######## marker_event_encoder ########
marker_event_encoder/layer_met1.png
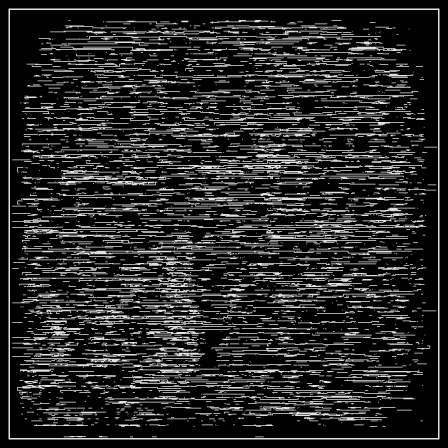

**config.mk**
```make
export PLATFORM = sky130hd
export DESIGN_NAME = marker_event_encoder
export DESIGN_NICKNAME = d
export VERILOG_FILES = /design/src/rtl/marker_event_encoder.sv
export SDC_FILE = /design/constraint.sdc
export NUM_CORES = 1
export LEC_CHECK = 0
export CELL_PAD_IN_SITES_DETAIL_PLACEMENT = 1
export CELL_PAD_IN_SITES_GLOBAL_PLACEMENT = 1
export CORE_MARGIN = 4
export CORE_UTILIZATION = 54
export CTS_CLUSTER_DIAMETER = 80
export DETAILED_ROUTE_END_ITERATION = 8
export PLACE_DENSITY_LB_ADDON = 0.08
export SETUP_SLACK_MARGIN = 0.5
export SLEW_MARGIN = 5
export SYNTH_ARGS = -nofsm -noshare
export SYNTH_HDL_FRONTEND = slang
export SYNTH_SLANG_ARGS = --single-unit
```
**constraint.sdc**
```tcl
create_clock -name clock -period 10.7 [get_ports clock]
set_input_delay 2.14 -clock clock [delete_from_list [all_inputs] [get_ports clock]]
set_output_delay 2.14 -clock clock [all_outputs]
set_load 0.005 [all_outputs]
```
**src/rtl/marker_event_encoder.sv**
```systemverilog
// Turns ROB phase-marker instructions (slti x0, x0, N) into timestamped records
// on a valid/ready stream, and tracks the committed phase plus protocol errors.
module marker_event_encoder #(
    parameter int TS_W   = 48,
    parameter int DEPTH  = 8,
    parameter int DROP_W = 16
) (
    input  logic              clock,
    input  logic              reset,
    input  logic              enq_valid,
    input  logic [31:0]       enq_inst,
    input  logic              commit_valid,
    input  logic [31:0]       commit_inst,
    output logic              out_valid,
    input  logic              out_ready,
    output logic [TS_W+4:0]   out_data,
    output logic [2:0]        phase,
    output logic              proto_err,
    output logic              overflow,
    output logic [DROP_W-1:0] drop_cnt
);

    localparam int PW = $clog2(DEPTH);
    localparam int CW = PW + 1;
    localparam int RW = TS_W + 5;

    logic [TS_W-1:0]   ts;
    logic [RW-1:0]     mem [DEPTH];
    logic [PW-1:0]     rd_ptr;
    logic [PW-1:0]     wr_ptr;
    logic [CW-1:0]     count;

    logic              enq_hit;
    logic              com_hit;
    logic [RW-1:0]     rec_first;
    logic [RW-1:0]     rec_second;
    logic [1:0]        needed;
    logic [CW-1:0]     free;
    logic [1:0]        n_write;
    logic [1:0]        n_drop;
    logic              pop;
    logic [DROP_W:0]   drop_sum;
    logic [3:0]        cid;
    logic [2:0]        target;

    function automatic logic is_marker(input logic valid, input logic [31:0] inst);
        return valid && inst[31:24] == 8'h00 && inst[19:0] == 20'h02013
               && inst[23:20] <= 4'hD;
    endfunction

    always_comb begin
        // NOTE: every always_comb output gets a default first so no path leaves it unassigned (no latch).
        n_write    = 2'd0;
        enq_hit    = is_marker(enq_valid, enq_inst);
        com_hit    = is_marker(commit_valid, commit_inst);
        rec_first  = enq_hit ? {1'b0, enq_inst[23:20], ts} : {1'b1, commit_inst[23:20], ts};
        rec_second = {1'b1, commit_inst[23:20], ts};
        needed     = {1'b0, enq_hit} + {1'b0, com_hit};
        // Space is judged on pre-pop occupancy; a same-cycle pop helps only next cycle.
        free       = CW'(DEPTH) - count;
        if (free >= CW'(needed))
            n_write = needed;
        else
            n_write = free[1:0];
        n_drop     = needed - n_write;
        drop_sum   = {1'b0, drop_cnt} + (DROP_W + 1)'(n_drop);
        cid        = commit_inst[23:20];
        target     = cid[3:1] + 3'd1;
    end

    assign out_valid = count != '0;
    assign pop       = out_valid && out_ready;
    assign out_data  = out_valid ? mem[rd_ptr] : '0;

    // NOTE: storage is not reset; count==0 makes stale entries unobservable.
    always_ff @(posedge clock) begin
        if (reset) begin
            if (n_write != 2'd0)
                mem[wr_ptr] <= rec_first;
            if (n_write == 2'd2)
                mem[wr_ptr + PW'(1)] <= rec_second;
        end
    end

    // NOTE: state uses non-blocking assignments so every register sees pre-edge values.
    always_ff @(posedge clock) begin
        if (!reset) begin
            ts        <= '0;
            rd_ptr    <= '0;
            wr_ptr    <= '0;
            count     <= '0;
            phase     <= 3'd0;
            proto_err <= 1'b0;
            overflow  <= 1'b0;
            drop_cnt  <= '0;
        end else begin
            ts     <= ts + TS_W'(1);
            wr_ptr <= wr_ptr + PW'(n_write);
            rd_ptr <= rd_ptr + PW'(pop);
            count  <= count + CW'(n_write) - CW'(pop);

            if (n_drop != 2'd0) begin
                overflow <= 1'b1;
                drop_cnt <= drop_sum[DROP_W] ? '1 : drop_sum[DROP_W-1:0];
            end

            // Only committed markers move the phase; enqueue markers are speculative.
            if (com_hit) begin
                if (!cid[0]) begin
                    if (phase != 3'd0)
                        proto_err <= 1'b1;
                    phase <= target;
                end else if (phase == target) begin
                    phase <= 3'd0;
                end else begin
                    proto_err <= 1'b1;
                end
            end
        end
    end

endmodule

```
######## mem_bus_arbiter ########
--- src/rtl/mem_bus_arbiter_pkg.sv ---
// Shared types and constants for the memory bus arbiter.
package mem_bus_arbiter_pkg;

    // Arbiter FSM states.
    typedef enum logic [1:0] {
        ARB_IDLE     = 2'd0,
        ARB_BUSY_IF  = 2'd1,
        ARB_BUSY_MEM = 2'd2,
        ARB_RESP     = 2'd3
    } arb_state_e;

    // Access widths, funct3[1:0] encoding.
    localparam logic [1:0] MEMW_BYTE = 2'b00;
    localparam logic [1:0] MEMW_HALF = 2'b01;
    localparam logic [1:0] MEMW_WORD = 2'b10;

endpackage

--- src/rtl/mem_bus_arbiter.sv ---
// Shares one external memory bus between instruction fetch and the mem stage.
// Data beats fetch, but fetch is guaranteed a grant after STARVE_LIMIT
// consecutive mem grants taken while it was waiting.
//
// Handshake: a requester raises *_req with stable fields and holds it until
// its one-cycle *_ack. On the bus side bus_req stays high with stable fields
// until the slave returns bus_ack; bus_ack is looked at only in BUSY states.
// Every output is a register, so no input reaches an output combinationally.
module mem_bus_arbiter
    import mem_bus_arbiter_pkg::*;
#(
    parameter int STARVE_LIMIT = 4
) (
    input  logic        clk,
    input  logic        reset_n,
    input  logic        if_req,
    input  logic [31:0] if_addr,
    output logic        if_ack,
    output logic [31:0] if_rdata,
    input  logic        mem_req,
    input  logic [31:0] mem_addr,
    input  logic        mem_we,
    input  logic [1:0]  mem_width,
    input  logic [31:0] mem_wdata,
    output logic        mem_ack,
    output logic [31:0] mem_rdata,
    output logic        bus_req,
    output logic [31:0] bus_addr,
    output logic [31:0] bus_wdata,
    output logic        bus_we,
    output logic [1:0]  bus_width,
    input  logic        bus_ack,
    input  logic [31:0] bus_rdata,
    output logic [1:0]  o_dbg_state
);

    localparam int CW = $clog2(STARVE_LIMIT + 1);
    localparam logic [CW-1:0] LIMIT_C = CW'(STARVE_LIMIT);

    arb_state_e      r_state;
    arb_state_e      w_next_state;
    logic [CW-1:0]   r_starve_cnt;
    logic            w_grant_if;
    logic            w_grant_mem;
    logic            w_done_if;
    logic            w_done_mem;

    logic            r_bus_req;
    logic [31:0]     r_bus_addr;
    logic [31:0]     r_bus_wdata;
    logic            r_bus_we;
    logic [1:0]      r_bus_width;
    logic            r_if_ack;
    logic            r_mem_ack;
    logic [31:0]     r_if_rdata;
    logic [31:0]     r_mem_rdata;

    // State register.
    always_ff @(posedge clk or negedge reset_n) begin
        if (!reset_n) begin
            r_state <= ARB_IDLE;
        end else begin
            r_state <= w_next_state;
        end
    end

    // Next-state logic: grant from IDLE, wait for the slave, one RESP cycle.
    always_comb begin
        w_next_state = r_state;
        case (r_state)
            ARB_IDLE: begin
                if (w_grant_if) begin
                    w_next_state = ARB_BUSY_IF;
                end else if (w_grant_mem) begin
                    w_next_state = ARB_BUSY_MEM;
                end
            end
            ARB_BUSY_IF:  if (bus_ack) w_next_state = ARB_RESP;
            ARB_BUSY_MEM: if (bus_ack) w_next_state = ARB_RESP;
            ARB_RESP:     w_next_state = ARB_IDLE;
            default:      w_next_state = ARB_IDLE;
        endcase
    end

    // Control decode: priority grant in IDLE and slave completion in BUSY.
    always_comb begin
        w_grant_if  = 1'b0;
        w_grant_mem = 1'b0;
        w_done_if   = (r_state == ARB_BUSY_IF)  && bus_ack;
        w_done_mem  = (r_state == ARB_BUSY_MEM) && bus_ack;
        if (r_state == ARB_IDLE) begin
            if (if_req && mem_req) begin
                // Fetch wins a contested cycle only once it has been starved.
                if (r_starve_cnt == LIMIT_C) begin
                    w_grant_if = 1'b1;
                end else begin
                    w_grant_mem = 1'b1;
                end
            end else begin
                w_grant_if  = if_req;
                w_grant_mem = mem_req;
            end
        end
    end

    // Starvation counter: counts mem grants that left fetch waiting.
    always_ff @(posedge clk or negedge reset_n) begin
        if (!reset_n) begin
            r_starve_cnt <= '0;
        end else if (w_grant_mem && if_req) begin
            if (r_starve_cnt != LIMIT_C) begin
                r_starve_cnt <= r_starve_cnt + 1'b1;
            end
        end else if (w_grant_if || w_grant_mem) begin
            r_starve_cnt <= '0;
        end
    end

    // Bus request registers: load the winner at grant, drop req on completion.
    always_ff @(posedge clk or negedge reset_n) begin
        if (!reset_n) begin
            r_bus_req   <= 1'b0;
            r_bus_addr  <= '0;
            r_bus_wdata <= '0;
            r_bus_we    <= 1'b0;
            r_bus_width <= MEMW_BYTE;
        end else if (w_grant_if) begin
            r_bus_req   <= 1'b1;
            r_bus_addr  <= if_addr;
            r_bus_wdata <= '0;
            r_bus_we    <= 1'b0;
            r_bus_width <= MEMW_WORD;
        end else if (w_grant_mem) begin
            r_bus_req   <= 1'b1;
            r_bus_addr  <= mem_addr;
            r_bus_wdata <= mem_wdata;
            r_bus_we    <= mem_we;
            r_bus_width <= mem_width;
        end else if (w_done_if || w_done_mem) begin
            r_bus_req   <= 1'b0;
        end
    end

    // Response registers: one-cycle ack and read data held between acks.
    always_ff @(posedge clk or negedge reset_n) begin
        if (!reset_n) begin
            r_if_ack    <= 1'b0;
            r_mem_ack   <= 1'b0;
            r_if_rdata  <= '0;
            r_mem_rdata <= '0;
        end else begin
            r_if_ack  <= w_done_if;
            r_mem_ack <= w_done_mem;
            if (w_done_if) begin
                r_if_rdata <= bus_rdata;
            end
            if (w_done_mem) begin
                r_mem_rdata <= bus_rdata;
            end
        end
    end

    assign bus_req     = r_bus_req;
    assign bus_addr    = r_bus_addr;
    assign bus_wdata   = r_bus_wdata;
    assign bus_we      = r_bus_we;
    assign bus_width   = r_bus_width;
    assign if_ack      = r_if_ack;
    assign if_rdata    = r_if_rdata;
    assign mem_ack     = r_mem_ack;
    assign mem_rdata   = r_mem_rdata;
    assign o_dbg_state = r_state;

endmodule

--- config.mk ---
export PLATFORM = sky130hd
export DESIGN_NAME = mem_bus_arbiter
export DESIGN_NICKNAME = d
export VERILOG_FILES = /design/src/rtl/mem_bus_arbiter_pkg.sv /design/src/rtl/mem_bus_arbiter.sv
export SDC_FILE = /design/constraint.sdc
export NUM_CORES = 1
export LEC_CHECK = 0
export ABC_AREA = 1
export CAP_MARGIN = 20
export CORE_UTILIZATION = 30
export CTS_CLUSTER_DIAMETER = 40
export DETAILED_ROUTE_END_ITERATION = 7
export DONT_BUFFER_PORTS = 1
export PLACE_DENSITY = 0.46
export REMOVE_ABC_BUFFERS = 1
export SLEW_MARGIN = 25
export SYNTH_ARGS = -nofsm -noshare
export SYNTH_HDL_FRONTEND = slang
export SYNTH_SLANG_ARGS = --single-unit
--- constraint.sdc ---
create_clock -name clk -period 1.45 [get_ports clk]
set_input_delay 0.2175 -clock clk [delete_from_list [all_inputs] [get_ports clk]]
set_output_delay 0.2175 -clock clk [all_outputs]
set_load 0.05 [all_outputs]
######## alu_arbiter ########
`src/rtl/alu_arbiter.sv`:
```
// alu_arbiter: shares one combinational ALU between two requesters with a per-operation hold window
module alu_arbiter #(
  parameter int DATA_WIDTH = 32,
  parameter int OPRN_WIDTH = 6,
  parameter int MUL_CYCLES = 4,
  parameter int MUL_CODE   = 3
) (
  input  logic                  CLK,
  input  logic                  RST,
  input  logic                  REQ0,
  input  logic                  REQ1,
  input  logic [DATA_WIDTH-1:0] OP1_0,
  input  logic [DATA_WIDTH-1:0] OP2_0,
  input  logic [DATA_WIDTH-1:0] OP1_1,
  input  logic [DATA_WIDTH-1:0] OP2_1,
  input  logic [OPRN_WIDTH-1:0] OPRN_0,
  input  logic [OPRN_WIDTH-1:0] OPRN_1,
  output logic                  DONE0,
  output logic                  DONE1,
  output logic [DATA_WIDTH-1:0] RESULT,
  output logic                  RES_ZERO,
  output logic                  BUSY,
  output logic                  GRANT_ID,
  output logic [DATA_WIDTH-1:0] ALU_OP1,
  output logic [DATA_WIDTH-1:0] ALU_OP2,
  output logic [OPRN_WIDTH-1:0] ALU_OPRN,
  input  logic [DATA_WIDTH-1:0] ALU_OUT,
  input  logic                  ALU_ZERO
);
  typedef enum logic [1:0] {S_IDLE, S_EXEC, S_DONE} state_t;
  localparam logic [3:0] MUL_LAST = 4'(MUL_CYCLES - 1);
  localparam logic [OPRN_WIDTH-1:0] MUL_OP = OPRN_WIDTH'(MUL_CODE);
  state_t state_q, state_d;
  logic prio_q, prio_d, gid_q, gid_d, zero_q, zero_d, gnt;
  logic [3:0] cnt_q, cnt_d;
  logic [DATA_WIDTH-1:0] op1_q, op1_d, op2_q, op2_d, res_q, res_d;
  logic [OPRN_WIDTH-1:0] oprn_q, oprn_d, oprn_n;
  assign gnt = (REQ0 && REQ1) ? prio_q : REQ1;
  assign oprn_n = gnt ? OPRN_1 : OPRN_0;
  always_comb begin
    state_d = state_q;
    prio_d = prio_q;
    gid_d = gid_q;
    cnt_d = cnt_q;
    op1_d = op1_q;
    op2_d = op2_q;
    oprn_d = oprn_q;
    res_d = res_q;
    zero_d = zero_q;
    case (state_q)
      S_IDLE: if (REQ0 || REQ1) begin
        state_d = S_EXEC;
        gid_d = gnt;
        prio_d = ~gnt;
        op1_d = gnt ? OP1_1 : OP1_0;
        op2_d = gnt ? OP2_1 : OP2_0;
        oprn_d = oprn_n;
        cnt_d = (oprn_n == MUL_OP) ? MUL_LAST : 4'd0;
      end
      S_EXEC: if (cnt_q != 4'd0) begin
        cnt_d = cnt_q - 4'd1;
      end else begin
        state_d = S_DONE;
        res_d = ALU_OUT;
        zero_d = ALU_ZERO;
      end
      default: state_d = S_IDLE;
    endcase
  end
  always_ff @(posedge CLK) begin
    if (RST) begin
      state_q <= S_IDLE;
      prio_q <= 1'b0;
      gid_q <= 1'b0;
      cnt_q <= 4'd0;
      op1_q <= '0;
      op2_q <= '0;
      oprn_q <= '0;
      res_q <= '0;
      zero_q <= 1'b0;
    end else begin
      state_q <= state_d;
      prio_q <= prio_d;
      gid_q <= gid_d;
      cnt_q <= cnt_d;
      op1_q <= op1_d;
      op2_q <= op2_d;
      oprn_q <= oprn_d;
      res_q <= res_d;
      zero_q <= zero_d;
    end
  end
  assign BUSY = state_q != S_IDLE;
  assign DONE0 = (state_q == S_DONE) && !gid_q;
  assign DONE1 = (state_q == S_DONE) && gid_q;
  assign GRANT_ID = gid_q;
  assign RESULT = res_q;
  assign RES_ZERO = zero_q;
  assign ALU_OP1 = op1_q;
  assign ALU_OP2 = op2_q;
  assign ALU_OPRN = oprn_q;
endmodule

```
`config.mk`:
```
export PLATFORM = sky130hd
export DESIGN_NAME = alu_arbiter
export DESIGN_NICKNAME = d
export VERILOG_FILES = /design/src/rtl/alu_arbiter.sv
export SDC_FILE = /design/constraint.sdc
export NUM_CORES = 1
export LEC_CHECK = 0
export CAP_MARGIN = 10
export CORE_ASPECT_RATIO = 1.25
export CORE_UTILIZATION = 37
export CTS_CLUSTER_DIAMETER = 120
export DETAILED_ROUTE_END_ITERATION = 6
export GPL_TIMING_DRIVEN = 0
export PLACE_DENSITY = 0.79
export SYNTH_ARGS = -nofsm -noshare
export SYNTH_HDL_FRONTEND = slang
export SYNTH_SLANG_ARGS = --single-unit
```
`constraint.sdc`:
```
create_clock -name CLK -period 1.8 [get_ports CLK]
set_input_delay 0.27 -clock CLK [delete_from_list [all_inputs] [get_ports CLK]]
set_output_delay 0.27 -clock CLK [all_outputs]
set_load 0.02 [all_outputs]
```
######## transmissor_serial ########
### config.mk
export PLATFORM = sky130hd
export DESIGN_NAME = transmissor_serial
export DESIGN_NICKNAME = d
export VERILOG_FILES = /design/src/rtl/transmissor_serial.sv
export SDC_FILE = /design/constraint.sdc
export NUM_CORES = 1
export LEC_CHECK = 0
export ABC_AREA = 0
export CAP_MARGIN = 10
export CORE_AREA = 3 3 60 62
export CTS_CLUSTER_SIZE = 30
export DETAILED_ROUTE_END_ITERATION = 10
export DIE_AREA = 0 0 63 65
export PLACE_DENSITY = 0.67
export SLEW_MARGIN = 0
export SYNTH_ARGS = -nofsm -noshare
export SYNTH_HDL_FRONTEND = slang
export SYNTH_SLANG_ARGS = --single-unit
### constraint.sdc
create_clock -name Clock -period 2.1 [get_ports Clock]
set_input_delay 0.21 -clock Clock [delete_from_list [all_inputs] [get_ports Clock]]
set_output_delay 0.21 -clock Clock [all_outputs]
set_load 0.01 [all_outputs]
### src/rtl/transmissor_serial.sv
// Serial frame transmitter: start bit, LSB-first payload, optional even parity, stop bit.
// Every output is registered and updated together with the state on the same edge.
module transmissor_serial #(
   parameter int DATA_BITS    = 8,
   parameter int CLKS_PER_BIT = 4,
   parameter int PARITY_EN    = 1
) (
   input  logic                 Clock,
   input  logic                 Reset,
   input  logic                 Start,
   input  logic [DATA_BITS-1:0] Data,
   output logic                 X,
   output logic                 Busy,
   output logic                 Done
);

   localparam int IW = (DATA_BITS > 1) ? $clog2(DATA_BITS) : 1;
   localparam logic [IW-1:0] LAST_IDX = IW'(DATA_BITS - 1);
   localparam logic [7:0]    LAST_CNT = 8'(CLKS_PER_BIT - 1);

   typedef enum logic [2:0] {
      IDLE   = 3'd0,
      START  = 3'd1,
      DATA   = 3'd2,
      PARITY = 3'd3,
      STOP   = 3'd4
   } state_t;

   state_t               state;
   logic [7:0]           cnt;
   logic [IW-1:0]        idx;
   logic [DATA_BITS-1:0] shreg;
   logic [DATA_BITS-1:0] shreg_next;
   logic                 par;
   logic                 bit_end;

   assign bit_end    = (cnt == LAST_CNT);
   assign shreg_next = shreg >> 1;

   always_ff @(posedge Clock or negedge Reset) begin
      if (!Reset) begin
         state <= IDLE;
         cnt   <= '0;
         idx   <= '0;
         shreg <= '0;
         par   <= 1'b0;
         X     <= 1'b1;
         Busy  <= 1'b0;
         Done  <= 1'b0;
      end else begin
         Done <= 1'b0;
         case (state)
            IDLE: begin
               X    <= 1'b1;
               Busy <= 1'b0;
               if (Start) begin
                  shreg <= Data;
                  par   <= ^Data;
                  cnt   <= '0;
                  idx   <= '0;
                  state <= START;
                  X     <= 1'b0;
                  Busy  <= 1'b1;
               end
            end
            START: begin
               if (bit_end) begin
                  cnt   <= '0;
                  state <= DATA;
                  X     <= shreg[0];
               end else begin
                  cnt <= cnt + 8'd1;
               end
            end
            DATA: begin
               if (bit_end) begin
                  cnt <= '0;
                  if (idx == LAST_IDX) begin
                     // X is loaded with the level of the state being entered.
                     if (PARITY_EN != 0) begin
                        state <= PARITY;
                        X     <= par;
                     end else begin
                        state <= STOP;
                        X     <= 1'b1;
                     end
                  end else begin
                     idx   <= idx + 1'b1;
                     shreg <= shreg_next;
                     X     <= shreg_next[0];
                  end
               end else begin
                  cnt <= cnt + 8'd1;
               end
            end
            PARITY: begin
               if (bit_end) begin
                  cnt   <= '0;
                  state <= STOP;
                  X     <= 1'b1;
               end else begin
                  cnt <= cnt + 8'd1;
               end
            end
            STOP: begin
               if (bit_end) begin
                  cnt   <= '0;
                  idx   <= '0;
                  state <= IDLE;
                  X     <= 1'b1;
                  Busy  <= 1'b0;
                  Done  <= 1'b1;
               end else begin
                  cnt <= cnt + 8'd1;
               end
            end
            default: begin
               state <= IDLE;
               cnt   <= '0;
               idx   <= '0;
               X     <= 1'b1;
               Busy  <= 1'b0;
            end
         endcase
      end
   end

endmodule


==> gallery <==
M3 wires.
Plate I
Bar = 20 um.
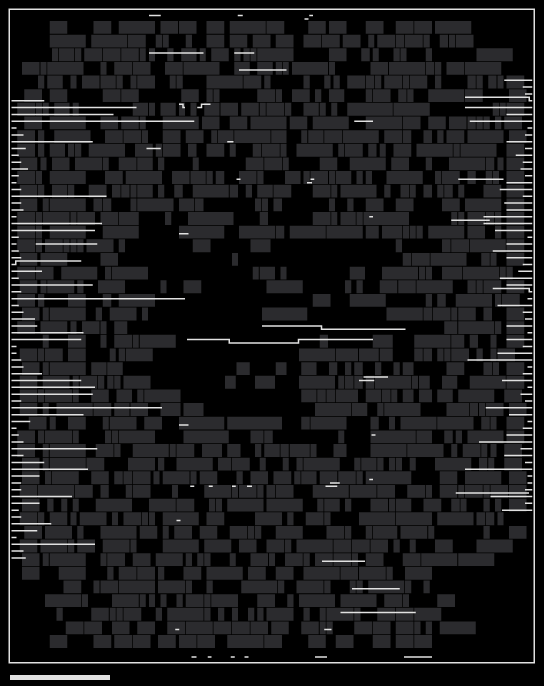
Plate II
Bar = 20 um.
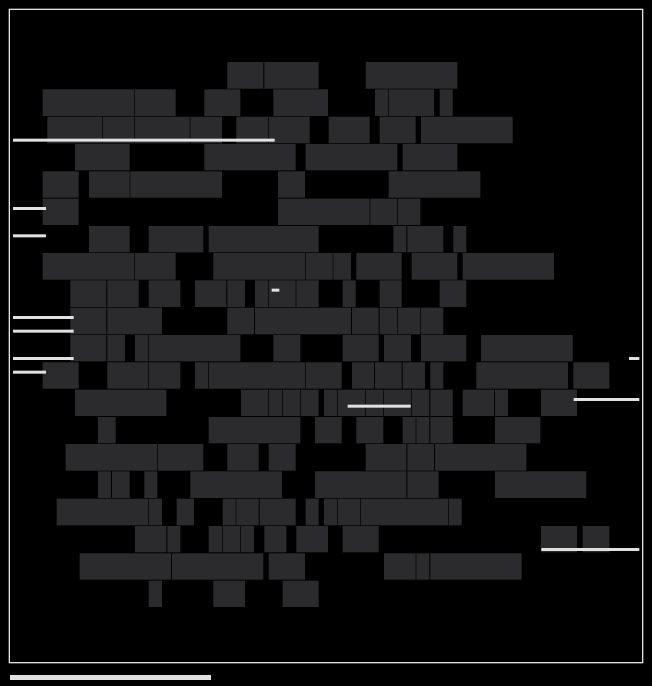
Plate III
Bar = 50 um.
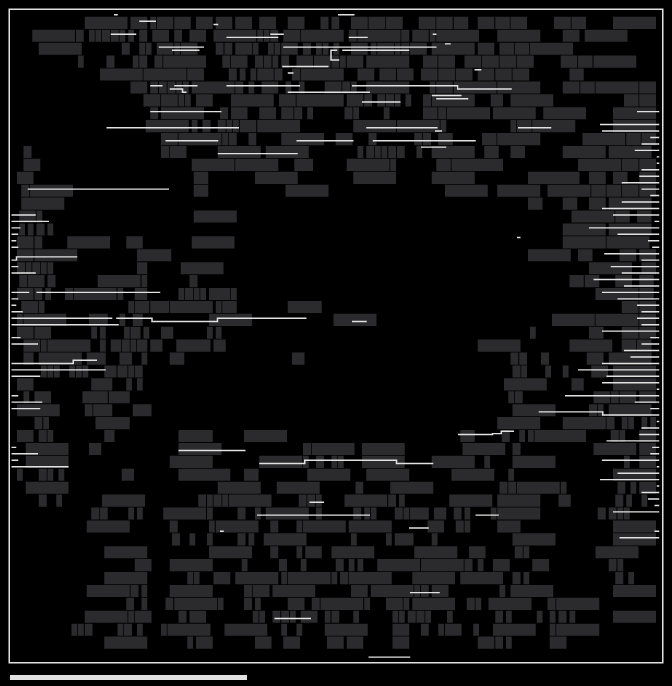
Plate IV
Bar = 50 um.
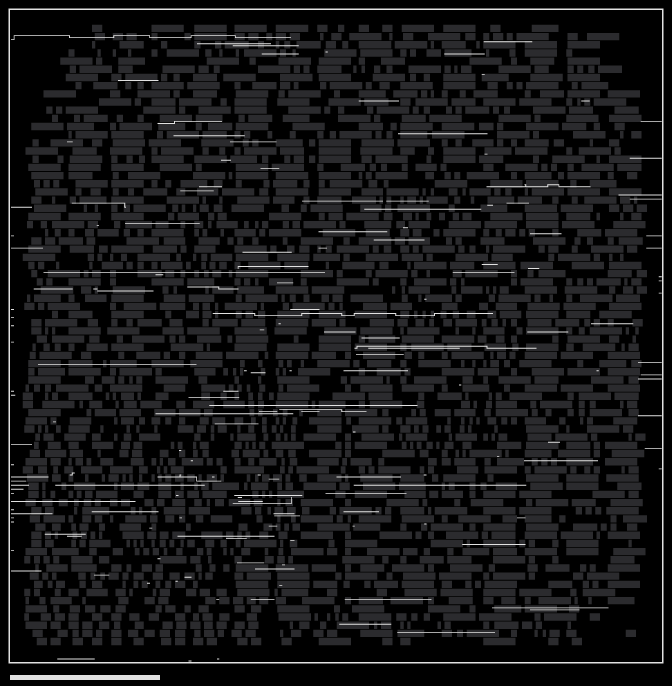
| from | picture |
|---|---|
| transmissor_serial | Plate II |
| mem_bus_arbiter | Plate III |
| marker_event_encoder | Plate IV |
| alu_arbiter | Plate I |

Key to Plate III:
share of all routed wire: 6.2%
main direction: horizontal
wire length on this layer: 1140 um
nets with wire on the layer: 118
longest straight run: 32.0 um

transmissor_serial/layer_met1.png
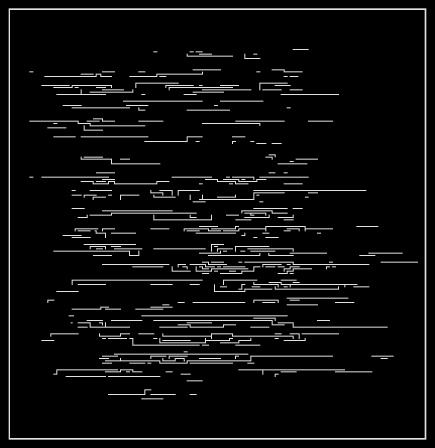
share of all routed wire: 50%
longest straight run: 22.1 um
global routing met1 resource utilization: 20.4%
via count: 1003

==> results.txt, transmissor_serial <==
Implementation results. By area, the combinational part of the netlist is dominated by simple AND/OR/NAND/NOR gates. Netlist area before placement landed at 1500 sq um. Looking at the area split, the leading class of cells is combinational gates. The launch point of the worst register-to-register path is recorded as cnt[0]$_DFFE_PN0N_. Per the skew report, the later register of the worst-skew pair sees a clock latency of 0.32 ns. Synthesized net count landed at 148. Number of synthesis warnings landed at 0. Of all cell types, the one taking the most synthesized area is sky130_fd_sc_hd__dfrtp_1. Largest net degree at the start of global routing landed at 27. Clock tree synthesis selected as its root buffer the cell sky130_fd_sc_hd__clkbuf_4. Design internal power landed at 1.43 mW. Post-synthesis, Yosys gives the total cell area as 1500 sq um. Per the TritonCTS log, the buffer count is 3. Fraction of standard cell area in multi-input logic landed at 46.0%.

Global routing put the most usage on met2. In this run switching power makes up 34.7% of total power. Finished layout cell area landed at 1750 sq um. Total combinational power landed at 0.965 mW. Worst setup slack for register-to-register paths landed at 0.18 ns.

The worst setup path is launched from a flip-flop. For the worst setup path, the data arrival time is 2.13 ns. The commonest cells after synthesis are 25 x sky130_fd_sc_hd__dfrtp_1, 12 x sky130_fd_sc_hd__nor2_1, 10 x sky130_fd_sc_hd__xnor2_1. In the layout the tool counted multi-input logic cells amounting to 99. Per the cell usage report, the commonest logic cells after layout are 25 x sky130_fd_sc_hd__dfrtp_1, 13 x sky130_fd_sc_hd__clkdlybuf4s50_1, 12 x sky130_fd_sc_hd__nor2_1, 10 x sky130_fd_sc_hd__xnor2_1, 9 x sky130_fd_sc_hd__nand2_1. Die height landed at 65 um. Post-detailed-route via-to-cell ratio landed at 5.12. Combinational gate area landed at 807 sq um.

The flow ran to the end, and the final reports show no timing, DRC or antenna violations. Max-cap violations in this run came to 0. Worst hold slack landed at 0.226 ns.
==> transmissor_serial: registers in the layout (all words and copies together) (netlist names) <==
| register | count |
|---|---|
| Busy | 1 |
| Done | 1 |
| X | 1 |
| cnt | 8 |
| idx | 3 |
| par | 1 |
| shreg | 8 |
| state | 3 |
==> transmissor_serial: how the worst max path moves through the flow <==
stage                         start              endpoint  slack [ns]  cells past startpoint
6_report         cnt[0]$_DFFE_PN0N_  shreg[0]$_DFFE_PN0P_        0.18                      5
5_1_grt          cnt[0]$_DFFE_PN0N_  shreg[6]$_DFFE_PN0P_        0.07                      5
4_1_cts          idx[0]$_DFFE_PN0P_  shreg[6]$_DFFE_PN0P_        0.16                      5
3_5_place_dp                  Start  shreg[5]$_DFFE_PN0P_        0.11                      5
3_3_place_gp                  Start  shreg[3]$_DFFE_PN0P_        0.17                      5
2_1_floorplan  state[2]$_DFFE_PN0P_  shreg[0]$_DFFE_PN0P_        0.35                      4
==> transmissor_serial: per-layer routing <==
layer / vias up / routed length, um
met5: - / 0
met4: 0 / 14
met3: 2 / 74
met2: 12 / 1200
met1: 486 / 1270
li1: 503 / -
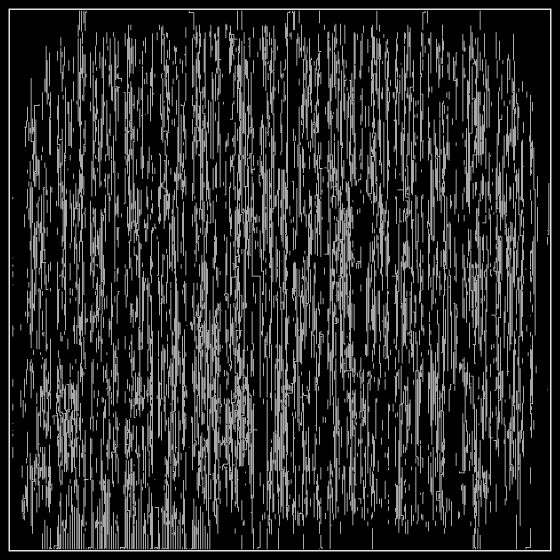
marker_event_encoder/layer_met2.png
main direction: vertical
nets with wire on the layer: 1781
longest straight run: 78.2 um
via count: 14265
GR Util met2: 43.7%

## Picture notes: marker_event_encoder/layer_met1.png
share of all routed wire: 41%
nets with wire on the layer: 1867
final wirelength: 55700 um
global routing met1 resource utilization: 30.7%

==> results.txt, marker_event_encoder <==
Implementation results. The worst setup path is of the input port to flip-flop kind. The first global-routing pass estimated 88900 um of wire. The report puts the hold buffer count at CTS at 0. Number of enable-type register cells in the synthesized netlist landed at 416.

Summed over all nets, wire length on met2 after detailed routing comes to 29600 um. After synthesis, the cell types taking the most area are sky130_fd_sc_hd__edfxtp_1 53%, sky130_fd_sc_hd__mux4_2 10%, sky130_fd_sc_hd__and2_1 9.4%. In this design, the largest share of critical-path delay is due to simple AND/OR/NAND/NOR gates. Clock-pin slew reported for the worst setup and hold paths after clock tree synthesis landed at 0.06 ns. Looking at the critical path, the single cell with the biggest stage delay is sky130_fd_sc_hd__clkinv_2. Row count landed at 76. In this run, flip-flops and latches consume 43.3% of the power.

The run reported a max-capacitance violation count of 0. The flow ran to the end, and the final reports show no timing, DRC or antenna violations. Actual slew at the worst max-slew pin landed at 1.00 ns.

Count of placed standard cells in the final layout, fillers left out landed at 2464. Total power per unit cell area landed at 190 nW/um^2. Number of top-level pins landed at 144.

Setup repair after global routing left no endpoint under its margin. Normalized max-slew margin landed at 32.6%.
-- marker_event_encoder: registers in the layout, indices dropped and copies added, names as in the netlist --
signal and cells:
count 4, drop_cnt 16, mem 424, overflow 1, phase 3, proto_err 1
rd_ptr 3, ts 48, wr_ptr 3
-- marker_event_encoder: kinds of logic after synthesis --
| kind of cell | synth area share [%] |
|---|---|
| and+or+nand+nor | 17.4 |
| DFF | 60.4 |
| buffers and inverters | 2.71 |
| muxes | 12.6 |
| AOI/OAI and AO/OA | 3.48 |
| xor gates and xnor gates | 2.19 |
| adders and majority gates | 1.26 |
-- marker_event_encoder: power by group through the flow --
stage | logic [mW] | registers, mW | clock network, mW
6_report | 1.17 | 2.23 | 1.75
5_1_grt | 1.27 | 2.24 | 1.86
4_1_cts | 1.19 | 2.23 | 1.78
3_5_place_dp | 1.18 | 2.27 | 0
3_3_place_gp | 1.16 | 2.27 | 0
2_1_floorplan | 0.767 | 2.21 | 0
-- marker_event_encoder: final cells by class --
type	count	area, sq um	share of cell area [%]
inverters	26	100	0.370
well taps	585	732	2.71
repair buffers	164	1590	5.87
clock inverters	11	93.8	0.347
clock buffers	85	1540	5.68
flip-flops and latches	503	14200	52.6
multi-input cells	1090	8760	32.4
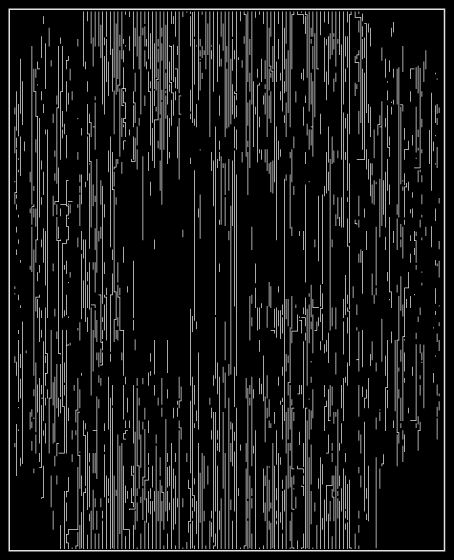
alu_arbiter/layer_met2.png
wire length on this layer: 8130 um
main direction: vertical
nets with wire on the layer: 883
longest straight run: 58.1 um
GR Util met2: 41.1%
via count: 5178

==> results.txt, alu_arbiter <==
Implementation results. The flow ran to the end, and the final reports show no timing, DRC or antenna violations. Row count landed at 46. The flow reported a cell area power density of 975 nW/um^2. Horizontal die dimension landed at 104 um. Total clock buffers created by CTS landed at 9.

Fraction of area in non-clock buffers landed at 37.9%. Synthesis area per yosys landed at 4850 sq um. Netlist area before placement landed at 4850 sq um. At the placement stage, the worst setup path has a slack of -0.377 ns. The cell sequence reported for the critical path is clkdlybuf4s50_1, o21a_1, buf_2, clkbuf_1, nand2_1, a311oi_2. Fraction of standard cell area in multi-input logic landed at 28.7%. Post-synthesis adder-cell area fraction landed at 0.516%. The number of cells on the worst reg-to-reg path is 7. The chip occupies 13600 sq um. Instance count on the critical path landed at 6.

Among all stages on the critical path, the largest delay is contributed by sky130_fd_sc_hd__clkdlybuf4s50_1. The worst hold path was traced through 2 stages. Highest attainable clock frequency landed at 593 MHz. The clock arrives with 0.0136 ns of skew.
[alu_arbiter: logic make-up after synthesis]
logic type                 Yosys count
adders and majority gates            2
and+or+nand+nor                    308
muxes                                1
xor gates and xnor gates             2
buffers and inverters               52
DFF                                111
AOI/OAI and AO/OA                  108
[alu_arbiter: what timing repair did]
action,CTS,global route
endpoints found under the setup margin,4,83
endpoints found under the hold margin,0,0
resized,4,30
pin swaps,0,1
buffers inserted,0,1
gates cloned,0,0
[alu_arbiter: per-layer routing]
metal / share of wire (%) / track usage [%]
met4: 3.2 / 10.4
met3: 6.1 / 5.24
met2: 50 / 41.1
met1: 40 / 26.9
met5: 0 / 0
[alu_arbiter: metrics by stage]
stage,cells,power (mW),hold slack (ns),util (%)
floorplan,584,4.61,0.406,-
global placement,1034,5.95,0.441,61.9
detailed placement,1034,5.99,0.446,61.9
CTS,1050,8.06,0.346,64.4
global route,1051,8.44,0.360,64.6
finish,1051,8.02,0.353,64.6
[alu_arbiter: power by group]
group	switching, mW	internal [mW]
registers	0.193	2.81
clock network	0.944	1.13
logic	1.52	1.42
total	2.66	5.36
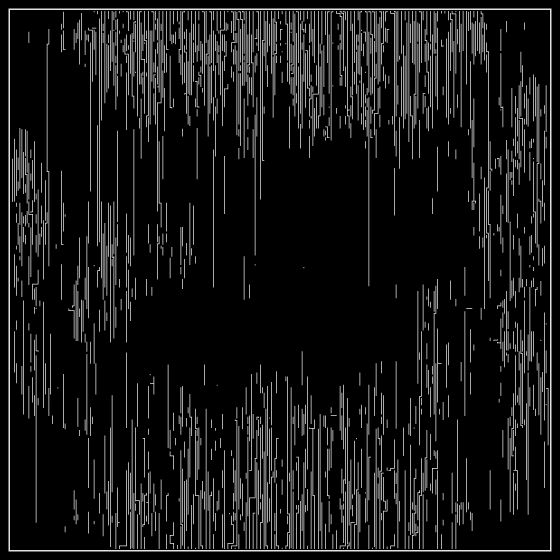
mem_bus_arbiter/layer_met2.png
nets with wire on the layer: 708
wire length on this layer: 9360 um
main direction: vertical
share of all routed wire: 51%
longest straight run: 56.8 um
GR Util met2: 27.7%
via count: 4665
final wirelength: 18300 um

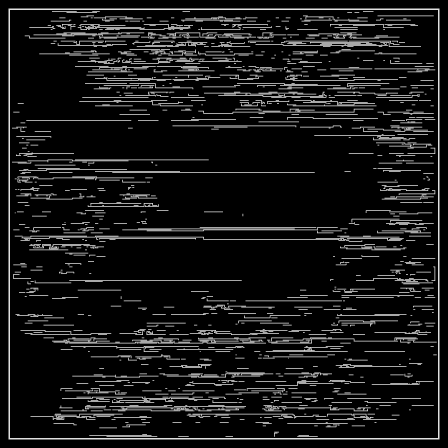
mem_bus_arbiter/layer_met1.png
share of all routed wire: 41%
longest straight run: 64.9 um
global routing met1 resource utilization: 19.1%

==> results.txt, mem_bus_arbiter <==
Implementation results. The last timing report of the flow puts the setup violation total at 0. Global routing consumed, over all layers together, 16.3% of the routing resources. The final reports fail on negative hold slack. RePlAce ended its routability-driven mode at a weighted congestion of 0.717. Final hold violation count landed at 139.

The worst path needs 1.41 ns of the cycle, external delays included. Across all register-to-register paths, the minimum setup slack is 0.04 ns. Summed over all instances, the cell type with the most area after synthesis is sky130_fd_sc_hd__dfrtp_1. Looking at the setup timing report, the critical path kind is flip-flop to flip-flop. Once detail routing completed, the nets flagged for antenna violations numbered 0. Normalized max-slew margin landed at 59.4%. Worst hold slack landed at -0.513 ns. The number of cells reported by Yosys stat comes to 552.

After detailed routing, the number of vias per cell comes to 4.96. Number of instances resized during post-cts repair landed at 5. The run finished, with violations left.

After technology mapping, the gate count stands at 552. Ranking logic cells in the layout by count gives the top entries 146 x sky130_fd_sc_hd__nand2_1, 139 x sky130_fd_sc_hd__dfrtp_1, 131 x sky130_fd_sc_hd__dlygate4sd3_1, 67 x sky130_fd_sc_hd__nand3_1, 62 x sky130_fd_sc_hd__o21ai_0. Core box area landed at 18000 sq um.

For the worst reg-to-reg path, the endpoint reported by OpenROAD is bus_wdata[3]$_DFFE_PN0P_.
mem_bus_arbiter: area by class of cell:
class / count / share of cell area [%]
repair buffers: 162 / 22.0
well taps: 229 / 3.55
clock buffers: 19 / 5.49
flip-flops and latches: 139 / 43.1
multi-input cells: 332 / 21.2
inverters: 47 / 2.31
clock inverters: 13 / 2.34
mem_bus_arbiter: critical path, cell delays in order, from the launching register on:
cell	delay, ns
sky130_fd_sc_hd__dfrtp_1	0.40
sky130_fd_sc_hd__inv_2	0.09
sky130_fd_sc_hd__ha_4	0.15
sky130_fd_sc_hd__nand2_2	0.07
sky130_fd_sc_hd__nand2_2	0.11
sky130_fd_sc_hd__inv_6	0.07
sky130_fd_sc_hd__clkbuf_16	0.18
sky130_fd_sc_hd__a22o_1	0.22
mem_bus_arbiter: layer usage:
metal	track usage (%)	wire length, um	up-vias
met5	0	0	-
met4	7.63	276	0
met3	4.49	1140	22
met2	27.7	9360	188
met1	19.1	7490	2344
li1	-	-	2111

######## inst_fetch_queue ########
inst_fetch_queue/congestion.png
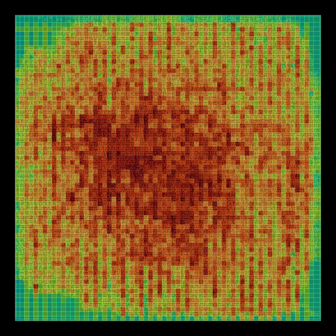

<file path="config.mk">
export PLATFORM = sky130hd
export DESIGN_NAME = inst_fetch_queue
export DESIGN_NICKNAME = d
export VERILOG_FILES = /design/src/rtl/inst_fetch_queue_pkg.sv /design/src/rtl/inst_fetch_queue_fetch_fifo.sv /design/src/rtl/inst_fetch_queue.sv
export SDC_FILE = /design/constraint.sdc
export NUM_CORES = 2
export LEC_CHECK = 0
export CELL_PAD_IN_SITES_DETAIL_PLACEMENT = 2
export CELL_PAD_IN_SITES_GLOBAL_PLACEMENT = 2
export CORE_MARGIN = 1
export CORE_UTILIZATION = 36
export DETAILED_ROUTE_END_ITERATION = 12
export GPL_TIMING_DRIVEN = 0
export PLACE_DENSITY_LB_ADDON = 0.08
export SETUP_SLACK_MARGIN = 0.1
export SYNTH_ARGS = -nofsm -noshare
export SYNTH_HDL_FRONTEND = slang
export SYNTH_SLANG_ARGS = --single-unit
</file>
<file path="constraint.sdc">
create_clock -name clk_in -period 3.01 [get_ports clk_in]
set_input_delay 0.602 -clock clk_in [delete_from_list [all_inputs] [get_ports clk_in]]
set_output_delay 0.602 -clock clk_in [all_outputs]
set_load 0.005 [all_outputs]
</file>
<file path="src/rtl/inst_fetch_queue_pkg.sv">
// Shared fetch/decode definitions: opcode constants, queue entry layout, FSM states and the
// static next-PC predictor.
package inst_fetch_queue_pkg;

  localparam int unsigned DATA_WIDTH = 32;
  localparam logic [6:0]  OPC_JAL    = 7'h6f;

  typedef struct packed {
    logic [DATA_WIDTH-1:0] inst;
    logic [31:0]           pc;
    logic [31:0]           pred_pc;
  } fetch_entry_t;

  typedef enum logic [1:0] {
    StIdle,
    StWait,
    StDrop
  } fetch_state_e;

  // JAL is predicted taken; branches and JALR fall through.
  function automatic logic [31:0] predict_npc(input logic [31:0]           pc,
                                              input logic [DATA_WIDTH-1:0] inst);
    if (inst[6:0] == OPC_JAL) begin
      return pc + {{11{inst[31]}}, inst[31], inst[19:12], inst[20], inst[30:21], 1'b0};
    end
    return pc + 32'd4;
  endfunction

endpackage

</file>
<file path="src/rtl/inst_fetch_queue_fetch_fifo.sv">
// Circular buffer of fetched {inst, pc, pred_pc} entries; head entry is read straight from
// storage so an entry written at one edge is visible right after it.
module fetch_fifo
  import inst_fetch_queue_pkg::*;
#(
  parameter int unsigned Depth = 16
) (
  input  logic         clk_in,
  input  logic         rst_in,
  input  logic         enq_i,
  input  logic         deq_i,
  input  logic         clear_i,
  input  fetch_entry_t enq_data_i,
  output logic         full_o,
  output logic         empty_o,
  output fetch_entry_t head_o
);

  localparam int unsigned PtrW = $clog2(Depth);

  fetch_entry_t    mem_q [Depth];
  logic [PtrW-1:0] head_q, tail_q;
  logic [PtrW:0]   count_q;

  always_ff @(posedge clk_in or negedge rst_in) begin
    if (!rst_in) begin
      head_q  <= '0;
      tail_q  <= '0;
      count_q <= '0;
      for (int i = 0; i < int'(Depth); i++) begin
        mem_q[i] <= '0;
      end
    end else if (clear_i) begin
      head_q  <= '0;
      tail_q  <= '0;
      count_q <= '0;
    end else begin
      if (enq_i) begin
        mem_q[tail_q] <= enq_data_i;
        tail_q        <= tail_q + PtrW'(1);
      end
      if (deq_i) begin
        head_q <= head_q + PtrW'(1);
      end
      unique case ({enq_i, deq_i})
        2'b10:   count_q <= count_q + (PtrW+1)'(1);
        2'b01:   count_q <= count_q - (PtrW+1)'(1);
        default: count_q <= count_q;
      endcase
    end
  end

  assign full_o  = (count_q == (PtrW+1)'(Depth));
  assign empty_o = (count_q == '0);
  assign head_o  = mem_q[head_q];

endmodule

</file>
<file path="src/rtl/inst_fetch_queue.sv">
// Fetch front end: one outstanding instruction read, static JAL prediction, in-order queue to
// decode, full flush on redirect.
module inst_fetch_queue
  import inst_fetch_queue_pkg::*;
#(
  parameter int unsigned QUEUE_DEPTH = 16,
  parameter logic [31:0] RESET_PC    = 32'h0
) (
  input  logic                  clk_in,
  input  logic                  rst_in,
  input  logic                  rdy_in,
  output logic                  mem_req_valid,
  output logic [31:0]           mem_req_addr,
  input  logic                  mem_resp_valid,
  input  logic [DATA_WIDTH-1:0] mem_resp_data,
  output logic                  inst_valid,
  output logic [DATA_WIDTH-1:0] inst_out,
  output logic [31:0]           inst_pc_out,
  output logic [31:0]           inst_pred_pc_out,
  input  logic                  inst_deq,
  input  logic                  flush_in,
  input  logic [31:0]           flush_pc_in
);

  fetch_state_e state_q, state_d;
  logic [31:0]  pc_q, pc_d;
  logic [31:0]  req_addr_q, req_addr_d;
  logic         req_valid_q, req_valid_d;
  logic         enq, fifo_enq, fifo_deq, fifo_clear;
  logic         fifo_full, fifo_empty;
  logic [31:0]  npc;
  fetch_entry_t enq_entry, head;

  assign npc       = predict_npc(pc_q, mem_resp_data);
  assign enq_entry = '{inst: mem_resp_data, pc: pc_q, pred_pc: npc};

  always_comb begin
    state_d     = state_q;
    pc_d        = pc_q;
    req_valid_d = req_valid_q;
    req_addr_d  = req_addr_q;
    enq         = 1'b0;
    unique case (state_q)
      StIdle: begin
        if (flush_in) begin
          pc_d = flush_pc_in;
        end else if (!fifo_full) begin
          req_valid_d = 1'b1;
          req_addr_d  = pc_q;
          state_d     = StWait;
        end
      end
      StWait: begin
        if (flush_in) begin
          // A response in the flush cycle is stale; otherwise it is still to come.
          pc_d        = flush_pc_in;
          req_valid_d = 1'b0;
          state_d     = mem_resp_valid ? StIdle : StDrop;
        end else if (mem_resp_valid) begin
          enq         = 1'b1;
          pc_d        = npc;
          req_valid_d = 1'b0;
          state_d     = StIdle;
        end
      end
      StDrop: begin
        if (flush_in) begin
          pc_d = flush_pc_in;
        end
        if (mem_resp_valid) begin
          state_d = StIdle;
        end
      end
      default: state_d = StIdle;
    endcase
  end

  always_ff @(posedge clk_in or negedge rst_in) begin
    if (!rst_in) begin
      state_q     <= StIdle;
      pc_q        <= RESET_PC;
      req_valid_q <= 1'b0;
      req_addr_q  <= '0;
    end else if (rdy_in) begin
      state_q     <= state_d;
      pc_q        <= pc_d;
      req_valid_q <= req_valid_d;
      req_addr_q  <= req_addr_d;
    end
  end

  // Flush wins over enqueue and dequeue; rdy_in low freezes the queue as well.
  assign fifo_clear = rdy_in & flush_in;
  assign fifo_enq   = rdy_in & enq;
  assign fifo_deq   = rdy_in & inst_deq & ~fifo_empty & ~flush_in;

  fetch_fifo #(
    .Depth(QUEUE_DEPTH)
  ) u_fetch_fifo (
    .clk_in    (clk_in),
    .rst_in    (rst_in),
    .enq_i     (fifo_enq),
    .deq_i     (fifo_deq),
    .clear_i   (fifo_clear),
    .enq_data_i(enq_entry),
    .full_o    (fifo_full),
    .empty_o   (fifo_empty),
    .head_o    (head)
  );

  assign mem_req_valid    = req_valid_q;
  assign mem_req_addr     = req_addr_q;
  assign inst_valid       = ~fifo_empty;
  assign inst_out         = head.inst;
  assign inst_pc_out      = head.pc;
  assign inst_pred_pc_out = head.pred_pc;

endmodule

</file>
######## rgbw_spi_master ########
**config.mk**
```make
export PLATFORM = sky130hd
export DESIGN_NAME = rgbw_spi_master
export DESIGN_NICKNAME = d
export VERILOG_FILES = /design/src/rtl/rgbw_spi_master.sv
export SDC_FILE = /design/constraint.sdc
export NUM_CORES = 1
export LEC_CHECK = 0
export CAP_MARGIN = 20
export CORE_MARGIN = 2
export CORE_UTILIZATION = 40
export DETAILED_ROUTE_END_ITERATION = 12
export HOLD_SLACK_MARGIN = 0.1
export PLACE_DENSITY = 0.62
export REMOVE_ABC_BUFFERS = 1
export SLEW_MARGIN = 20
export SYNTH_ARGS = -nofsm -noshare
export SYNTH_HDL_FRONTEND = slang
export SYNTH_SLANG_ARGS = --single-unit
```
**constraint.sdc**
```tcl
create_clock -name clk -period 2.65 [get_ports clk]
set_clock_uncertainty 0.2 [all_clocks]
set_input_delay 0.53 -clock clk [delete_from_list [all_inputs] [get_ports clk]]
set_output_delay 0.53 -clock clk [all_outputs]
set_load 0.05 [all_outputs]
```
**src/rtl/rgbw_spi_master.sv**
```systemverilog
// SPI mode-0 byte-stream master: frames of bytes are shifted MSB first under
// an active-low chip select, with a minimum cs-high gap between frames.
module rgbw_spi_master #(
    parameter int unsigned CLK_DIV = 4,
    parameter int unsigned CS_IDLE = 2
) (
    input  logic       clk,
    input  logic       rst_n,
    input  logic [7:0] tx_data,
    input  logic       tx_valid,
    input  logic       tx_last,
    output logic       tx_ready,
    output logic       busy,
    output logic       frame_done,
    output logic       sck,
    output logic       mosi,
    output logic       cs
);

    typedef enum logic [2:0] {
        IDLE      = 3'd0,
        SETUP     = 3'd1,
        SCK_HI    = 3'd2,
        SCK_LO    = 3'd3,
        WAIT_NEXT = 3'd4,
        GAP       = 3'd5
    } state_t;

    localparam logic [7:0] HP_RELOAD  = 8'(CLK_DIV - 1);
    localparam logic [7:0] GAP_RELOAD = (CS_IDLE > 0) ? 8'(CS_IDLE - 1) : 8'd0;

    state_t     state_r, state_s;
    logic [7:0] hp_cnt_r, hp_cnt_s;
    logic [2:0] bit_cnt_r, bit_cnt_s;
    logic [7:0] gap_cnt_r, gap_cnt_s;
    logic [7:0] shift_r, shift_s;
    logic       last_r, last_s;
    logic       mosi_r, mosi_s;
    logic       cs_r, cs_s;
    logic       sck_r, sck_s;
    logic       tx_ready_r, tx_ready_s;
    logic       busy_r, busy_s;
    logic       frame_done_r, frame_done_s;
    logic       handshake_s;
    logic       hp_done_s;

    // Handshake is judged against the registered ready the requester actually sees.
    assign handshake_s = tx_valid & tx_ready_r;
    assign hp_done_s   = (hp_cnt_r == 8'd0);

    // Next-state, counters, shifter and next values of the registered outputs.
    always_comb begin
        state_s   = state_r;
        hp_cnt_s  = hp_cnt_r;
        bit_cnt_s = bit_cnt_r;
        gap_cnt_s = gap_cnt_r;
        shift_s   = shift_r;
        last_s    = last_r;
        mosi_s    = mosi_r;

        case (state_r)
            IDLE, WAIT_NEXT: begin
                if (handshake_s) begin
                    state_s   = SETUP;
                    shift_s   = tx_data;
                    mosi_s    = tx_data[7];
                    bit_cnt_s = 3'd7;
                    last_s    = tx_last;
                    hp_cnt_s  = HP_RELOAD;
                end else begin
                    state_s = state_r;
                end
            end
            SETUP: begin
                if (hp_done_s) begin
                    state_s  = SCK_HI;
                    hp_cnt_s = HP_RELOAD;
                end else begin
                    hp_cnt_s = hp_cnt_r - 8'd1;
                end
            end
            SCK_HI: begin
                if (hp_done_s) begin
                    state_s  = SCK_LO;
                    hp_cnt_s = HP_RELOAD;
                    // After bit 0 has been clocked the line simply holds.
                    if (bit_cnt_r != 3'd0) begin
                        shift_s = {shift_r[6:0], 1'b0};
                        mosi_s  = shift_r[6];
                    end else begin
                        mosi_s = mosi_r;
                    end
                end else begin
                    hp_cnt_s = hp_cnt_r - 8'd1;
                end
            end
            SCK_LO: begin
                if (hp_done_s) begin
                    hp_cnt_s = HP_RELOAD;
                    if (bit_cnt_r != 3'd0) begin
                        bit_cnt_s = bit_cnt_r - 3'd1;
                        state_s   = SCK_HI;
                    end else if (last_r) begin
                        state_s   = GAP;
                        gap_cnt_s = GAP_RELOAD;
                    end else begin
                        state_s = WAIT_NEXT;
                    end
                end else begin
                    hp_cnt_s = hp_cnt_r - 8'd1;
                end
            end
            GAP: begin
                if (hp_done_s) begin
                    if (gap_cnt_r == 8'd0) begin
                        state_s = IDLE;
                    end else begin
                        gap_cnt_s = gap_cnt_r - 8'd1;
                        hp_cnt_s  = HP_RELOAD;
                    end
                end else begin
                    hp_cnt_s = hp_cnt_r - 8'd1;
                end
            end
            default: begin
                state_s = IDLE;
            end
        endcase

        cs_s         = (state_s == IDLE) || (state_s == GAP);
        sck_s        = (state_s == SCK_HI);
        tx_ready_s   = (state_s == IDLE) || (state_s == WAIT_NEXT);
        busy_s       = (state_s != IDLE);
        frame_done_s = (state_s == GAP) && (state_r != GAP);
    end

    // State, datapath and output registers with synchronous active-low reset.
    always_ff @(posedge clk) begin
        if (!rst_n) begin
            state_r      <= IDLE;
            hp_cnt_r     <= 8'd0;
            bit_cnt_r    <= 3'd0;
            gap_cnt_r    <= 8'd0;
            shift_r      <= 8'd0;
            last_r       <= 1'b0;
            mosi_r       <= 1'b0;
            cs_r         <= 1'b1;
            sck_r        <= 1'b0;
            tx_ready_r   <= 1'b0;
            busy_r       <= 1'b0;
            frame_done_r <= 1'b0;
        end else begin
            state_r      <= state_s;
            hp_cnt_r     <= hp_cnt_s;
            bit_cnt_r    <= bit_cnt_s;
            gap_cnt_r    <= gap_cnt_s;
            shift_r      <= shift_s;
            last_r       <= last_s;
            mosi_r       <= mosi_s;
            cs_r         <= cs_s;
            sck_r        <= sck_s;
            tx_ready_r   <= tx_ready_s;
            busy_r       <= busy_s;
            frame_done_r <= frame_done_s;
        end
    end

    assign tx_ready   = tx_ready_r;
    assign busy       = busy_r;
    assign frame_done = frame_done_r;
    assign sck        = sck_r;
    assign mosi       = mosi_r;
    assign cs         = cs_r;

endmodule

```
######## capture_ctrl ########
`src/rtl/capture_ctrl.sv`:
```
// Capture sequencer: fills a circular sample RAM, waits for a trigger and then
// records a fixed number of post-trigger samples before reporting done.
module capture_ctrl #(
  parameter int ADDR_W = 14,
  parameter int DATA_W = 8
) (
  input  logic              clk,
  input  logic              rst_n,
  input  logic              sample_en,
  input  logic [DATA_W-1:0] pin,
  input  logic              arm,
  input  logic              abort,
  input  logic [DATA_W-1:0] trig_en,
  input  logic [DATA_W-1:0] trig_val,
  input  logic [ADDR_W-1:0] post_cnt,
  output logic              mem_we,
  output logic [ADDR_W-1:0] mem_addr,
  output logic [DATA_W-1:0] mem_din,
  output logic              busy,
  output logic              triggered,
  output logic              done,
  output logic [ADDR_W-1:0] trig_addr,
  output logic [ADDR_W-1:0] start_addr
);

  // state     | meaning
  // IDLE      | no capture armed
  // FILL      | collecting pre-trigger history, triggers ignored
  // WAIT_TRIG | history full, overwriting oldest until a match
  // POST      | recording post-trigger samples
  // DONE      | capture complete, buffer frozen
  typedef enum logic [2:0] {IDLE, FILL, WAIT_TRIG, POST, DONE} state_t;

  state_t state, state_nx;

  logic [ADDR_W-1:0] wr_ptr;
  logic [ADDR_W-1:0] fill_cnt;
  logic [ADDR_W-1:0] post_left;
  logic [ADDR_W-1:0] post_lat;
  logic              capturing;
  logic              match;
  logic              fill_last;
  logic [ADDR_W:0]   fill_target;

  assign capturing   = (state == FILL) || (state == WAIT_TRIG) || (state == POST);
  assign match       = ((pin & trig_en) == trig_val);
  // History length is whatever the post-trigger window leaves free.
  assign fill_target = {1'b1, {ADDR_W{1'b0}}} - {1'b0, post_lat};
  assign fill_last   = (({1'b0, fill_cnt} + (ADDR_W+1)'(1)) == fill_target);
  assign busy        = capturing;
  assign done        = (state == DONE);

  always_comb begin
    state_nx = state;
    if (abort) begin
      state_nx = IDLE;
    end else begin
      case (state)
        IDLE, DONE: if (arm) state_nx = FILL;
        FILL:       if (sample_en && fill_last) state_nx = WAIT_TRIG;
        WAIT_TRIG:  if (sample_en && match)
                      state_nx = (post_lat == ADDR_W'(1)) ? DONE : POST;
        POST:       if (sample_en && post_left == ADDR_W'(1)) state_nx = DONE;
        default:    state_nx = IDLE;
      endcase
    end
  end

  always_ff @(posedge clk or negedge rst_n) begin
    if (!rst_n) begin
      state      <= IDLE;
      wr_ptr     <= '0;
      fill_cnt   <= '0;
      post_left  <= '0;
      post_lat   <= '0;
      mem_we     <= 1'b0;
      mem_addr   <= '0;
      mem_din    <= '0;
      triggered  <= 1'b0;
      trig_addr  <= '0;
      start_addr <= '0;
    end else begin
      state  <= state_nx;
      mem_we <= 1'b0;
      if (abort) begin
        triggered <= 1'b0;
      end else begin
        if (capturing && sample_en) begin
          mem_we   <= 1'b1;
          mem_addr <= wr_ptr;
          mem_din  <= pin;
          wr_ptr   <= wr_ptr + ADDR_W'(1);
        end
        case (state)
          IDLE, DONE: begin
            if (arm) begin
              post_lat   <= (post_cnt == '0) ? ADDR_W'(1) : post_cnt;
              wr_ptr     <= '0;
              fill_cnt   <= '0;
              triggered  <= 1'b0;
              trig_addr  <= '0;
              start_addr <= '0;
            end
          end
          FILL: if (sample_en) fill_cnt <= fill_cnt + ADDR_W'(1);
          WAIT_TRIG: begin
            if (sample_en && match) begin
              trig_addr <= wr_ptr;
              triggered <= 1'b1;
              post_left <= post_lat - ADDR_W'(1);
              if (post_lat == ADDR_W'(1)) start_addr <= wr_ptr + ADDR_W'(1);
            end
          end
          POST: begin
            if (sample_en) begin
              post_left <= post_left - ADDR_W'(1);
              // Oldest sample sits just past the final write.
              if (post_left == ADDR_W'(1)) start_addr <= wr_ptr + ADDR_W'(1);
            end
          end
          default: ;
        endcase
      end
    end
  end

endmodule

```
`config.mk`:
```
export PLATFORM = sky130hd
export DESIGN_NAME = capture_ctrl
export DESIGN_NICKNAME = d
export VERILOG_FILES = /design/src/rtl/capture_ctrl.sv
export SDC_FILE = /design/constraint.sdc
export NUM_CORES = 1
export LEC_CHECK = 0
export CORE_MARGIN = 10
export CORE_UTILIZATION = 35
export DETAILED_ROUTE_END_ITERATION = 10
export GPL_ROUTABILITY_DRIVEN = 0
export PLACE_DENSITY = 0.64
export REMOVE_ABC_BUFFERS = 1
export SLEW_MARGIN = 40
export SYNTH_ARGS = -nofsm -noshare
export SYNTH_HDL_FRONTEND = slang
export SYNTH_SLANG_ARGS = --single-unit
```
`constraint.sdc`:
```
create_clock -name clk -period 3.5 [get_ports clk]
set_input_delay 0.525 -clock clk [delete_from_list [all_inputs] [get_ports clk]]
set_output_delay 0.525 -clock clk [all_outputs]
set_load 0.01 [all_outputs]
```
######## fetch_unit ########
File: src/rtl/fetch_pkg.sv
// ============================================================================
// fetch_pkg : shared types and constants for the instruction-fetch front end
// Rev 1.0
// ============================================================================
`default_nettype none

package fetch_pkg;

  typedef enum logic [1:0] {
    BOOT  = 2'd0,
    RUN   = 2'd1,
    DRAIN = 2'd2
  } fetch_state_t;

  localparam int INSTR_BYTES = 4;

endpackage

`default_nettype wire

File: src/rtl/fetch_fifo.sv
// ============================================================================
// fetch_fifo : synchronous FIFO with push/pop/flush and occupancy count
// Rev 1.0
// ============================================================================
`default_nettype none

module fetch_fifo #(
  parameter int WIDTH = 32,
  parameter int DEPTH = 4
) (
  input  logic                           clk,
  input  logic                           reset,
  input  logic                           push,
  input  logic [WIDTH-1:0]               push_data,
  input  logic                           pop,
  input  logic                           flush,
  output logic [WIDTH-1:0]               head_data,
  output logic [$clog2(DEPTH+1)-1:0]     count,
  output logic                           empty
);

  localparam int CW = $clog2(DEPTH+1);
  localparam int PW = $clog2(DEPTH);

  logic [WIDTH-1:0] r_mem [DEPTH];
  logic [PW-1:0]    r_rd_ptr;
  logic [PW-1:0]    r_wr_ptr;
  logic [CW-1:0]    r_count;
  logic             w_full;
  logic             w_push;
  logic             w_pop;

  assign w_full    = (r_count == CW'(DEPTH));
  assign empty     = (r_count == '0);
  assign w_push    = push && !w_full;
  assign w_pop     = pop && !empty;
  assign head_data = r_mem[r_rd_ptr];
  assign count     = r_count;

  // DEPTH is a power of two, so pointers wrap naturally
  always_ff @(posedge clk or negedge reset) begin
    if (!reset) begin
      for (int i = 0; i < DEPTH; i++) r_mem[i] <= '0;
      r_rd_ptr <= '0;
      r_wr_ptr <= '0;
      r_count  <= '0;
    end else if (flush) begin
      r_rd_ptr <= '0;
      r_wr_ptr <= '0;
      r_count  <= '0;
    end else begin
      if (w_push) begin
        r_mem[r_wr_ptr] <= push_data;
        r_wr_ptr        <= r_wr_ptr + PW'(1);
      end
      if (w_pop) r_rd_ptr <= r_rd_ptr + PW'(1);
      r_count <= r_count + CW'(w_push) - CW'(w_pop);
    end
  end

endmodule

`default_nettype wire

File: src/rtl/fetch_unit.sv
// ============================================================================
// fetch_unit : decoupled request/response instruction fetch with redirect drain
// Rev 1.0
// ============================================================================
`default_nettype none

module fetch_unit
  import fetch_pkg::*;
#(
  parameter int                ADDR_W   = 64,
  parameter int                INSTR_W  = 32,
  parameter int                DEPTH    = 4,
  parameter logic [ADDR_W-1:0] RESET_PC = '0
) (
  input  logic               clk,
  input  logic               reset,
  output logic               imem_req_valid,
  input  logic               imem_req_ready,
  output logic [ADDR_W-1:0]  imem_req_addr,
  input  logic               imem_rsp_valid,
  input  logic [INSTR_W-1:0] imem_rsp_data,
  input  logic               redirect_valid,
  input  logic [ADDR_W-1:0]  redirect_pc,
  output logic               instr_valid,
  input  logic               instr_ready,
  output logic [INSTR_W-1:0] instr_data,
  output logic [ADDR_W-1:0]  instr_pc,
  output logic               busy_drain
);

  localparam int CW = $clog2(DEPTH+1);
  localparam logic [CW:0] c_depth = (CW+1)'(DEPTH);

  typedef struct packed {
    logic [ADDR_W-1:0]  pc;
    logic [INSTR_W-1:0] data;
  } fetch_entry_t;

  fetch_state_t      r_state, w_state_nxt;
  logic [ADDR_W-1:0] r_pc;
  logic [CW-1:0]     r_drop_cnt, w_drop_cnt_nxt;
  logic [CW-1:0]     w_fifo_count;
  logic [CW-1:0]     w_outstanding;
  logic [CW-1:0]     w_outstanding_after;
  logic [CW:0]       w_credit_used;
  logic              w_fifo_empty;
  logic              w_pcq_empty;
  logic [ADDR_W-1:0] w_pcq_head;
  fetch_entry_t      w_head, w_push_entry;
  logic              w_fire, w_rsp_accept, w_pop;

  assign w_credit_used       = {1'b0, w_fifo_count} + {1'b0, w_outstanding};
  assign w_fire              = imem_req_valid && imem_req_ready;
  assign w_rsp_accept        = imem_rsp_valid && (r_state == RUN) && !redirect_valid && !w_pcq_empty;
  assign w_pop               = instr_valid && instr_ready;
  // A response landing in the redirect cycle is dropped immediately, not drained
  assign w_outstanding_after = (imem_rsp_valid && !w_pcq_empty) ? w_outstanding - CW'(1) : w_outstanding;
  assign w_push_entry        = '{pc: w_pcq_head, data: imem_rsp_data};

  assign imem_req_addr = r_pc;
  assign instr_valid   = !w_fifo_empty;
  assign instr_data    = instr_valid ? w_head.data : '0;
  assign instr_pc      = instr_valid ? w_head.pc   : '0;

  always_ff @(posedge clk or negedge reset) begin
    if (!reset) begin
      r_state    <= BOOT;
      r_pc       <= RESET_PC;
      r_drop_cnt <= '0;
    end else begin
      r_state    <= w_state_nxt;
      r_drop_cnt <= w_drop_cnt_nxt;
      if (redirect_valid)  r_pc <= redirect_pc;
      else if (w_fire)     r_pc <= r_pc + ADDR_W'(INSTR_BYTES);
    end
  end

  always_comb begin
    w_state_nxt    = r_state;
    w_drop_cnt_nxt = r_drop_cnt;
    imem_req_valid = 1'b0;
    busy_drain     = 1'b0;
    case (r_state)
      BOOT: w_state_nxt = RUN;
      RUN: begin
        imem_req_valid = !redirect_valid && (w_credit_used < c_depth);
        if (redirect_valid && (w_outstanding_after != '0)) begin
          w_state_nxt    = DRAIN;
          w_drop_cnt_nxt = w_outstanding_after;
        end
      end
      DRAIN: begin
        busy_drain = 1'b1;
        if (imem_rsp_valid) begin
          w_drop_cnt_nxt = r_drop_cnt - CW'(1);
          if (r_drop_cnt == CW'(1)) w_state_nxt = RUN;
        end
      end
      default: w_state_nxt = BOOT;
    endcase
  end

  always_ff @(posedge clk) begin
    if (reset && imem_rsp_valid && (r_state != DRAIN)) assert (!w_pcq_empty);
  end

  fetch_fifo #(.WIDTH(ADDR_W), .DEPTH(DEPTH)) u_pc_queue (
    .clk       (clk),
    .reset     (reset),
    .push      (w_fire),
    .push_data (r_pc),
    .pop       (w_rsp_accept),
    .flush     (redirect_valid),
    .head_data (w_pcq_head),
    .count     (w_outstanding),
    .empty     (w_pcq_empty)
  );

  fetch_fifo #(.WIDTH(ADDR_W + INSTR_W), .DEPTH(DEPTH)) u_instr_fifo (
    .clk       (clk),
    .reset     (reset),
    .push      (w_rsp_accept),
    .push_data (w_push_entry),
    .pop       (w_pop),
    .flush     (redirect_valid),
    .head_data (w_head),
    .count     (w_fifo_count),
    .empty     (w_fifo_empty)
  );

endmodule

`default_nettype wire

File: config.mk
export PLATFORM = sky130hd
export DESIGN_NAME = fetch_unit
export DESIGN_NICKNAME = d
export VERILOG_FILES = /design/src/rtl/fetch_pkg.sv /design/src/rtl/fetch_fifo.sv /design/src/rtl/fetch_unit.sv
export SDC_FILE = /design/constraint.sdc
export NUM_CORES = 1
export LEC_CHECK = 0
export ABC_CLOCK_PERIOD_IN_PS = 2600
export CORE_MARGIN = 5
export CORE_UTILIZATION = 50
export DETAILED_ROUTE_END_ITERATION = 8
export GPL_TIMING_DRIVEN = 0
export PLACE_DENSITY = 0.73
export RECOVER_POWER = 25
export SLEW_MARGIN = 5
export SYNTH_ARGS = -nofsm -noshare
export SYNTH_HDL_FRONTEND = slang
export SYNTH_SLANG_ARGS = --single-unit
File: constraint.sdc
create_clock -name clk -period 2.6 [get_ports clk]
set_input_delay 0.26 -clock clk [delete_from_list [all_inputs] [get_ports clk]]
set_output_delay 0.26 -clock clk [all_outputs]
set_load 0.03 [all_outputs]
rgbw_spi_master/layer_met1.png
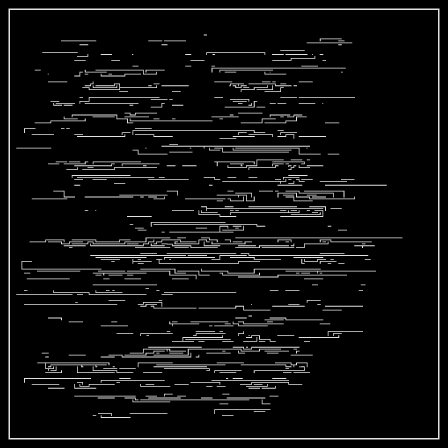
wire length on this layer: 2190 um
share of all routed wire: 50%
final wirelength: 4330 um
via count: 1691
global routing met1 resource utilization: 23.6%

==> results.txt, rgbw_spi_master <==
Implementation results. The run finished with clean final reports. Note that the worst hold path type here is flip-flop to flip-flop. TritonCTS built the clock tree. CTS placed an instance of sky130_fd_sc_hd__clkbuf_8 at the clock tree root. Nets still carrying antenna violations after routing amount to 0. In the placement report, post-DP HPWL is listed as 3090 um. Including well taps, the total number of placed cells is 290.

The capture point of the worst register-to-register path is recorded as busy$_SDFF_PN0_. Xor and xnor fraction of the mapped netlist area landed at 0%. OpenROAD emitted warnings numbering 26. In the detailed route, the total length drawn on met3 is 199 um. Setup total negative slack landed at 0 ns. Setup repair after global routing left no endpoint under its margin. Clock-pin slew reported for the worst setup and hold paths after clock tree synthesis landed at 0.07 ns. Count of buffering cells on the critical path with inverters included landed at 1. The horizontal die dimension reported for this design is 74.6 um. Routed signal wires occupy layers up through met4.

The number of clock buffers added by TritonCTS is 5. Entering global routing, the biggest net connects 23 pins. Normalized max-slew margin landed at 56.8%.

The critical path is of the flip-flop to flip-flop type. The core region is 4750 sq um. The final weighted congestion recorded by global placement is 0.732. In the final design database the tool counted 246 nets.

The number of antenna violations at the first check in global routing was 0. Synthesis area per yosys landed at 1990 sq um. Largest voltage drop on the vdd net landed at 0.672 mV. In this design, the largest share of critical-path delay is due to simple AND/OR/NAND/NOR gates. Met3 track utilization from global routing landed at 4.74%.

Yosys shows that the main logic family after synthesis is AND-OR/OR-AND gates. Number of top-level pins landed at 18. The report lists the number of standard-cell rows as 25.
==> rgbw_spi_master: sequential cells by signal, summed over array words and instances (netlist names) <==
register / count
bit_cnt_r: 3
shift_r: 7
sck: 1
state_r: 3
busy: 1
mosi: 1
frame_done: 1
cs: 1
tx_ready: 1
gap_cnt_r: 8
last_r: 1
hp_cnt_r: 8
==> rgbw_spi_master: cell type report <==
| type | instances | area [sq um] | area share (%) |
|---|---|---|---|
| clock buffer | 5 | 68.8 | 2.87 |
| clock inverter | 3 | 90.1 | 3.75 |
| inverter | 12 | 45.0 | 1.88 |
| multi-input combinational | 150 | 1160 | 48.4 |
| sequential | 36 | 721 | 30.0 |
| tap | 67 | 83.8 | 3.49 |
| timing repair buffer | 25 | 230 | 9.59 |
==> rgbw_spi_master: report_power, final <==
part | internal (mW) | leakage [nW] | switching (mW) | total [mW]
Clock | 0.471 | 0.0784 | 0.201 | 0.671
Combinational | 0.512 | 0.653 | 0.746 | 1.26
Sequential | 0.679 | 0.293 | 0.132 | 0.811
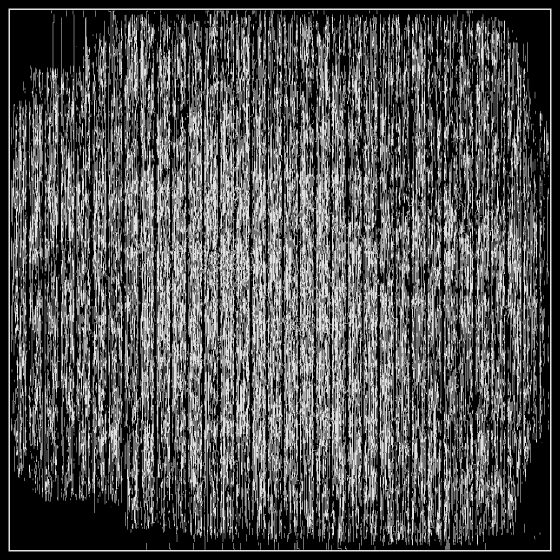
inst_fetch_queue/layer_met2.png
longest straight run: 202 um
share of all routed wire: 44%
GR Util met2: 58.8%
via count: 71712
final wirelength: 422000 um

## Picture notes: inst_fetch_queue/congestion.png
global routing met1 resource utilization: 48.4%
end-of-flow core utilization: 47.7%

==> results.txt, inst_fetch_queue <==
Implementation results. The flow ran to the end, but the final reports show violations. The final reports fail on negative setup slack. Worst setup slack after placement landed at -2.82 ns. The first global-routing pass estimated 570000 um of wire. According to the report, the first pass of detailed routing completed in 8 iterations. Count of hold-fix buffers inserted at cts landed at 2.

Buffers inserted during post-CTS setup optimization landed at 257. Core box area landed at 207000 sq um. The critical path contains buffers and inverters numbering 5 combined.

Per the finish-stage timing summary, setup violations number 535. Clock-pin slew reported for the worst setup and hold paths after clock tree synthesis landed at 0.07 ns. Global-route usage over all layers landed at 38.0%. For reference, the most critical setup path is categorized as flip-flop to output pin. The global router reports that the layer with the highest usage is met2.

In the post-route analysis, the smallest setup slack over all paths is -0.976 ns. Routed signal wires occupy layers up through met5. OpenROAD emitted warnings numbering 56. Summed over all instances, the cell type with the most area after synthesis is sky130_fd_sc_hd__dfrtp_1. In the finished design, the share of the clock period the worst path needs comes to 132%. The via count of the first global-routing pass came to 76056. Yosys mapped a number of flops with a built-in enable equal to 0.
inst_fetch_queue: area by class of cell:
type | count | area, sq um | area share, %
Inverter | 15 | 68.8 | 0.0696
Multi-Input combinational cell | 5857 | 36700 | 37.1
Antenna cell | 29 | 72.6 | 0.0734
Timing Repair Buffer | 609 | 7230 | 7.32
Buffer | 676 | 5100 | 5.16
Sequential cell | 1600 | 40100 | 40.5
Tap cell | 2788 | 3490 | 3.53
Clock buffer | 277 | 5490 | 5.56
Clock inverter | 60 | 674 | 0.682
inst_fetch_queue: report_power, final:
group / internal, mW / total [mW] / switching, mW
Sequential: 23.2 / 24.4 / 1.24
Clock: 13.5 / 23.7 / 10.3
Combinational: 11.8 / 27.8 / 16.0
Total: 48.4 / 75.9 / 27.5
inst_fetch_queue: kinds of logic after synthesis:
logic type,after synthesis,synth area share (%)
xor gates and xnor gates,49,0.570
DFF,1600,53.2
adders and majority gates,41,0.702
and+or+nand+nor,3918,20.3
muxes,607,11.5
buffers and inverters,700,3.78
AOI/OAI and AO/OA,1242,9.98
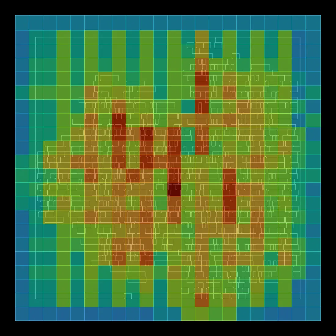
capture_ctrl/congestion.png
average wire per standard cell: 15.9 um
GR Util met2: 22.0%

==> results.txt, capture_ctrl <==
Implementation results. The run finished with clean final reports. Synthesis area per yosys landed at 6130 sq um. Clock tree synthesis selected as its root buffer the cell sky130_fd_sc_hd__clkbuf_16.

Total of endpoints with negative setup slack in the final report landed at 0. Setup slack on the worst reg-to-reg path comes out at 0.81 ns. Part of the total power dissipated in sequential elements landed at 43.1%. Finished layout cell area landed at 7600 sq um. The analysis attributes to cell leakage a power of 3.11 nW. Core box area landed at 17200 sq um. Global routing consumed, over all layers together, 13.4% of the routing resources.

The number of warnings reported in the stage logs is 28. The horizontal die dimension reported for this design is 152 um. The detailed router reported a total wirelength of 16100 um. Count of placed standard cells in the final layout, fillers left out landed at 1017. Setup total negative slack landed at 0 ns. In the final design, more cell area goes to combinational gates than to any other class. Total global routing overflow landed at 0. Count of inverters not on the clock network in the layout landed at 25.
capture_ctrl: metal layers:
| layer | vias up | wire, um | GRT usage, % |
|---|---|---|---|
| li1 | 2620 | - | - |
| met1 | 2465 | 7700 | 17.4 |
| met2 | 110 | 7570 | 22.0 |
| met3 | 17 | 718 | 3.42 |
| met5 | - | 0 | 0 |
| met4 | 0 | 163 | 3.16 |
capture_ctrl: critical path, stage by stage, from the launching register on:
cell and delay [ns]:
sky130_fd_sc_hd__dfrtp_1 0.49, sky130_fd_sc_hd__ha_1 0.34, sky130_fd_sc_hd__nand3_1 0.30, sky130_fd_sc_hd__or2_2 0.41
sky130_fd_sc_hd__or3_1 0.35, sky130_fd_sc_hd__a32oi_1 0.17, sky130_fd_sc_hd__nand3_1 0.10, sky130_fd_sc_hd__nor4_1 0.29
sky130_fd_sc_hd__a21oi_1 0.11
capture_ctrl: logic make-up (layout without fill, tap and decap cells):
logic type | after synthesis | count (layout) | synth area share [%]
fa+ha+maj | 7 | 7 | 1.43
flops | 111 | 111 | 45.3
xor+xnor | 53 | 53 | 7.57
buf+inv | 69 | 150 | 4.37
simple gates | 296 | 296 | 22.9
compound gates | 160 | 160 | 15.7
mux | 15 | 15 | 2.69
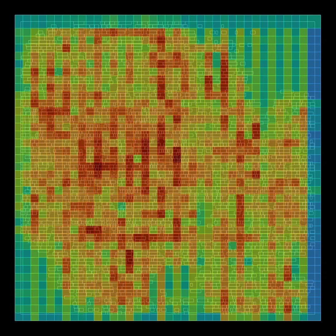
fetch_unit/congestion.png
GR Util met2: 40.1%
average wire per standard cell: 25.0 um
end-of-flow core utilization: 63.3%
met3 Track Usage GR: 6.57%

==> results.txt, fetch_unit <==
Implementation results. The run finished, with violations left. The checks that failed: negative setup slack. Routability-driven placement congestion ratio landed at 0.856. Async set-reset flop share out of synthesis landed at 100%.

Post-place instance area landed at 36900 sq um. Detailed placement HPWL landed at 61800 um. Worst setup slack for register-to-register paths landed at -0.1 ns. According to the floorplan report, the total die area is 71200 sq um.

The first global-routing pass estimated 137000 um of wire. Post-route clock period utilization landed at 104%. Number of antenna violations at the first check in global routing landed at 2.

The critical path in the final layout is reported with a setup slack of -0.0984 ns. Total of endpoints with negative setup slack in the final report landed at 94. Routed length on met3 landed at 6920 um. Normalized max-slew margin landed at 31.6%. Tracing the worst setup path back leads to its startpoint at u_instr_fifo.r_rd_ptr[0]$_DFFE_PN0P_. Setup skew after layout landed at 0.0289 ns. STA classifies the critical path startpoint as a flip-flop.
-- fetch_unit: stage by stage --
stage / cells / utilization, % / total power [mW] / setup WS [ns] / hold WS (ns)
after floorplan: 2258 / - / 24.4 / -0.0192 / -0.0356
after global placement: 3386 / 55.9 / 28.9 / -28.98 / 0.457
after detailed placement: 3392 / 56.2 / 29.5 / -1.66 / 0.254
after CTS: 3554 / 61.5 / 41.5 / -0.182 / 0.188
after global routing: 3611 / 63.3 / 44.9 / -0.189 / 0.220
final: 3611 / 63.3 / 42.9 / -0.0984 / 0.204
-- fetch_unit: final cells by class --
class	instances	area (sq um)	share of cell area, %
well taps	864	1080	2.60
clock buffers	110	2290	5.50
plain buffers	150	1230	2.97
inverters	20	75.1	0.181
multi-input cells	1352	14600	35.2
clock inverters	28	333	0.801
flip-flops and latches	723	18100	43.6
repair buffers	364	3810	9.17
-- fetch_unit: power groups by stage --
stage / clock (mW) / combinational [mW] / sequential [mW]
5_1_grt: 11.9 / 17.3 / 15.7
6_report: 11.3 / 16.2 / 15.4
2_1_floorplan: 0 / 9.19 / 15.2
4_1_cts: 11.5 / 14.7 / 15.4
3_5_place_dp: 0 / 14.0 / 15.5
3_3_place_gp: 0 / 13.6 / 15.4

######## phase_gate_gen ########
phase_gate_gen/congestion.png
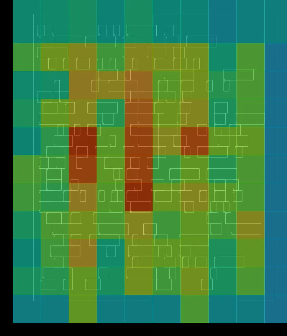

## src/rtl/phase_gate_gen_pkg.sv

```systemverilog
// phase_gate_gen_pkg
//   Shared definitions for the A-to-B phase gate generator and anything that
//   consumes its gate (CLK_count, result-capture stages).
//   - state_t          : measurement FSM encoding (IDLE=0, ARMED=1, GATE=2, DONE=3)
//   - CNT_W_DEFAULT    : default gate counter width, equal to CLK_count's Time width
//   - MAX_GATE_DEFAULT : default gate length limit before timeout
package phase_gate_gen_pkg;

    typedef enum logic [1:0] {
        ST_IDLE  = 2'd0,
        ST_ARMED = 2'd1,
        ST_GATE  = 2'd2,
        ST_DONE  = 2'd3
    } state_t;

    localparam int CNT_W_DEFAULT    = 16;
    localparam int MAX_GATE_DEFAULT = 65535;

endpackage

```

## src/rtl/phase_gate_gen_edge_sync.sv

```systemverilog
// phase_gate_gen_edge_sync
//   Brings one asynchronous signal into the CLK domain through two flops and
//   adds a third flop for rising-edge detection.
//   Ports:
//     CLK  in  : system clock
//     RST  in  : synchronous active-high reset, clears all three flops
//     sig  in  : asynchronous input
//     rise out : one-cycle pulse per synchronised rising edge
module phase_gate_gen_edge_sync (
    input  logic CLK,
    input  logic RST,
    input  logic sig,
    output logic rise
);

    logic sig_p0;
    logic sig_p1;
    logic sig_p2;

    always_ff @(posedge CLK) begin
        if (RST) begin
            sig_p0 <= 1'b0;
            sig_p1 <= 1'b0;
            sig_p2 <= 1'b0;
        end else begin
            // metastability stages
            sig_p0 <= sig;
            sig_p1 <= sig_p0;
            // edge-detect history
            sig_p2 <= sig_p1;
        end
    end

    assign rise = sig_p1 & ~sig_p2;

endmodule

```

## src/rtl/phase_gate_gen.sv

```systemverilog
// phase_gate_gen
//   Produces the start gate for CLK_count: start is high for exactly the
//   number of clocks between a rising edge of sig_a and the next rising edge
//   of sig_b. One measurement per arm request; a missing B edge ends the gate
//   after MAX_GATE cycles and raises timeout.
//   Ports:
//     CLK     in  : system clock
//     RST     in  : synchronous active-high reset
//     arm     in  : level request for one measurement, sampled in IDLE
//     sig_a   in  : asynchronous reference signal A
//     sig_b   in  : asynchronous measured signal B
//     start   out : gate to CLK_count
//     done    out : one-cycle strobe when a measurement ends
//     timeout out : sticky, last measurement ran out without a B edge
//     busy    out : high while ARMED or in GATE
module phase_gate_gen
    import phase_gate_gen_pkg::*;
#(
    parameter int CNT_W    = CNT_W_DEFAULT,
    parameter int MAX_GATE = MAX_GATE_DEFAULT
) (
    input  logic CLK,
    input  logic RST,
    input  logic arm,
    input  logic sig_a,
    input  logic sig_b,
    output logic start,
    output logic done,
    output logic timeout,
    output logic busy
);

    localparam logic [CNT_W-1:0] GATE_LAST = CNT_W'(MAX_GATE - 1);

    state_t           state;
    logic [CNT_W-1:0] gate_cnt;
    logic             a_rise;
    logic             b_rise;

    // Counter value in the final permitted gate cycle.
    function automatic logic gate_expired(input logic [CNT_W-1:0] cnt);
        return cnt == GATE_LAST;
    endfunction

    // Both channels share the same synchroniser depth, so the edge-to-edge
    // distance seen by the FSM equals the distance on the pins.
    phase_gate_gen_edge_sync u_sync_a (
        .CLK  (CLK),
        .RST  (RST),
        .sig  (sig_a),
        .rise (a_rise)
    );

    phase_gate_gen_edge_sync u_sync_b (
        .CLK  (CLK),
        .RST  (RST),
        .sig  (sig_b),
        .rise (b_rise)
    );

    always_ff @(posedge CLK) begin
        if (RST) begin
            state    <= ST_IDLE;
            gate_cnt <= '0;
            done     <= 1'b0;
            timeout  <= 1'b0;
        end else begin
            done <= 1'b0;
            case (state)
                ST_IDLE: begin
                    if (arm) begin
                        state   <= ST_ARMED;
                        timeout <= 1'b0;
                    end
                end
                ST_ARMED: begin
                    // B alone is ignored; A and B together means zero phase
                    // and the gate never opens.
                    if (a_rise) begin
                        gate_cnt <= '0;
                        if (b_rise) begin
                            state <= ST_DONE;
                            done  <= 1'b1;
                        end else begin
                            state <= ST_GATE;
                        end
                    end
                end
                ST_GATE: begin
                    gate_cnt <= gate_cnt + 1'b1;
                    // A B edge in the last permitted cycle still counts as a
                    // normal finish.
                    if (b_rise) begin
                        state <= ST_DONE;
                        done  <= 1'b1;
                    end else if (gate_expired(gate_cnt)) begin
                        state   <= ST_DONE;
                        done    <= 1'b1;
                        timeout <= 1'b1;
                    end
                end
                ST_DONE: begin
                    state <= ST_IDLE;
                end
                default: begin
                    state <= ST_IDLE;
                end
            endcase
        end
    end

    assign start = (state == ST_GATE);
    assign busy  = (state == ST_ARMED) || (state == ST_GATE);

endmodule

```

## config.mk

```make
export PLATFORM = sky130hd
export DESIGN_NAME = phase_gate_gen
export DESIGN_NICKNAME = d
export VERILOG_FILES = /design/src/rtl/phase_gate_gen_pkg.sv /design/src/rtl/phase_gate_gen_edge_sync.sv /design/src/rtl/phase_gate_gen.sv
export SDC_FILE = /design/constraint.sdc
export NUM_CORES = 1
export LEC_CHECK = 0
export CAP_MARGIN = 20
export CELL_PAD_IN_SITES_DETAIL_PLACEMENT = 2
export CELL_PAD_IN_SITES_GLOBAL_PLACEMENT = 2
export CORE_ASPECT_RATIO = 1.2
export CORE_MARGIN = 5
export CORE_UTILIZATION = 30
export DETAILED_ROUTE_END_ITERATION = 10
export PLACE_DENSITY_LB_ADDON = 0.1
export SLEW_MARGIN = 20
export SYNTH_ARGS = -nofsm -noshare
export SYNTH_HDL_FRONTEND = slang
export SYNTH_SLANG_ARGS = --single-unit
```

## constraint.sdc

```tcl
create_clock -name CLK -period 4 [get_ports CLK]
set_clock_uncertainty 0.15 [all_clocks]
set_input_delay 1 -clock CLK [delete_from_list [all_inputs] [get_ports CLK]]
set_output_delay 1 -clock CLK [all_outputs]
set_load 0.005 [all_outputs]
```

######## spi_cfg_master ########
`config.mk`:
```
export PLATFORM = sky130hd
export DESIGN_NAME = spi_cfg_master
export DESIGN_NICKNAME = d
export VERILOG_FILES = /design/src/rtl/spi_cfg_pkg.sv /design/src/rtl/spi_cfg_arbiter.sv /design/src/rtl/spi_cfg_master.sv
export SDC_FILE = /design/constraint.sdc
export NUM_CORES = 1
export LEC_CHECK = 0
export ABC_AREA = 1
export CORE_MARGIN = 2
export CORE_UTILIZATION = 45
export DETAILED_ROUTE_END_ITERATION = 12
export PLACE_DENSITY = 0.77
export SLEW_MARGIN = 20
export SYNTH_ARGS = -nofsm -noshare
export SYNTH_HDL_FRONTEND = slang
export SYNTH_SLANG_ARGS = --single-unit
```
`constraint.sdc`:
```
create_clock -name clk -period 1.7 [get_ports clk]
set_input_delay 0.34 -clock clk [delete_from_list [all_inputs] [get_ports clk]]
set_output_delay 0.34 -clock clk [all_outputs]
set_load 0.02 [all_outputs]
```
`src/rtl/spi_cfg_pkg.sv`:
```
// Shared types and constants for the SPI register-file configuration master.
package spi_cfg_pkg;

   typedef enum logic [1:0] {
      IDLE,
      SETUP,
      SHIFT,
      GAP
   } state_e;

   localparam int FRAME_W = 16;
   localparam int ADDR_W  = 7;
   localparam int DATA_W  = 8;

   localparam logic [ADDR_W-1:0] REG_EN_OUT_LO  = 7'h00;
   localparam logic [ADDR_W-1:0] REG_EN_OUT_HI  = 7'h01;
   localparam logic [ADDR_W-1:0] REG_EN_PWM_LO  = 7'h02;
   localparam logic [ADDR_W-1:0] REG_EN_PWM_HI  = 7'h03;
   localparam logic [ADDR_W-1:0] REG_PWM_DUTY   = 7'h04;

   localparam logic WRITE_BIT = 1'b1;

   function automatic logic [FRAME_W-1:0] build_frame(input logic [ADDR_W-1:0] addr,
                                                      input logic [DATA_W-1:0] data);
      return {WRITE_BIT, addr, data};
   endfunction

endpackage

```
`src/rtl/spi_cfg_arbiter.sv`:
```
// Requester arbiter: one-hot grant from req_valid. Round-robin when
// SPI_CFG_RR_ARB_EN is defined, otherwise fixed priority (lowest index wins).
module spi_cfg_arbiter #(
   parameter int NUM_REQ = 2
) (
   input  logic               clk,
   input  logic               rst,
   input  logic [NUM_REQ-1:0] req_valid,
   input  logic               advance,
   output logic [NUM_REQ-1:0] grant
);

   localparam int unsigned N = NUM_REQ;

   logic found;

`ifdef SPI_CFG_RR_ARB_EN
   localparam int PTR_W = (NUM_REQ > 1) ? $clog2(NUM_REQ) : 1;

   logic [PTR_W-1:0] rr_ptr_q, rr_ptr_d;
   int unsigned      nxt;

   // Nested constant loops keep every select index static after unrolling.
   always_comb begin
      grant = '0;
      found = 1'b0;
      nxt   = 0;
      for (int unsigned p = 0; p < N; p++) begin
         if (32'(rr_ptr_q) == p) begin
            for (int unsigned i = 0; i < N; i++) begin
               if (!found && req_valid[(p + i) % N]) begin
                  found                = 1'b1;
                  grant[(p + i) % N]   = 1'b1;
                  nxt                  = (p + i + 1) % N;
               end
            end
         end
      end
      rr_ptr_d = (advance && found) ? PTR_W'(nxt) : rr_ptr_q;
   end

   always_ff @(posedge clk or posedge rst) begin
      if (rst) rr_ptr_q <= '0;
      else     rr_ptr_q <= rr_ptr_d;
   end
`else
   logic unused_ok;
   assign unused_ok = ^{clk, rst, advance};

   always_comb begin
      grant = '0;
      found = 1'b0;
      for (int unsigned i = 0; i < N; i++) begin
         if (!found && req_valid[i]) begin
            found    = 1'b1;
            grant[i] = 1'b1;
         end
      end
   end
`endif

endmodule

```
`src/rtl/spi_cfg_master.sv`:
```
// SPI configuration master: arbitrates requesters and sends 16-bit write frames
// (mode 0, MSB first). Arbitration policy selected by SPI_CFG_RR_ARB_EN.
module spi_cfg_master
   import spi_cfg_pkg::*;
#(
   parameter int NUM_REQ = 2,
   parameter int CLK_DIV = 4,
   parameter int CS_GAP  = 4
) (
   input  logic                      clk,
   input  logic                      rst,
   input  logic [NUM_REQ-1:0]        req_valid,
   input  logic [NUM_REQ*ADDR_W-1:0] req_addr,
   input  logic [NUM_REQ*DATA_W-1:0] req_data,
   output logic [NUM_REQ-1:0]        req_ready,
   output logic                      busy,
   output logic                      done,
   output logic                      ncs,
   output logic                      sclk,
   output logic                      copi
);

   localparam int DIV_W = (CLK_DIV > 1) ? $clog2(CLK_DIV) : 1;
   localparam int GAP_W = (CS_GAP > 1) ? $clog2(CS_GAP) : 1;
   localparam logic [DIV_W-1:0] DIV_LAST = DIV_W'(CLK_DIV - 1);
   localparam logic [GAP_W-1:0] GAP_LAST = GAP_W'(CS_GAP - 1);

   state_e               state_q, state_d;
   logic [DIV_W-1:0]     div_q, div_d;
   logic [GAP_W-1:0]     gap_q, gap_d;
   logic [3:0]           bit_q, bit_d;
   logic [FRAME_W-1:0]   frame_q, frame_d;
   logic                 ncs_q, ncs_d;
   logic                 sclk_q, sclk_d;
   logic                 copi_q, copi_d;
   logic                 done_q, done_d;

   logic [NUM_REQ-1:0]   grant;
   logic                 accept;
   logic [ADDR_W-1:0]    sel_addr;
   logic [DATA_W-1:0]    sel_data;

   spi_cfg_arbiter #(.NUM_REQ(NUM_REQ)) u_arb (
      .clk       (clk),
      .rst       (rst),
      .req_valid (req_valid),
      .advance   (accept),
      .grant     (grant)
   );

   assign req_ready = (state_q == IDLE) ? grant : '0;
   assign accept    = |(req_valid & req_ready);
   assign busy      = (state_q != IDLE);
   assign done      = done_q;
   assign ncs       = ncs_q;
   assign sclk      = sclk_q;
   assign copi      = copi_q;

   always_comb begin
      sel_addr = '0;
      sel_data = '0;
      for (int unsigned i = 0; i < NUM_REQ; i++) begin
         if (grant[i]) begin
            sel_addr = req_addr[ADDR_W*i +: ADDR_W];
            sel_data = req_data[DATA_W*i +: DATA_W];
         end
      end
   end

   always_comb begin
      state_d = state_q;
      div_d   = div_q;
      gap_d   = gap_q;
      bit_d   = bit_q;
      frame_d = frame_q;
      ncs_d   = ncs_q;
      sclk_d  = sclk_q;
      copi_d  = copi_q;
      done_d  = 1'b0;
      unique case (state_q)
         IDLE: begin
            if (accept) begin
               state_d = SETUP;
               div_d   = '0;
               frame_d = build_frame(sel_addr, sel_data);
               ncs_d   = 1'b0;
               sclk_d  = 1'b0;
               copi_d  = frame_d[FRAME_W-1];
            end
         end
         SETUP: begin
            if (div_q == DIV_LAST) begin
               state_d = SHIFT;
               div_d   = '0;
               bit_d   = '0;
               sclk_d  = 1'b1;
            end else begin
               div_d = div_q + 1'b1;
            end
         end
         SHIFT: begin
            if (div_q != DIV_LAST) begin
               div_d = div_q + 1'b1;
            end else begin
               div_d = '0;
               if (sclk_q) begin
                  // Rotate so the register's MSB is always the bit on the wire.
                  sclk_d  = 1'b0;
                  frame_d = {frame_q[FRAME_W-2:0], frame_q[FRAME_W-1]};
                  copi_d  = (bit_q == 4'd15) ? 1'b0 : frame_q[FRAME_W-2];
               end else if (bit_q == 4'd15) begin
                  state_d = GAP;
                  bit_d   = '0;
                  gap_d   = '0;
                  ncs_d   = 1'b1;
                  copi_d  = 1'b0;
                  done_d  = 1'b1;
               end else begin
                  bit_d  = bit_q + 4'd1;
                  sclk_d = 1'b1;
               end
            end
         end
         GAP: begin
            if (gap_q == GAP_LAST) state_d = IDLE;
            else                   gap_d   = gap_q + 1'b1;
         end
         default: state_d = IDLE;
      endcase
   end

   always_ff @(posedge clk or posedge rst) begin
      if (rst) begin
         state_q <= IDLE;
         div_q   <= '0;
         gap_q   <= '0;
         bit_q   <= '0;
         frame_q <= '0;
         ncs_q   <= 1'b1;
         sclk_q  <= 1'b0;
         copi_q  <= 1'b0;
         done_q  <= 1'b0;
      end else begin
         state_q <= state_d;
         div_q   <= div_d;
         gap_q   <= gap_d;
         bit_q   <= bit_d;
         frame_q <= frame_d;
         ncs_q   <= ncs_d;
         sclk_q  <= sclk_d;
         copi_q  <= copi_d;
         done_q  <= done_d;
      end
   end

endmodule

```
######## icache ########
`src/rtl/cpu_types_pkg.sv`:
```
// Shared CPU-side types for the instruction cache: word type and fetch-address field layout.
package cpu_types_pkg;

    typedef logic [31:0] word_t;

    // Field layout of a fetch address for the default 16-frame cache.
    localparam int ICACHE_IDX_W = 4;

    typedef struct packed {
        logic [29-ICACHE_IDX_W:0] tag;
        logic [ICACHE_IDX_W-1:0]  idx;
        logic [1:0]               bytoff;
    } icachef_t;

endpackage

```
`src/rtl/icache_frames.sv`:
```
// Direct-mapped frame store: valid/tag/data per set, one synchronous write port, one combinational read port.
module icache_frames
    import cpu_types_pkg::*;
#(
    parameter int SETS    = 16,
    parameter int INDEX_W = $clog2(SETS),
    parameter int TAG_W   = 30 - INDEX_W
) (
    input  logic               CLK,
    input  logic               nRST,
    input  logic               wen,
    input  logic [INDEX_W-1:0] widx,
    input  logic [TAG_W-1:0]   wtag,
    input  word_t              wdata,
    input  logic [INDEX_W-1:0] ridx,
    output logic               rvalid,
    output logic [TAG_W-1:0]   rtag,
    output word_t              rdata
);

    logic [SETS-1:0]  valid;
    logic [TAG_W-1:0] tags [SETS];
    word_t            data [SETS];

    // Only valid bits are cleared; a write in the reset cycle is dropped.
    always_ff @(posedge CLK) begin
        if (!nRST) begin
            valid <= '0;
        end else if (wen) begin
            valid[widx] <= 1'b1;
        end
    end

    always_ff @(posedge CLK) begin
        if (nRST && wen) begin
            tags[widx] <= wtag;
            data[widx] <= wdata;
        end
    end

    assign rvalid = valid[ridx];
    assign rtag   = tags[ridx];
    assign rdata  = data[ridx];

endmodule

```
`src/rtl/icache.sv`:
```
// Blocking direct-mapped instruction cache: serves hits combinationally, fetches one word per miss.
module icache
    import cpu_types_pkg::*;
#(
    parameter int SETS = 16
) (
    input  logic  CLK,
    input  logic  nRST,
    input  logic  imemREN,
    input  word_t imemaddr,
    output logic  ihit,
    output word_t imemload,
    output logic  iREN,
    output word_t iaddr,
    input  logic  iwait,
    input  word_t iload,
    output word_t hit_count,
    output word_t miss_count
);

    localparam int INDEX_W = $clog2(SETS);
    localparam int TAG_W   = 30 - INDEX_W;

    typedef enum logic {
        IDLE,
        FETCH
    } icache_state_t;

    icache_state_t      state, next_state;
    word_t              miss_addr;
    word_t              fetch_addr;
    logic               hit;
    logic               miss_start;
    logic               fill_en;
    logic               rvalid;
    logic [TAG_W-1:0]   rtag;

    assign fetch_addr = imemaddr & ~32'h3;
    assign fill_en    = (state == FETCH) && !iwait;
    assign hit        = imemREN && rvalid && (rtag == fetch_addr[31:INDEX_W+2]);

    icache_frames #(
        .SETS    (SETS),
        .INDEX_W (INDEX_W),
        .TAG_W   (TAG_W)
    ) u_frames (
        .CLK    (CLK),
        .nRST   (nRST),
        .wen    (fill_en),
        .widx   (miss_addr[INDEX_W+1:2]),
        .wtag   (miss_addr[31:INDEX_W+2]),
        .wdata  (iload),
        .ridx   (fetch_addr[INDEX_W+1:2]),
        .rvalid (rvalid),
        .rtag   (rtag),
        .rdata  (imemload)
    );

    always_comb begin
        next_state = state;
        ihit       = 1'b0;
        iREN       = 1'b0;
        iaddr      = '0;
        miss_start = 1'b0;
        case (state)
            IDLE: begin
                ihit = hit;
                if (imemREN && !hit) begin
                    miss_start = 1'b1;
                    next_state = FETCH;
                end
            end
            FETCH: begin
                iREN  = 1'b1;
                iaddr = miss_addr;
                // The fill always completes, even if the datapath has moved on.
                if (!iwait) begin
                    next_state = IDLE;
                end
            end
            default: next_state = IDLE;
        endcase
    end

    always_ff @(posedge CLK) begin
        if (!nRST) begin
            state      <= IDLE;
            miss_addr  <= '0;
            hit_count  <= '0;
            miss_count <= '0;
        end else begin
            state <= next_state;
            if (miss_start) begin
                miss_addr <= fetch_addr;
            end
            if (ihit && (hit_count != 32'hFFFF_FFFF)) begin
                hit_count <= hit_count + 32'd1;
            end
            if (miss_start && (miss_count != 32'hFFFF_FFFF)) begin
                miss_count <= miss_count + 32'd1;
            end
        end
    end

endmodule
```
`config.mk`:
```
export PLATFORM = sky130hd
export DESIGN_NAME = icache
export DESIGN_NICKNAME = d
export VERILOG_FILES = /design/src/rtl/cpu_types_pkg.sv /design/src/rtl/icache_frames.sv /design/src/rtl/icache.sv
export SDC_FILE = /design/constraint.sdc
export NUM_CORES = 1
export LEC_CHECK = 0
export CELL_PAD_IN_SITES_DETAIL_PLACEMENT = 0
export CELL_PAD_IN_SITES_GLOBAL_PLACEMENT = 1
export CORE_UTILIZATION = 50
export CTS_CLUSTER_SIZE = 20
export DETAILED_ROUTE_END_ITERATION = 12
export DONT_BUFFER_PORTS = 1
export PLACE_DENSITY_LB_ADDON = 0.1
export SLEW_MARGIN = 0
export SYNTH_ARGS = -nofsm -noshare
export SYNTH_HDL_FRONTEND = slang
export SYNTH_HIERARCHICAL = 1
export SYNTH_SLANG_ARGS = --single-unit
```
`constraint.sdc`:
```
create_clock -name CLK -period 16.45 [get_ports CLK]
set_input_delay 1.645 -clock CLK [delete_from_list [all_inputs] [get_ports CLK]]
set_output_delay 1.645 -clock CLK [all_outputs]
set_load 0.005 [all_outputs]
```
spi_cfg_master/layer_met1.png
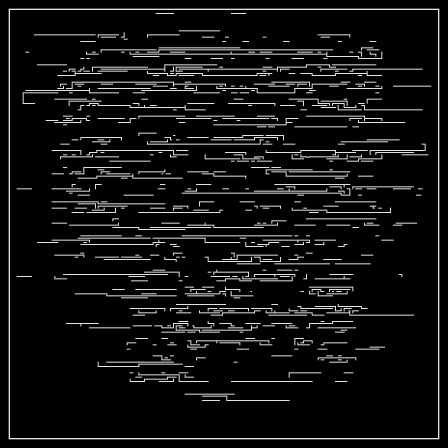
nets with wire on the layer: 318
wire length on this layer: 2010 um
main direction: horizontal
share of all routed wire: 48%
longest straight run: 31.3 um
final wirelength: 4150 um
global routing met1 resource utilization: 25.8%
via count: 1782

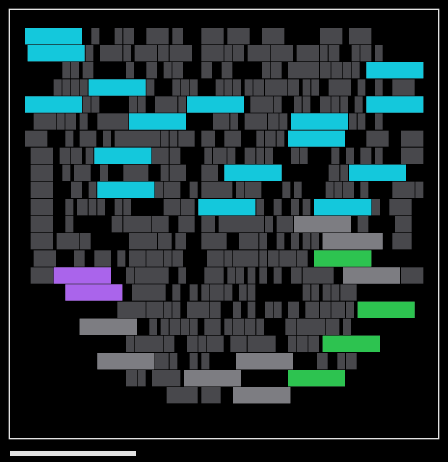
spi_cfg_master/flops_by_reg.png
Bar = 20 um.
[bit_q] green | sequential cells: 4 | where: lower right
[state_q] purple | sequential cells: 2
[frame_q] cyan | sequential cells: 16
not colored: 8
sequential cell area: 752 sq um
sequential portion of the cell area: 29.9%
end-of-flow core utilization: 63.3%
Seq. pwr: 1.18 mW

==> results.txt, spi_cfg_master <==
Implementation results. Effective utilization at floorplan landed at 46.5%. Flop and latch count out of synthesis landed at 30. Via count of the first global-routing pass landed at 1605. Per the CTS log, the buffer count on the longest clock path is 2. Entering global routing, the biggest net connects 31 pins.

Starting DRC count in detailed routing landed at 61. Routed wire length per instance landed at 11.3 um. Post-route clock period utilization landed at 95.3%. TritonCTS built the clock tree. Setup repair after global routing could not meet its margin everywhere. Per the detail_route report, DRC violations left total 0. Among the non-sequential cells, simple AND/OR/NAND/NOR gates take the most area. The core region is 3970 sq um. Clock sink count landed at 30. The run reported a max-capacitance violation count of 0. The launch point of the worst register-to-register path is recorded as state_q[0]$_DFFE_PP0P_. A synthesized cell averages 7.24 sq um. Total global routing overflow landed at 0. In the final layout, the multi-input gates occupy 982 sq um. The library cell used most frequently in the layout, excluding fill and tap cells, is sky130_fd_sc_hd__nand2_1. The finished cells cover 2510 sq um. For this design the ratio of total power to cell area is 1660 nW/um^2.

Row generation in the floorplan step produced 23 rows. Synthesized netlist cell count landed at 255. Wire segments on met2 add up to 1900 um in the final route. The final antenna diode tally reported by the flow is 0. The leakage power in the latest report is 1.27 nW.

The flow ran to the end, and the final reports show no timing, DRC or antenna violations. The net count of the finished layout is 358. 41 I/O pins were placed. Of all flip-flops after synthesis, the portion carrying an async set or reset was 100%. Number of library cell types mapped by synthesis landed at 29.

Path depth of the worst reg2reg path landed at 9. Count of placed standard cells in the final layout, fillers left out landed at 366.
==> spi_cfg_master: power by group <==
part	internal, mW	total (mW)	switching [mW]
sequential	1.02	1.18	0.162
combinational	1.03	2.44	1.41
clock	0.290	0.544	0.254
total	2.33	4.16	1.83
==> spi_cfg_master: final cells by class <==
| class | instances | share of cell area (%) |
|---|---|---|
| multi-input combinational | 199 | 39.1 |
| sequential | 30 | 29.9 |
| timing repair buffer | 62 | 22.6 |
| clock buffer | 8 | 3.19 |
| inverter | 17 | 2.74 |
| tap | 50 | 2.49 |
==> spi_cfg_master: state kept, by name, summed over array words and instances, names as in the netlist <==
signal	count
bit_q	4
copi	1
div_q	2
done	1
frame_q	16
gap_q	2
ncs	1
sclk	1
state_q	2
==> spi_cfg_master: how the worst max path moves through the flow <==
stage	endpoint	slack, ns	cells past startpoint
final	busy	0.08	5
after global placement	req_ready[1]	-0.35	4
after floorplan	req_ready[1]	0.16	4
after CTS	bit_q[2]$_DFFE_PP0P_	0.03	8
after detailed placement	req_ready[1]	-0.37	4
after global routing	req_ready[1]	-0.0009	5
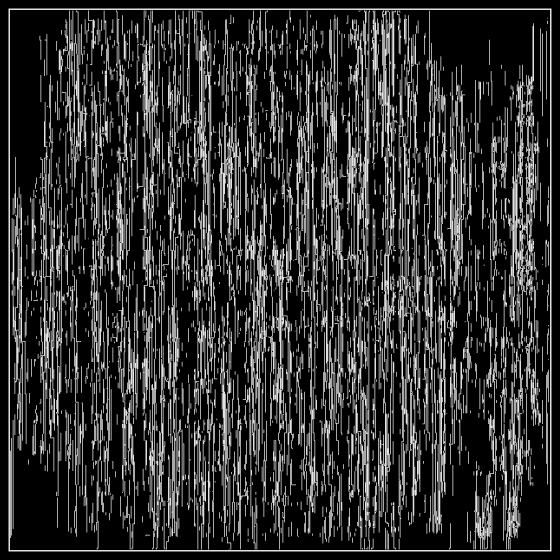
icache/layer_met2.png
nets with wire on the layer: 1970
longest straight run: 121 um
share of all routed wire: 50%
main direction: vertical
via count: 20428
GR Util met2: 38.2%

==> results.txt, icache <==
Implementation results. The tool warning count for the run is 38. The timing report shows the most common cell along the critical path to be sky130_fd_sc_hd__or4_1. Counting plain and timing-repair buffers in the layout gives 39. The first global-routing pass estimated 136000 um of wire. Ranked by total cell area, the synthesized netlist is headed by sky130_fd_sc_hd__edfxtp_1 69%, sky130_fd_sc_hd__mux4_2 13%, sky130_fd_sc_hd__dfxtp_1 5.5%. Before placement the cells fill 50.8% of the core. Sequential portion of the cell area landed at 66.8%.

The power report puts the leakage power at 14.5 nW. Via count of the first global-routing pass landed at 20969. In this run the power spent charging and discharging nets is 1.08 mW.

Max-capacitance violation count landed at 0. Proportion of cell area spent on the clock network landed at 7.64%. Per the area breakdown, the dominant cell category is registers.

Per the GRT congestion report, total overflow comes to 0. Counting flops with an async set or reset pin after synthesis yields a share of 0%. Clock buffers in the final layout number 142. The final timing summary puts the cycle share of the worst path at 39.6%. The flow ran to the end, and the final reports show no timing, DRC or antenna violations.
==> icache: metal layers <==
layer  GRT usage, %  part of all wire (%)
met1           30.0                    41
met4           6.42                   2.6
met5              0                     0
met3           5.15                   6.4
met2           38.2                    50
==> icache: stage by stage <==
stage / area, sq um / utilization [%] / hold WS (ns) / cells / worst slack, ns
floorplan: 40400 / - / 0.421 / 2130 / 9.77
global placement: 41600 / 52.3 / 0.427 / 3094 / 9.90
detailed placement: 41600 / 52.3 / 0.440 / 3094 / 9.89
CTS: 45000 / 56.6 / 0.453 / 3298 / 9.88
global route: 45000 / 56.6 / 0.464 / 3298 / 9.87
finish: 45000 / 56.7 / 0.451 / 3299 / 9.94
==> icache: sequential cells by signal (all words and copies together) (netlist names) <==
register / count
u_frames/valid: 16
miss_count: 32
hit_count: 32
miss_addr: 30
u_frames/tags: 416
u_frames/data: 512
state: 1
==> icache: path summary, 6_finish.rpt <==
check / slack, ns / end
worst max-delay path: 9.94 / ihit
worst min-delay path: 0.45 / u_frames/valid[9]$_SDFFE_PN0P_
worst max register to register: 12.36 / hit_count[25]$_SDFFE_PN0P_
worst min register to register: 0.45 / u_frames/valid[9]$_SDFFE_PN0P_
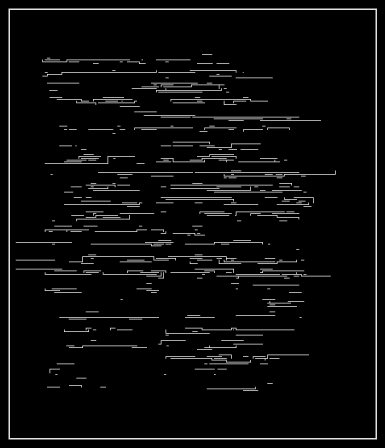
phase_gate_gen/layer_met1.png
nets with wire on the layer: 146
main direction: horizontal
wire length on this layer: 1380 um
share of all routed wire: 44%
via count: 1079
final wirelength: 3130 um
global routing met1 resource utilization: 13.3%

About phase_gate_gen/congestion.png:
average wire per standard cell: 15.3 um
GR Util met2: 23.1%
Global Route Usage Sum: 11.9%
peak-usage layer in the global routing report: met2
end-of-flow core utilization: 34.5%

==> results.txt, phase_gate_gen <==
Implementation results. The flow ran to the end, and the final reports show no timing, DRC or antenna violations. Worst setup slack after placement landed at 1.07 ns. Via count of the first global-routing pass landed at 1190. Setup repair after global routing left no endpoint under its margin.

Max-capacitance violation count landed at 0. TritonCTS built the clock tree. Pin placement for this block handled 9 I/O pins. Max-slew violation count landed at 0.

The warning tally printed by Yosys for this design is 0. Worst setup slack after layout landed at 1.16 ns. Post-synthesis to final-layout area growth landed at 13.4%. Setup total negative slack landed at 0 ns. Stage-log warning count landed at 29. Per Yosys stat, the portion of area used by sequential elements is 40.8%. Cell count in the Yosys report landed at 141. The later pin in the worst-skew pair is clocked with a latency of 0.28 ns.
==> phase_gate_gen: critical path, stage by stage, from the launching register on <==
cell and delay (ns):
sky130_fd_sc_hd__dfxtp_1 0.35, sky130_fd_sc_hd__inv_1 0.11, sky130_fd_sc_hd__ha_1 0.37, sky130_fd_sc_hd__clkdlybuf4s50_1 0.58
==> phase_gate_gen: area by class of cell <==
| cell class | instances | share of cell area (%) |
|---|---|---|
| clock buffers | 4 | 3.81 |
| inverters | 9 | 2.34 |
| well taps | 56 | 4.84 |
| multi-input cells | 102 | 47.5 |
| repair buffers | 8 | 5.54 |
| flip-flops and latches | 26 | 36.0 |
==> phase_gate_gen: state kept, by name, summed over array words and instances, names as in the netlist <==
signal,cells
u_sync_b.sig_p1,1
u_sync_b.sig_p2,1
u_sync_b.sig_p0,1
u_sync_a.sig_p0,1
u_sync_a.sig_p1,1
done,1
gate_cnt,16
u_sync_a.sig_p2,1
timeout,1
state,2
==> phase_gate_gen: where the power goes <==
part           total [mW]  switching, mW  internal, mW  leakage [nW]
clock               0.174         0.0859        0.0882        0.0288
sequential          0.288         0.0142         0.274         0.211
combinational       0.173         0.0985        0.0745         0.259

######## axis_packet_rr_arbiter ########
axis_packet_rr_arbiter/layer_met2.png
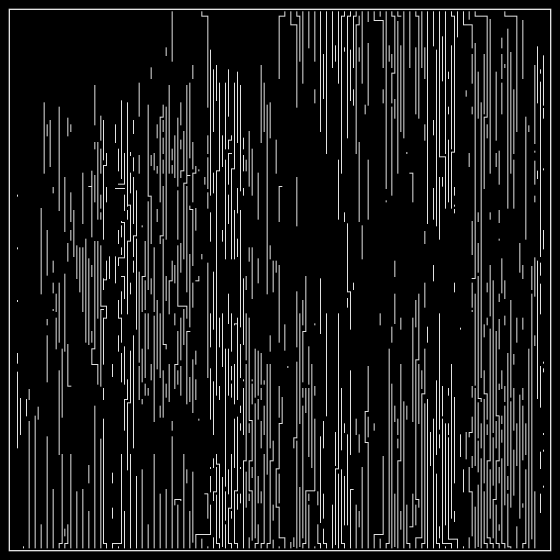

--- src/rtl/axis_arb_pkg.sv ---
// Shared types and helpers for the AXI-stream packet arbiters.
package axis_arb_pkg;

  typedef enum logic [1:0] {
    IDLE  = 2'd0,
    XFER  = 2'd1,
    DRAIN = 2'd2
  } arb_state_t;

  // Index width that never collapses to zero bits for a single requester.
  function automatic int clog2_min1(input int n);
    return (n < 2) ? 1 : $clog2(n);
  endfunction

endpackage

--- src/rtl/axis_rr_pick.sv ---
// Combinational round-robin picker: first set req bit searching upward from last+1, modulo NUM.
module axis_rr_pick
  import axis_arb_pkg::*;
#(
  parameter int NUM = 4,
  parameter int IW  = clog2_min1(NUM)
) (
  input  logic [NUM-1:0] req,
  input  logic [IW-1:0]  last,
  output logic [IW-1:0]  gnt_idx,
  output logic           any
);

  always_comb begin
    // NOTE: every output of a combinational block gets a default first, so no path can infer a latch.
    gnt_idx = '0;
    any     = 1'b0;
    for (int k = 1; k <= NUM; k++) begin
      logic [IW-1:0] w_idx;
      w_idx = IW'((int'(last) + k) % NUM);
      if (!any && req[w_idx]) begin
        gnt_idx = w_idx;
        any     = 1'b1;
      end
    end
  end

endmodule

--- src/rtl/axis_packet_rr_arbiter.sv ---
// Packet-granular round-robin arbiter of NUM AXI-stream sources onto one packet FIFO.
// Optional over-length guard (truncate + drain) enabled by `define AXIS_ARB_LEN_GUARD_EN.
module axis_packet_rr_arbiter
  import axis_arb_pkg::*;
#(
  parameter int NUM       = 4,
  parameter int DSIZE     = 32,
  parameter int MAX_BEATS = 4096,
  parameter int IW        = clog2_min1(NUM)
) (
  input  logic                 clk,
  input  logic                 rst,
  input  logic [NUM-1:0]       s_tvalid,
  output logic [NUM-1:0]       s_tready,
  input  logic [NUM*DSIZE-1:0] s_tdata,
  input  logic [NUM-1:0]       s_tlast,
  output logic                 m_tvalid,
  input  logic                 m_tready,
  output logic [DSIZE-1:0]     m_tdata,
  output logic                 m_tlast,
  output logic [IW-1:0]        m_tid,
  output logic [NUM-1:0]       grant_vec,
  output logic [15:0]          pkt_cnt,
  output logic                 trunc_err
);

  if (NUM < 2 || NUM > 16 || MAX_BEATS < 2 || MAX_BEATS > 65536) begin : g_bad_params
    $error("axis_packet_rr_arbiter: NUM or MAX_BEATS out of range");
  end

  arb_state_t       r_state;
  logic [NUM-1:0]   r_grant_vec;
  logic [IW-1:0]    r_tid;
  logic [IW-1:0]    r_last_grant;
  logic [15:0]      r_pkt_cnt;
  logic [15:0]      r_beat_cnt;
  logic             r_trunc_err;

  logic [IW-1:0]    w_pick_idx;
  logic             w_pick_any;
  logic [DSIZE-1:0] w_src_data [NUM];
  logic             w_xfer;
  logic             w_hs;
  logic             w_eop;
  logic             w_force;

  axis_rr_pick #(.NUM(NUM), .IW(IW)) u_pick (
    .req     (s_tvalid),
    .last    (r_last_grant),
    .gnt_idx (w_pick_idx),
    .any     (w_pick_any)
  );

  always_comb begin
    for (int i = 0; i < NUM; i++) w_src_data[i] = s_tdata[i*DSIZE +: DSIZE];
  end

  assign w_xfer = (r_state == XFER);

`ifdef AXIS_ARB_LEN_GUARD_EN
  // Last beat the FIFO can accept for this packet: force tlast if the source did not.
  assign w_force = w_xfer && (r_beat_cnt == 16'(MAX_BEATS - 1)) && !s_tlast[r_tid];
`else
  assign w_force = 1'b0;
`endif

  assign m_tvalid  = w_xfer && s_tvalid[r_tid];
  assign m_tdata   = w_src_data[r_tid];
  assign m_tlast   = w_xfer && (s_tlast[r_tid] || w_force);
  assign m_tid     = r_tid;
  assign grant_vec = r_grant_vec;
  assign pkt_cnt   = r_pkt_cnt;
  assign trunc_err = r_trunc_err;
  assign w_hs      = m_tvalid && m_tready;
  assign w_eop     = w_hs && m_tlast;

  always_comb begin
    s_tready = '0;
    if (w_xfer) s_tready[r_tid] = m_tready;
`ifdef AXIS_ARB_LEN_GUARD_EN
    else if (r_state == DRAIN) s_tready[r_tid] = 1'b1;
`endif
  end

  // NOTE: state registers use non-blocking assignments so every flop samples pre-edge values.
  always_ff @(posedge clk or posedge rst) begin
    // NOTE: reset is asynchronous, so a mid-packet reset drops the grant without waiting for an edge.
    if (rst) begin
      r_state      <= IDLE;
      r_grant_vec  <= '0;
      r_tid        <= '0;
      r_last_grant <= IW'(NUM - 1);
      r_pkt_cnt    <= '0;
      r_beat_cnt   <= '0;
      r_trunc_err  <= 1'b0;
    end else begin
      r_trunc_err <= 1'b0;
      case (r_state)
        IDLE: begin
          if (w_pick_any) begin
            r_grant_vec <= NUM'(1) << w_pick_idx;
            r_tid       <= w_pick_idx;
            r_state     <= XFER;
          end
        end
        XFER: begin
          if (w_eop) begin
            r_last_grant <= r_tid;
            r_beat_cnt   <= '0;
            r_pkt_cnt    <= r_pkt_cnt + 16'd1;
            r_grant_vec  <= '0;
`ifdef AXIS_ARB_LEN_GUARD_EN
            r_trunc_err  <= w_force;
            r_state      <= w_force ? DRAIN : IDLE;
`else
            r_state      <= IDLE;
`endif
          end else if (w_hs && r_beat_cnt != 16'hFFFF) begin
            r_beat_cnt <= r_beat_cnt + 16'd1;
          end
        end
`ifdef AXIS_ARB_LEN_GUARD_EN
        DRAIN: begin
          if (s_tvalid[r_tid] && s_tlast[r_tid]) r_state <= IDLE;
        end
`endif
        default: r_state <= IDLE;
      endcase
    end
  end

endmodule

--- config.mk ---
export PLATFORM = sky130hd
export DESIGN_NAME = axis_packet_rr_arbiter
export DESIGN_NICKNAME = d
export VERILOG_FILES = /design/src/rtl/axis_arb_pkg.sv /design/src/rtl/axis_rr_pick.sv /design/src/rtl/axis_packet_rr_arbiter.sv
export SDC_FILE = /design/constraint.sdc
export NUM_CORES = 1
export LEC_CHECK = 0
export ABC_CLOCK_PERIOD_IN_PS = 5800
export CORE_MARGIN = 2
export CORE_UTILIZATION = 34
export DETAILED_ROUTE_END_ITERATION = 12
export PLACE_DENSITY = 0.88
export SLEW_MARGIN = 20
export SYNTH_ARGS = -nofsm -noshare
export SYNTH_HDL_FRONTEND = slang
export SYNTH_SLANG_ARGS = --single-unit
--- constraint.sdc ---
create_clock -name clk -period 5.8 [get_ports clk]
set_clock_uncertainty 0.2 [all_clocks]
set_input_delay 0.58 -clock clk [delete_from_list [all_inputs] [get_ports clk]]
set_output_delay 0.58 -clock clk [all_outputs]
set_load 0.01 [all_outputs]
######## vram_fetch_arbiter ########
===== config.mk =====
export PLATFORM = sky130hd
export DESIGN_NAME = vram_fetch_arbiter
export DESIGN_NICKNAME = d
export VERILOG_FILES = /design/src/rtl/pc8001_video_pkg.sv /design/src/rtl/vram_addr_gen.sv /design/src/rtl/vram_fetch_arbiter.sv
export SDC_FILE = /design/constraint.sdc
export NUM_CORES = 1
export LEC_CHECK = 0
export CORE_ASPECT_RATIO = 2
export CORE_MARGIN = 5
export CORE_UTILIZATION = 48
export CTS_CLUSTER_DIAMETER = 60
export DETAILED_ROUTE_END_ITERATION = 12
export PLACE_DENSITY = 0.85
export SKIP_LAST_GASP = 1
export SYNTH_ARGS = -nofsm -noshare
export SYNTH_HDL_FRONTEND = slang
export SYNTH_SLANG_ARGS = --single-unit

===== constraint.sdc =====
create_clock -name I_CLK -period 5.6 [get_ports I_CLK]
set_clock_uncertainty 0.2 [all_clocks]
set_input_delay 1.12 -clock I_CLK [delete_from_list [all_inputs] [get_ports I_CLK]]
set_output_delay 1.12 -clock I_CLK [all_outputs]
set_load 0.005 [all_outputs]

===== src/rtl/pc8001_video_pkg.sv =====
// Shared geometry and CPU-port state encoding for the 80x25 text video path.
package pc8001_video_pkg;

   localparam int H_ACTIVE = 640;
   localparam int V_OFFSET = 40;
   localparam int V_ACTIVE = 400;
   localparam int COLS     = 80;
   localparam int CHAR_H   = 16;
   localparam int CHAR_SH  = $clog2(CHAR_H);
   localparam int HMAX     = 800;
   localparam int VMAX     = 525;

   localparam logic [11:0] VRAM_BASE = 12'h000;

   typedef enum logic [1:0] {
      S_IDLE = 2'd0,
      S_CPU1 = 2'd1,
      S_CPU2 = 2'd2,
      S_ACK  = 2'd3
   } cpu_state_t;

endpackage


===== src/rtl/vram_addr_gen.sv =====
// Combinational display-slot decode: flags the first pixel of each active cell
// and produces that cell's VRAM address and font line.
module vram_addr_gen
   import pc8001_video_pkg::*;
(
   input  logic [9:0]  h_cnt,
   input  logic [9:0]  v_cnt,
   output logic        active,
   output logic [11:0] addr,
   output logic [3:0]  line
);

   logic [9:0]  win_line;
   logic [11:0] row;
   logic [11:0] col;

   always_comb begin
      win_line = v_cnt - 10'(V_OFFSET);
      row      = 12'(win_line >> CHAR_SH);
      col      = {5'd0, h_cnt[9:3]};
      line     = 4'(win_line & 10'(CHAR_H - 1));
      // row*80 as two shifts keeps this adder-only
      addr     = VRAM_BASE + (row << 6) + (row << 4) + col;
      active   = (h_cnt[2:0] == 3'd0)
               && (h_cnt < 10'(H_ACTIVE))
               && (v_cnt >= 10'(V_OFFSET))
               && (v_cnt < 10'(V_OFFSET + V_ACTIVE));
   end

endmodule


===== src/rtl/vram_fetch_arbiter.sv =====
// Shares the text VRAM between display fetch (priority, fixed 2-edge latency to code)
// and CPU REQ/ACK accesses (ACK 3 edges after grant-sample, 4 if deferred by a fetch).
module vram_fetch_arbiter
   import pc8001_video_pkg::*;
(
   input  logic        I_CLK,
   input  logic        I_RST,
   input  logic [9:0]  I_H_CNT,
   input  logic [9:0]  I_V_CNT,
   input  logic        I_CPU_REQ,
   input  logic        I_CPU_WE,
   input  logic [11:0] I_CPU_ADDR,
   input  logic [7:0]  I_CPU_WDATA,
   output logic        O_CPU_ACK,
   output logic [7:0]  O_CPU_RDATA,
   output logic [11:0] O_RAM_ADDR,
   output logic        O_RAM_WE,
   output logic [7:0]  O_RAM_WDATA,
   input  logic [7:0]  I_RAM_RDATA,
   output logic [7:0]  O_CHR_CODE,
   output logic [3:0]  O_CHR_LINE,
   output logic        O_CHR_VALID
);

   cpu_state_t  state;
   logic        ds;
   logic [11:0] ds_addr;
   logic [3:0]  ds_line;
   logic        s1_vld, s2_vld;
   logic [3:0]  s1_line, s2_line;

   vram_addr_gen u_addr_gen (
      .h_cnt  (I_H_CNT),
      .v_cnt  (I_V_CNT),
      .active (ds),
      .addr   (ds_addr),
      .line   (ds_line)
   );

   always_ff @(posedge I_CLK or posedge I_RST) begin
      if (I_RST) begin
         state       <= S_IDLE;
         O_CPU_ACK   <= 1'b0;
         O_CPU_RDATA <= 8'd0;
         O_RAM_ADDR  <= 12'd0;
         O_RAM_WE    <= 1'b0;
         O_RAM_WDATA <= 8'd0;
         O_CHR_CODE  <= 8'd0;
         O_CHR_LINE  <= 4'd0;
         O_CHR_VALID <= 1'b0;
         s1_vld      <= 1'b0;
         s2_vld      <= 1'b0;
         s1_line     <= 4'd0;
         s2_line     <= 4'd0;
      end else begin
         O_RAM_WE <= 1'b0;
         s1_vld   <= ds;
         s2_vld   <= s1_vld;
         s2_line  <= s1_line;
         if (ds) begin
            O_RAM_ADDR <= ds_addr;
            s1_line    <= ds_line;
         end
         // Code lands two edges after its slot; an empty slot clears valid at phase 2
         if (s2_vld) begin
            O_CHR_CODE  <= I_RAM_RDATA;
            O_CHR_LINE  <= s2_line;
            O_CHR_VALID <= 1'b1;
         end else if (I_H_CNT[2:0] == 3'd2) begin
            O_CHR_VALID <= 1'b0;
         end
         case (state)
            S_IDLE: begin
               if (I_CPU_REQ && !ds) begin
                  O_RAM_ADDR  <= I_CPU_ADDR;
                  O_RAM_WE    <= I_CPU_WE;
                  O_RAM_WDATA <= I_CPU_WDATA;
                  state       <= S_CPU1;
               end
            end
            S_CPU1: state <= S_CPU2;
            S_CPU2: begin
               if (!I_CPU_WE) O_CPU_RDATA <= I_RAM_RDATA;
               O_CPU_ACK <= 1'b1;
               state     <= S_ACK;
            end
            S_ACK: begin
               O_CPU_ACK <= 1'b0;
               state     <= S_IDLE;
            end
            default: state <= S_IDLE;
         endcase
      end
   end

endmodule


######## encode_tx ########
--- src/rtl/encode_tx.sv ---
// Response framer: pops BYTE_NUM bytes from the SDRAM read FIFO and sends
// HEAD, the data bytes and an XOR checksum to uart_tx one byte at a time.
module encode_tx #(
   parameter int unsigned BYTE_NUM = 4,
   parameter logic [7:0]  HEAD     = 8'hA5,
   parameter int unsigned TIMEOUT  = 1023
) (
   input  logic       clk,
   input  logic       rst_n,
   input  logic       i_rd_done,
   input  logic       i_rfifo_empty,
   input  logic [7:0] i_rfifo_rd_data,
   output logic       o_rfifo_rd_en,
   input  logic       i_flag_tx_end,
   output logic       o_tx_trig,
   output logic [7:0] o_tx_data,
   output logic       o_busy,
   output logic       o_tx_done,
   output logic       o_err
);

   typedef enum logic [3:0] {
      StIdle, StHead, StWaitH, StFetch, StLatch, StSend, StWaitD, StChk, StWaitC
   } state_e;

   localparam logic [7:0]  LastByte = 8'(BYTE_NUM - 1);
   localparam logic [15:0] TmoLast  = 16'(TIMEOUT - 1);

   state_e      r_state, w_state_nxt;
   logic [7:0]  r_cnt, w_cnt_nxt;
   logic [7:0]  r_chk, w_chk_nxt;
   logic [15:0] r_tmo, w_tmo_nxt;
   logic [7:0]  r_tx_data, w_tx_data_nxt;
   logic        r_tx_trig, w_tx_trig_nxt;
   logic        r_rd_en, w_rd_en_nxt;
   logic        r_busy, w_busy_nxt;
   logic        r_tx_done, w_tx_done_nxt;
   logic        r_err, w_err_nxt;
   logic        w_end;

   // An end pulse coinciding with our own trigger belongs to the previous byte.
   assign w_end = i_flag_tx_end & ~r_tx_trig;

   always_comb begin
      w_state_nxt   = r_state;
      w_cnt_nxt     = r_cnt;
      w_chk_nxt     = r_chk;
      w_tmo_nxt     = r_tmo;
      w_tx_data_nxt = r_tx_data;
      w_tx_trig_nxt = 1'b0;
      w_rd_en_nxt   = 1'b0;
      w_tx_done_nxt = 1'b0;
      w_err_nxt     = 1'b0;
      unique case (r_state)
         StIdle: begin
            if (i_rd_done) begin
               w_state_nxt   = StHead;
               w_tx_trig_nxt = 1'b1;
               w_tx_data_nxt = HEAD;
               w_cnt_nxt     = 8'd0;
               w_chk_nxt     = 8'd0;
               w_tmo_nxt     = 16'd0;
            end
         end
         StHead:  w_state_nxt = StWaitH;
         StWaitH: if (w_end) w_state_nxt = StFetch;
         StFetch: begin
            if (!i_rfifo_empty) begin
               w_rd_en_nxt = 1'b1;
               w_tmo_nxt   = 16'd0;
               w_state_nxt = StLatch;
            end else if (r_tmo == TmoLast) begin
               w_err_nxt   = 1'b1;
               w_tmo_nxt   = 16'd0;
               w_state_nxt = StIdle;
            end else begin
               w_tmo_nxt = r_tmo + 16'd1;
            end
         end
         // rd_en is visible during StLatch; FIFO data arrives in StSend.
         StLatch: w_state_nxt = StSend;
         StSend: begin
            w_tx_data_nxt = i_rfifo_rd_data;
            w_chk_nxt     = r_chk ^ i_rfifo_rd_data;
            w_tx_trig_nxt = 1'b1;
            w_state_nxt   = StWaitD;
         end
         StWaitD: begin
            if (w_end) begin
               if (r_cnt == LastByte) begin
                  w_tx_data_nxt = r_chk;
                  w_tx_trig_nxt = 1'b1;
                  w_state_nxt   = StChk;
               end else begin
                  w_cnt_nxt   = r_cnt + 8'd1;
                  w_state_nxt = StFetch;
               end
            end
         end
         StChk: w_state_nxt = StWaitC;
         StWaitC: begin
            if (w_end) begin
               w_tx_done_nxt = 1'b1;
               w_state_nxt   = StIdle;
            end
         end
         default: w_state_nxt = StIdle;
      endcase
      w_busy_nxt = (w_state_nxt != StIdle);
   end

   always_ff @(posedge clk or negedge rst_n) begin
      if (!rst_n) begin
         r_state   <= StIdle;
         r_cnt     <= 8'd0;
         r_chk     <= 8'd0;
         r_tmo     <= 16'd0;
         r_tx_data <= 8'h00;
         r_tx_trig <= 1'b0;
         r_rd_en   <= 1'b0;
         r_busy    <= 1'b0;
         r_tx_done <= 1'b0;
         r_err     <= 1'b0;
      end else begin
         r_state   <= w_state_nxt;
         r_cnt     <= w_cnt_nxt;
         r_chk     <= w_chk_nxt;
         r_tmo     <= w_tmo_nxt;
         r_tx_data <= w_tx_data_nxt;
         r_tx_trig <= w_tx_trig_nxt;
         r_rd_en   <= w_rd_en_nxt;
         r_busy    <= w_busy_nxt;
         r_tx_done <= w_tx_done_nxt;
         r_err     <= w_err_nxt;
      end
   end

   assign o_rfifo_rd_en = r_rd_en;
   assign o_tx_trig     = r_tx_trig;
   assign o_tx_data     = r_tx_data;
   assign o_busy        = r_busy;
   assign o_tx_done     = r_tx_done;
   assign o_err         = r_err;

endmodule

--- config.mk ---
export PLATFORM = sky130hd
export DESIGN_NAME = encode_tx
export DESIGN_NICKNAME = d
export VERILOG_FILES = /design/src/rtl/encode_tx.sv
export SDC_FILE = /design/constraint.sdc
export NUM_CORES = 1
export LEC_CHECK = 0
export CAP_MARGIN = 10
export CORE_UTILIZATION = 45
export DETAILED_ROUTE_END_ITERATION = 8
export PLACE_DENSITY = 0.7
export SYNTH_ARGS = -nofsm -noshare
export SYNTH_HDL_FRONTEND = slang
export SYNTH_SLANG_ARGS = --single-unit
--- constraint.sdc ---
create_clock -name clk -period 2.8 [get_ports clk]
set_input_delay 0.56 -clock clk [delete_from_list [all_inputs] [get_ports clk]]
set_output_delay 0.56 -clock clk [all_outputs]
set_load 0.005 [all_outputs]
######## n_bit_down_counter ########
`src/rtl/n_bit_down_counter.sv`:
```
// Loadable N-bit down counter with one-shot and periodic modes.
// Synchronous active-low reset; done pulses on the terminal count.
module n_bit_down_counter #(
   parameter int N = 3
) (
   input  logic         clk,
   input  logic         rstn,
   input  logic         load,
   input  logic [N-1:0] load_val,
   input  logic         en,
   input  logic         auto_reload,
   output logic [N-1:0] count_out,
   output logic         done,
   output logic         busy
);

   typedef enum logic [1:0] {
      IDLE  = 2'd0,
      RUN   = 2'd1,
      PAUSE = 2'd2
   } state_t;

   localparam logic [N-1:0] ZERO = '0;
   localparam logic [N-1:0] ONE  = {{(N-1){1'b0}}, 1'b1};

   state_t       state_q, state_d;
   logic [N-1:0] cnt_q, cnt_d;
   logic [N-1:0] rel_q, rel_d;
   logic         done_q, done_d;

   always_comb begin
      state_d = state_q;
      cnt_d   = cnt_q;
      rel_d   = rel_q;
      done_d  = 1'b0;
      if (load) begin
         cnt_d   = load_val;
         rel_d   = load_val;
         state_d = (load_val != ZERO) ? RUN : IDLE;
      end else begin
         unique case (state_q)
            IDLE: ;
            RUN, PAUSE: begin
               if (!en) begin
                  state_d = PAUSE;
               end else begin
                  state_d = RUN;
                  unique case (1'b1)
                     (cnt_q > ONE): cnt_d = cnt_q - ONE;
                     (cnt_q == ONE): begin
                        cnt_d  = ZERO;
                        done_d = 1'b1;
                        if (!auto_reload) state_d = IDLE;
                     end
                     default: begin
                        // zero count: reload in periodic mode, else stop at 0
                        if (auto_reload) cnt_d = rel_q;
                        else state_d = IDLE;
                     end
                  endcase
               end
            end
            default: state_d = IDLE;
         endcase
      end
   end

   always_ff @(posedge clk) begin
      if (!rstn) begin
         state_q <= IDLE;
         cnt_q   <= ZERO;
         rel_q   <= ZERO;
         done_q  <= 1'b0;
      end else begin
         state_q <= state_d;
         cnt_q   <= cnt_d;
         rel_q   <= rel_d;
         done_q  <= done_d;
      end
   end

   assign count_out = cnt_q;
   assign done      = done_q;
   assign busy      = (state_q != IDLE);

endmodule
```
`config.mk`:
```
export PLATFORM = sky130hd
export DESIGN_NAME = n_bit_down_counter
export DESIGN_NICKNAME = d
export VERILOG_FILES = /design/src/rtl/n_bit_down_counter.sv
export SDC_FILE = /design/constraint.sdc
export NUM_CORES = 1
export LEC_CHECK = 0
export ABC_AREA = 1
export CAP_MARGIN = 30
export CORE_AREA = 4 4 41 43
export CTS_BUF_LIST = sky130_fd_sc_hd__clkbuf_8
export DETAILED_ROUTE_END_ITERATION = 10
export DIE_AREA = 0 0 45 47
export PLACE_DENSITY = 0.67
export SYNTH_ARGS = -nofsm -noshare
export SYNTH_HDL_FRONTEND = slang
export SYNTH_SLANG_ARGS = --single-unit
```
`constraint.sdc`:
```
create_clock -name clk -period 2.8 [get_ports clk]
set_input_delay 0.42 -clock clk [delete_from_list [all_inputs] [get_ports clk]]
set_output_delay 0.42 -clock clk [all_outputs]
set_load 0.03 [all_outputs]
```
######## counter_seg_display_flat ########
$ cat src/rtl/counter_seg_display_if.sv
// counter_seg_display_if
//   Bundles the data and display signals of counter_seg_display.
//   count_in : 4-bit binary count from the upstream down counter
//   seg      : segments {g,f,e,d,c,b,a}, active-low
//   an       : digit enables, active-low (an[0] = ones, an[1] = tens)
//   tc       : single-cycle terminal-count pulse
//   master   : the side that supplies count_in and watches the display
//   slave    : the display block itself
interface counter_seg_display_if;
  logic [3:0] count_in;
  logic [6:0] seg;
  logic [1:0] an;
  logic       tc;

  modport master (output count_in, input seg, an, tc);
  modport slave  (input count_in, output seg, an, tc);
endinterface

$ cat src/rtl/counter_seg_display.sv
// counter_seg_display
//   Shows a 4-bit count (0..15) as two decimal digits on a time-multiplexed,
//   common-anode, 2-digit seven-segment display. It also pulses tc for one
//   cycle when the count goes from nonzero to zero.
//
//   Ports:
//     clk      : single clock, rising edge
//     clear    : synchronous active-high reset
//     bus      : counter_seg_display_if.slave (count_in in; seg/an/tc out,
//                all outputs registered)
//   Parameter:
//     REFRESH_DIV : clock cycles per digit slot, >= 2
//   Build option:
//     SEG_BLANK_LEAD_EN : when defined, a leading tens digit of 0 is blanked
//
//   Scan FSM states:
//     state     | meaning
//     SLOT_ONES | ones digit is being driven (an = 2'b10 one clock later)
//     SLOT_TENS | tens digit is being driven (an = 2'b01 one clock later)
module counter_seg_display #(
  parameter int REFRESH_DIV = 50000
) (
  input  logic                   clk,
  input  logic                   clear,
  counter_seg_display_if.slave   bus
);

  localparam int PW = $clog2(REFRESH_DIV);

  localparam logic [6:0] SEG_BLANK = 7'b1111111;
  localparam logic [6:0] SEG_ZERO  = 7'b1000000;

  typedef enum logic {SLOT_ONES = 1'b0, SLOT_TENS = 1'b1} slot_e;

  slot_e         sel_q, sel_d;
  logic [PW-1:0] presc_q, presc_d;
  logic [3:0]    disp_val_q, disp_val_d;
  logic [3:0]    prev_q;
  logic [6:0]    seg_q, seg_d;
  logic [1:0]    an_q, an_d;
  logic          tc_q, tc_d;
  logic          tick;
  logic          tens_dig;
  logic [3:0]    ones_dig;

  function automatic logic [6:0] encode(input logic [3:0] val);
    logic [6:0] s;
    case (val)
      4'd0:    s = 7'b1000000;
      4'd1:    s = 7'b1111001;
      4'd2:    s = 7'b0100100;
      4'd3:    s = 7'b0110000;
      4'd4:    s = 7'b0011001;
      4'd5:    s = 7'b0010010;
      4'd6:    s = 7'b0000010;
      4'd7:    s = 7'b1111000;
      4'd8:    s = 7'b0000000;
      4'd9:    s = 7'b0010000;
      default: s = SEG_BLANK;
    endcase
    return s;
  endfunction

  assign tick = (presc_q == PW'(REFRESH_DIV - 1));

  // Prescaler and display latch. The latch is loaded only at the end of the
  // tens slot, so both digits of a scan always come from the same sample.
  always_comb begin
    presc_d    = tick ? '0 : presc_q + PW'(1);
    disp_val_d = disp_val_q;
    if (tick && (sel_q == SLOT_TENS)) begin
      disp_val_d = bus.count_in;
    end
  end

  // Scan FSM: state register
  always_ff @(posedge clk) begin
    if (clear) begin
      sel_q <= SLOT_ONES;
    end else begin
      sel_q <= sel_d;
    end
  end

  // Scan FSM: next state
  always_comb begin
    sel_d = sel_q;
    if (tick) begin
      sel_d = (sel_q == SLOT_ONES) ? SLOT_TENS : SLOT_ONES;
    end
  end

  // Scan FSM: outputs (registered below, so they lag the state by a clock)
  assign tens_dig = (disp_val_q >= 4'd10);
  assign ones_dig = tens_dig ? (disp_val_q - 4'd10) : disp_val_q;

  always_comb begin
    an_d  = 2'b10;
    seg_d = encode(ones_dig);
    if (sel_q == SLOT_TENS) begin
      an_d = 2'b01;
`ifdef SEG_BLANK_LEAD_EN
      seg_d = tens_dig ? encode(4'd1) : SEG_BLANK;
`else
      seg_d = encode({3'b000, tens_dig});
`endif
    end
  end

  // tc fires on the first sample of zero after a nonzero sample.
  assign tc_d = (bus.count_in == 4'd0) && (prev_q != 4'd0);

  always_ff @(posedge clk) begin
    if (clear) begin
      presc_q    <= '0;
      disp_val_q <= '0;
      prev_q     <= '0;
      seg_q      <= SEG_ZERO;
      an_q       <= 2'b10;
      tc_q       <= 1'b0;
    end else begin
      presc_q    <= presc_d;
      disp_val_q <= disp_val_d;
      prev_q     <= bus.count_in;
      seg_q      <= seg_d;
      an_q       <= an_d;
      tc_q       <= tc_d;
    end
  end

  assign bus.seg = seg_q;
  assign bus.an  = an_q;
  assign bus.tc  = tc_q;

endmodule

$ cat src/flat_wrapper.sv
// flat-port wrapper written by rule: the top's interface ports become plain ports
module counter_seg_display_flat 
#(
  parameter int REFRESH_DIV = 50000
)
  (clk, clear, bus_count_in, bus_seg, bus_an, bus_tc);
  counter_seg_display_if bus_i ();
  input  logic clk;
  input  logic clear;
  input wire logic [$bits(bus_i.count_in)-1:0] bus_count_in;
  output wire logic [$bits(bus_i.seg)-1:0] bus_seg;
  output wire logic [$bits(bus_i.an)-1:0] bus_an;
  output wire logic [$bits(bus_i.tc)-1:0] bus_tc;
  assign bus_i.count_in = bus_count_in;
  assign bus_seg = bus_i.seg;
  assign bus_an = bus_i.an;
  assign bus_tc = bus_i.tc;
  counter_seg_display #(.REFRESH_DIV(REFRESH_DIV)) u_core (.clk(clk), .clear(clear), .bus(bus_i));
endmodule
$ cat config.mk
export PLATFORM = sky130hd
export DESIGN_NAME = counter_seg_display_flat
export DESIGN_NICKNAME = d
export VERILOG_FILES = /design/src/rtl/counter_seg_display_if.sv /design/src/rtl/counter_seg_display.sv /design/src/flat_wrapper.sv
export SDC_FILE = /design/constraint.sdc
export NUM_CORES = 1
export LEC_CHECK = 0
export CELL_PAD_IN_SITES_DETAIL_PLACEMENT = 0
export CELL_PAD_IN_SITES_GLOBAL_PLACEMENT = 2
export CORE_MARGIN = 1.5
export CORE_UTILIZATION = 31
export DETAILED_ROUTE_END_ITERATION = 16
export PLACE_DENSITY_LB_ADDON = 0.1
export SETUP_SLACK_MARGIN = 0.3
export SYNTH_ARGS = -nofsm -noshare
export SYNTH_HDL_FRONTEND = slang
export SYNTH_SLANG_ARGS = --single-unit
$ cat constraint.sdc
create_clock -name clk -period 1.8 [get_ports clk]
set_input_delay 0.18 -clock clk [delete_from_list [all_inputs] [get_ports clk]]
set_output_delay 0.18 -clock clk [all_outputs]
set_load 0.01 [all_outputs]

==> notes/layouts.md <==
Pictures saved along the way, in no particular order.

The metal 2 layer.
(a)
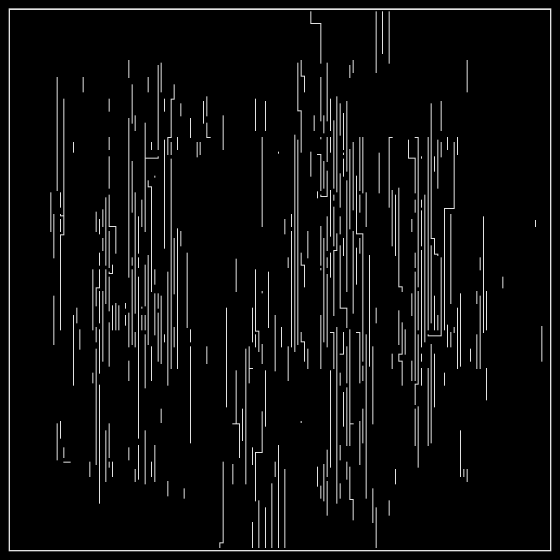
(b)
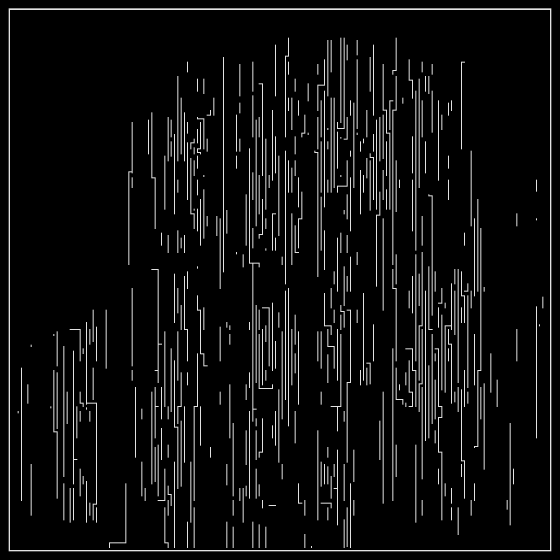
(c)
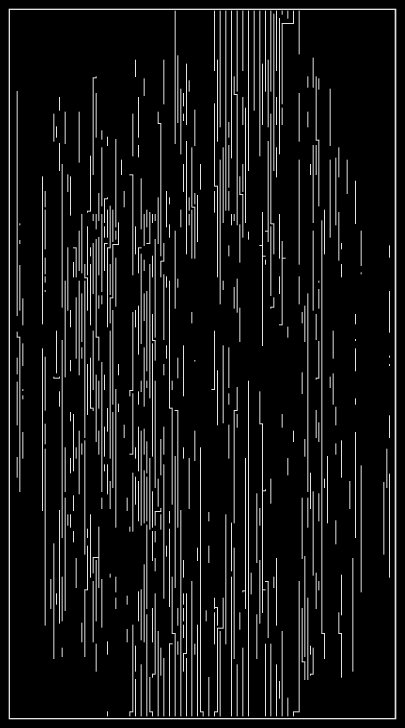
(d)
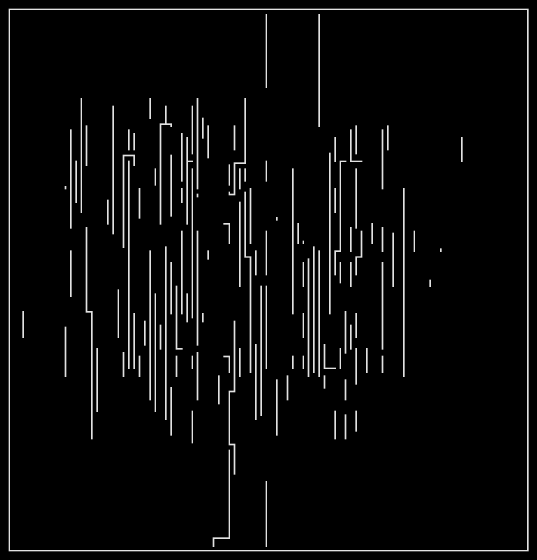
vram_fetch_arbiter: (c)
counter_seg_display_flat: (a)
n_bit_down_counter: (d)
encode_tx: (b)

Key to (b):
wire length on this layer: 2510 um
nets with wire on the layer: 259
share of all routed wire: 46%
longest straight run: 30.3 um

counter_seg_display_flat/flops_by_reg.png
Bar = 20 um.
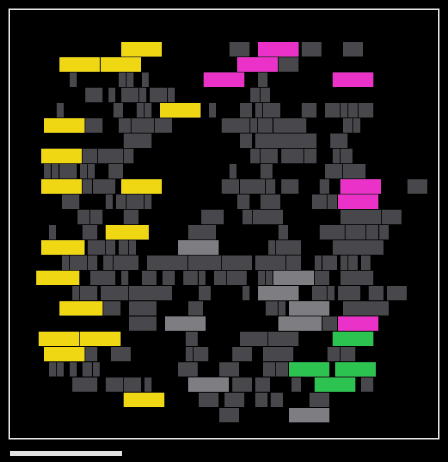
[u_core.prev_q] green | sequential cells: 4 | where: lower right
[u_core.presc_q] yellow | sequential cells: 16
[u_core.bus.seg] magenta | sequential cells: 7 | where: upper right
sequential portion of the cell area: 31.4%
sequential cell area: 707 sq um
Seq. pwr: 0.792 mW

==> results.txt, counter_seg_display_flat <==
Implementation results. The flow ran to the end, and the final reports show no timing, DRC or antenna violations. For the final database, setup skew stands at 0.00379 ns. Total power per unit cell area landed at 699 nW/um^2. Per the CTS log, the root buffer master is sky130_fd_sc_hd__clkbuf_8.

In the final report, the number of hold violations comes to 0. After synthesis, the most frequently instantiated cells are 35 x sky130_fd_sc_hd__dfxtp_1, 30 x sky130_fd_sc_hd__nor2_1, 15 x sky130_fd_sc_hd__xnor2_1. Sorting the synthesized cells by area gives the leading types as sky130_fd_sc_hd__dfxtp_1 42%, sky130_fd_sc_hd__xnor2_1 7.9%, sky130_fd_sc_hd__nor2_1 6.8%. Sorting the Yosys area breakdown by cell type puts at the top sky130_fd_sc_hd__dfxtp_1. And-or/or-and share of the synthesized area landed at 10.6%.

Counting the buffers created by CTS gives 5. Clock buffer count in the final layout landed at 6. For this run, combinational gates with multiple inputs come to 131. The group that draws the most power in this run is registers.

After technology mapping, the gate count stands at 188. Share of synthesized area spent on multiplexers landed at 4.80%. The detailed router reports a met3 wire length of 101 um. For reference, the clock transition at the flip-flops on the worst setup and hold paths is 0.07 ns. The via count of the first global-routing pass came to 1429. For this run, the final setup violation count is recorded as 0. Summed over all cells, the static leakage comes to 0.825 nW. Once routing completed, OpenROAD measured the worst setup slack at 0.149 ns.

Number of top-level pins landed at 16. Minimum clock period landed at 1.65 ns. Post-synthesis adder-cell area fraction landed at 3.75%. At the end of the flow, the number of nets in the layout was 228. On met1, the global router reports a usage of 16.2%. In this run the top signal layer used is met4. The logs give a warning total of 31.
[counter_seg_display_flat: registers in the layout, indices dropped and copies added, names as in the netlist]
| register | cells |
|---|---|
| u_core.presc_q | 16 |
| u_core.bus.seg | 7 |
| u_core.disp_val_q | 4 |
| u_core.prev_q | 4 |
| u_core.bus.an | 2 |
| u_core.bus.tc | 1 |
| u_core.sel_q | 1 |
[counter_seg_display_flat: worst reg2reg max path, stage by stage (launching register included)]
cell	delay (ns)
sky130_fd_sc_hd__dfxtp_2	0.33
sky130_fd_sc_hd__or4b_4	0.54
sky130_fd_sc_hd__nor4_4	0.20
sky130_fd_sc_hd__nand2_2	0.16
sky130_fd_sc_hd__mux2_4	0.32
[counter_seg_display_flat: through the flow]
| stage | instances | instance area [sq um] | total power, mW | hold WS (ns) | utilization, % |
|---|---|---|---|---|---|
| after detailed placement | 270 | 1950 | 0.863 | 0.463 | 37.9 |
| after global placement | 270 | 1950 | 0.862 | 0.440 | 37.9 |
| after global routing | 288 | 2250 | 1.65 | 0.508 | 43.8 |
| after floorplan | 188 | 1730 | 0.839 | 0.263 | - |
| final | 288 | 2250 | 1.57 | 0.473 | 43.8 |
| after CTS | 283 | 2140 | 1.60 | 0.480 | 41.6 |
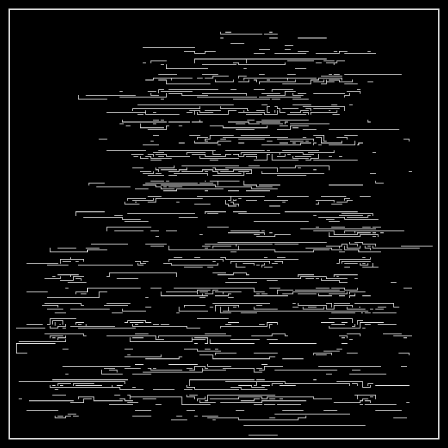
encode_tx/layer_met1.png
longest straight run: 25.8 um
main direction: horizontal
wire length on this layer: 2720 um
nets with wire on the layer: 293
share of all routed wire: 50%
via count: 2092
global routing met1 resource utilization: 28.7%

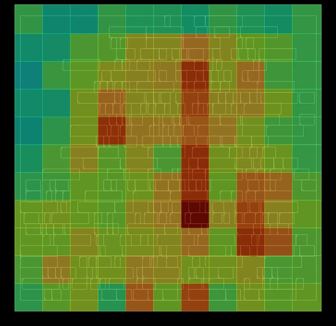
encode_tx/congestion.png
met3 Track Usage GR: 2.75%
peak-usage layer in the global routing report: met2
Global Route Usage Sum: 20.1%
GR Util met2: 31.5%
end-of-flow core utilization: 56.6%

==> results.txt, encode_tx <==
Implementation results. Number of input and output port buffers inserted landed at 25. The flow ran to the end, and the final reports show no timing, DRC or antenna violations. Actual slew at the worst max-slew pin landed at 0.520 ns.

Instance count on the critical path landed at 7. The most critical hold endpoint after final layout shows a slack of 0.176 ns. Die height landed at 76.2 um. Among all flip-flop cells after synthesis, the most frequent one is sky130_fd_sc_hd__dfrtp_1. Looking at the gate-level netlist, the highest instance count belongs to sky130_fd_sc_hd__dfrtp_1. Yosys printed 0 warnings.

Looking at the clock tree report, the maximum root-to-sink buffer count equals 2. Wire length of the first global-routing pass landed at 9450 um. Cell count in the Yosys report landed at 272.

The critical path goes through inv_1, ha_1, or4b_4, nor4_4, or2_4, nand2_4, or4_4. After synthesis, the netlist uses 47 different library cells. Via count of the first global-routing pass landed at 1988. TritonCTS built the clock tree. The synthesized netlist devotes 12.6% of its cell area to compound gates. STA classifies the critical path startpoint as a flip-flop. Number of detailed-route iterations in the first pass landed at 4. Along the critical path, the tally of buffer and inverter instances is 1. Per the post-synthesis report, the number of cells in the design is 272. The worst path needs 2.53 ns of the cycle, external delays included. The chip area line in the Yosys stat output reads 2480 sq um.
==> encode_tx: worst reg2reg max path, stage by stage (launching register included) <==
cell	delay, ns
sky130_fd_sc_hd__dfrtp_1	0.44
sky130_fd_sc_hd__inv_1	0.08
sky130_fd_sc_hd__ha_1	0.17
sky130_fd_sc_hd__or4b_4	0.48
sky130_fd_sc_hd__nor4_4	0.41
sky130_fd_sc_hd__or2_4	0.31
sky130_fd_sc_hd__nand2_4	0.06
sky130_fd_sc_hd__or4_4	0.46
==> encode_tx: final cells by class <==
class | count | share of cell area, %
inverter | 7 | 0.892
sequential | 49 | 41.6
tap | 70 | 2.97
clock inverter | 2 | 1.32
timing repair buffer | 34 | 10.6
clock buffer | 6 | 2.46
multi-input combinational | 205 | 40.1
==> encode_tx: per-layer routing <==
layer / track usage (%) / up-vias / part of all wire (%)
met5: 0 / - / 0
met4: 6.35 / 0 / 1.2
li1: - / 1041 / -
met1: 28.7 / 998 / 50
met3: 2.75 / 7 / 2.8
met2: 31.5 / 46 / 46
==> encode_tx: flip-flops by register name (all words and copies together) (netlist names), 4 cells and up <==
register	count
r_state	4
r_chk	8
r_tmo	16
r_cnt	8
o_tx_data	8
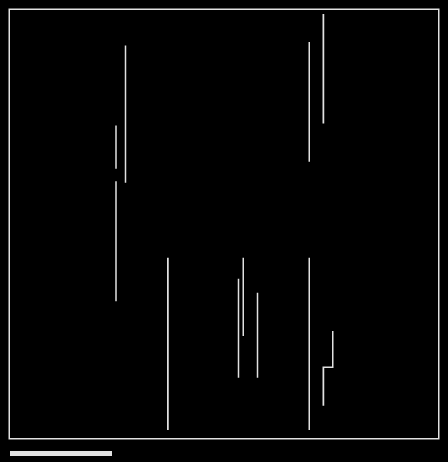
axis_packet_rr_arbiter/layer_met4.png
Bar = 20 um.
nets with wire on the layer: 10
main direction: vertical
longest straight run: 33.3 um
share of all routed wire: 2.5%
via count: 2378
final wirelength: 9610 um

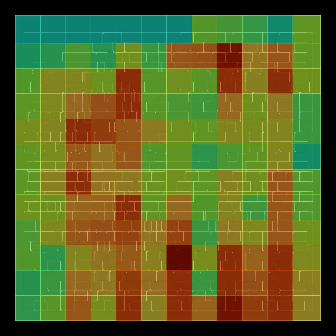
axis_packet_rr_arbiter/congestion.png
end-of-flow core utilization: 69.7%
peak-usage layer in the global routing report: met2
GR Util met2: 48.4%
met3 Track Usage GR: 7.02%

Notes on axis_packet_rr_arbiter/layer_met2.png above:
share of all routed wire: 52%
longest straight run: 42.5 um
wire length on this layer: 4970 um
main direction: vertical

==> results.txt, axis_packet_rr_arbiter <==
Implementation results. The run finished with clean final reports. In this run the number of H-tree levels came out at 1. Core box area landed at 6030 sq um. The placed instances occupy a cell area of 4150 sq um. Per the summary, power density relative to cell area is 347 nW/um^2. The worst hold path terminates at pkt_cnt[15]$_DFFE_PP0P_. TritonCTS built the clock tree.

Number of antenna violations at the first check in global routing landed at 0. The floorplan has 28 rows. The via count of the first global-routing pass was 2549.

Synthesis area per yosys landed at 2150 sq um. Synthesized netlist cell count landed at 171. Looking at the post-CTS report, the setup buffer insertion count equals 0. According to the hold report, the worst path is of the flip-flop to flip-flop type.

The congestion estimate from routability-driven global placement came to 0.918. The most critical setup path has its startpoint at m_tid[0]$_DFFE_PP0P_. Cells with a size suffix above 1 make up 14.8% of the layout. Total of endpoints with negative setup slack in the final report landed at 0. Largest net degree at the start of global routing landed at 41.

Normalized max-slew margin landed at 38.0%. Netlist area before placement landed at 2150 sq um. Overall routing resource usage recorded by global route was 27.3%.

The power report lists cell-internal power as 0.898 mW. Per the timing report, the most critical flop-to-flop path originates at m_tid[0]$_DFFE_PP0P_. Per the synthesis report, the number of distinct cell types is 44. Routed length on met2 landed at 4970 um. The cell sequence reported for the critical path is buf_4, mux2i_1, mux2_2, nor2_1, clkdlybuf4s50_1. The biggest area contributor in the post-synthesis netlist is sky130_fd_sc_hd__mux4_2. The first detailed-routing pass took 4 iterations. The finished layout holds 435 standard cells, fillers aside.

After detailed placement, the design holds a cell count of 430. In the per-layer summary, the met1 wirelength comes to 3710 um. Count of hold-fix buffers inserted at cts landed at 0.

The script logs the ratio of routed vias to standard cells as 5.47. Note, the detailed placer reported a final HPWL of 8060 um. Switching portion of total power landed at 38.4%.

The longest incremental delay of any stage on the critical path is reported as 0.60 ns. The timing report lists the critical path depth as 5 cells. In the CTS report, the clock slew at the register clock pins of the worst setup and hold paths is listed as 0.10 ns.
==> axis_packet_rr_arbiter: cell type report <==
| type | count | area (sq um) |
|---|---|---|
| clock buffers | 3 | 41.3 |
| repair buffers | 200 | 2000 |
| clock inverters | 1 | 7.51 |
| flip-flops and latches | 25 | 629 |
| diodes | 1 | 2.50 |
| multi-input cells | 126 | 1410 |
| well taps | 75 | 93.8 |
| inverters | 4 | 15.0 |
| fillers | 438 | 1830 |
==> axis_packet_rr_arbiter: logic make-up after synthesis <==
| logic type | Yosys count | synth area share, % |
|---|---|---|
| compound gates | 17 | 6.05 |
| xor+xnor | 15 | 6.45 |
| fa+ha+maj | 1 | 0.581 |
| buf+inv | 20 | 5.12 |
| flops | 25 | 29.2 |
| mux | 40 | 37.4 |
| other cells | 1 | 0.174 |
| simple gates | 52 | 15.1 |
==> axis_packet_rr_arbiter: metrics by stage <==
stage	power [mW]	hold slack, ns
2_1_floorplan	0.856	0.299
3_5_place_dp	1.35	0.258
6_report	1.46	0.268
4_1_cts	1.47	0.272
5_1_grt	1.54	0.283
3_3_place_gp	1.32	0.259
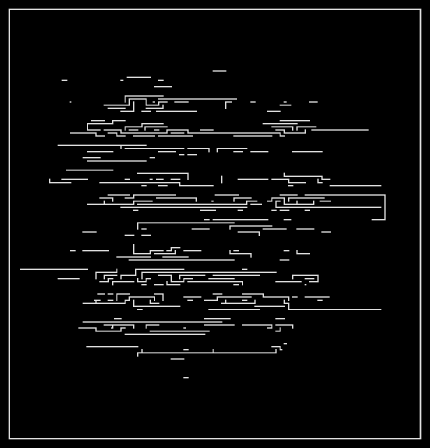
n_bit_down_counter/layer_met1.png
longest straight run: 15.2 um
wire length on this layer: 625 um
nets with wire on the layer: 105
main direction: horizontal
share of all routed wire: 47%
final wirelength: 1320 um
via count: 604
global routing met1 resource utilization: 17.0%

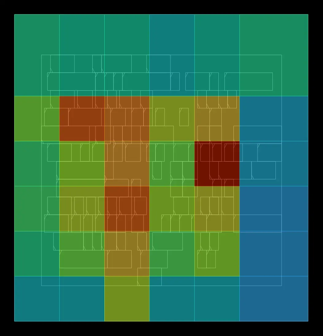
n_bit_down_counter/congestion.png
met3 Track Usage GR: 6.13%
peak-usage layer in the global routing report: met2
average wire per standard cell: 10.8 um

==> results.txt, n_bit_down_counter <==
Implementation results. Entering global routing, the biggest net connects 12 pins. Buffers added to address setup during post-CTS repair amount to 0. Post-route core utilization landed at 58.5%. The area recorded from the Yosys report for this design is 587 sq um. Normalized max-slew margin landed at 75.3%. The flow ran to the end, and the final reports show no timing, DRC or antenna violations.

Setup skew after layout landed at 0.00595 ns. TritonRoute reported its final design rule violation total as 0. Yosys reports that the leading cell type by area covers 30.7% of the netlist area.

Once the floorplan was initialized, standard cells occupied 45.1% of the core. Finished layout cell area landed at 761 sq um. Routed length on met2 landed at 579 um. Stage delay of the slowest cell on the critical path landed at 0.67 ns.

Path depth of the worst reg2reg path landed at 8. In the final report, the number of pins over their slew limit comes to 0. The placement report lists the number of port buffers as 12. The path with the worst hold slack has its endpoint at rel_q[2]$_SDFFE_PN0P_. Using the TritonRoute via totals, the vias-per-cell ratio works out to 4.95. By count the netlist is led by 17 x sky130_fd_sc_hd__nand2_1, 16 x sky130_fd_sc_hd__inv_1, 14 x sky130_fd_sc_hd__nor2_1. Largest voltage drop on the vdd net landed at 0.420 mV. The transition time recorded at the tightest slew-check pin is 0.369 ns.

The worst hold path begins at rel_q[2]$_SDFFE_PN0P_. Portion of the post-synthesis area used by sequential elements landed at 30.7%. Xor and xnor fraction of the mapped netlist area landed at 0%.
n_bit_down_counter: area by class of cell:
class                           count  area (sq um)
Sequential cell                     9           180
Multi-Input combinational cell     62           320
Timing Repair Buffer               12           120
Inverter                           20          75.1
Fill cell                         137           541
Tap cell                           15          18.8
Clock inverter                      1          5.00
Clock buffer                        3          41.3
n_bit_down_counter: power breakdown:
group	switching (mW)	internal [mW]
sequential	0.00867	0.138
clock	0.0537	0.0972
combinational	0.0782	0.0515
total	0.141	0.287
n_bit_down_counter: flip-flops by register name, indices dropped and copies added (netlist names):
register	count
done	1
state_q	2
count_out	3
rel_q	3
n_bit_down_counter: worst reg2reg max path: stages, from the launching register on:
cell	delay (ns)
sky130_fd_sc_hd__dfxtp_1	0.40
sky130_fd_sc_hd__inv_1	0.10
sky130_fd_sc_hd__ha_1	0.21
sky130_fd_sc_hd__inv_1	0.15
sky130_fd_sc_hd__nand4_1	0.11
sky130_fd_sc_hd__nand2_1	0.11
sky130_fd_sc_hd__nand3_1	0.09
sky130_fd_sc_hd__nand2_1	0.07
sky130_fd_sc_hd__nor2_1	0.04
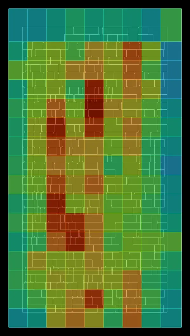
vram_fetch_arbiter/congestion.png
global routing met1 resource utilization: 17.5%
met3 Track Usage GR: 3.20%
end-of-flow core utilization: 69.8%

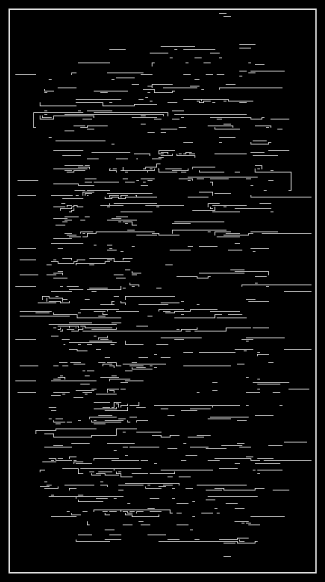
vram_fetch_arbiter/layer_met1.png
nets with wire on the layer: 320
longest straight run: 20.2 um
main direction: horizontal
share of all routed wire: 33%
final wirelength: 6230 um
via count: 1949

==> results.txt, vram_fetch_arbiter <==
Implementation results. Per the final timing report, the hold violations number 0. On the final layout, the worst hold slack is 0.153 ns. Counting flops with an async set or reset pin after synthesis yields a share of 100%. In the synthesized netlist, the cells that appear most often are 55 x sky130_fd_sc_hd__dfrtp_1, 23 x sky130_fd_sc_hd__mux2_2, 14 x sky130_fd_sc_hd__ha_1. The flow ran to the end, and the final reports show no timing, DRC or antenna violations. The worst setup path is launched from an input port. Minimum clock period landed at 4.34 ns. Core box area landed at 5420 sq um. The cell type that accounts for the most area after synthesis is sky130_fd_sc_hd__dfrtp_1. Row count landed at 38. Die height landed at 115 um. Entering global routing, the biggest net connects 56 pins. Detailed placement HPWL landed at 4940 um. Sequential portion of the cell area landed at 36.4%. Worst setup slack after placement landed at 0.913 ns.
## vram_fetch_arbiter: state kept, by name, indices dropped and copies added (netlist names), 2 cells and up
| register | count |
|---|---|
| O_CHR_CODE | 8 |
| O_CHR_LINE | 4 |
| O_CPU_RDATA | 8 |
| O_RAM_ADDR | 12 |
| O_RAM_WDATA | 8 |
| s1_line | 4 |
| s2_line | 4 |
| state | 2 |
## vram_fetch_arbiter: cells in the final DEF (no fill, tap or decap), drive strengths merged, types with 7 or more instances in the layout
cell type | Yosys | routed
inv | 13 | 13
o21ai | 14 | 14
dfrtp | 55 | 55
a21oi | 7 | 7
ha | 14 | 14
nand2 | 12 | 12
mux2 | 33 | 33
mux2i | 10 | 10
clkdlybuf4s50 | 0 | 94
## vram_fetch_arbiter: report_power, final
part / internal, mW / total [mW] / switching [mW]
sequential: 0.554 / 0.637 / 0.0836
combinational: 0.444 / 0.682 / 0.238
clock: 0.145 / 0.273 / 0.128
## vram_fetch_arbiter: logic make-up after synthesis
family / count (synthesis)
DFF: 55
muxes: 43
AOI/OAI and AO/OA: 38
and+or+nand+nor: 28
buffers and inverters: 20
adders and majority gates: 17
xor gates and xnor gates: 10

######## wb_gain_ctrl ########
[config.mk]
export PLATFORM = sky130hd
export DESIGN_NAME = wb_gain_ctrl
export DESIGN_NICKNAME = d
export VERILOG_FILES = /design/src/rtl/wb_gain_ctrl.sv
export SDC_FILE = /design/constraint.sdc
export NUM_CORES = 1
export LEC_CHECK = 0
export ABC_AREA = 1
export CELL_PAD_IN_SITES_DETAIL_PLACEMENT = 0
export CELL_PAD_IN_SITES_GLOBAL_PLACEMENT = 1
export CORE_UTILIZATION = 45
export CTS_CLUSTER_SIZE = 12
export DETAILED_ROUTE_END_ITERATION = 7
export PLACE_DENSITY_LB_ADDON = 0.1
export SYNTH_ARGS = -nofsm -noshare
export SYNTH_HDL_FRONTEND = slang
export SYNTH_SLANG_ARGS = --single-unit
export TNS_END_PERCENT = 20
[constraint.sdc]
create_clock -name clk -period 21.2 [get_ports clk]
set_input_delay 6.36 -clock clk [delete_from_list [all_inputs] [get_ports clk]]
set_output_delay 6.36 -clock clk [all_outputs]
set_load 0.02 [all_outputs]
[src/rtl/wb_gain_ctrl.sv]
// Gray-world white-balance gains k/avg_c from one shared restoring divider; 66 cycles sum_valid->pending.
// No backpressure: a sum_valid arriving while busy is dropped and flagged in the sticky o_overrun.
module wb_gain_ctrl #(
  parameter int SUM_W     = 28,
  parameter int TRIM_BITS = 20,
  parameter int FRAC_BITS = 8,
  parameter int GAIN_W    = 12
) (
  input  logic              clk,
  input  logic              rst,
  input  logic              i_vsync,
  input  logic              i_sum_valid,
  input  logic [SUM_W-1:0]  i_r_sum,
  input  logic [SUM_W-1:0]  i_g_sum,
  input  logic [SUM_W-1:0]  i_b_sum,
  input  logic              i_bypass,
  output logic [GAIN_W-1:0] o_r_gain,
  output logic [GAIN_W-1:0] o_g_gain,
  output logic [GAIN_W-1:0] o_b_gain,
  output logic              o_busy,
  output logic              o_pending,
  output logic              o_overrun
);

  localparam int DIV_W = 8 + FRAC_BITS;
  localparam int CNT_W = $clog2(DIV_W);
  localparam logic [GAIN_W-1:0] UNITY = GAIN_W'(1 << FRAC_BITS);
  localparam logic [GAIN_W-1:0] GMAX  = '1;
  localparam logic [CNT_W-1:0]  LAST  = CNT_W'(DIV_W - 1);

  typedef enum logic [2:0] {
    ST_IDLE, ST_LATCH, ST_DIV_K, ST_DIV_R, ST_DIV_G, ST_DIV_B, ST_DONE
  } state_t;

  state_t            state_q, state_d;
  logic [CNT_W-1:0]  cnt_q, cnt_d;
  logic [7:0]        rem_q, rem_d;
  logic [DIV_W-1:0]  quo_q, quo_d;
  logic [7:0]        k_q, k_d;
  logic [7:0]        avg_r_q, avg_r_d, avg_g_q, avg_g_d, avg_b_q, avg_b_d;
  logic [GAIN_W-1:0] res_r_q, res_r_d, res_g_q, res_g_d, res_b_q, res_b_d;
  logic [GAIN_W-1:0] shd_r_q, shd_r_d, shd_g_q, shd_g_d, shd_b_q, shd_b_d;
  logic [GAIN_W-1:0] gain_r_q, gain_r_d, gain_g_q, gain_g_d, gain_b_q, gain_b_d;
  logic              pending_q, pending_d;
  logic              overrun_q, overrun_d;
  logic              vsync_q;

  logic [SUM_W-1:0]  r_sh, g_sh, b_sh;
  logic [7:0]        divisor;
  logic [8:0]        rem_sh, diff;
  logic              ge;
  logic [DIV_W-1:0]  quo_nx, quo_hi;
  logic [GAIN_W-1:0] q_sat;
  logic [9:0]        sum_s;
  logic              busy, vs_rise, last;

  assign r_sh = i_r_sum >> TRIM_BITS;
  assign g_sh = i_g_sum >> TRIM_BITS;
  assign b_sh = i_b_sum >> TRIM_BITS;

  assign busy    = (state_q != ST_IDLE);
  assign vs_rise = i_vsync & ~vsync_q;
  assign last    = (cnt_q == LAST);

  // One restoring-divide step: shift in the next numerator bit, subtract if it fits.
  always_comb begin
    case (state_q)
      ST_DIV_K: divisor = 8'd3;
      ST_DIV_R: divisor = avg_r_q;
      ST_DIV_G: divisor = avg_g_q;
      default:  divisor = avg_b_q;
    endcase
    rem_sh = {rem_q, quo_q[DIV_W-1]};
    diff   = rem_sh - {1'b0, divisor};
    ge     = (rem_sh >= {1'b0, divisor});
    quo_nx = {quo_q[DIV_W-2:0], ge};
    quo_hi = quo_nx >> GAIN_W;
    q_sat  = ((divisor == 8'd0) || (quo_hi != '0)) ? GMAX : quo_nx[GAIN_W-1:0];
    sum_s  = 10'(avg_r_q) + 10'(avg_g_q) + 10'(avg_b_q);
  end

  always_comb begin
    state_d   = state_q;
    cnt_d     = cnt_q;
    rem_d     = rem_q;
    quo_d     = quo_q;
    k_d       = k_q;
    avg_r_d   = avg_r_q;
    avg_g_d   = avg_g_q;
    avg_b_d   = avg_b_q;
    res_r_d   = res_r_q;
    res_g_d   = res_g_q;
    res_b_d   = res_b_q;
    shd_r_d   = shd_r_q;
    shd_g_d   = shd_g_q;
    shd_b_d   = shd_b_q;
    gain_r_d  = gain_r_q;
    gain_g_d  = gain_g_q;
    gain_b_d  = gain_b_q;
    pending_d = pending_q;
    overrun_d = overrun_q;

    case (state_q)
      ST_IDLE: begin
        if (i_sum_valid) begin
          avg_r_d = r_sh[7:0];
          avg_g_d = g_sh[7:0];
          avg_b_d = b_sh[7:0];
          state_d = ST_LATCH;
        end
      end
      ST_LATCH: begin
        quo_d   = DIV_W'(sum_s);
        rem_d   = 8'd0;
        cnt_d   = '0;
        state_d = ST_DIV_K;
      end
      ST_DIV_K, ST_DIV_R, ST_DIV_G, ST_DIV_B: begin
        rem_d = ge ? diff[7:0] : rem_sh[7:0];
        quo_d = quo_nx;
        cnt_d = cnt_q + 1'b1;
        if (last) begin
          cnt_d = '0;
          rem_d = 8'd0;
          // Each finished divide reloads the numerator k<<FRAC_BITS for the next channel.
          quo_d = {k_q, {FRAC_BITS{1'b0}}};
          case (state_q)
            ST_DIV_K: begin
              k_d     = quo_nx[7:0];
              quo_d   = {quo_nx[7:0], {FRAC_BITS{1'b0}}};
              state_d = ST_DIV_R;
            end
            ST_DIV_R: begin
              res_r_d = q_sat;
              state_d = ST_DIV_G;
            end
            ST_DIV_G: begin
              res_g_d = q_sat;
              state_d = ST_DIV_B;
            end
            default: begin
              res_b_d = q_sat;
              state_d = ST_DONE;
            end
          endcase
        end
      end
      ST_DONE: begin
        shd_r_d = res_r_q;
        shd_g_d = res_g_q;
        shd_b_d = res_b_q;
        state_d = ST_IDLE;
      end
      default: state_d = ST_IDLE;
    endcase

    if (i_sum_valid && busy) overrun_d = 1'b1;

    if (vs_rise) begin
      if (pending_q) begin
        gain_r_d  = i_bypass ? UNITY : shd_r_q;
        gain_g_d  = i_bypass ? UNITY : shd_g_q;
        gain_b_d  = i_bypass ? UNITY : shd_b_q;
        pending_d = 1'b0;
      end else if (i_bypass) begin
        gain_r_d = UNITY;
        gain_g_d = UNITY;
        gain_b_d = UNITY;
      end
    end

    // A set finished this cycle stays pending even if an edge arrived alongside it.
    if (state_q == ST_DONE) pending_d = 1'b1;
  end

  always_ff @(posedge clk or posedge rst) begin
    if (rst) begin
      state_q   <= ST_IDLE;
      cnt_q     <= '0;
      rem_q     <= 8'd0;
      quo_q     <= '0;
      k_q       <= 8'd0;
      avg_r_q   <= 8'd0;
      avg_g_q   <= 8'd0;
      avg_b_q   <= 8'd0;
      res_r_q   <= UNITY;
      res_g_q   <= UNITY;
      res_b_q   <= UNITY;
      shd_r_q   <= UNITY;
      shd_g_q   <= UNITY;
      shd_b_q   <= UNITY;
      gain_r_q  <= UNITY;
      gain_g_q  <= UNITY;
      gain_b_q  <= UNITY;
      pending_q <= 1'b0;
      overrun_q <= 1'b0;
      vsync_q   <= 1'b0;
    end else begin
      state_q   <= state_d;
      cnt_q     <= cnt_d;
      rem_q     <= rem_d;
      quo_q     <= quo_d;
      k_q       <= k_d;
      avg_r_q   <= avg_r_d;
      avg_g_q   <= avg_g_d;
      avg_b_q   <= avg_b_d;
      res_r_q   <= res_r_d;
      res_g_q   <= res_g_d;
      res_b_q   <= res_b_d;
      shd_r_q   <= shd_r_d;
      shd_g_q   <= shd_g_d;
      shd_b_q   <= shd_b_d;
      gain_r_q  <= gain_r_d;
      gain_g_q  <= gain_g_d;
      gain_b_q  <= gain_b_d;
      pending_q <= pending_d;
      overrun_q <= overrun_d;
      vsync_q   <= i_vsync;
    end
  end

  assign o_r_gain  = gain_r_q;
  assign o_g_gain  = gain_g_q;
  assign o_b_gain  = gain_b_q;
  assign o_busy    = busy;
  assign o_pending = pending_q;
  assign o_overrun = overrun_q;

endmodule

######## hist_acq_scheduler ########
File: src/rtl/hist_acq_scheduler.sv
// Shares one histogram-builder write port among PIXELS TDC channels over a frame of
// ACQ_NUM laser acquisitions. Each pixel has a one-deep buffer; buffers are granted round-robin.
module hist_acq_scheduler #(
  parameter int NP      = 10,
  parameter int PIXELS  = 3,
  parameter int ACQ_NUM = 4,
  parameter int PIX_W   = (PIXELS > 1) ? $clog2(PIXELS) : 1
) (
  input  logic                 clk,
  input  logic                 res,
  input  logic                 start,
  input  logic                 laser_sync,
  input  logic [PIXELS-1:0]    tdc_valid,
  input  logic [PIXELS*NP-1:0] tdc_data,
  output logic                 wrEn,
  output logic [NP-1:0]        data,
  output logic [PIX_W-1:0]     pix_sel,
  output logic                 acq_strobe,
  output logic                 busy,
  output logic                 frame_done,
  output logic [15:0]          drop_cnt
);

  localparam int ACQ_W = (ACQ_NUM > 1) ? $clog2(ACQ_NUM) : 1;

  typedef enum logic [2:0] {IDLE, ARM, ACQ, DRAIN, DONE} state_t;

  state_t              state, state_nxt;
  logic [ACQ_W-1:0]    acq_cnt;
  logic [PIXELS-1:0]   full;
  logic [NP-1:0]       hold [PIXELS];
  logic [PIX_W-1:0]    rr;

  logic                sync_ok, last_sync, cap_en, grant_vld;
  logic [PIX_W-1:0]    grant_idx;
  logic [PIXELS-1:0]   grant_oh, load, drop;
  logic [PIX_W:0]      drop_n;
  logic [16:0]         drop_sum;
  logic [15:0]         drop_nxt;

  always_comb begin
    state_nxt = state;
    sync_ok   = 1'b0;
    last_sync = 1'b0;
    case (state)
      IDLE:  if (start) state_nxt = ARM;
      ARM:   if (laser_sync) begin
               state_nxt = ACQ;
               sync_ok   = 1'b1;
             end
      ACQ:   if (laser_sync) begin
               sync_ok = 1'b1;
               if (acq_cnt == ACQ_W'(ACQ_NUM - 1)) begin
                 last_sync = 1'b1;
                 state_nxt = DRAIN;
               end
             end
      DRAIN: if (full == '0) state_nxt = DONE;
      DONE:  state_nxt = IDLE;
      default: state_nxt = IDLE;
    endcase
  end

  // Round-robin search starts one past the last granted pixel.
  always_comb begin
    int idx;
    idx       = 0;
    grant_vld = 1'b0;
    grant_idx = '0;
    grant_oh  = '0;
    if (state == ACQ || state == DRAIN) begin
      for (int k = 1; k <= PIXELS; k++) begin
        idx = (int'(rr) + k) % PIXELS;
        if (!grant_vld && full[idx]) begin
          grant_vld     = 1'b1;
          grant_idx     = PIX_W'(idx);
          grant_oh[idx] = 1'b1;
        end
      end
    end
  end

  // A buffer being granted this cycle can take a new hit without losing anything.
  always_comb begin
    cap_en = (state == ACQ) && !last_sync;
    load   = '0;
    drop   = '0;
    drop_n = '0;
    for (int i = 0; i < PIXELS; i++) begin
      load[i] = cap_en && tdc_valid[i] && (!full[i] || grant_oh[i]);
      drop[i] = cap_en && tdc_valid[i] && full[i] && !grant_oh[i];
      drop_n  = drop_n + {{PIX_W{1'b0}}, drop[i]};
    end
    drop_sum = {1'b0, drop_cnt} + 17'(drop_n);
    drop_nxt = drop_sum[16] ? 16'hFFFF : drop_sum[15:0];
  end

  always_ff @(posedge clk) begin
    if (res) begin
      state      <= IDLE;
      acq_cnt    <= '0;
      full       <= '0;
      rr         <= '0;
      wrEn       <= 1'b0;
      data       <= '0;
      pix_sel    <= '0;
      acq_strobe <= 1'b0;
      drop_cnt   <= '0;
    end else begin
      state      <= state_nxt;
      acq_strobe <= sync_ok;
      if (state == ARM && laser_sync)
        acq_cnt <= '0;
      else if (state == ACQ && laser_sync && !last_sync)
        acq_cnt <= acq_cnt + 1'b1;
      if (state == IDLE && start)
        drop_cnt <= '0;
      else
        drop_cnt <= drop_nxt;
      wrEn <= grant_vld;
      if (grant_vld) begin
        data    <= hold[grant_idx];
        pix_sel <= grant_idx;
        rr      <= grant_idx;
      end
      full <= (full & ~grant_oh) | load;
    end
  end

  always_ff @(posedge clk) begin
    for (int i = 0; i < PIXELS; i++)
      if (load[i]) hold[i] <= tdc_data[i*NP +: NP];
  end

  assign busy       = (state != IDLE);
  assign frame_done = (state == DONE);

endmodule

File: config.mk
export PLATFORM = sky130hd
export DESIGN_NAME = hist_acq_scheduler
export DESIGN_NICKNAME = d
export VERILOG_FILES = /design/src/rtl/hist_acq_scheduler.sv
export SDC_FILE = /design/constraint.sdc
export NUM_CORES = 1
export LEC_CHECK = 0
export CAP_MARGIN = 10
export CORE_AREA = 2 2 83 93
export DETAILED_ROUTE_END_ITERATION = 10
export DIE_AREA = 0 0 85 95
export GPL_TIMING_DRIVEN = 0
export PLACE_DENSITY_LB_ADDON = 0.12
export SYNTH_ARGS = -nofsm -noshare
export SYNTH_HDL_FRONTEND = slang
export SYNTH_SLANG_ARGS = --single-unit
export TNS_END_PERCENT = 1
File: constraint.sdc
create_clock -name clk -period 4 [get_ports clk]
set_clock_uncertainty 0.1 [all_clocks]
set_input_delay 0.6 -clock clk [delete_from_list [all_inputs] [get_ports clk]]
set_output_delay 0.6 -clock clk [all_outputs]
set_load 0.01 [all_outputs]
hist_acq_scheduler/layer_met2.png
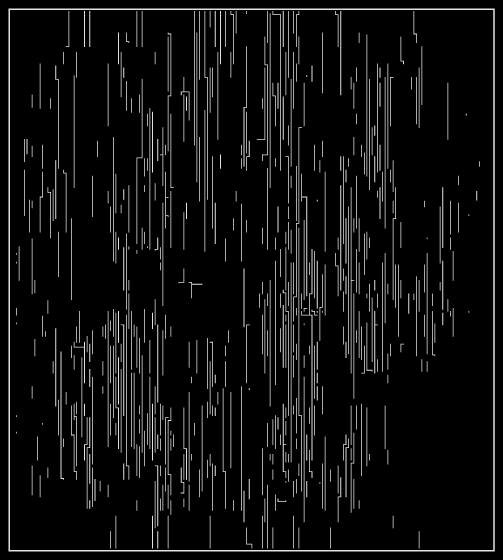
longest straight run: 35.0 um
wire length on this layer: 3470 um
main direction: vertical
share of all routed wire: 50%
final wirelength: 6920 um
via count: 2427
GR Util met2: 27.4%

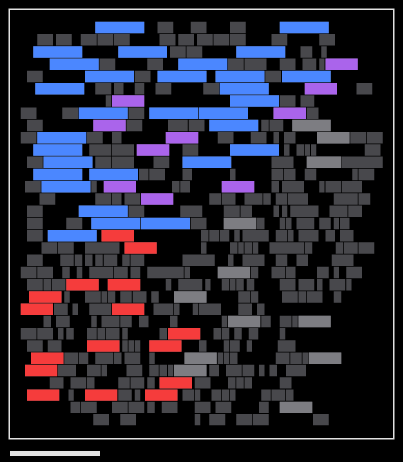
hist_acq_scheduler/flops_by_reg.png
Bar = 20 um.
[data] purple | sequential cells: 10
[drop_cnt] red | sequential cells: 16
[hold] blue | sequential cells: 30
not colored: 12
sequential cell area: 1670 sq um
sequential portion of the cell area: 39.4%
end-of-flow core utilization: 58.6%
Seq. pwr: 0.758 mW

==> results.txt, hist_acq_scheduler <==
Implementation results. Of the available clock period, the critical path in the final layout requires 95.3%. The synthesis report names the predominant flop master as sky130_fd_sc_hd__dfxtp_1. The synthesized design devotes to its leading area cell type 28.9% of total area. Finished layout cell area landed at 4230 sq um.

STA classifies the critical path startpoint as a flip-flop. STA classifies the critical path endpoint as a flip-flop. Insertion delay at the late pin of the worst-skew pair landed at 0.33 ns. The launch point of the critical path was reported as rr[0]$_SDFFE_PP0P_. The global routing report lists combined usage of all routing layers as 17.2%. CTS added clock buffers totalling 9. The largest total area in the synthesized netlist belongs to sky130_fd_sc_hd__edfxtp_1.

Minimum clock period landed at 3.81 ns. Once detailed placement completed, the half-perimeter wirelength came to 4750 um. The timing report shows the most common cell along the critical path to be sky130_fd_sc_hd__inv_1. Walking the worst path, the cells encountered are inv_1, ha_4, buf_6, nor2b_1, o211ai_1, inv_1, a31oi_4, o21a_1, nand3_2, fa_1, inv_1, ha_2, fa_2, nand2_4, nor4_4, nand3_2, buf_6, a21oi_1. TritonCTS built the clock tree. Entering global routing, the biggest net connects 13 pins. Starting DRC count in detailed routing landed at 178. In this run the worst setup path terminates at drop_cnt[2]$_SDFF_PP0_.

Final hold violation count landed at 0. The run finished with clean final reports. Per STA, the highest per-stage delay on the worst path measures 0.49 ns. The startpoint identified for the worst register-to-register timing path is rr[0]$_SDFFE_PP0P_. Routed wire length per instance landed at 14.9 um. Number of enable-type register cells in the synthesized netlist landed at 30.
## hist_acq_scheduler: cell type report
class / count / area [sq um] / area share (%)
sequential: 68 / 1670 / 39.4
timing repair buffer: 73 / 716 / 16.9
inverter: 15 / 56.3 / 1.33
multi-input combinational: 192 / 1440 / 34.1
buffer: 13 / 80.1 / 1.89
clock inverter: 4 / 27.5 / 0.650
tap: 87 / 109 / 2.57
clock buffer: 12 / 135 / 3.19
## hist_acq_scheduler: cell families after synthesis
| family | Yosys count |
|---|---|
| compound gates | 63 |
| flops | 68 |
| xor+xnor | 11 |
| mux | 24 |
| fa+ha+maj | 9 |
| simple gates | 85 |
| buf+inv | 28 |
## hist_acq_scheduler: registers in the layout, indices dropped and copies added, names as in the netlist
register,count
state,3
acq_strobe,1
hold,30
drop_cnt,16
acq_cnt,2
full,3
rr,2
data,10
wrEn,1
## hist_acq_scheduler: where the power goes
group	switching, mW	leakage, nW	total, mW	internal (mW)
Sequential	0.0106	0.579	0.758	0.748
Combinational	0.0911	0.784	0.182	0.0905
Clock	0.251	0.0843	0.477	0.226
Total	0.353	1.45	1.42	1.06
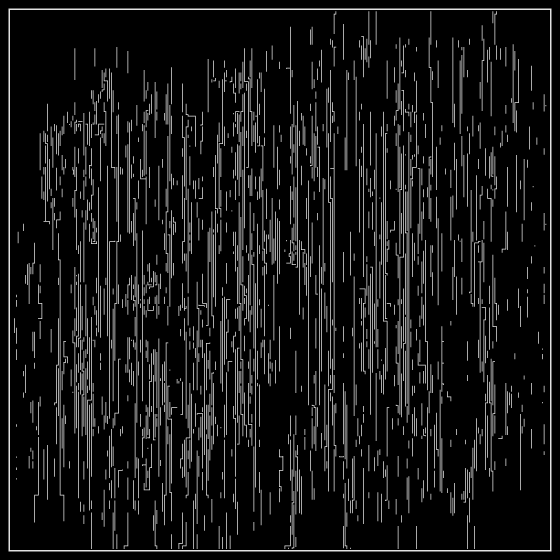
wb_gain_ctrl/layer_met2.png
nets with wire on the layer: 793
main direction: vertical
longest straight run: 71.1 um
wire length on this layer: 8780 um
final wirelength: 17800 um
via count: 5904
GR Util met2: 35.8%

==> results.txt, wb_gain_ctrl <==
Implementation results. For this design the static power due to leakage is 4.50 nW. For this run, the top clock speed supported by timing is 115 MHz. Worst hold slack landed at 0.471 ns.

Synthesized net count landed at 937. Detailed routing placed a total of 8780 um of wire on met2. The slowest stage of the critical path belongs to the cell sky130_fd_sc_hd__dfrtp_1. The flow ran to the end, and the final reports show no timing, DRC or antenna violations. Portion of the post-synthesis area used by sequential elements landed at 54.0%.

Listed in order, past its start point the critical path passes nor2_2, nand2_1, clkdlybuf4s50_1. Count of buffering cells on the critical path with inverters included landed at 1. The via count of the first global-routing pass came to 5858.

Sequential cell area landed at 4370 sq um. By area the synthesized netlist is led by sky130_fd_sc_hd__dfrtp_1 51%, sky130_fd_sc_hd__nand2_1 11%, sky130_fd_sc_hd__mux2_2 6.7%. After layout, the setup clock skew is reported as 0.0150 ns.

Number of design rule violations left after detail routing landed at 0. Number of enable-type register cells in the synthesized netlist landed at 0.
[wb_gain_ctrl: report_power, final]
part           internal [mW]  switching [mW]
Clock                  0.158           0.150
Sequential             0.427          0.0737
Combinational          0.309           0.493
Total                  0.895           0.716
[wb_gain_ctrl: worst paths after layout]
path	slack (ns)	cells after the start	end
setup reg to reg	17.31	16	res_g_q[0]$_DFFE_PP0P_
min in group asynchronous	6.50	2	o_overrun$_DFFE_PP0P_
setup / recovery	12.49	3	o_busy
max in group asynchronous	13.26	3	res_b_q[10]$_DFFE_PP0P_
hold / removal	0.47	1	o_overrun$_DFFE_PP0P_
hold reg to reg	0.47	1	o_overrun$_DFFE_PP0P_
[wb_gain_ctrl: kinds of logic after synthesis]
family	share of synthesized area, %
and+or+nand+nor	17.0
DFF	54.0
AOI/OAI and AO/OA	10.6
buffers and inverters	5.80
muxes	6.69
adders and majority gates	4.95
xor gates and xnor gates	0.975
[wb_gain_ctrl: area by class of cell]
class,count,share of cell area [%]
clock buffer,17,4.46
clock inverter,15,1.85
inverter,84,3.36
multi-input combinational,532,34.2
sequential,174,45.8
tap,225,2.95
timing repair buffer,72,7.43

==> gallery <==
Routing congestion.
shot_01.png
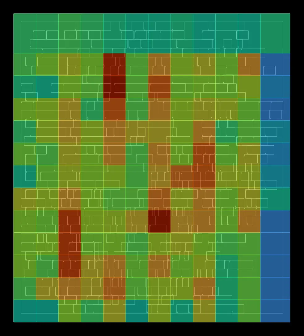
shot_02.png
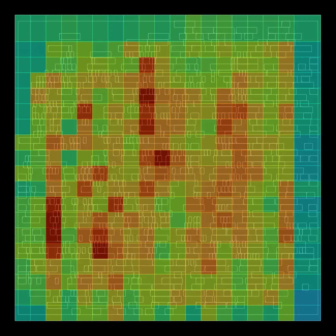
shot_02.png -> wb_gain_ctrl
shot_01.png -> hist_acq_scheduler


######## lmsm_mem_stage_flat ########
lmsm_mem_stage_flat/congestion.png
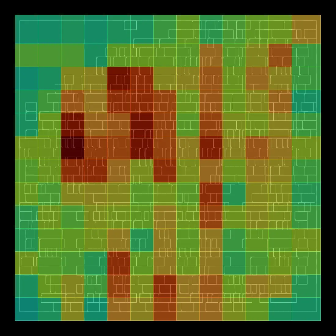

<file path="config.mk">
export PLATFORM = sky130hd
export DESIGN_NAME = lmsm_mem_stage_flat
export DESIGN_NICKNAME = d
export VERILOG_FILES = /design/src/rtl/risc_pkg.sv /design/src/rtl/lmsm_mem_stage_if.sv /design/src/rtl/lmsm_grp_tracker.sv /design/src/rtl/lmsm_mem_stage.sv /design/src/flat_wrapper.sv
export SDC_FILE = /design/constraint.sdc
export NUM_CORES = 1
export LEC_CHECK = 0
export ABC_AREA = 1
export CAP_MARGIN = 20
export CORE_UTILIZATION = 39
export DETAILED_ROUTE_END_ITERATION = 7
export GPL_TIMING_DRIVEN = 0
export HOLD_SLACK_MARGIN = 0.05
export PLACE_DENSITY = 0.76
export SLEW_MARGIN = 20
export SYNTH_ARGS = -nofsm -noshare
export SYNTH_HDL_FRONTEND = slang
export SYNTH_SLANG_ARGS = --single-unit
</file>
<file path="constraint.sdc">
create_clock -name clk -period 1.1 [get_ports clk]
set_input_delay 0.22 -clock clk [delete_from_list [all_inputs] [get_ports clk]]
set_output_delay 0.22 -clock clk [all_outputs]
set_load 0.02 [all_outputs]
</file>
<file path="src/rtl/risc_pkg.sv">
// rtl/risc_pkg.sv - shared opcode, width and group-state definitions for the RISC pipeline
package risc_pkg;

  localparam int AW_DEF = 16;
  localparam int DW_DEF = 16;
  localparam int REG_W  = 3;
  localparam int CNT_W  = 4;

  localparam logic [3:0] OP_LW = 4'b0100;
  localparam logic [3:0] OP_SW = 4'b0101;
  localparam logic [3:0] OP_LM = 4'b1100;
  localparam logic [3:0] OP_SM = 4'b1101;

  // An LM/SM group may move at most one transfer per architectural register.
  localparam logic [CNT_W-1:0] GRP_MAX = 4'd8;

  typedef enum logic {
    IDLE  = 1'b0,
    GROUP = 1'b1
  } grp_state_e;

  function automatic logic is_load(input logic [3:0] op);
    return (op == OP_LW) || (op == OP_LM);
  endfunction

  function automatic logic is_store(input logic [3:0] op);
    return (op == OP_SW) || (op == OP_SM);
  endfunction

  function automatic logic is_grp(input logic [3:0] op);
    return (op == OP_LM) || (op == OP_SM);
  endfunction

endpackage

</file>
<file path="src/rtl/lmsm_mem_stage_if.sv">
// rtl/lmsm_mem_stage_if.sv - data-memory port between the memory stage and the data RAM
interface lmsm_mem_stage_if #(
  parameter int AW = risc_pkg::AW_DEF,
  parameter int DW = risc_pkg::DW_DEF
);
  logic [AW-1:0] dmem_addr;
  logic [DW-1:0] dmem_wdata;
  logic          dmem_we;
  logic [DW-1:0] dmem_rdata;

  modport master (
    output dmem_addr,
    output dmem_wdata,
    output dmem_we,
    input  dmem_rdata
  );

  modport slave (
    input  dmem_addr,
    input  dmem_wdata,
    input  dmem_we,
    output dmem_rdata
  );
endinterface

</file>
<file path="src/rtl/lmsm_grp_tracker.sv">
// rtl/lmsm_grp_tracker.sv - LM/SM group boundary FSM: tags the closing transfer and flags broken groups
module lmsm_grp_tracker
  import risc_pkg::*;
(
  input  logic             clk,
  input  logic             rst_n,
  input  logic             accept,
  input  logic [3:0]       opcode,
  input  logic             comp,
  output logic             tag_done,
  output logic [CNT_W-1:0] tag_cnt,
  output logic             seq_err
);

  grp_state_e       state, state_nx;
  logic [3:0]       grp_op, grp_op_nx;
  logic [CNT_W-1:0] cnt, cnt_nx;
  logic             err;
  logic             fresh;

  always_comb begin
    state_nx  = state;
    grp_op_nx = grp_op;
    cnt_nx    = cnt;
    tag_done  = 1'b0;
    tag_cnt   = '0;
    err       = 1'b0;
    fresh     = 1'b1;
    if (state == GROUP) begin
      if (opcode == grp_op && cnt < GRP_MAX) begin
        fresh = 1'b0;
        if (comp) begin
          tag_done = 1'b1;
          tag_cnt  = cnt + 4'd1;
          state_nx = IDLE;
          cnt_nx   = '0;
        end else begin
          cnt_nx = cnt + 4'd1;
        end
      end else begin
        err      = 1'b1;
        state_nx = IDLE;
        cnt_nx   = '0;
      end
    end
    // An offending micro-op falls through and is handled as if the FSM were idle.
    if (fresh && is_grp(opcode)) begin
      if (comp) begin
        tag_done = 1'b1;
        tag_cnt  = 4'd1;
      end else begin
        state_nx  = GROUP;
        grp_op_nx = opcode;
        cnt_nx    = 4'd1;
      end
    end
  end

  always_ff @(posedge clk) begin
    if (!rst_n) begin
      state   <= IDLE;
      grp_op  <= '0;
      cnt     <= '0;
      seq_err <= 1'b0;
    end else begin
      seq_err <= accept && err;
      if (accept) begin
        state  <= state_nx;
        grp_op <= grp_op_nx;
        cnt    <= cnt_nx;
      end
    end
  end

endmodule

</file>
<file path="src/rtl/lmsm_mem_stage.sv">
// rtl/lmsm_mem_stage.sv - memory-access stage: M/W pipeline registers, data-memory drive, group tagging
module lmsm_mem_stage
  import risc_pkg::*;
#(
  parameter int AW = AW_DEF,
  parameter int DW = DW_DEF
) (
  input  logic              clk,
  input  logic              rst_n,
  input  logic              in_valid,
  input  logic [3:0]        opcode,
  input  logic [REG_W-1:0]  regr,
  input  logic [AW-1:0]     memloc,
  input  logic [DW-1:0]     st_data,
  input  logic              comp,
  input  logic              stall,
  output logic              in_ready,
  output logic              wb_valid,
  output logic              wb_we,
  output logic [REG_W-1:0]  wb_reg,
  output logic [DW-1:0]     wb_data,
  output logic              grp_done,
  output logic [CNT_W-1:0]  grp_cnt,
  output logic              seq_err,
  lmsm_mem_stage_if.master  dmem
);

  logic             accept;
  logic             tag_done;
  logic [CNT_W-1:0] tag_cnt;

  logic             m_valid;
  logic [3:0]       m_opcode;
  logic [REG_W-1:0] m_regr;
  logic [AW-1:0]    m_memloc;
  logic [DW-1:0]    m_st_data;
  logic             m_grp_done;
  logic [CNT_W-1:0] m_grp_cnt;

  logic             w_valid;
  logic             w_load;
  logic [REG_W-1:0] w_regr;
  logic [DW-1:0]    w_data;
  logic             w_grp_done;
  logic [CNT_W-1:0] w_grp_cnt;

  assign accept   = in_valid && !stall;
  assign in_ready = !stall;

  lmsm_grp_tracker u_grp (
    .clk      (clk),
    .rst_n    (rst_n),
    .accept   (accept),
    .opcode   (opcode),
    .comp     (comp),
    .tag_done (tag_done),
    .tag_cnt  (tag_cnt),
    .seq_err  (seq_err)
  );

  always_ff @(posedge clk) begin
    if (!rst_n) begin
      m_valid    <= 1'b0;
      m_opcode   <= '0;
      m_regr     <= '0;
      m_memloc   <= '0;
      m_st_data  <= '0;
      m_grp_done <= 1'b0;
      m_grp_cnt  <= '0;
    end else if (!stall) begin
      m_valid <= in_valid;
      if (in_valid) begin
        m_opcode   <= opcode;
        m_regr     <= regr;
        m_memloc   <= memloc;
        m_st_data  <= st_data;
        m_grp_done <= tag_done;
        m_grp_cnt  <= tag_cnt;
      end
    end
  end

  // Stores commit only on the edge that moves M forward, so a stalled store writes once.
  assign dmem.dmem_addr  = m_memloc;
  assign dmem.dmem_wdata = m_st_data;
  assign dmem.dmem_we    = rst_n && m_valid && is_store(m_opcode) && !stall;

  always_ff @(posedge clk) begin
    if (!rst_n) begin
      w_valid    <= 1'b0;
      w_load     <= 1'b0;
      w_regr     <= '0;
      w_data     <= '0;
      w_grp_done <= 1'b0;
      w_grp_cnt  <= '0;
    end else if (!stall) begin
      w_valid    <= m_valid;
      w_load     <= m_valid && is_load(m_opcode);
      w_regr     <= m_regr;
      w_data     <= (m_valid && is_load(m_opcode)) ? dmem.dmem_rdata : '0;
      w_grp_done <= m_valid && m_grp_done;
      w_grp_cnt  <= (m_valid && m_grp_done) ? m_grp_cnt : '0;
    end
  end

  assign wb_valid = w_valid;
  assign wb_we    = w_valid && w_load;
  assign wb_reg   = w_regr;
  assign wb_data  = w_data;
  assign grp_done = w_grp_done;
  assign grp_cnt  = w_grp_cnt;

endmodule
</file>
<file path="src/flat_wrapper.sv">
// flat-port wrapper written by rule: the top's interface ports become plain ports
module lmsm_mem_stage_flat import risc_pkg::*;
#(
  parameter int AW = AW_DEF,
  parameter int DW = DW_DEF
)
  (clk, rst_n, in_valid, opcode, regr, memloc, st_data, comp, stall, in_ready, wb_valid, wb_we, wb_reg, wb_data, grp_done, grp_cnt, seq_err, dmem_dmem_addr, dmem_dmem_wdata, dmem_dmem_we, dmem_dmem_rdata);
  lmsm_mem_stage_if #(.AW(AW), .DW(DW)) dmem_i ();
  input  logic clk;
  input  logic rst_n;
  input  logic in_valid;
  input  logic [3:0] opcode;
  input  logic [REG_W-1:0] regr;
  input  logic [AW-1:0] memloc;
  input  logic [DW-1:0] st_data;
  input  logic comp;
  input  logic stall;
  output logic in_ready;
  output logic wb_valid;
  output logic wb_we;
  output logic [REG_W-1:0] wb_reg;
  output logic [DW-1:0] wb_data;
  output logic grp_done;
  output logic [CNT_W-1:0] grp_cnt;
  output logic seq_err;
  output wire logic [$bits(dmem_i.dmem_addr)-1:0] dmem_dmem_addr;
  output wire logic [$bits(dmem_i.dmem_wdata)-1:0] dmem_dmem_wdata;
  output wire logic [$bits(dmem_i.dmem_we)-1:0] dmem_dmem_we;
  input wire logic [$bits(dmem_i.dmem_rdata)-1:0] dmem_dmem_rdata;
  assign dmem_dmem_addr = dmem_i.dmem_addr;
  assign dmem_dmem_wdata = dmem_i.dmem_wdata;
  assign dmem_dmem_we = dmem_i.dmem_we;
  assign dmem_i.dmem_rdata = dmem_dmem_rdata;
  lmsm_mem_stage #(.AW(AW), .DW(DW)) u_core (.clk(clk), .rst_n(rst_n), .in_valid(in_valid), .opcode(opcode), .regr(regr), .memloc(memloc), .st_data(st_data), .comp(comp), .stall(stall), .in_ready(in_ready), .wb_valid(wb_valid), .wb_we(wb_we), .wb_reg(wb_reg), .wb_data(wb_data), .grp_done(grp_done), .grp_cnt(grp_cnt), .seq_err(seq_err), .dmem(dmem_i));
endmodule
</file>
######## noise_poly_streamer ########
--- src/rtl/noise_poly_streamer.sv ---
// rtl/noise_poly_streamer.sv - noise polynomial bank reader and coefficient streamer
//
// Purpose: walks the seven stored noise polynomials (r[0..2], e1[0..2], e2)
// through a synchronous read port and serialises the coefficients as a
// valid/ready stream. A 2-entry output FIFO decouples the stream from the bank.
// Reads are issued only when the FIFO is guaranteed to have room for the data.
//
// Ports:
//   clk, rst              clock, asynchronous active-high reset
//   start                 begin a run (sampled only when idle)
//   noise_ready           bank contents valid level
//   busy, done, err       status: not idle / one-cycle completion pulse /
//                         sticky coefficient range error
//   rd_en, rd_poly,       bank read strobe and address
//   rd_idx
//   rd_data               bank data, one cycle after rd_en
//   out_valid, out_ready  stream handshake
//   out_coef, out_poly,   stream beat: coefficient with its polynomial and
//   out_idx               coefficient index
//   out_last, out_end     last coefficient of a polynomial / of the run
//
// Optional build macro: NOISE_MOD_Q_EN maps negative coefficients into [0, Q)
// as they are written into the FIFO.

module noise_poly_streamer #(
    parameter int COEF_W   = 16,
    parameter int N        = 256,
    parameter int NUM_POLY = 7
`ifdef NOISE_MOD_Q_EN
    ,
    parameter int Q        = 3329
`endif
) (
    input  logic              clk,
    input  logic              rst,
    input  logic              start,
    input  logic              noise_ready,
    output logic              busy,
    output logic              done,
    output logic              err,
    output logic              rd_en,
    output logic [2:0]        rd_poly,
    output logic [7:0]        rd_idx,
    input  logic [COEF_W-1:0] rd_data,
    output logic              out_valid,
    input  logic              out_ready,
    output logic [COEF_W-1:0] out_coef,
    output logic [2:0]        out_poly,
    output logic [7:0]        out_idx,
    output logic              out_last,
    output logic              out_end
);

    typedef enum logic [2:0] {
        S_IDLE,
        S_WAIT_SRC,
        S_STREAM,
        S_DRAIN,
        S_DONE
    } state_t;

    localparam logic [7:0]               LAST_IDX  = 8'(N - 1);
    localparam logic [2:0]               LAST_POLY = 3'(NUM_POLY - 1);
    localparam logic signed [COEF_W-1:0] RANGE_HI  = COEF_W'(2);
    localparam logic signed [COEF_W-1:0] RANGE_LO  = COEF_W'(-2);

    state_t            state_q;
    logic              busy_q;
    logic              done_q;
    logic              err_q;
    logic              end_acc_q;
    logic [2:0]        poly_q;
    logic [7:0]        idx_q;

    logic              inflight_q;
    logic [2:0]        tag_poly_q;
    logic [7:0]        tag_idx_q;

    logic [COEF_W-1:0] fifo_coef_q [2];
    logic [2:0]        fifo_poly_q [2];
    logic [7:0]        fifo_idx_q  [2];
    logic              wr_ptr_q;
    logic              rd_ptr_q;
    logic [1:0]        count_q;

    logic              pop;
    logic              push;
    logic              credit_ok;
    logic              last_read;
    logic              drain_done;
    logic              raw_bad;
    logic [COEF_W-1:0] cap_coef;

    assign out_valid = (count_q != 2'd0);
    assign pop       = out_valid & out_ready;
    // rd_data always arrives the cycle after rd_en, so every in-flight read
    // becomes a push.
    assign push      = inflight_q;

    // Entries held plus the read in flight must stay below 2 after this
    // cycle's pop; otherwise the returning data could find the FIFO full.
    assign credit_ok = ({1'b0, count_q} + {2'b00, inflight_q}) < (3'd2 + {2'b00, pop});
    assign rd_en     = (state_q == S_STREAM) & credit_ok;
    assign rd_poly   = poly_q;
    assign rd_idx    = idx_q;
    assign last_read = rd_en & (poly_q == LAST_POLY) & (idx_q == LAST_IDX);

    assign out_coef  = out_valid ? fifo_coef_q[rd_ptr_q] : '0;
    assign out_poly  = out_valid ? fifo_poly_q[rd_ptr_q] : '0;
    assign out_idx   = out_valid ? fifo_idx_q[rd_ptr_q]  : '0;
    assign out_last  = out_valid & (out_idx == LAST_IDX);
    assign out_end   = out_last & (out_poly == LAST_POLY);

    assign busy      = busy_q;
    assign done      = done_q;
    assign err       = err_q;

    // The range check always looks at the raw bank value.
    assign raw_bad   = ($signed(rd_data) > RANGE_HI) || ($signed(rd_data) < RANGE_LO);

`ifdef NOISE_MOD_Q_EN
    assign cap_coef  = rd_data[COEF_W-1] ? (rd_data + COEF_W'(Q)) : rd_data;
`else
    assign cap_coef  = rd_data;
`endif

    // The run is complete once the FIFO empties this cycle with nothing in
    // flight and the end beat has been (or is now being) accepted; done then
    // lands the cycle right after the final transfer.
    assign drain_done = (state_q == S_DRAIN) & ~inflight_q
                      & ((count_q == 2'd0) | ((count_q == 2'd1) & pop))
                      & (end_acc_q | (pop & out_end));

    always_ff @(posedge clk or posedge rst) begin
        if (rst) begin
            state_q   <= S_IDLE;
            busy_q    <= 1'b0;
            done_q    <= 1'b0;
            err_q     <= 1'b0;
            end_acc_q <= 1'b0;
            poly_q    <= '0;
            idx_q     <= '0;
        end else begin
            done_q <= 1'b0;
            if (pop && out_end) begin
                end_acc_q <= 1'b1;
            end
            if (push && raw_bad) begin
                err_q <= 1'b1;
            end
            if (rd_en) begin
                if (idx_q == LAST_IDX) begin
                    idx_q  <= '0;
                    poly_q <= poly_q + 3'd1;
                end else begin
                    idx_q  <= idx_q + 8'd1;
                end
            end
            case (state_q)
                S_IDLE: begin
                    if (start) begin
                        state_q   <= S_WAIT_SRC;
                        busy_q    <= 1'b1;
                        err_q     <= 1'b0;
                        end_acc_q <= 1'b0;
                        poly_q    <= '0;
                        idx_q     <= '0;
                    end
                end
                S_WAIT_SRC: begin
                    if (noise_ready) begin
                        state_q <= S_STREAM;
                    end
                end
                S_STREAM: begin
                    if (last_read) begin
                        state_q <= S_DRAIN;
                    end
                end
                S_DRAIN: begin
                    if (drain_done) begin
                        state_q <= S_DONE;
                        done_q  <= 1'b1;
                    end
                end
                S_DONE: begin
                    state_q <= S_IDLE;
                    busy_q  <= 1'b0;
                end
                default: begin
                    state_q <= S_IDLE;
                    busy_q  <= 1'b0;
                end
            endcase
        end
    end

    always_ff @(posedge clk or posedge rst) begin
        if (rst) begin
            inflight_q <= 1'b0;
            tag_poly_q <= '0;
            tag_idx_q  <= '0;
            wr_ptr_q   <= 1'b0;
            rd_ptr_q   <= 1'b0;
            count_q    <= '0;
            for (int k = 0; k < 2; k++) begin
                fifo_coef_q[k] <= '0;
                fifo_poly_q[k] <= '0;
                fifo_idx_q[k]  <= '0;
            end
        end else begin
            inflight_q <= rd_en;
            if (rd_en) begin
                tag_poly_q <= poly_q;
                tag_idx_q  <= idx_q;
            end
            if (push) begin
                fifo_coef_q[wr_ptr_q] <= cap_coef;
                fifo_poly_q[wr_ptr_q] <= tag_poly_q;
                fifo_idx_q[wr_ptr_q]  <= tag_idx_q;
                wr_ptr_q              <= ~wr_ptr_q;
            end
            if (pop) begin
                rd_ptr_q <= ~rd_ptr_q;
            end
            count_q <= count_q + {1'b0, push} - {1'b0, pop};
        end
    end

endmodule

--- config.mk ---
export PLATFORM = sky130hd
export DESIGN_NAME = noise_poly_streamer
export DESIGN_NICKNAME = d
export VERILOG_FILES = /design/src/rtl/noise_poly_streamer.sv
export SDC_FILE = /design/constraint.sdc
export NUM_CORES = 1
export LEC_CHECK = 0
export ABC_AREA = 1
export CAP_MARGIN = 20
export CORE_AREA = 2 2 95 97
export DETAILED_ROUTE_END_ITERATION = 8
export DIE_AREA = 0 0 97 99
export PLACE_DENSITY = 0.83
export REMOVE_ABC_BUFFERS = 1
export SETUP_SLACK_MARGIN = 0.4
export SLEW_MARGIN = 40
export SYNTH_ARGS = -nofsm -noshare
export SYNTH_HDL_FRONTEND = slang
export SYNTH_SLANG_ARGS = --single-unit
--- constraint.sdc ---
create_clock -name clk -period 4.9 [get_ports clk]
set_input_delay 1.225 -clock clk [delete_from_list [all_inputs] [get_ports clk]]
set_output_delay 1.225 -clock clk [all_outputs]
set_load 0.02 [all_outputs]
noise_poly_streamer/layer_met2.png
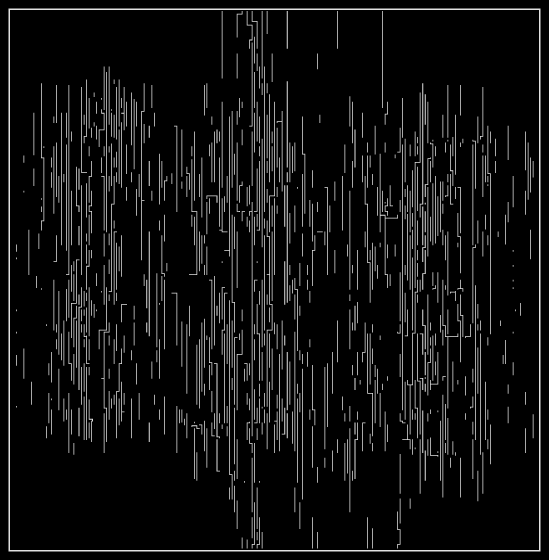
wire length on this layer: 4450 um
main direction: vertical
longest straight run: 48.6 um
via count: 3544
final wirelength: 9170 um

==> results.txt, noise_poly_streamer <==
Implementation results. After layout, the worst path uses 86.0% of the clock period. Prior to clock tree synthesis, the placed netlist has a worst setup slack of 0.684 ns. By instance count after routing, the leading logic cell type is sky130_fd_sc_hd__nand2_1.

Combinational gate area landed at 1620 sq um. Actual slew at the worst max-slew pin landed at 0.729 ns. Count of placed standard cells in the final layout, fillers left out landed at 689. Largest net degree at the start of global routing landed at 64. Wire length of the first global-routing pass landed at 15500 um.

Number of synthesis warnings landed at 0. The synthesized netlist devotes 1.04% of its cell area to XOR and XNOR gates. On the worst setup and hold paths after CTS, the clock-pin slew comes to 0.08 ns.

Power attributed to combinational cells is 1.54 mW. The biggest slice of the area belongs to registers. Post-synthesis to final-layout area growth landed at 21.9%. Part of the total power dissipated in sequential elements landed at 36.4%. Once detailed placement completed, the half-perimeter wirelength came to 6350 um. Effective utilization at floorplan landed at 49.2%. In the synthesized netlist, mux cells make up 0% of the area. Via count of the first global-routing pass landed at 3338.

The initialized floorplan defines 34 standard-cell rows. In the final layout, clock buffers and inverters account for 3.88% of the cell area. The layout has 74 inverters outside the clock class. The final timing report counts setup violations totalling 0. The worst hold path terminates at tag_idx_q[6]$_DFFE_PP0N_. The skew report gives the latency at the later pin of the worst-skew pair as 0.35 ns. The core region is 8550 sq um.

The logs give a warning total of 26. For this run, combinational gates with multiple inputs come to 334. Setup repair after global routing left no endpoint under its margin.

The worst path needs 4.22 ns of the cycle, external delays included. Counting endpoints that fail hold in the final report gives 0. The flow inserted 108 tap cells. The final antenna diode tally reported by the flow is 0. Deepest level of the CTS H-tree landed at 3.

The flow ran to the end, and the final reports show no timing, DRC or antenna violations.
-- noise_poly_streamer: cells in the mapped netlist, drive strengths merged --
cell	instances	share of area [%]
nand2	170	16
dfrtp	88	52
inv	73	6.5
o21ai	72	8.7
a21oi	25	3.0
nor2	19	2.2
clkbuf	16	1.4
nand3	12	1.8
ha	7	2.1
nor3	7	0.95
buf	4	0.92
nand4	4	0.60
nor4	4	0.60
xor2	4	0.83
a31oi	2	0.30
o22ai	2	0.30
clkinv	1	0.12
nor3b	1	0.18
o2111ai	1	0.21
o211ai	1	0.18
o21bai	1	0.18
or2	1	0.15
xnor2	1	0.21
-- noise_poly_streamer: registers in the layout, summed over array words and instances (netlist names) --
signal,count
rd_poly,3
state_q,3
fifo_idx_q,16
end_acc_q,1
wr_ptr_q,1
count_q,2
inflight_q,1
busy,1
fifo_coef_q,32
err,1
done,1
rd_ptr_q,1
rd_idx,8
tag_idx_q,8
fifo_poly_q,6
tag_poly_q,3
-- noise_poly_streamer: layer usage --
layer | share of wire, % | vias to the layer above | track usage (%)
li1 | - | 1744 | -
met1 | 45 | 1669 | 25.4
met2 | 49 | 114 | 32.2
met3 | 5.0 | 17 | 5.18
met4 | 1.9 | 0 | 6.72
met5 | 0 | - | 0
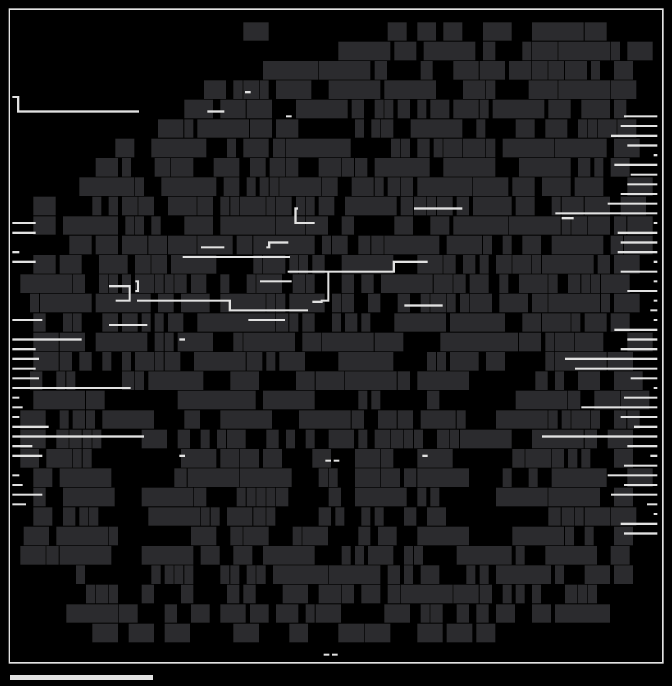
lmsm_mem_stage_flat/layer_met3.png
Bar = 20 um.
wire length on this layer: 430 um
longest straight run: 18.2 um
share of all routed wire: 4.7%
met3 Track Usage GR: 3.94%
via count: 3215
final wirelength: 9090 um

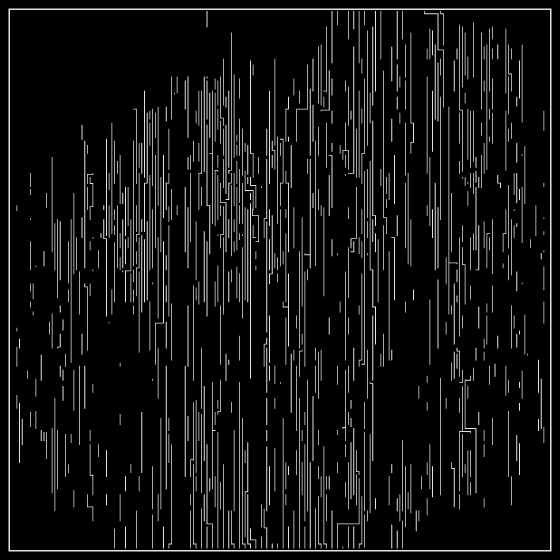
lmsm_mem_stage_flat/layer_met2.png
nets with wire on the layer: 520
main direction: vertical
share of all routed wire: 50%
longest straight run: 35.0 um
wire length on this layer: 4530 um
GR Util met2: 35.3%

About lmsm_mem_stage_flat/congestion.png:
peak-usage layer in the global routing report: met2
average wire per standard cell: 13.7 um

==> results.txt, lmsm_mem_stage_flat <==
Implementation results. The flow ran to the end, but the final reports show violations. Share of synthesized area spent on multiplexers landed at 0%. Number of synthesis warnings landed at 0.

Routability-driven placement finished with a final weighted congestion of 0.836. Total of endpoints with negative setup slack in the final report landed at 33. The final reports fail on negative setup slack. The flow inserted 102 tap cells. Count of hold-fix buffers inserted at cts landed at 0.

Worst setup slack after layout landed at -0.324 ns. The launch point of the worst min-delay path is recorded as stall. Clock skew on the completed layout was measured at 0.0105 ns. Insertion delay at the late pin of the worst-skew pair landed at 0.35 ns.

Part of the total power dissipated in sequential elements landed at 46.6%. Normalized max-slew margin landed at 57.8%. STA classifies the critical path endpoint as an output pin.

In the final report, the number of pins over their slew limit comes to 0. Stage delay of the slowest cell on the critical path landed at 0.33 ns. Leakage component of the power landed at 2.11 nW. Before CTS, the worst setup slack after placement is -1.09 ns. At the floorplan stage, the core utilization is reported as 40.3%. The non-clock inverters instantiated in the layout total 25. Clock buffer count in the final layout landed at 9. Biggest fanout along the worst timing path landed at 2.

The synthesized netlist devotes 27.2% of its cell area to simple gates. Fraction of area in non-clock buffers landed at 25.5%. Counting instances, the worst hold path has a depth of 3.
lmsm_mem_stage_flat: cells in the final DEF (no fill, tap or decap), types with 6 or more instances in the layout:
cell type,netlist,layout
sky130_fd_sc_hd__nor2_1,87,84
sky130_fd_sc_hd__dfxtp_1,80,62
sky130_fd_sc_hd__buf_4,0,55
sky130_fd_sc_hd__clkdlybuf4s50_1,0,53
sky130_fd_sc_hd__nand2_1,81,52
sky130_fd_sc_hd__o21ai_0,48,25
sky130_fd_sc_hd__nand2_2,3,23
sky130_fd_sc_hd__buf_2,9,21
sky130_fd_sc_hd__a21oi_2,0,21
sky130_fd_sc_hd__o21ai_1,0,20
sky130_fd_sc_hd__dfxtp_2,0,17
sky130_fd_sc_hd__a21oi_1,35,14
sky130_fd_sc_hd__inv_1,19,11
sky130_fd_sc_hd__inv_2,4,10
sky130_fd_sc_hd__buf_6,2,9
sky130_fd_sc_hd__nand2_4,0,9
sky130_fd_sc_hd__clkbuf_8,0,9
sky130_fd_sc_hd__nand3_2,2,8
sky130_fd_sc_hd__clkbuf_1,12,6
sky130_fd_sc_hd__nand3_1,14,6
sky130_fd_sc_hd__dlygate4sd2_1,0,6

######## pht_table ########
pht_table/congestion.png
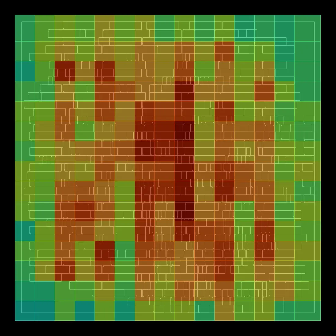

File: src/rtl/bp_pkg.sv
// Shared branch-predictor definitions: counter width and encodings, plus the
// pattern-history-table state type. fsm_for_sel imports the same package.
package bp_pkg;

  localparam int CNT_W = 2;

  localparam logic [CNT_W-1:0] SNT = 2'b00;
  localparam logic [CNT_W-1:0] WNT = 2'b01;
  localparam logic [CNT_W-1:0] WT  = 2'b10;
  localparam logic [CNT_W-1:0] ST  = 2'b11;

  typedef logic [0:0] pht_state_t;
  localparam pht_state_t PHT_INIT  = 1'b0;
  localparam pht_state_t PHT_READY = 1'b1;

endpackage

File: src/rtl/pht_table.sv
// Pattern history table: one 2-bit counter per branch index, self-initialised
// after reset, one-cycle registered read with write-through bypass.
module pht_table
  import bp_pkg::*;
#(
  parameter int               IDX_W    = 6,
  parameter logic [CNT_W-1:0] INIT_VAL = WNT
) (
  input  logic             clk,
  input  logic             reset,
  output logic             init_busy,
  input  logic             rd_en,
  input  logic [IDX_W-1:0] rd_idx,
  output logic             rd_vld,
  output logic [CNT_W-1:0] rd_data,
  output logic             pred_taken,
  input  logic             wr_en,
  input  logic [IDX_W-1:0] wr_idx,
  input  logic [CNT_W-1:0] wr_data
);

  localparam int DEPTH = 2 ** IDX_W;

  // Handshake: rd_en has no back-pressure; every rd_en accepted in READY
  // produces exactly one rd_vld pulse on the following cycle. wr_en is a
  // fire-and-forget strobe, accepted only in READY.

  pht_state_t             state;
  logic [IDX_W-1:0]       init_ptr;
  logic [CNT_W-1:0]       mem [DEPTH];

  logic                   ready;
  logic                   port_rd;
  logic                   port_wr;

  assign ready      = (state == PHT_READY);
  assign port_rd    = ready && rd_en;
  assign port_wr    = ready && wr_en;
  assign init_busy  = (state == PHT_INIT);
  assign pred_taken = rd_data[1];

  always_ff @(posedge clk) begin
    if (reset) begin
      state    <= PHT_INIT;
      init_ptr <= '0;
    end else if (state == PHT_INIT) begin
      init_ptr <= init_ptr + 1'b1;
      // The pointer wraps to zero on the same edge the table becomes usable.
      if (init_ptr == {IDX_W{1'b1}}) begin
        state <= PHT_READY;
      end
    end
  end

  // Single write port: init writes and update writes are exclusive by state.
  always_ff @(posedge clk) begin
    if (!reset) begin
      if (state == PHT_INIT) begin
        mem[init_ptr] <= INIT_VAL;
      end else if (port_wr) begin
        mem[wr_idx] <= wr_data;
      end
    end
  end

  always_ff @(posedge clk) begin
    if (reset) begin
      rd_vld  <= 1'b0;
      rd_data <= '0;
    end else begin
      rd_vld <= port_rd;
      if (port_rd) begin
        rd_data <= (port_wr && (wr_idx == rd_idx)) ? wr_data : mem[rd_idx];
      end
    end
  end

endmodule

File: config.mk
export PLATFORM = sky130hd
export DESIGN_NAME = pht_table
export DESIGN_NICKNAME = d
export VERILOG_FILES = /design/src/rtl/bp_pkg.sv /design/src/rtl/pht_table.sv
export SDC_FILE = /design/constraint.sdc
export NUM_CORES = 1
export LEC_CHECK = 0
export ABC_AREA = 0
export CAP_MARGIN = 10
export CORE_MARGIN = 2
export CORE_UTILIZATION = 60
export CTS_BUF_LIST = sky130_fd_sc_hd__clkbuf_4 sky130_fd_sc_hd__clkbuf_8 sky130_fd_sc_hd__clkbuf_16
export CTS_CLUSTER_SIZE = 12
export DETAILED_ROUTE_END_ITERATION = 6
export PLACE_DENSITY = 0.82
export SLEW_MARGIN = 20
export SYNTH_ARGS = -nofsm -noshare
export SYNTH_HDL_FRONTEND = slang
export SYNTH_SLANG_ARGS = --single-unit
export TNS_END_PERCENT = 100
File: constraint.sdc
create_clock -name clk -period 2.3 [get_ports clk]
set_input_delay 0.345 -clock clk [delete_from_list [all_inputs] [get_ports clk]]
set_output_delay 0.345 -clock clk [all_outputs]
set_load 0.02 [all_outputs]
######## video_capture ########
File: src/rtl/video_timing_pkg.sv
// video_timing_pkg: VGA 812x525 timing constants and capture FSM state encoding
package video_timing_pkg;
  localparam int H_VISIBLE_AREA = 640;
  localparam int H_TOTAL        = 812;
  localparam int H_ACTIVE_START = 152;
  localparam int V_VISIBLE_AREA = 480;
  localparam int V_TOTAL        = 525;
  localparam int V_ACTIVE_START = 34;
  localparam int LOCK_FRAMES    = 2;
  localparam int CNT_W          = 12;
  typedef logic [CNT_W-1:0] cnt_t;
  typedef enum logic [2:0] {SEARCH, VBLANK, HBLANK, ACTIVE, LINE_END} cap_state_t;
endpackage

File: src/rtl/video_capture_sync_monitor.sv
// sync_monitor: input register, sync edge detect, line/frame length check and lock tracking
module sync_monitor
  import video_timing_pkg::*;
#(
  parameter int H_TOT  = H_TOTAL,
  parameter int V_TOT  = V_TOTAL,
  parameter int LOCK_N = LOCK_FRAMES
) (
  input  logic       clock,
  input  logic       reset,
  input  logic       pixel_valid,
  input  logic       h_sync,
  input  logic       v_sync,
  input  logic [7:0] video_data,
  output logic       valid,
  output logic [7:0] data,
  output logic       h_fall,
  output logic       v_fall,
  output cnt_t       sample_idx,
  output cnt_t       line_idx,
  output logic       err_now,
  output logic       locked,
  output logic       sync_error
);
  localparam int LW = $clog2(LOCK_N + 1);
  localparam cnt_t H_LAST = cnt_t'(H_TOT - 1);
  localparam cnt_t V_LAST = cnt_t'(V_TOT - 1);
  localparam logic [LW-1:0] LOCK_MAX = LW'(LOCK_N);
  logic hs_r, vs_r, hs_p, vs_p, line_seen, frame_seen, lc_first, frame_bad;
  logic line_err, lines_ok, frame_err;
  cnt_t sc, lc;
  logic [LW-1:0] lock_cnt, lock_inc;
  // sample_idx/line_idx are the indices of the current sample/line, saturating
  always_comb begin
    h_fall     = valid & hs_p & ~hs_r;
    v_fall     = valid & vs_p & ~vs_r;
    sample_idx = h_fall ? '0 : (&sc ? sc : sc + 1'b1);
    line_idx   = (v_fall | lc_first) ? '0 : (&lc ? lc : lc + 1'b1);
    line_err   = h_fall & line_seen & (sc != H_LAST);
    lines_ok   = ~lc_first & (lc == V_LAST);
    frame_err  = v_fall & frame_seen & ~lines_ok;
    err_now    = line_err | frame_err;
    lock_inc   = (lock_cnt == LOCK_MAX) ? lock_cnt : lock_cnt + 1'b1;
  end
  // a frame containing a bad line is not counted towards lock but raises no second error
  always_ff @(posedge clock or negedge reset)
    if (!reset) begin
      valid      <= 1'b0;
      data       <= '0;
      hs_r       <= 1'b1;
      vs_r       <= 1'b1;
      hs_p       <= 1'b1;
      vs_p       <= 1'b1;
      sc         <= '0;
      lc         <= '0;
      line_seen  <= 1'b0;
      frame_seen <= 1'b0;
      lc_first   <= 1'b0;
      frame_bad  <= 1'b0;
      lock_cnt   <= '0;
      locked     <= 1'b0;
      sync_error <= 1'b0;
    end else begin
      valid      <= pixel_valid;
      data       <= video_data;
      hs_r       <= h_sync;
      vs_r       <= v_sync;
      sync_error <= err_now;
      if (valid) begin
        hs_p       <= hs_r;
        vs_p       <= vs_r;
        sc         <= sample_idx;
        lc         <= h_fall ? line_idx : lc;
        lc_first   <= (v_fall | lc_first) & ~h_fall;
        line_seen  <= line_seen | h_fall;
        frame_seen <= frame_seen | v_fall;
        frame_bad  <= v_fall ? 1'b0 : frame_bad | line_err;
      end
      if (err_now) begin
        lock_cnt <= '0;
        locked   <= 1'b0;
      end else if (v_fall && frame_seen && !frame_bad) begin
        lock_cnt <= lock_inc;
        locked   <= lock_inc == LOCK_MAX;
      end
    end
endmodule

File: src/rtl/video_capture.sv
// video_capture: locks to VGA timing and emits 320x240 pixel-pair framebuffer writes
module video_capture
  import video_timing_pkg::*;
#(
  parameter int H_VIS   = H_VISIBLE_AREA,
  parameter int H_TOT   = H_TOTAL,
  parameter int H_START = H_ACTIVE_START,
  parameter int V_VIS   = V_VISIBLE_AREA,
  parameter int V_TOT   = V_TOTAL,
  parameter int V_START = V_ACTIVE_START,
  parameter int LOCK_N  = LOCK_FRAMES
) (
  input  logic       clock,
  input  logic       reset,
  input  logic       pixelValid,
  input  logic       hSync,
  input  logic       vSync,
  input  logic [7:0] videoData,
  output logic       wrEnable,
  output logic [8:0] wrX,
  output logic [7:0] wrY,
  output logic [7:0] wrPixel1,
  output logic [7:0] wrPixel2,
  output logic       frameDone,
  output logic       locked,
  output logic       syncError
);
  localparam cnt_t LINE_START = cnt_t'(V_START);
  localparam cnt_t BLANK_LAST = cnt_t'(H_START - 1);
  localparam logic [9:0] COL_LAST = 10'(H_VIS - 1);
  localparam logic [8:0] ROW_LAST = 9'(V_VIS - 1);
  localparam logic [8:0] ROW_LAST_EVEN = 9'(V_VIS - 2);
  cap_state_t state, state_nxt, cur;
  logic valid, h_fall, v_fall, err_now, take, wr, row_clr, row_inc;
  logic [7:0] data, held;
  cnt_t sample_idx, line_idx;
  logic [9:0] col;
  logic [8:0] row;

  sync_monitor #(.H_TOT(H_TOT), .V_TOT(V_TOT), .LOCK_N(LOCK_N)) u_mon (
    .clock(clock), .reset(reset), .pixel_valid(pixelValid), .h_sync(hSync), .v_sync(vSync),
    .video_data(videoData), .valid(valid), .data(data), .h_fall(h_fall), .v_fall(v_fall),
    .sample_idx(sample_idx), .line_idx(line_idx), .err_now(err_now), .locked(locked),
    .sync_error(syncError)
  );

  // vSync fall is applied before the same sample's hSync fall
  always_comb begin
    cur       = v_fall ? VBLANK : state;
    state_nxt = state;
    row_clr   = 1'b0;
    row_inc   = 1'b0;
    if (valid) begin
      state_nxt = cur;
      case (cur)
        VBLANK:   if (h_fall && line_idx == LINE_START) begin
          state_nxt = HBLANK;
          row_clr   = 1'b1;
        end
        HBLANK:   if (sample_idx == BLANK_LAST) state_nxt = ACTIVE;
        ACTIVE:   if (col == COL_LAST) state_nxt = LINE_END;
        LINE_END: if (h_fall) begin
          state_nxt = (row == ROW_LAST) ? SEARCH : HBLANK;
          row_inc   = 1'b1;
        end
        default:  ;
      endcase
      if (err_now && !v_fall) state_nxt = SEARCH;
    end
    take = valid && state == ACTIVE && !v_fall && !h_fall;
    wr   = take && col[0] && !row[0] && locked;
  end

  always_ff @(posedge clock or negedge reset)
    if (!reset) state <= SEARCH;
    else state <= state_nxt;

  always_ff @(posedge clock or negedge reset)
    if (!reset) begin
      col       <= '0;
      row       <= '0;
      held      <= '0;
      wrEnable  <= 1'b0;
      wrX       <= '0;
      wrY       <= '0;
      wrPixel1  <= '0;
      wrPixel2  <= '0;
      frameDone <= 1'b0;
    end else begin
      wrEnable  <= wr;
      frameDone <= wr && col == COL_LAST && row == ROW_LAST_EVEN;
      col       <= take ? (col == COL_LAST ? '0 : col + 1'b1) : (state == ACTIVE ? col : '0);
      held      <= (take && !col[0]) ? data : held;
      row       <= row_clr ? '0 : (row_inc ? row + 1'b1 : row);
      if (wr) begin
        wrX      <= col[9:1];
        wrY      <= row[8:1];
        wrPixel1 <= held;
        wrPixel2 <= data;
      end
    end
endmodule
File: config.mk
export PLATFORM = sky130hd
export DESIGN_NAME = video_capture
export DESIGN_NICKNAME = d
export VERILOG_FILES = /design/src/rtl/video_timing_pkg.sv /design/src/rtl/video_capture_sync_monitor.sv /design/src/rtl/video_capture.sv
export SDC_FILE = /design/constraint.sdc
export NUM_CORES = 1
export LEC_CHECK = 0
export CAP_MARGIN = 20
export CORE_MARGIN = 2
export CORE_UTILIZATION = 30
export DETAILED_ROUTE_END_ITERATION = 8
export GPL_ROUTABILITY_DRIVEN = 0
export GPL_TIMING_DRIVEN = 0
export PLACE_DENSITY = 0.61
export SYNTH_ARGS = -nofsm -noshare
export SYNTH_HDL_FRONTEND = slang
export SYNTH_SLANG_ARGS = --single-unit
File: constraint.sdc
create_clock -name clock -period 2.3 [get_ports clock]
set_input_delay 0.69 -clock clock [delete_from_list [all_inputs] [get_ports clock]]
set_output_delay 0.69 -clock clock [all_outputs]
set_load 0.1 [all_outputs]
######## lfsr_rng_gen ########
===== src/rtl/lfsr_rng_gen.sv =====
// Parametrised Fibonacci-LFSR random-word generator with seed load, warm-up discard,
// multi-step advance per word and a valid/ready output handshake.
module lfsr_rng_gen #(
    parameter int unsigned          LFSR_W        = 32,
    parameter logic [LFSR_W-1:0]    TAPS          = 32'hB89ADA1C,
    parameter logic [LFSR_W-1:0]    SEED          = 32'hAAAAAAAA,
    parameter int unsigned          OUT_W         = 4,
    parameter int unsigned          STEPS         = 1,
    parameter int unsigned          WARMUP_CYCLES = 0
) (
    input  logic              clk,
    input  logic              rst_n,
    input  logic              en,
    input  logic              seed_load,
    input  logic [LFSR_W-1:0] seed_in,
    output logic [OUT_W-1:0]  out_data,
    output logic              out_valid,
    input  logic              out_ready,
    output logic              seed_err,
    output logic              busy_warmup
);

    localparam int unsigned CNT_W = (WARMUP_CYCLES > 0) ? $clog2(WARMUP_CYCLES + 1) : 1;
    localparam logic [CNT_W-1:0] CNT_INIT = CNT_W'(WARMUP_CYCLES);

    typedef enum logic {
        S_WARMUP,
        S_RUN
    } state_e;

    localparam state_e START = (WARMUP_CYCLES > 0) ? S_WARMUP : S_RUN;

    state_e            fsm_q, fsm_d;
    logic [LFSR_W-1:0] lfsr_q, lfsr_d;
    logic [CNT_W-1:0]  cnt_q, cnt_d;
    logic [OUT_W-1:0]  data_q, data_d;
    logic              valid_q, valid_d;
    logic              err_q, err_d;
    logic [LFSR_W-1:0] adv;
    logic              slot_free;

    function automatic logic [LFSR_W-1:0] lfsr_step(input logic [LFSR_W-1:0] s);
        return {s[LFSR_W-2:0], ^(s & TAPS)};
    endfunction

    always_comb begin
        adv = lfsr_q;
        for (int unsigned i = 0; i < STEPS; i++) begin
            adv = lfsr_step(adv);
        end
    end

    assign slot_free = !valid_q || out_ready;

    always_comb begin
        fsm_d   = fsm_q;
        lfsr_d  = lfsr_q;
        cnt_d   = cnt_q;
        data_d  = data_q;
        valid_d = valid_q;
        err_d   = 1'b0;
        if (seed_load) begin
            // A pending word is dropped on load, even if it is being accepted this cycle.
            lfsr_d  = (seed_in == '0) ? SEED : seed_in;
            err_d   = (seed_in == '0);
            valid_d = 1'b0;
            fsm_d   = START;
            cnt_d   = CNT_INIT;
        end else if (lfsr_q == '0) begin
            lfsr_d = SEED;
            err_d  = 1'b1;
            if (valid_q && out_ready) begin
                valid_d = 1'b0;
            end
        end else begin
            case (fsm_q)
                S_WARMUP: begin
                    if (en) begin
                        lfsr_d = lfsr_step(lfsr_q);
                        cnt_d  = cnt_q - CNT_W'(1);
                        if (cnt_q == CNT_W'(1)) begin
                            fsm_d = S_RUN;
                        end
                    end
                end
                S_RUN: begin
                    if (en && slot_free) begin
                        lfsr_d  = adv;
                        data_d  = adv[OUT_W-1:0];
                        valid_d = 1'b1;
                    end else if (valid_q && out_ready) begin
                        valid_d = 1'b0;
                    end
                end
                default: fsm_d = START;
            endcase
        end
    end

    always_ff @(posedge clk) begin
        if (!rst_n) begin
            fsm_q   <= START;
            lfsr_q  <= SEED;
            cnt_q   <= CNT_INIT;
            data_q  <= '0;
            valid_q <= 1'b0;
            err_q   <= 1'b0;
        end else begin
            fsm_q   <= fsm_d;
            lfsr_q  <= lfsr_d;
            cnt_q   <= cnt_d;
            data_q  <= data_d;
            valid_q <= valid_d;
            err_q   <= err_d;
        end
    end

    assign out_data    = data_q;
    assign out_valid   = valid_q;
    assign seed_err    = err_q;
    assign busy_warmup = (fsm_q == S_WARMUP);

endmodule


===== config.mk =====
export PLATFORM = sky130hd
export DESIGN_NAME = lfsr_rng_gen
export DESIGN_NICKNAME = d
export VERILOG_FILES = /design/src/rtl/lfsr_rng_gen.sv
export SDC_FILE = /design/constraint.sdc
export NUM_CORES = 1
export LEC_CHECK = 0
export CAP_MARGIN = 25
export CORE_MARGIN = 2
export CORE_UTILIZATION = 56
export DETAILED_ROUTE_END_ITERATION = 7
export GPL_ROUTABILITY_DRIVEN = 1
export PLACE_DENSITY = 0.82
export SLEW_MARGIN = 20
export SYNTH_ARGS = -nofsm -noshare
export SYNTH_HDL_FRONTEND = slang
export SYNTH_SLANG_ARGS = --single-unit

===== constraint.sdc =====
create_clock -name clk -period 4.6 [get_ports clk]
set_clock_uncertainty 0.2 [all_clocks]
set_input_delay 0.46 -clock clk [delete_from_list [all_inputs] [get_ports clk]]
set_output_delay 0.46 -clock clk [all_outputs]
set_load 0.01 [all_outputs]

######## bram_stream_reader ########
## src/rtl/bram_stream_reader.sv

```systemverilog
// Ring-buffer drain: reads BRAM port B behind a free-running write pointer and
// presents the words as an AXI4-Stream master with frame tlast and sticky overrun.
module bram_stream_reader #(
  parameter int ADDR_WIDTH  = 16,
  parameter int DATA_WIDTH  = 32,
  parameter int DEPTH       = 16384,
  parameter int FRAME_WORDS = 128,
  localparam int PTR_W      = $clog2(DEPTH) + 1
) (
  input  logic                  clk,
  input  logic                  rst,
  input  logic                  enable,
  input  logic [PTR_W-1:0]      wr_ptr,
  output logic                  portb_en,
  output logic [3:0]            portb_we,
  output logic [ADDR_WIDTH-1:0] portb_addr,
  output logic [DATA_WIDTH-1:0] portb_din,
  input  logic [DATA_WIDTH-1:0] portb_dout,
  output logic [DATA_WIDTH-1:0] m_axis_tdata,
  output logic                  m_axis_tvalid,
  input  logic                  m_axis_tready,
  output logic                  m_axis_tlast,
  output logic [PTR_W-1:0]      rd_ptr,
  output logic [PTR_W-1:0]      fill_level,
  output logic                  overflow
);

  localparam int FC_W = (FRAME_WORDS > 1) ? $clog2(FRAME_WORDS) : 1;

  typedef struct packed {
    logic                  last;
    logic [DATA_WIDTH-1:0] data;
  } entry_t;

  entry_t [1:0]    fifo;
  logic            wr_idx, rd_idx;
  logic [1:0]      count;
  logic            in_flight, flight_last;
  logic [FC_W-1:0] frame_cnt;
  logic            pop, issue, frame_end;
  logic [2:0]      occupancy;

  assign fill_level    = wr_ptr - rd_ptr;
  assign m_axis_tvalid = (count != 2'd0);
  assign m_axis_tdata  = fifo[rd_idx].data;
  assign m_axis_tlast  = fifo[rd_idx].last;
  assign pop           = m_axis_tvalid && m_axis_tready;

  // A pop this cycle frees its slot for a read issued this cycle, which keeps
  // one word per cycle flowing while never holding more than two words.
  assign occupancy = {2'b00, in_flight} + {1'b0, count} - {2'b00, pop};
  assign issue     = !rst && enable && !overflow && (fill_level != '0) && (occupancy < 3'd2);
  assign frame_end = (frame_cnt == FC_W'(FRAME_WORDS - 1));

  assign portb_en   = issue;
  assign portb_we   = 4'b0000;
  assign portb_din  = '0;
  assign portb_addr = ADDR_WIDTH'({rd_ptr[PTR_W-2:0], 2'b00});

  always_ff @(posedge clk) begin
    if (rst) begin
      rd_ptr      <= '0;
      frame_cnt   <= '0;
      in_flight   <= 1'b0;
      flight_last <= 1'b0;
      fifo        <= '0;
      wr_idx      <= 1'b0;
      rd_idx      <= 1'b0;
      count       <= 2'd0;
      overflow    <= 1'b0;
    end else begin
      if (fill_level > PTR_W'(DEPTH)) overflow <= 1'b1;
      in_flight <= issue;
      if (issue) begin
        rd_ptr      <= rd_ptr + PTR_W'(1);
        flight_last <= frame_end;
        frame_cnt   <= frame_end ? '0 : frame_cnt + FC_W'(1);
      end
      // The tlast tag rides with the read so it lands on the returned word.
      if (in_flight) begin
        fifo[wr_idx].data <= portb_dout;
        fifo[wr_idx].last <= flight_last;
        wr_idx            <= ~wr_idx;
      end
      if (pop) rd_idx <= ~rd_idx;
      count <= count + {1'b0, in_flight} - {1'b0, pop};
    end
  end

endmodule

```

## config.mk

```make
export PLATFORM = sky130hd
export DESIGN_NAME = bram_stream_reader
export DESIGN_NICKNAME = d
export VERILOG_FILES = /design/src/rtl/bram_stream_reader.sv
export SDC_FILE = /design/constraint.sdc
export NUM_CORES = 1
export LEC_CHECK = 0
export ABC_CLOCK_PERIOD_IN_PS = 9200
export CELL_PAD_IN_SITES_DETAIL_PLACEMENT = 0
export CELL_PAD_IN_SITES_GLOBAL_PLACEMENT = 2
export CORE_MARGIN = 5
export CORE_UTILIZATION = 28
export DETAILED_ROUTE_END_ITERATION = 16
export GPL_TIMING_DRIVEN = 0
export PLACE_DENSITY_LB_ADDON = 0.1
export SYNTH_ARGS = -nofsm -noshare
export SYNTH_HDL_FRONTEND = slang
export SYNTH_SLANG_ARGS = --single-unit
```

## constraint.sdc

```tcl
create_clock -name clk -period 9.2 [get_ports clk]
set_clock_uncertainty 0.15 [all_clocks]
set_input_delay 2.76 -clock clk [delete_from_list [all_inputs] [get_ports clk]]
set_output_delay 2.76 -clock clk [all_outputs]
set_load 0.05 [all_outputs]
```


==> screenshots <==
Metal 1.
image #1
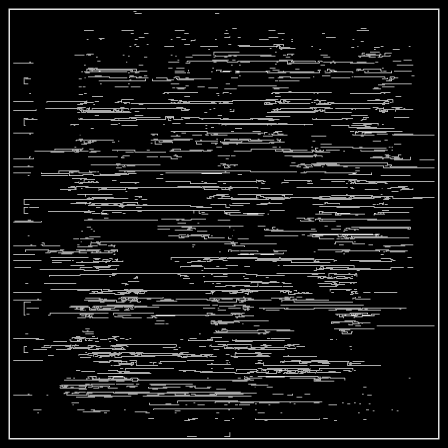
image #2
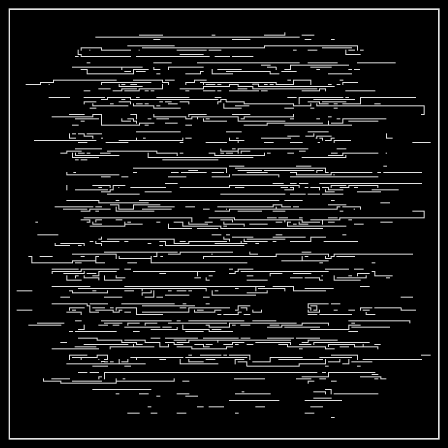
image #3
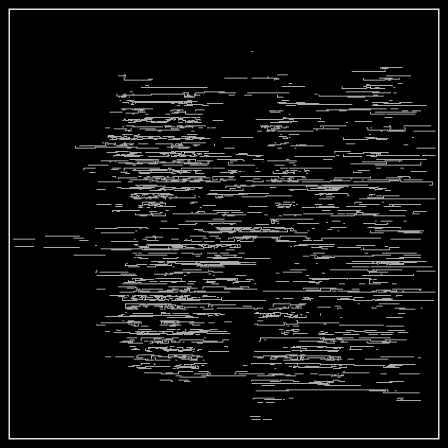
image #4
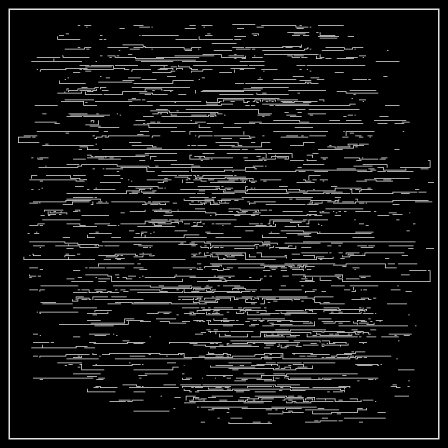
image #3: video_capture
image #2: lfsr_rng_gen
image #4: pht_table
image #1: bram_stream_reader

Key to image #1:
nets with wire on the layer: 830
wire length on this layer: 7610 um
main direction: horizontal
share of all routed wire: 46%

bram_stream_reader/layer_met3.png
Bar = 50 um.
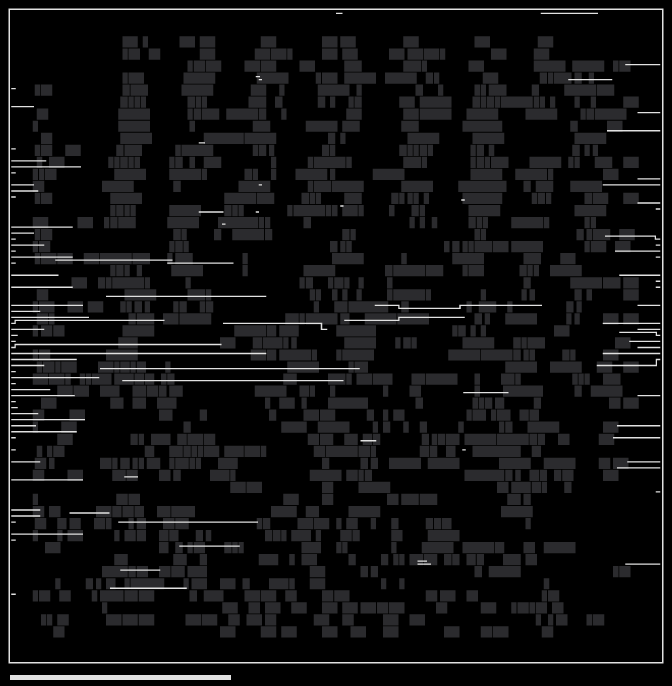
wire length on this layer: 1070 um
main direction: horizontal
longest straight run: 58.4 um
share of all routed wire: 6.4%
nets with wire on the layer: 99
met3 Track Usage GR: 3.61%
final wirelength: 16700 um

==> results.txt, bram_stream_reader <==
Implementation results. The run finished with clean final reports. Counting I/O delays and the setup requirement, the final critical path takes 8.94 ns. Via count of the first global-routing pass landed at 4997. Total of endpoints with negative setup slack in the final report landed at 0.

The synthesis run identifies the leading combinational cell family as simple AND/OR/NAND/NOR gates. After synthesis, the cell types taking the most area are sky130_fd_sc_hd__dfxtp_1 36%, sky130_fd_sc_hd__nand2_1 11%, sky130_fd_sc_hd__a21oi_1 8.3%. Checking max transition, the worst relative margin is 54.4%. Routed wire length per instance landed at 15.4 um. In this run the worst path has a maximum fanout of 10. Synthesized area divided by synthesized cell count landed at 7.97 sq um. Post-synth the commonest register cell is sky130_fd_sc_hd__dfxtp_1. In this run the remaining antenna-violating nets after routing total 0. Largest net degree at the start of global routing landed at 17.

Logged for this run, the post-placement worst setup slack is -0.386 ns. Dividing the final minimum period by the clock period gives 97.1%. Grouping stages by cell kind, the critical path spends the most delay in buffers and inverters. Netlist area before placement landed at 5280 sq um. The count of cells in the finished layout, fillers not included, comes to 1079. After floorplanning, the core was divided into 50 placement rows. Number of design rule violations left after detail routing landed at 0. Switching power summed over all nets landed at 0.533 mW. Number of library cell types mapped by synthesis landed at 59. The number of cells reported by Yosys stat comes to 662.
## bram_stream_reader: state kept, by name, summed over array words and instances (netlist names)
register and cells:
flight_last 1, count 2, in_flight 1, overflow 1
wr_idx 1, frame_cnt 7, fifo 66, rd_ptr 15
rd_idx 1
## bram_stream_reader: power by group through the flow
stage | Sequential (mW) | Combinational, mW | Clock, mW
6_report | 0.471 | 0.532 | 0.407
5_1_grt | 0.477 | 0.572 | 0.437
4_1_cts | 0.472 | 0.538 | 0.419
3_5_place_dp | 0.481 | 0.535 | 0
3_3_place_gp | 0.479 | 0.535 | 0
2_1_floorplan | 0.480 | 0.370 | 0
## bram_stream_reader: layer usage
layer	track usage (%)	routed length [um]	part of all wire, %
met5	0	0	0
met4	4.94	258	1.5
met3	3.61	1070	6.4
met2	25.3	7730	46
met1	19.5	7610	46
## bram_stream_reader: layout make-up
type | count | area (sq um)
plain buffers | 87 | 548
clock buffers | 9 | 225
clock inverters | 6 | 93.8
fillers | 1913 | 11300
inverters | 26 | 97.6
multi-input cells | 491 | 2880
flip-flops and latches | 95 | 1900
well taps | 234 | 293
repair buffers | 131 | 1300
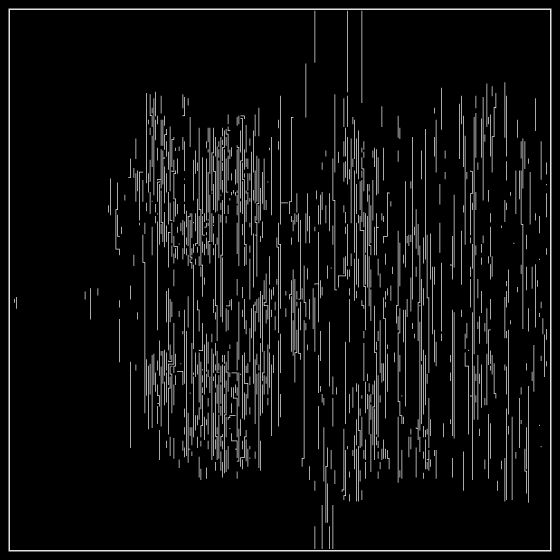
video_capture/layer_met2.png
wire length on this layer: 6050 um
share of all routed wire: 47%
main direction: vertical
via count: 4105
final wirelength: 12800 um
GR Util met2: 22.9%

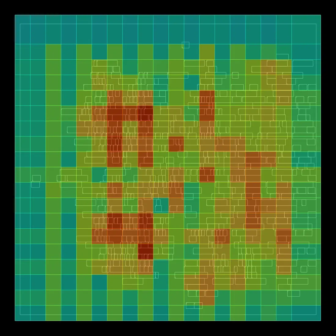
video_capture/congestion.png
peak-usage layer in the global routing report: met2
end-of-flow core utilization: 39.0%
global routing met1 resource utilization: 18.0%
met3 Track Usage GR: 3.83%
average wire per standard cell: 15.9 um

==> results.txt, video_capture <==
Implementation results. The flow ran to the end, but the final reports show violations. The checks that failed: negative setup slack. The library cell used most frequently in the layout, excluding fill and tap cells, is sky130_fd_sc_hd__dfrtp_1. In the post-route analysis, the smallest setup slack over all paths is -0.0648 ns. Total of endpoints with negative setup slack in the final report landed at 6.

The global route stage reports its total congestion overflow as 0. Number of flip-flops and latches landed at 109. Power share of the clock group landed at 33.6%. TritonCTS built the clock tree. The run reported a max-capacitance violation count of 0. Part of the total power dissipated in sequential elements landed at 48.9%.

Cell count in the Yosys report landed at 493. Insertion delay at the late pin of the worst-skew pair landed at 0.36 ns. Sorting the Yosys area breakdown by cell type puts at the top sky130_fd_sc_hd__dfrtp_1. Count of buffering cells on the critical path with inverters included landed at 3. The switching portion of total power comes to 29.3%. Per STA, the worst path accumulates the most delay in the family simple AND/OR/NAND/NOR gates. Max-slew check failures listed in the final report amount to 0.

Post-synthesis, Yosys gives the total cell area as 5330 sq um. For this run, asynchronously set or reset flops after synthesis account for 100%. Setup skew after layout landed at 0.00689 ns. The library cells used most frequently in the layout, excluding fill and tap cells, are 102 x sky130_fd_sc_hd__dfrtp_1, 48 x sky130_fd_sc_hd__nor2_1, 45 x sky130_fd_sc_hd__nand2_1, 26 x sky130_fd_sc_hd__mux2_4, 26 x sky130_fd_sc_hd__o21ai_0.

The min-delay analysis places its worst path in the category input port to async pin.
## video_capture: through the flow
step / worst slack, ns / TNS (ns)
2_1_floorplan: 0.0126 / 0
3_3_place_gp: -3.60 / -395.27
3_5_place_dp: -0.296 / -11.06
4_1_cts: -0.0953 / -1.40
5_1_grt: -0.122 / -1.85
6_report: -0.0648 / -0.314
## video_capture: routing by layer
layer | vias up | routed length [um] | track usage (%)
li1 | 1935 | - | -
met1 | 2043 | 5900 | 18.0
met3 | 16 | 642 | 3.83
met5 | - | 0 | 0
met4 | 0 | 166 | 4.64
met2 | 111 | 6050 | 22.9
## video_capture: power groups by stage
stage | logic (mW) | registers, mW | clock network, mW
floorplan | 0.471 | 2.30 | 0
global placement | 0.713 | 2.26 | 0
detailed placement | 0.742 | 2.27 | 0
CTS | 0.761 | 2.23 | 1.59
global route | 0.887 | 2.27 | 1.67
finish | 0.801 | 2.24 | 1.54
## video_capture: worst reg2reg max path, delay by kind of cell (launching register included)
family | cells | cell delay [ns]
buffers and inverters | 3 | 0.41
DFF | 1 | 0.58
muxes | 1 | 0.30
and+or+nand+nor | 3 | 0.97
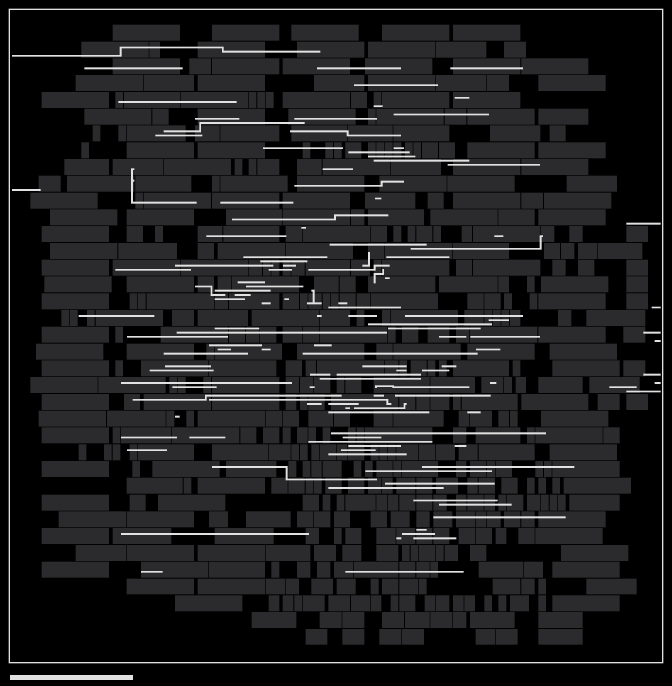
pht_table/layer_met3.png
Bar = 20 um.
longest straight run: 34.5 um
nets with wire on the layer: 80
final wirelength: 14700 um
via count: 4088
met3 Track Usage GR: 7.73%

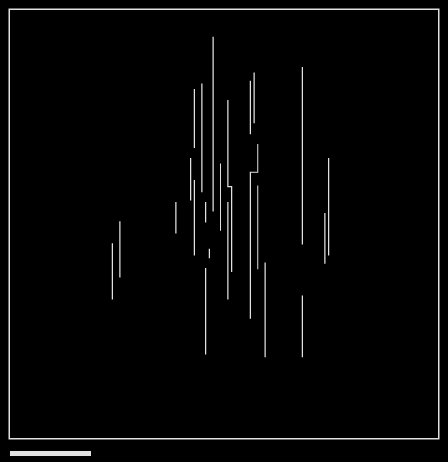
pht_table/layer_met4.png
Bar = 20 um.
main direction: vertical
longest straight run: 43.5 um
nets with wire on the layer: 19

Notes on pht_table/congestion.png above:
average wire per standard cell: 22.6 um
peak-usage layer in the global routing report: met2
global routing met1 resource utilization: 35.1%
end-of-flow core utilization: 74.0%

==> results.txt, pht_table <==
Implementation results. Met2 global-route usage landed at 48.6%. The highest clock rate this design can be run at is 461 MHz. Post-placement cell count landed at 620.

Actual slew at the worst max-slew pin landed at 0.662 ns. Yosys shows that the main logic family after synthesis is multiplexers. Part of the total power dissipated in sequential elements landed at 46.7%. The most used flip-flop cell after synthesis is sky130_fd_sc_hd__edfxtp_1. Instance count on the critical path landed at 7.

Number of input and output port buffers inserted landed at 22. The stat command in Yosys gives a chip area of 6200 sq um. During I/O placement, the number of pins put on the boundary was 23.

In this run the post-CTS setup repair buffer count came out at 0. Leakage component of the power landed at 2.78 nW. The launch point of the worst min-delay path is recorded as rd_en. The flow ran to the end, and the final reports show no timing, DRC or antenna violations.
## pht_table: synth_stat cells (all sizes together), types with 2 or more instances
| library cell | n | area, sq um |
|---|---|---|
| dfxtp | 10 | 200 |
| clkbuf | 9 | 35.0 |
| or3 | 4 | 25.0 |
| nand2b | 9 | 56.3 |
| nand2 | 32 | 120 |
| nor4 | 2 | 12.5 |
| a2111oi | 2 | 17.5 |
| mux2i | 13 | 130 |
| xor2 | 6 | 52.6 |
| a21oi | 5 | 25.0 |
| o22ai | 3 | 18.8 |
| inv | 4 | 15.0 |
| nor2 | 80 | 300 |
| edfxtp | 128 | 3840 |
| nand3 | 12 | 60.1 |
| o31ai | 4 | 30.0 |
| o21a | 3 | 22.5 |
| a31oi | 2 | 12.5 |
| xnor2 | 7 | 68.8 |
| a22oi | 3 | 22.5 |
| mux4 | 27 | 638 |
| nor3 | 4 | 25.0 |
| nand3b | 4 | 33.8 |
| mux2 | 5 | 56.3 |
| o21ai | 5 | 25.0 |
| nor2b | 12 | 75.1 |
| a211oi | 3 | 22.5 |
| nand4 | 2 | 12.5 |
| buf | 14 | 118 |
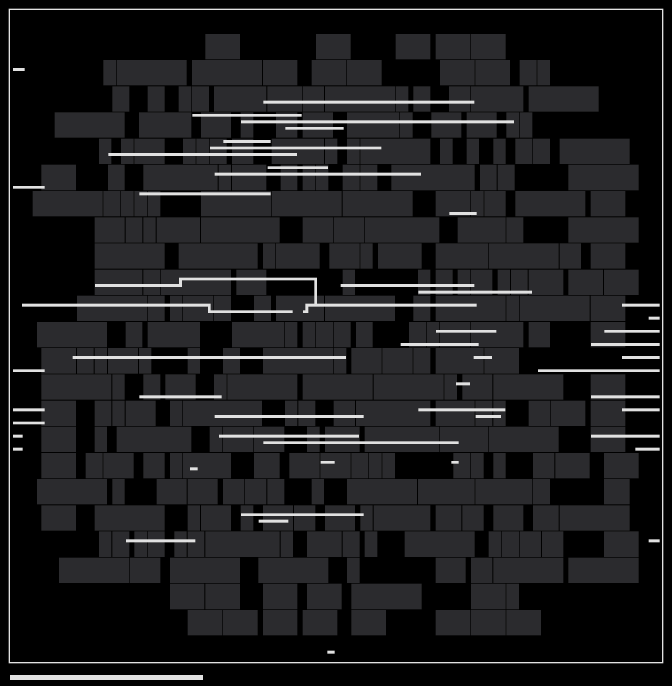
lfsr_rng_gen/layer_met3.png
Bar = 20 um.
wire length on this layer: 454 um
main direction: horizontal
met3 Track Usage GR: 5.50%
final wirelength: 5660 um
via count: 2030

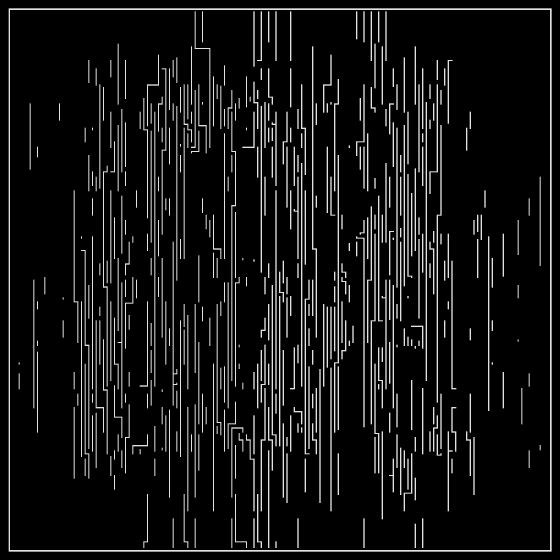
lfsr_rng_gen/layer_met2.png
wire length on this layer: 2620 um
longest straight run: 34.9 um
GR Util met2: 42.3%

==> results.txt, lfsr_rng_gen <==
Implementation results. The flow ran to the end, and the final reports show no timing, DRC or antenna violations. In this run the VDD rail shows a maximum IR drop of 0.327 mV. Highest attainable clock frequency landed at 384 MHz. Post-place instance area landed at 2700 sq um. Post-detailed-route via-to-cell ratio landed at 5.99.

In this run the worst hold path is classified as flip-flop to flip-flop. Buffers inserted during post-CTS setup optimization landed at 0. Synthesis handed over a netlist of 250 instances. By area, the class that comes first in the final layout consists of combinational gates.

Fraction of standard cell area in multi-input logic landed at 49.0%. Power share of the clock group landed at 28.9%. Leaving out fill and tap cells, the most frequent cell in the layout is sky130_fd_sc_hd__clkdlybuf4s50_1.

The worst setup path is captured at a flip-flop. The sequential cells in the finished layout cover a total of 801 sq um. In the layout the commonest cells are 43 x sky130_fd_sc_hd__clkdlybuf4s50_1, 40 x sky130_fd_sc_hd__dfxtp_1, 33 x sky130_fd_sc_hd__nand2_1, 27 x sky130_fd_sc_hd__nor2_1, 15 x sky130_fd_sc_hd__nand3_1.

Clock cells make up 3.31% of the layout cell area. Clock sink count landed at 40. Count of inserted antenna diode cells landed at 0. At the placement stage, the worst setup path has a slack of 1.74 ns.

Synthesized area divided by synthesized cell count landed at 9.09 sq um. The number of antenna violations at the first check in global routing is 0. Among all stages on the critical path, the maximum delay recorded is 0.52 ns. Summed over all nets, wire length on met3 after detailed routing comes to 453 um. Flop and latch count out of synthesis landed at 40.
-- lfsr_rng_gen: final timing paths --
check	startpoint	end	slack (ns)	cells past startpoint
hold reg to reg	lfsr_q[5]$_SDFFE_PN1P_	lfsr_q[5]$_SDFFE_PN1P_	0.30	2
setup / recovery	seed_in[1]	lfsr_q[22]$_SDFFE_PN0P_	2.00	6
setup reg to reg	lfsr_q[2]$_SDFFE_PN0P_	lfsr_q[9]$_SDFFE_PN1P_	2.27	7
hold / removal	lfsr_q[5]$_SDFFE_PN1P_	lfsr_q[5]$_SDFFE_PN1P_	0.30	2
-- lfsr_rng_gen: worst max-delay path, delay by kind of cell --
family	cells	cell delay (ns)
AND-OR/OR-AND	2	0.87
buffers and inverters	1	0.44
AND/OR/NAND/NOR	3	0.81
-- lfsr_rng_gen: state kept, by name, indices dropped and copies added, names as in the netlist --
signal and count:
lfsr_q 32, out_data 4, cnt_q 1, fsm_q 1, out_valid 1, seed_err 1
-- lfsr_rng_gen: kinds of logic after synthesis --
logic type	share of synthesized area [%]
compound gates	24.2
xor+xnor	5.67
fa+ha+maj	1.65
buf+inv	4.51
flops	35.2
mux	1.76
simple gates	27.0


==> gallery <==
Metal 1.
picture 1
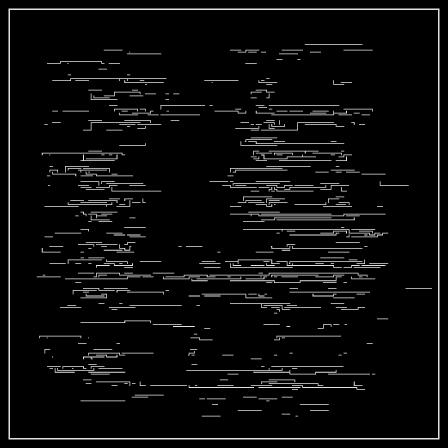
picture 2
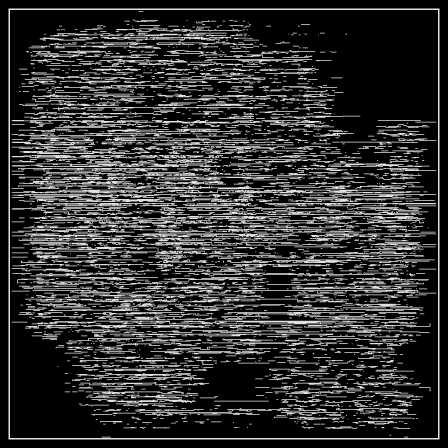
picture 3
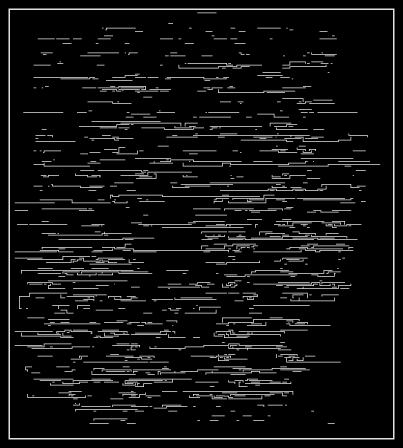
picture 4
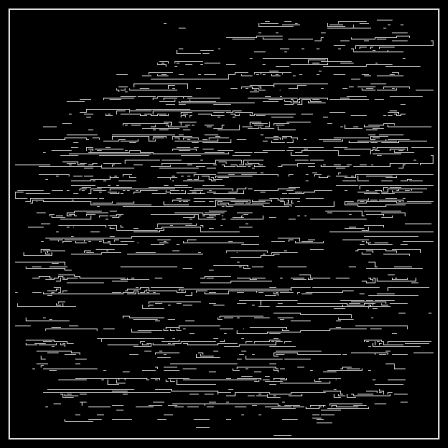
picture 5
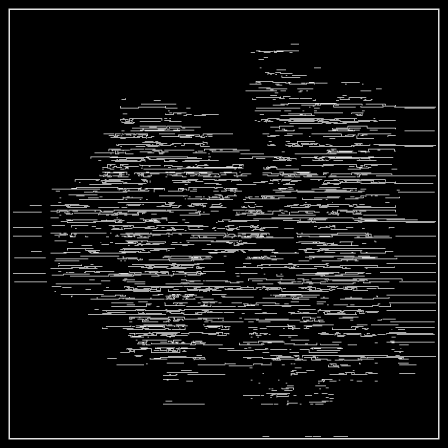
picture 6
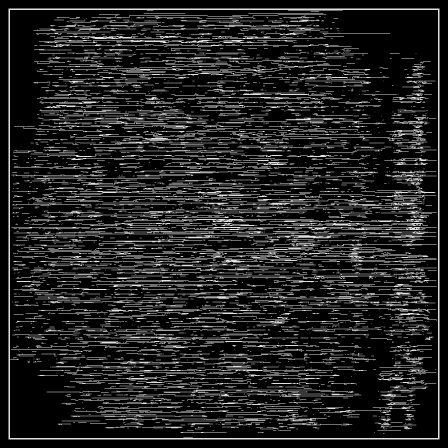
| picture | from |
|---|---|
| picture 5 | capture_ctrl |
| picture 1 | counter_seg_display_flat |
| picture 4 | lmsm_mem_stage_flat |
| picture 6 | icache |
| picture 3 | hist_acq_scheduler |
| picture 2 | fetch_unit |

Key to picture 6:
nets with wire on the layer: 2154
longest straight run: 82.3 um
main direction: horizontal
share of all routed wire: 41%
wire length on this layer: 38.0 mm


==> notes/layouts.md <==
Pictures saved along the way, in no particular order.

M3 wires.
panel A
Bar = 20 um.
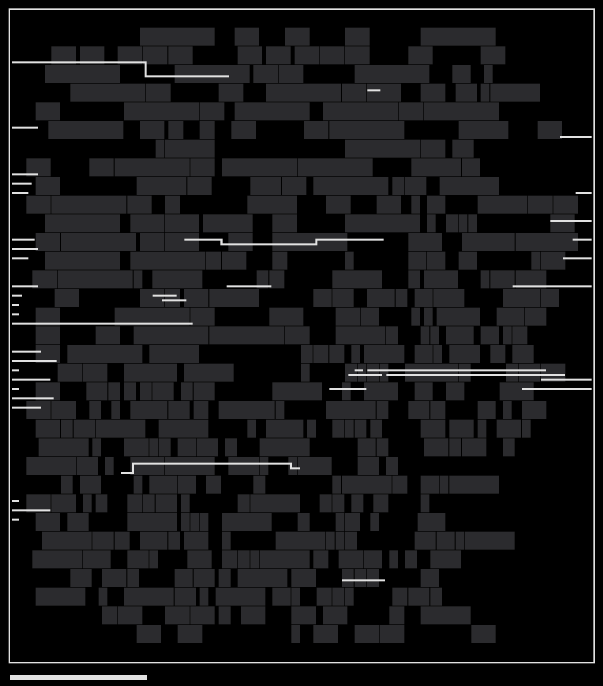
panel B
Bar = 100 um.
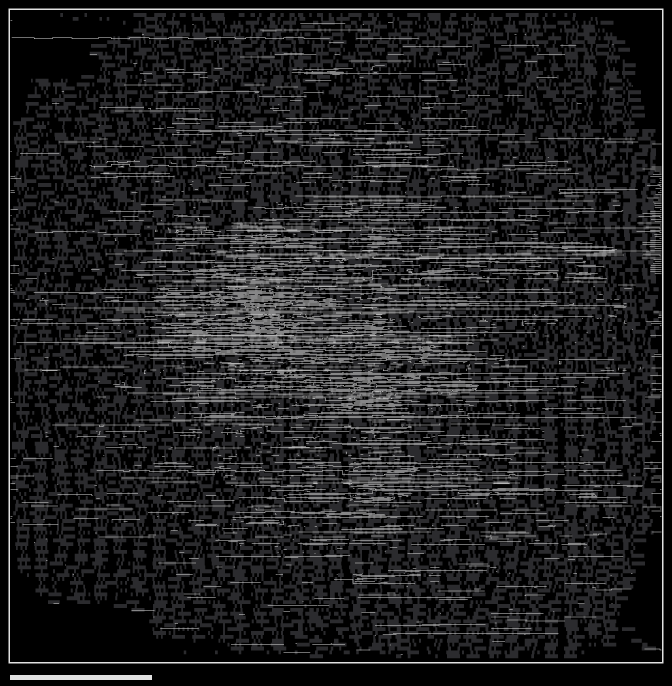
panel C
Bar = 20 um.
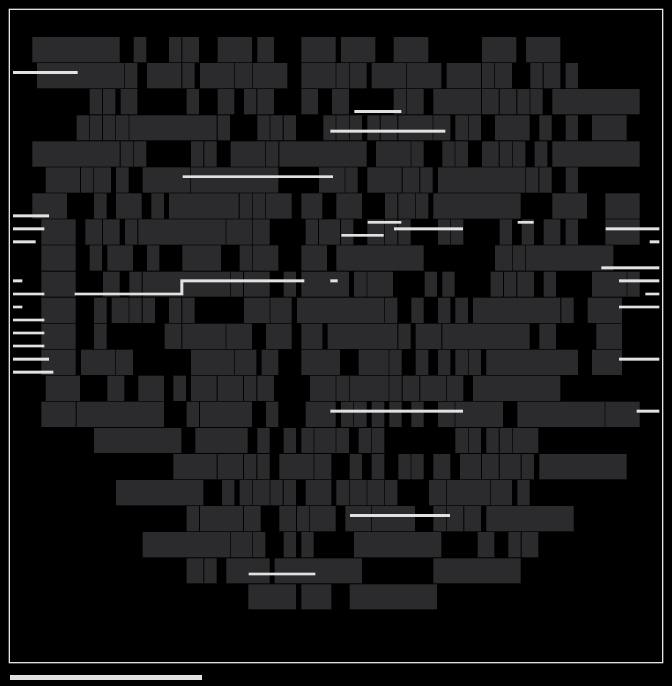
panel D
Bar = 20 um.
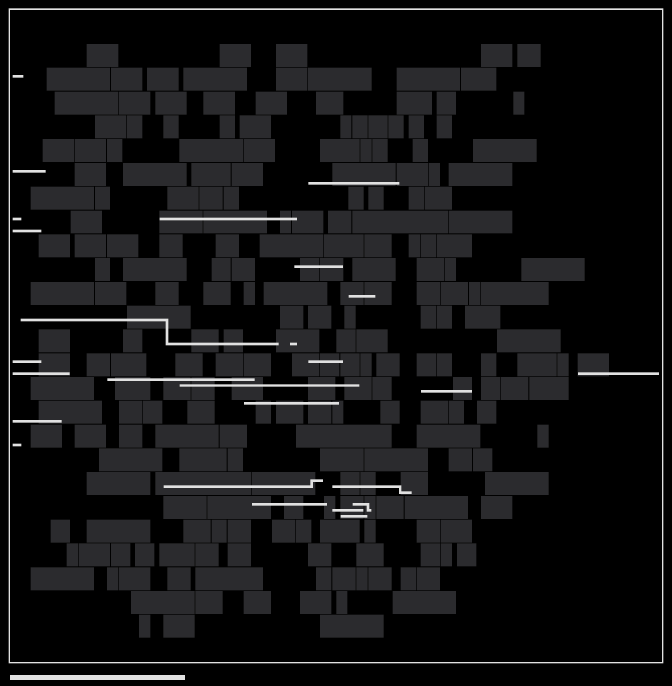
panel E
Bar = 20 um.
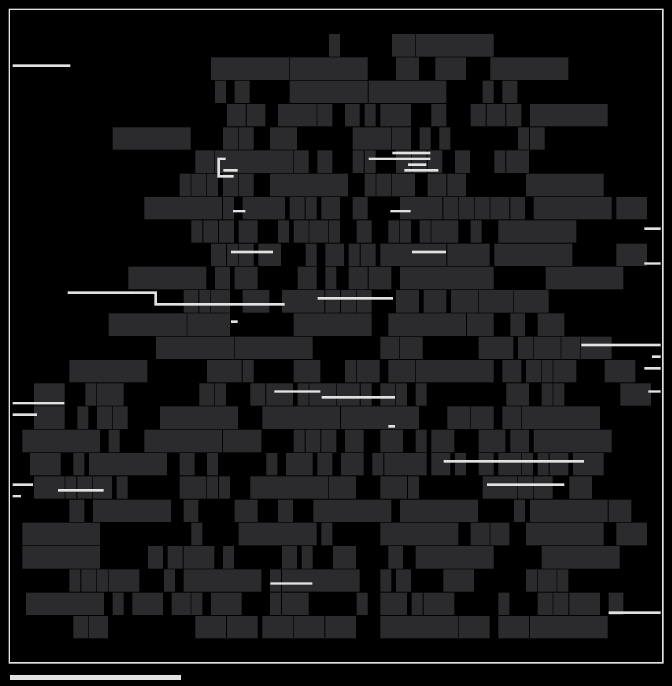
panel F
Bar = 10 um.
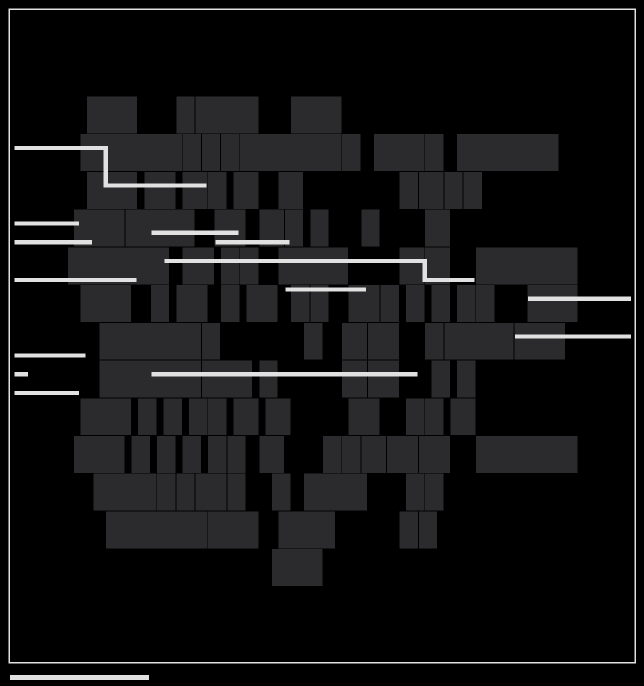
inst_fetch_queue -> panel B
hist_acq_scheduler -> panel A
spi_cfg_master -> panel C
rgbw_spi_master -> panel D
encode_tx -> panel E
n_bit_down_counter -> panel F
- largest die: panel B

Power figures rest on the tool's default switching activity, not on a simulated workload.
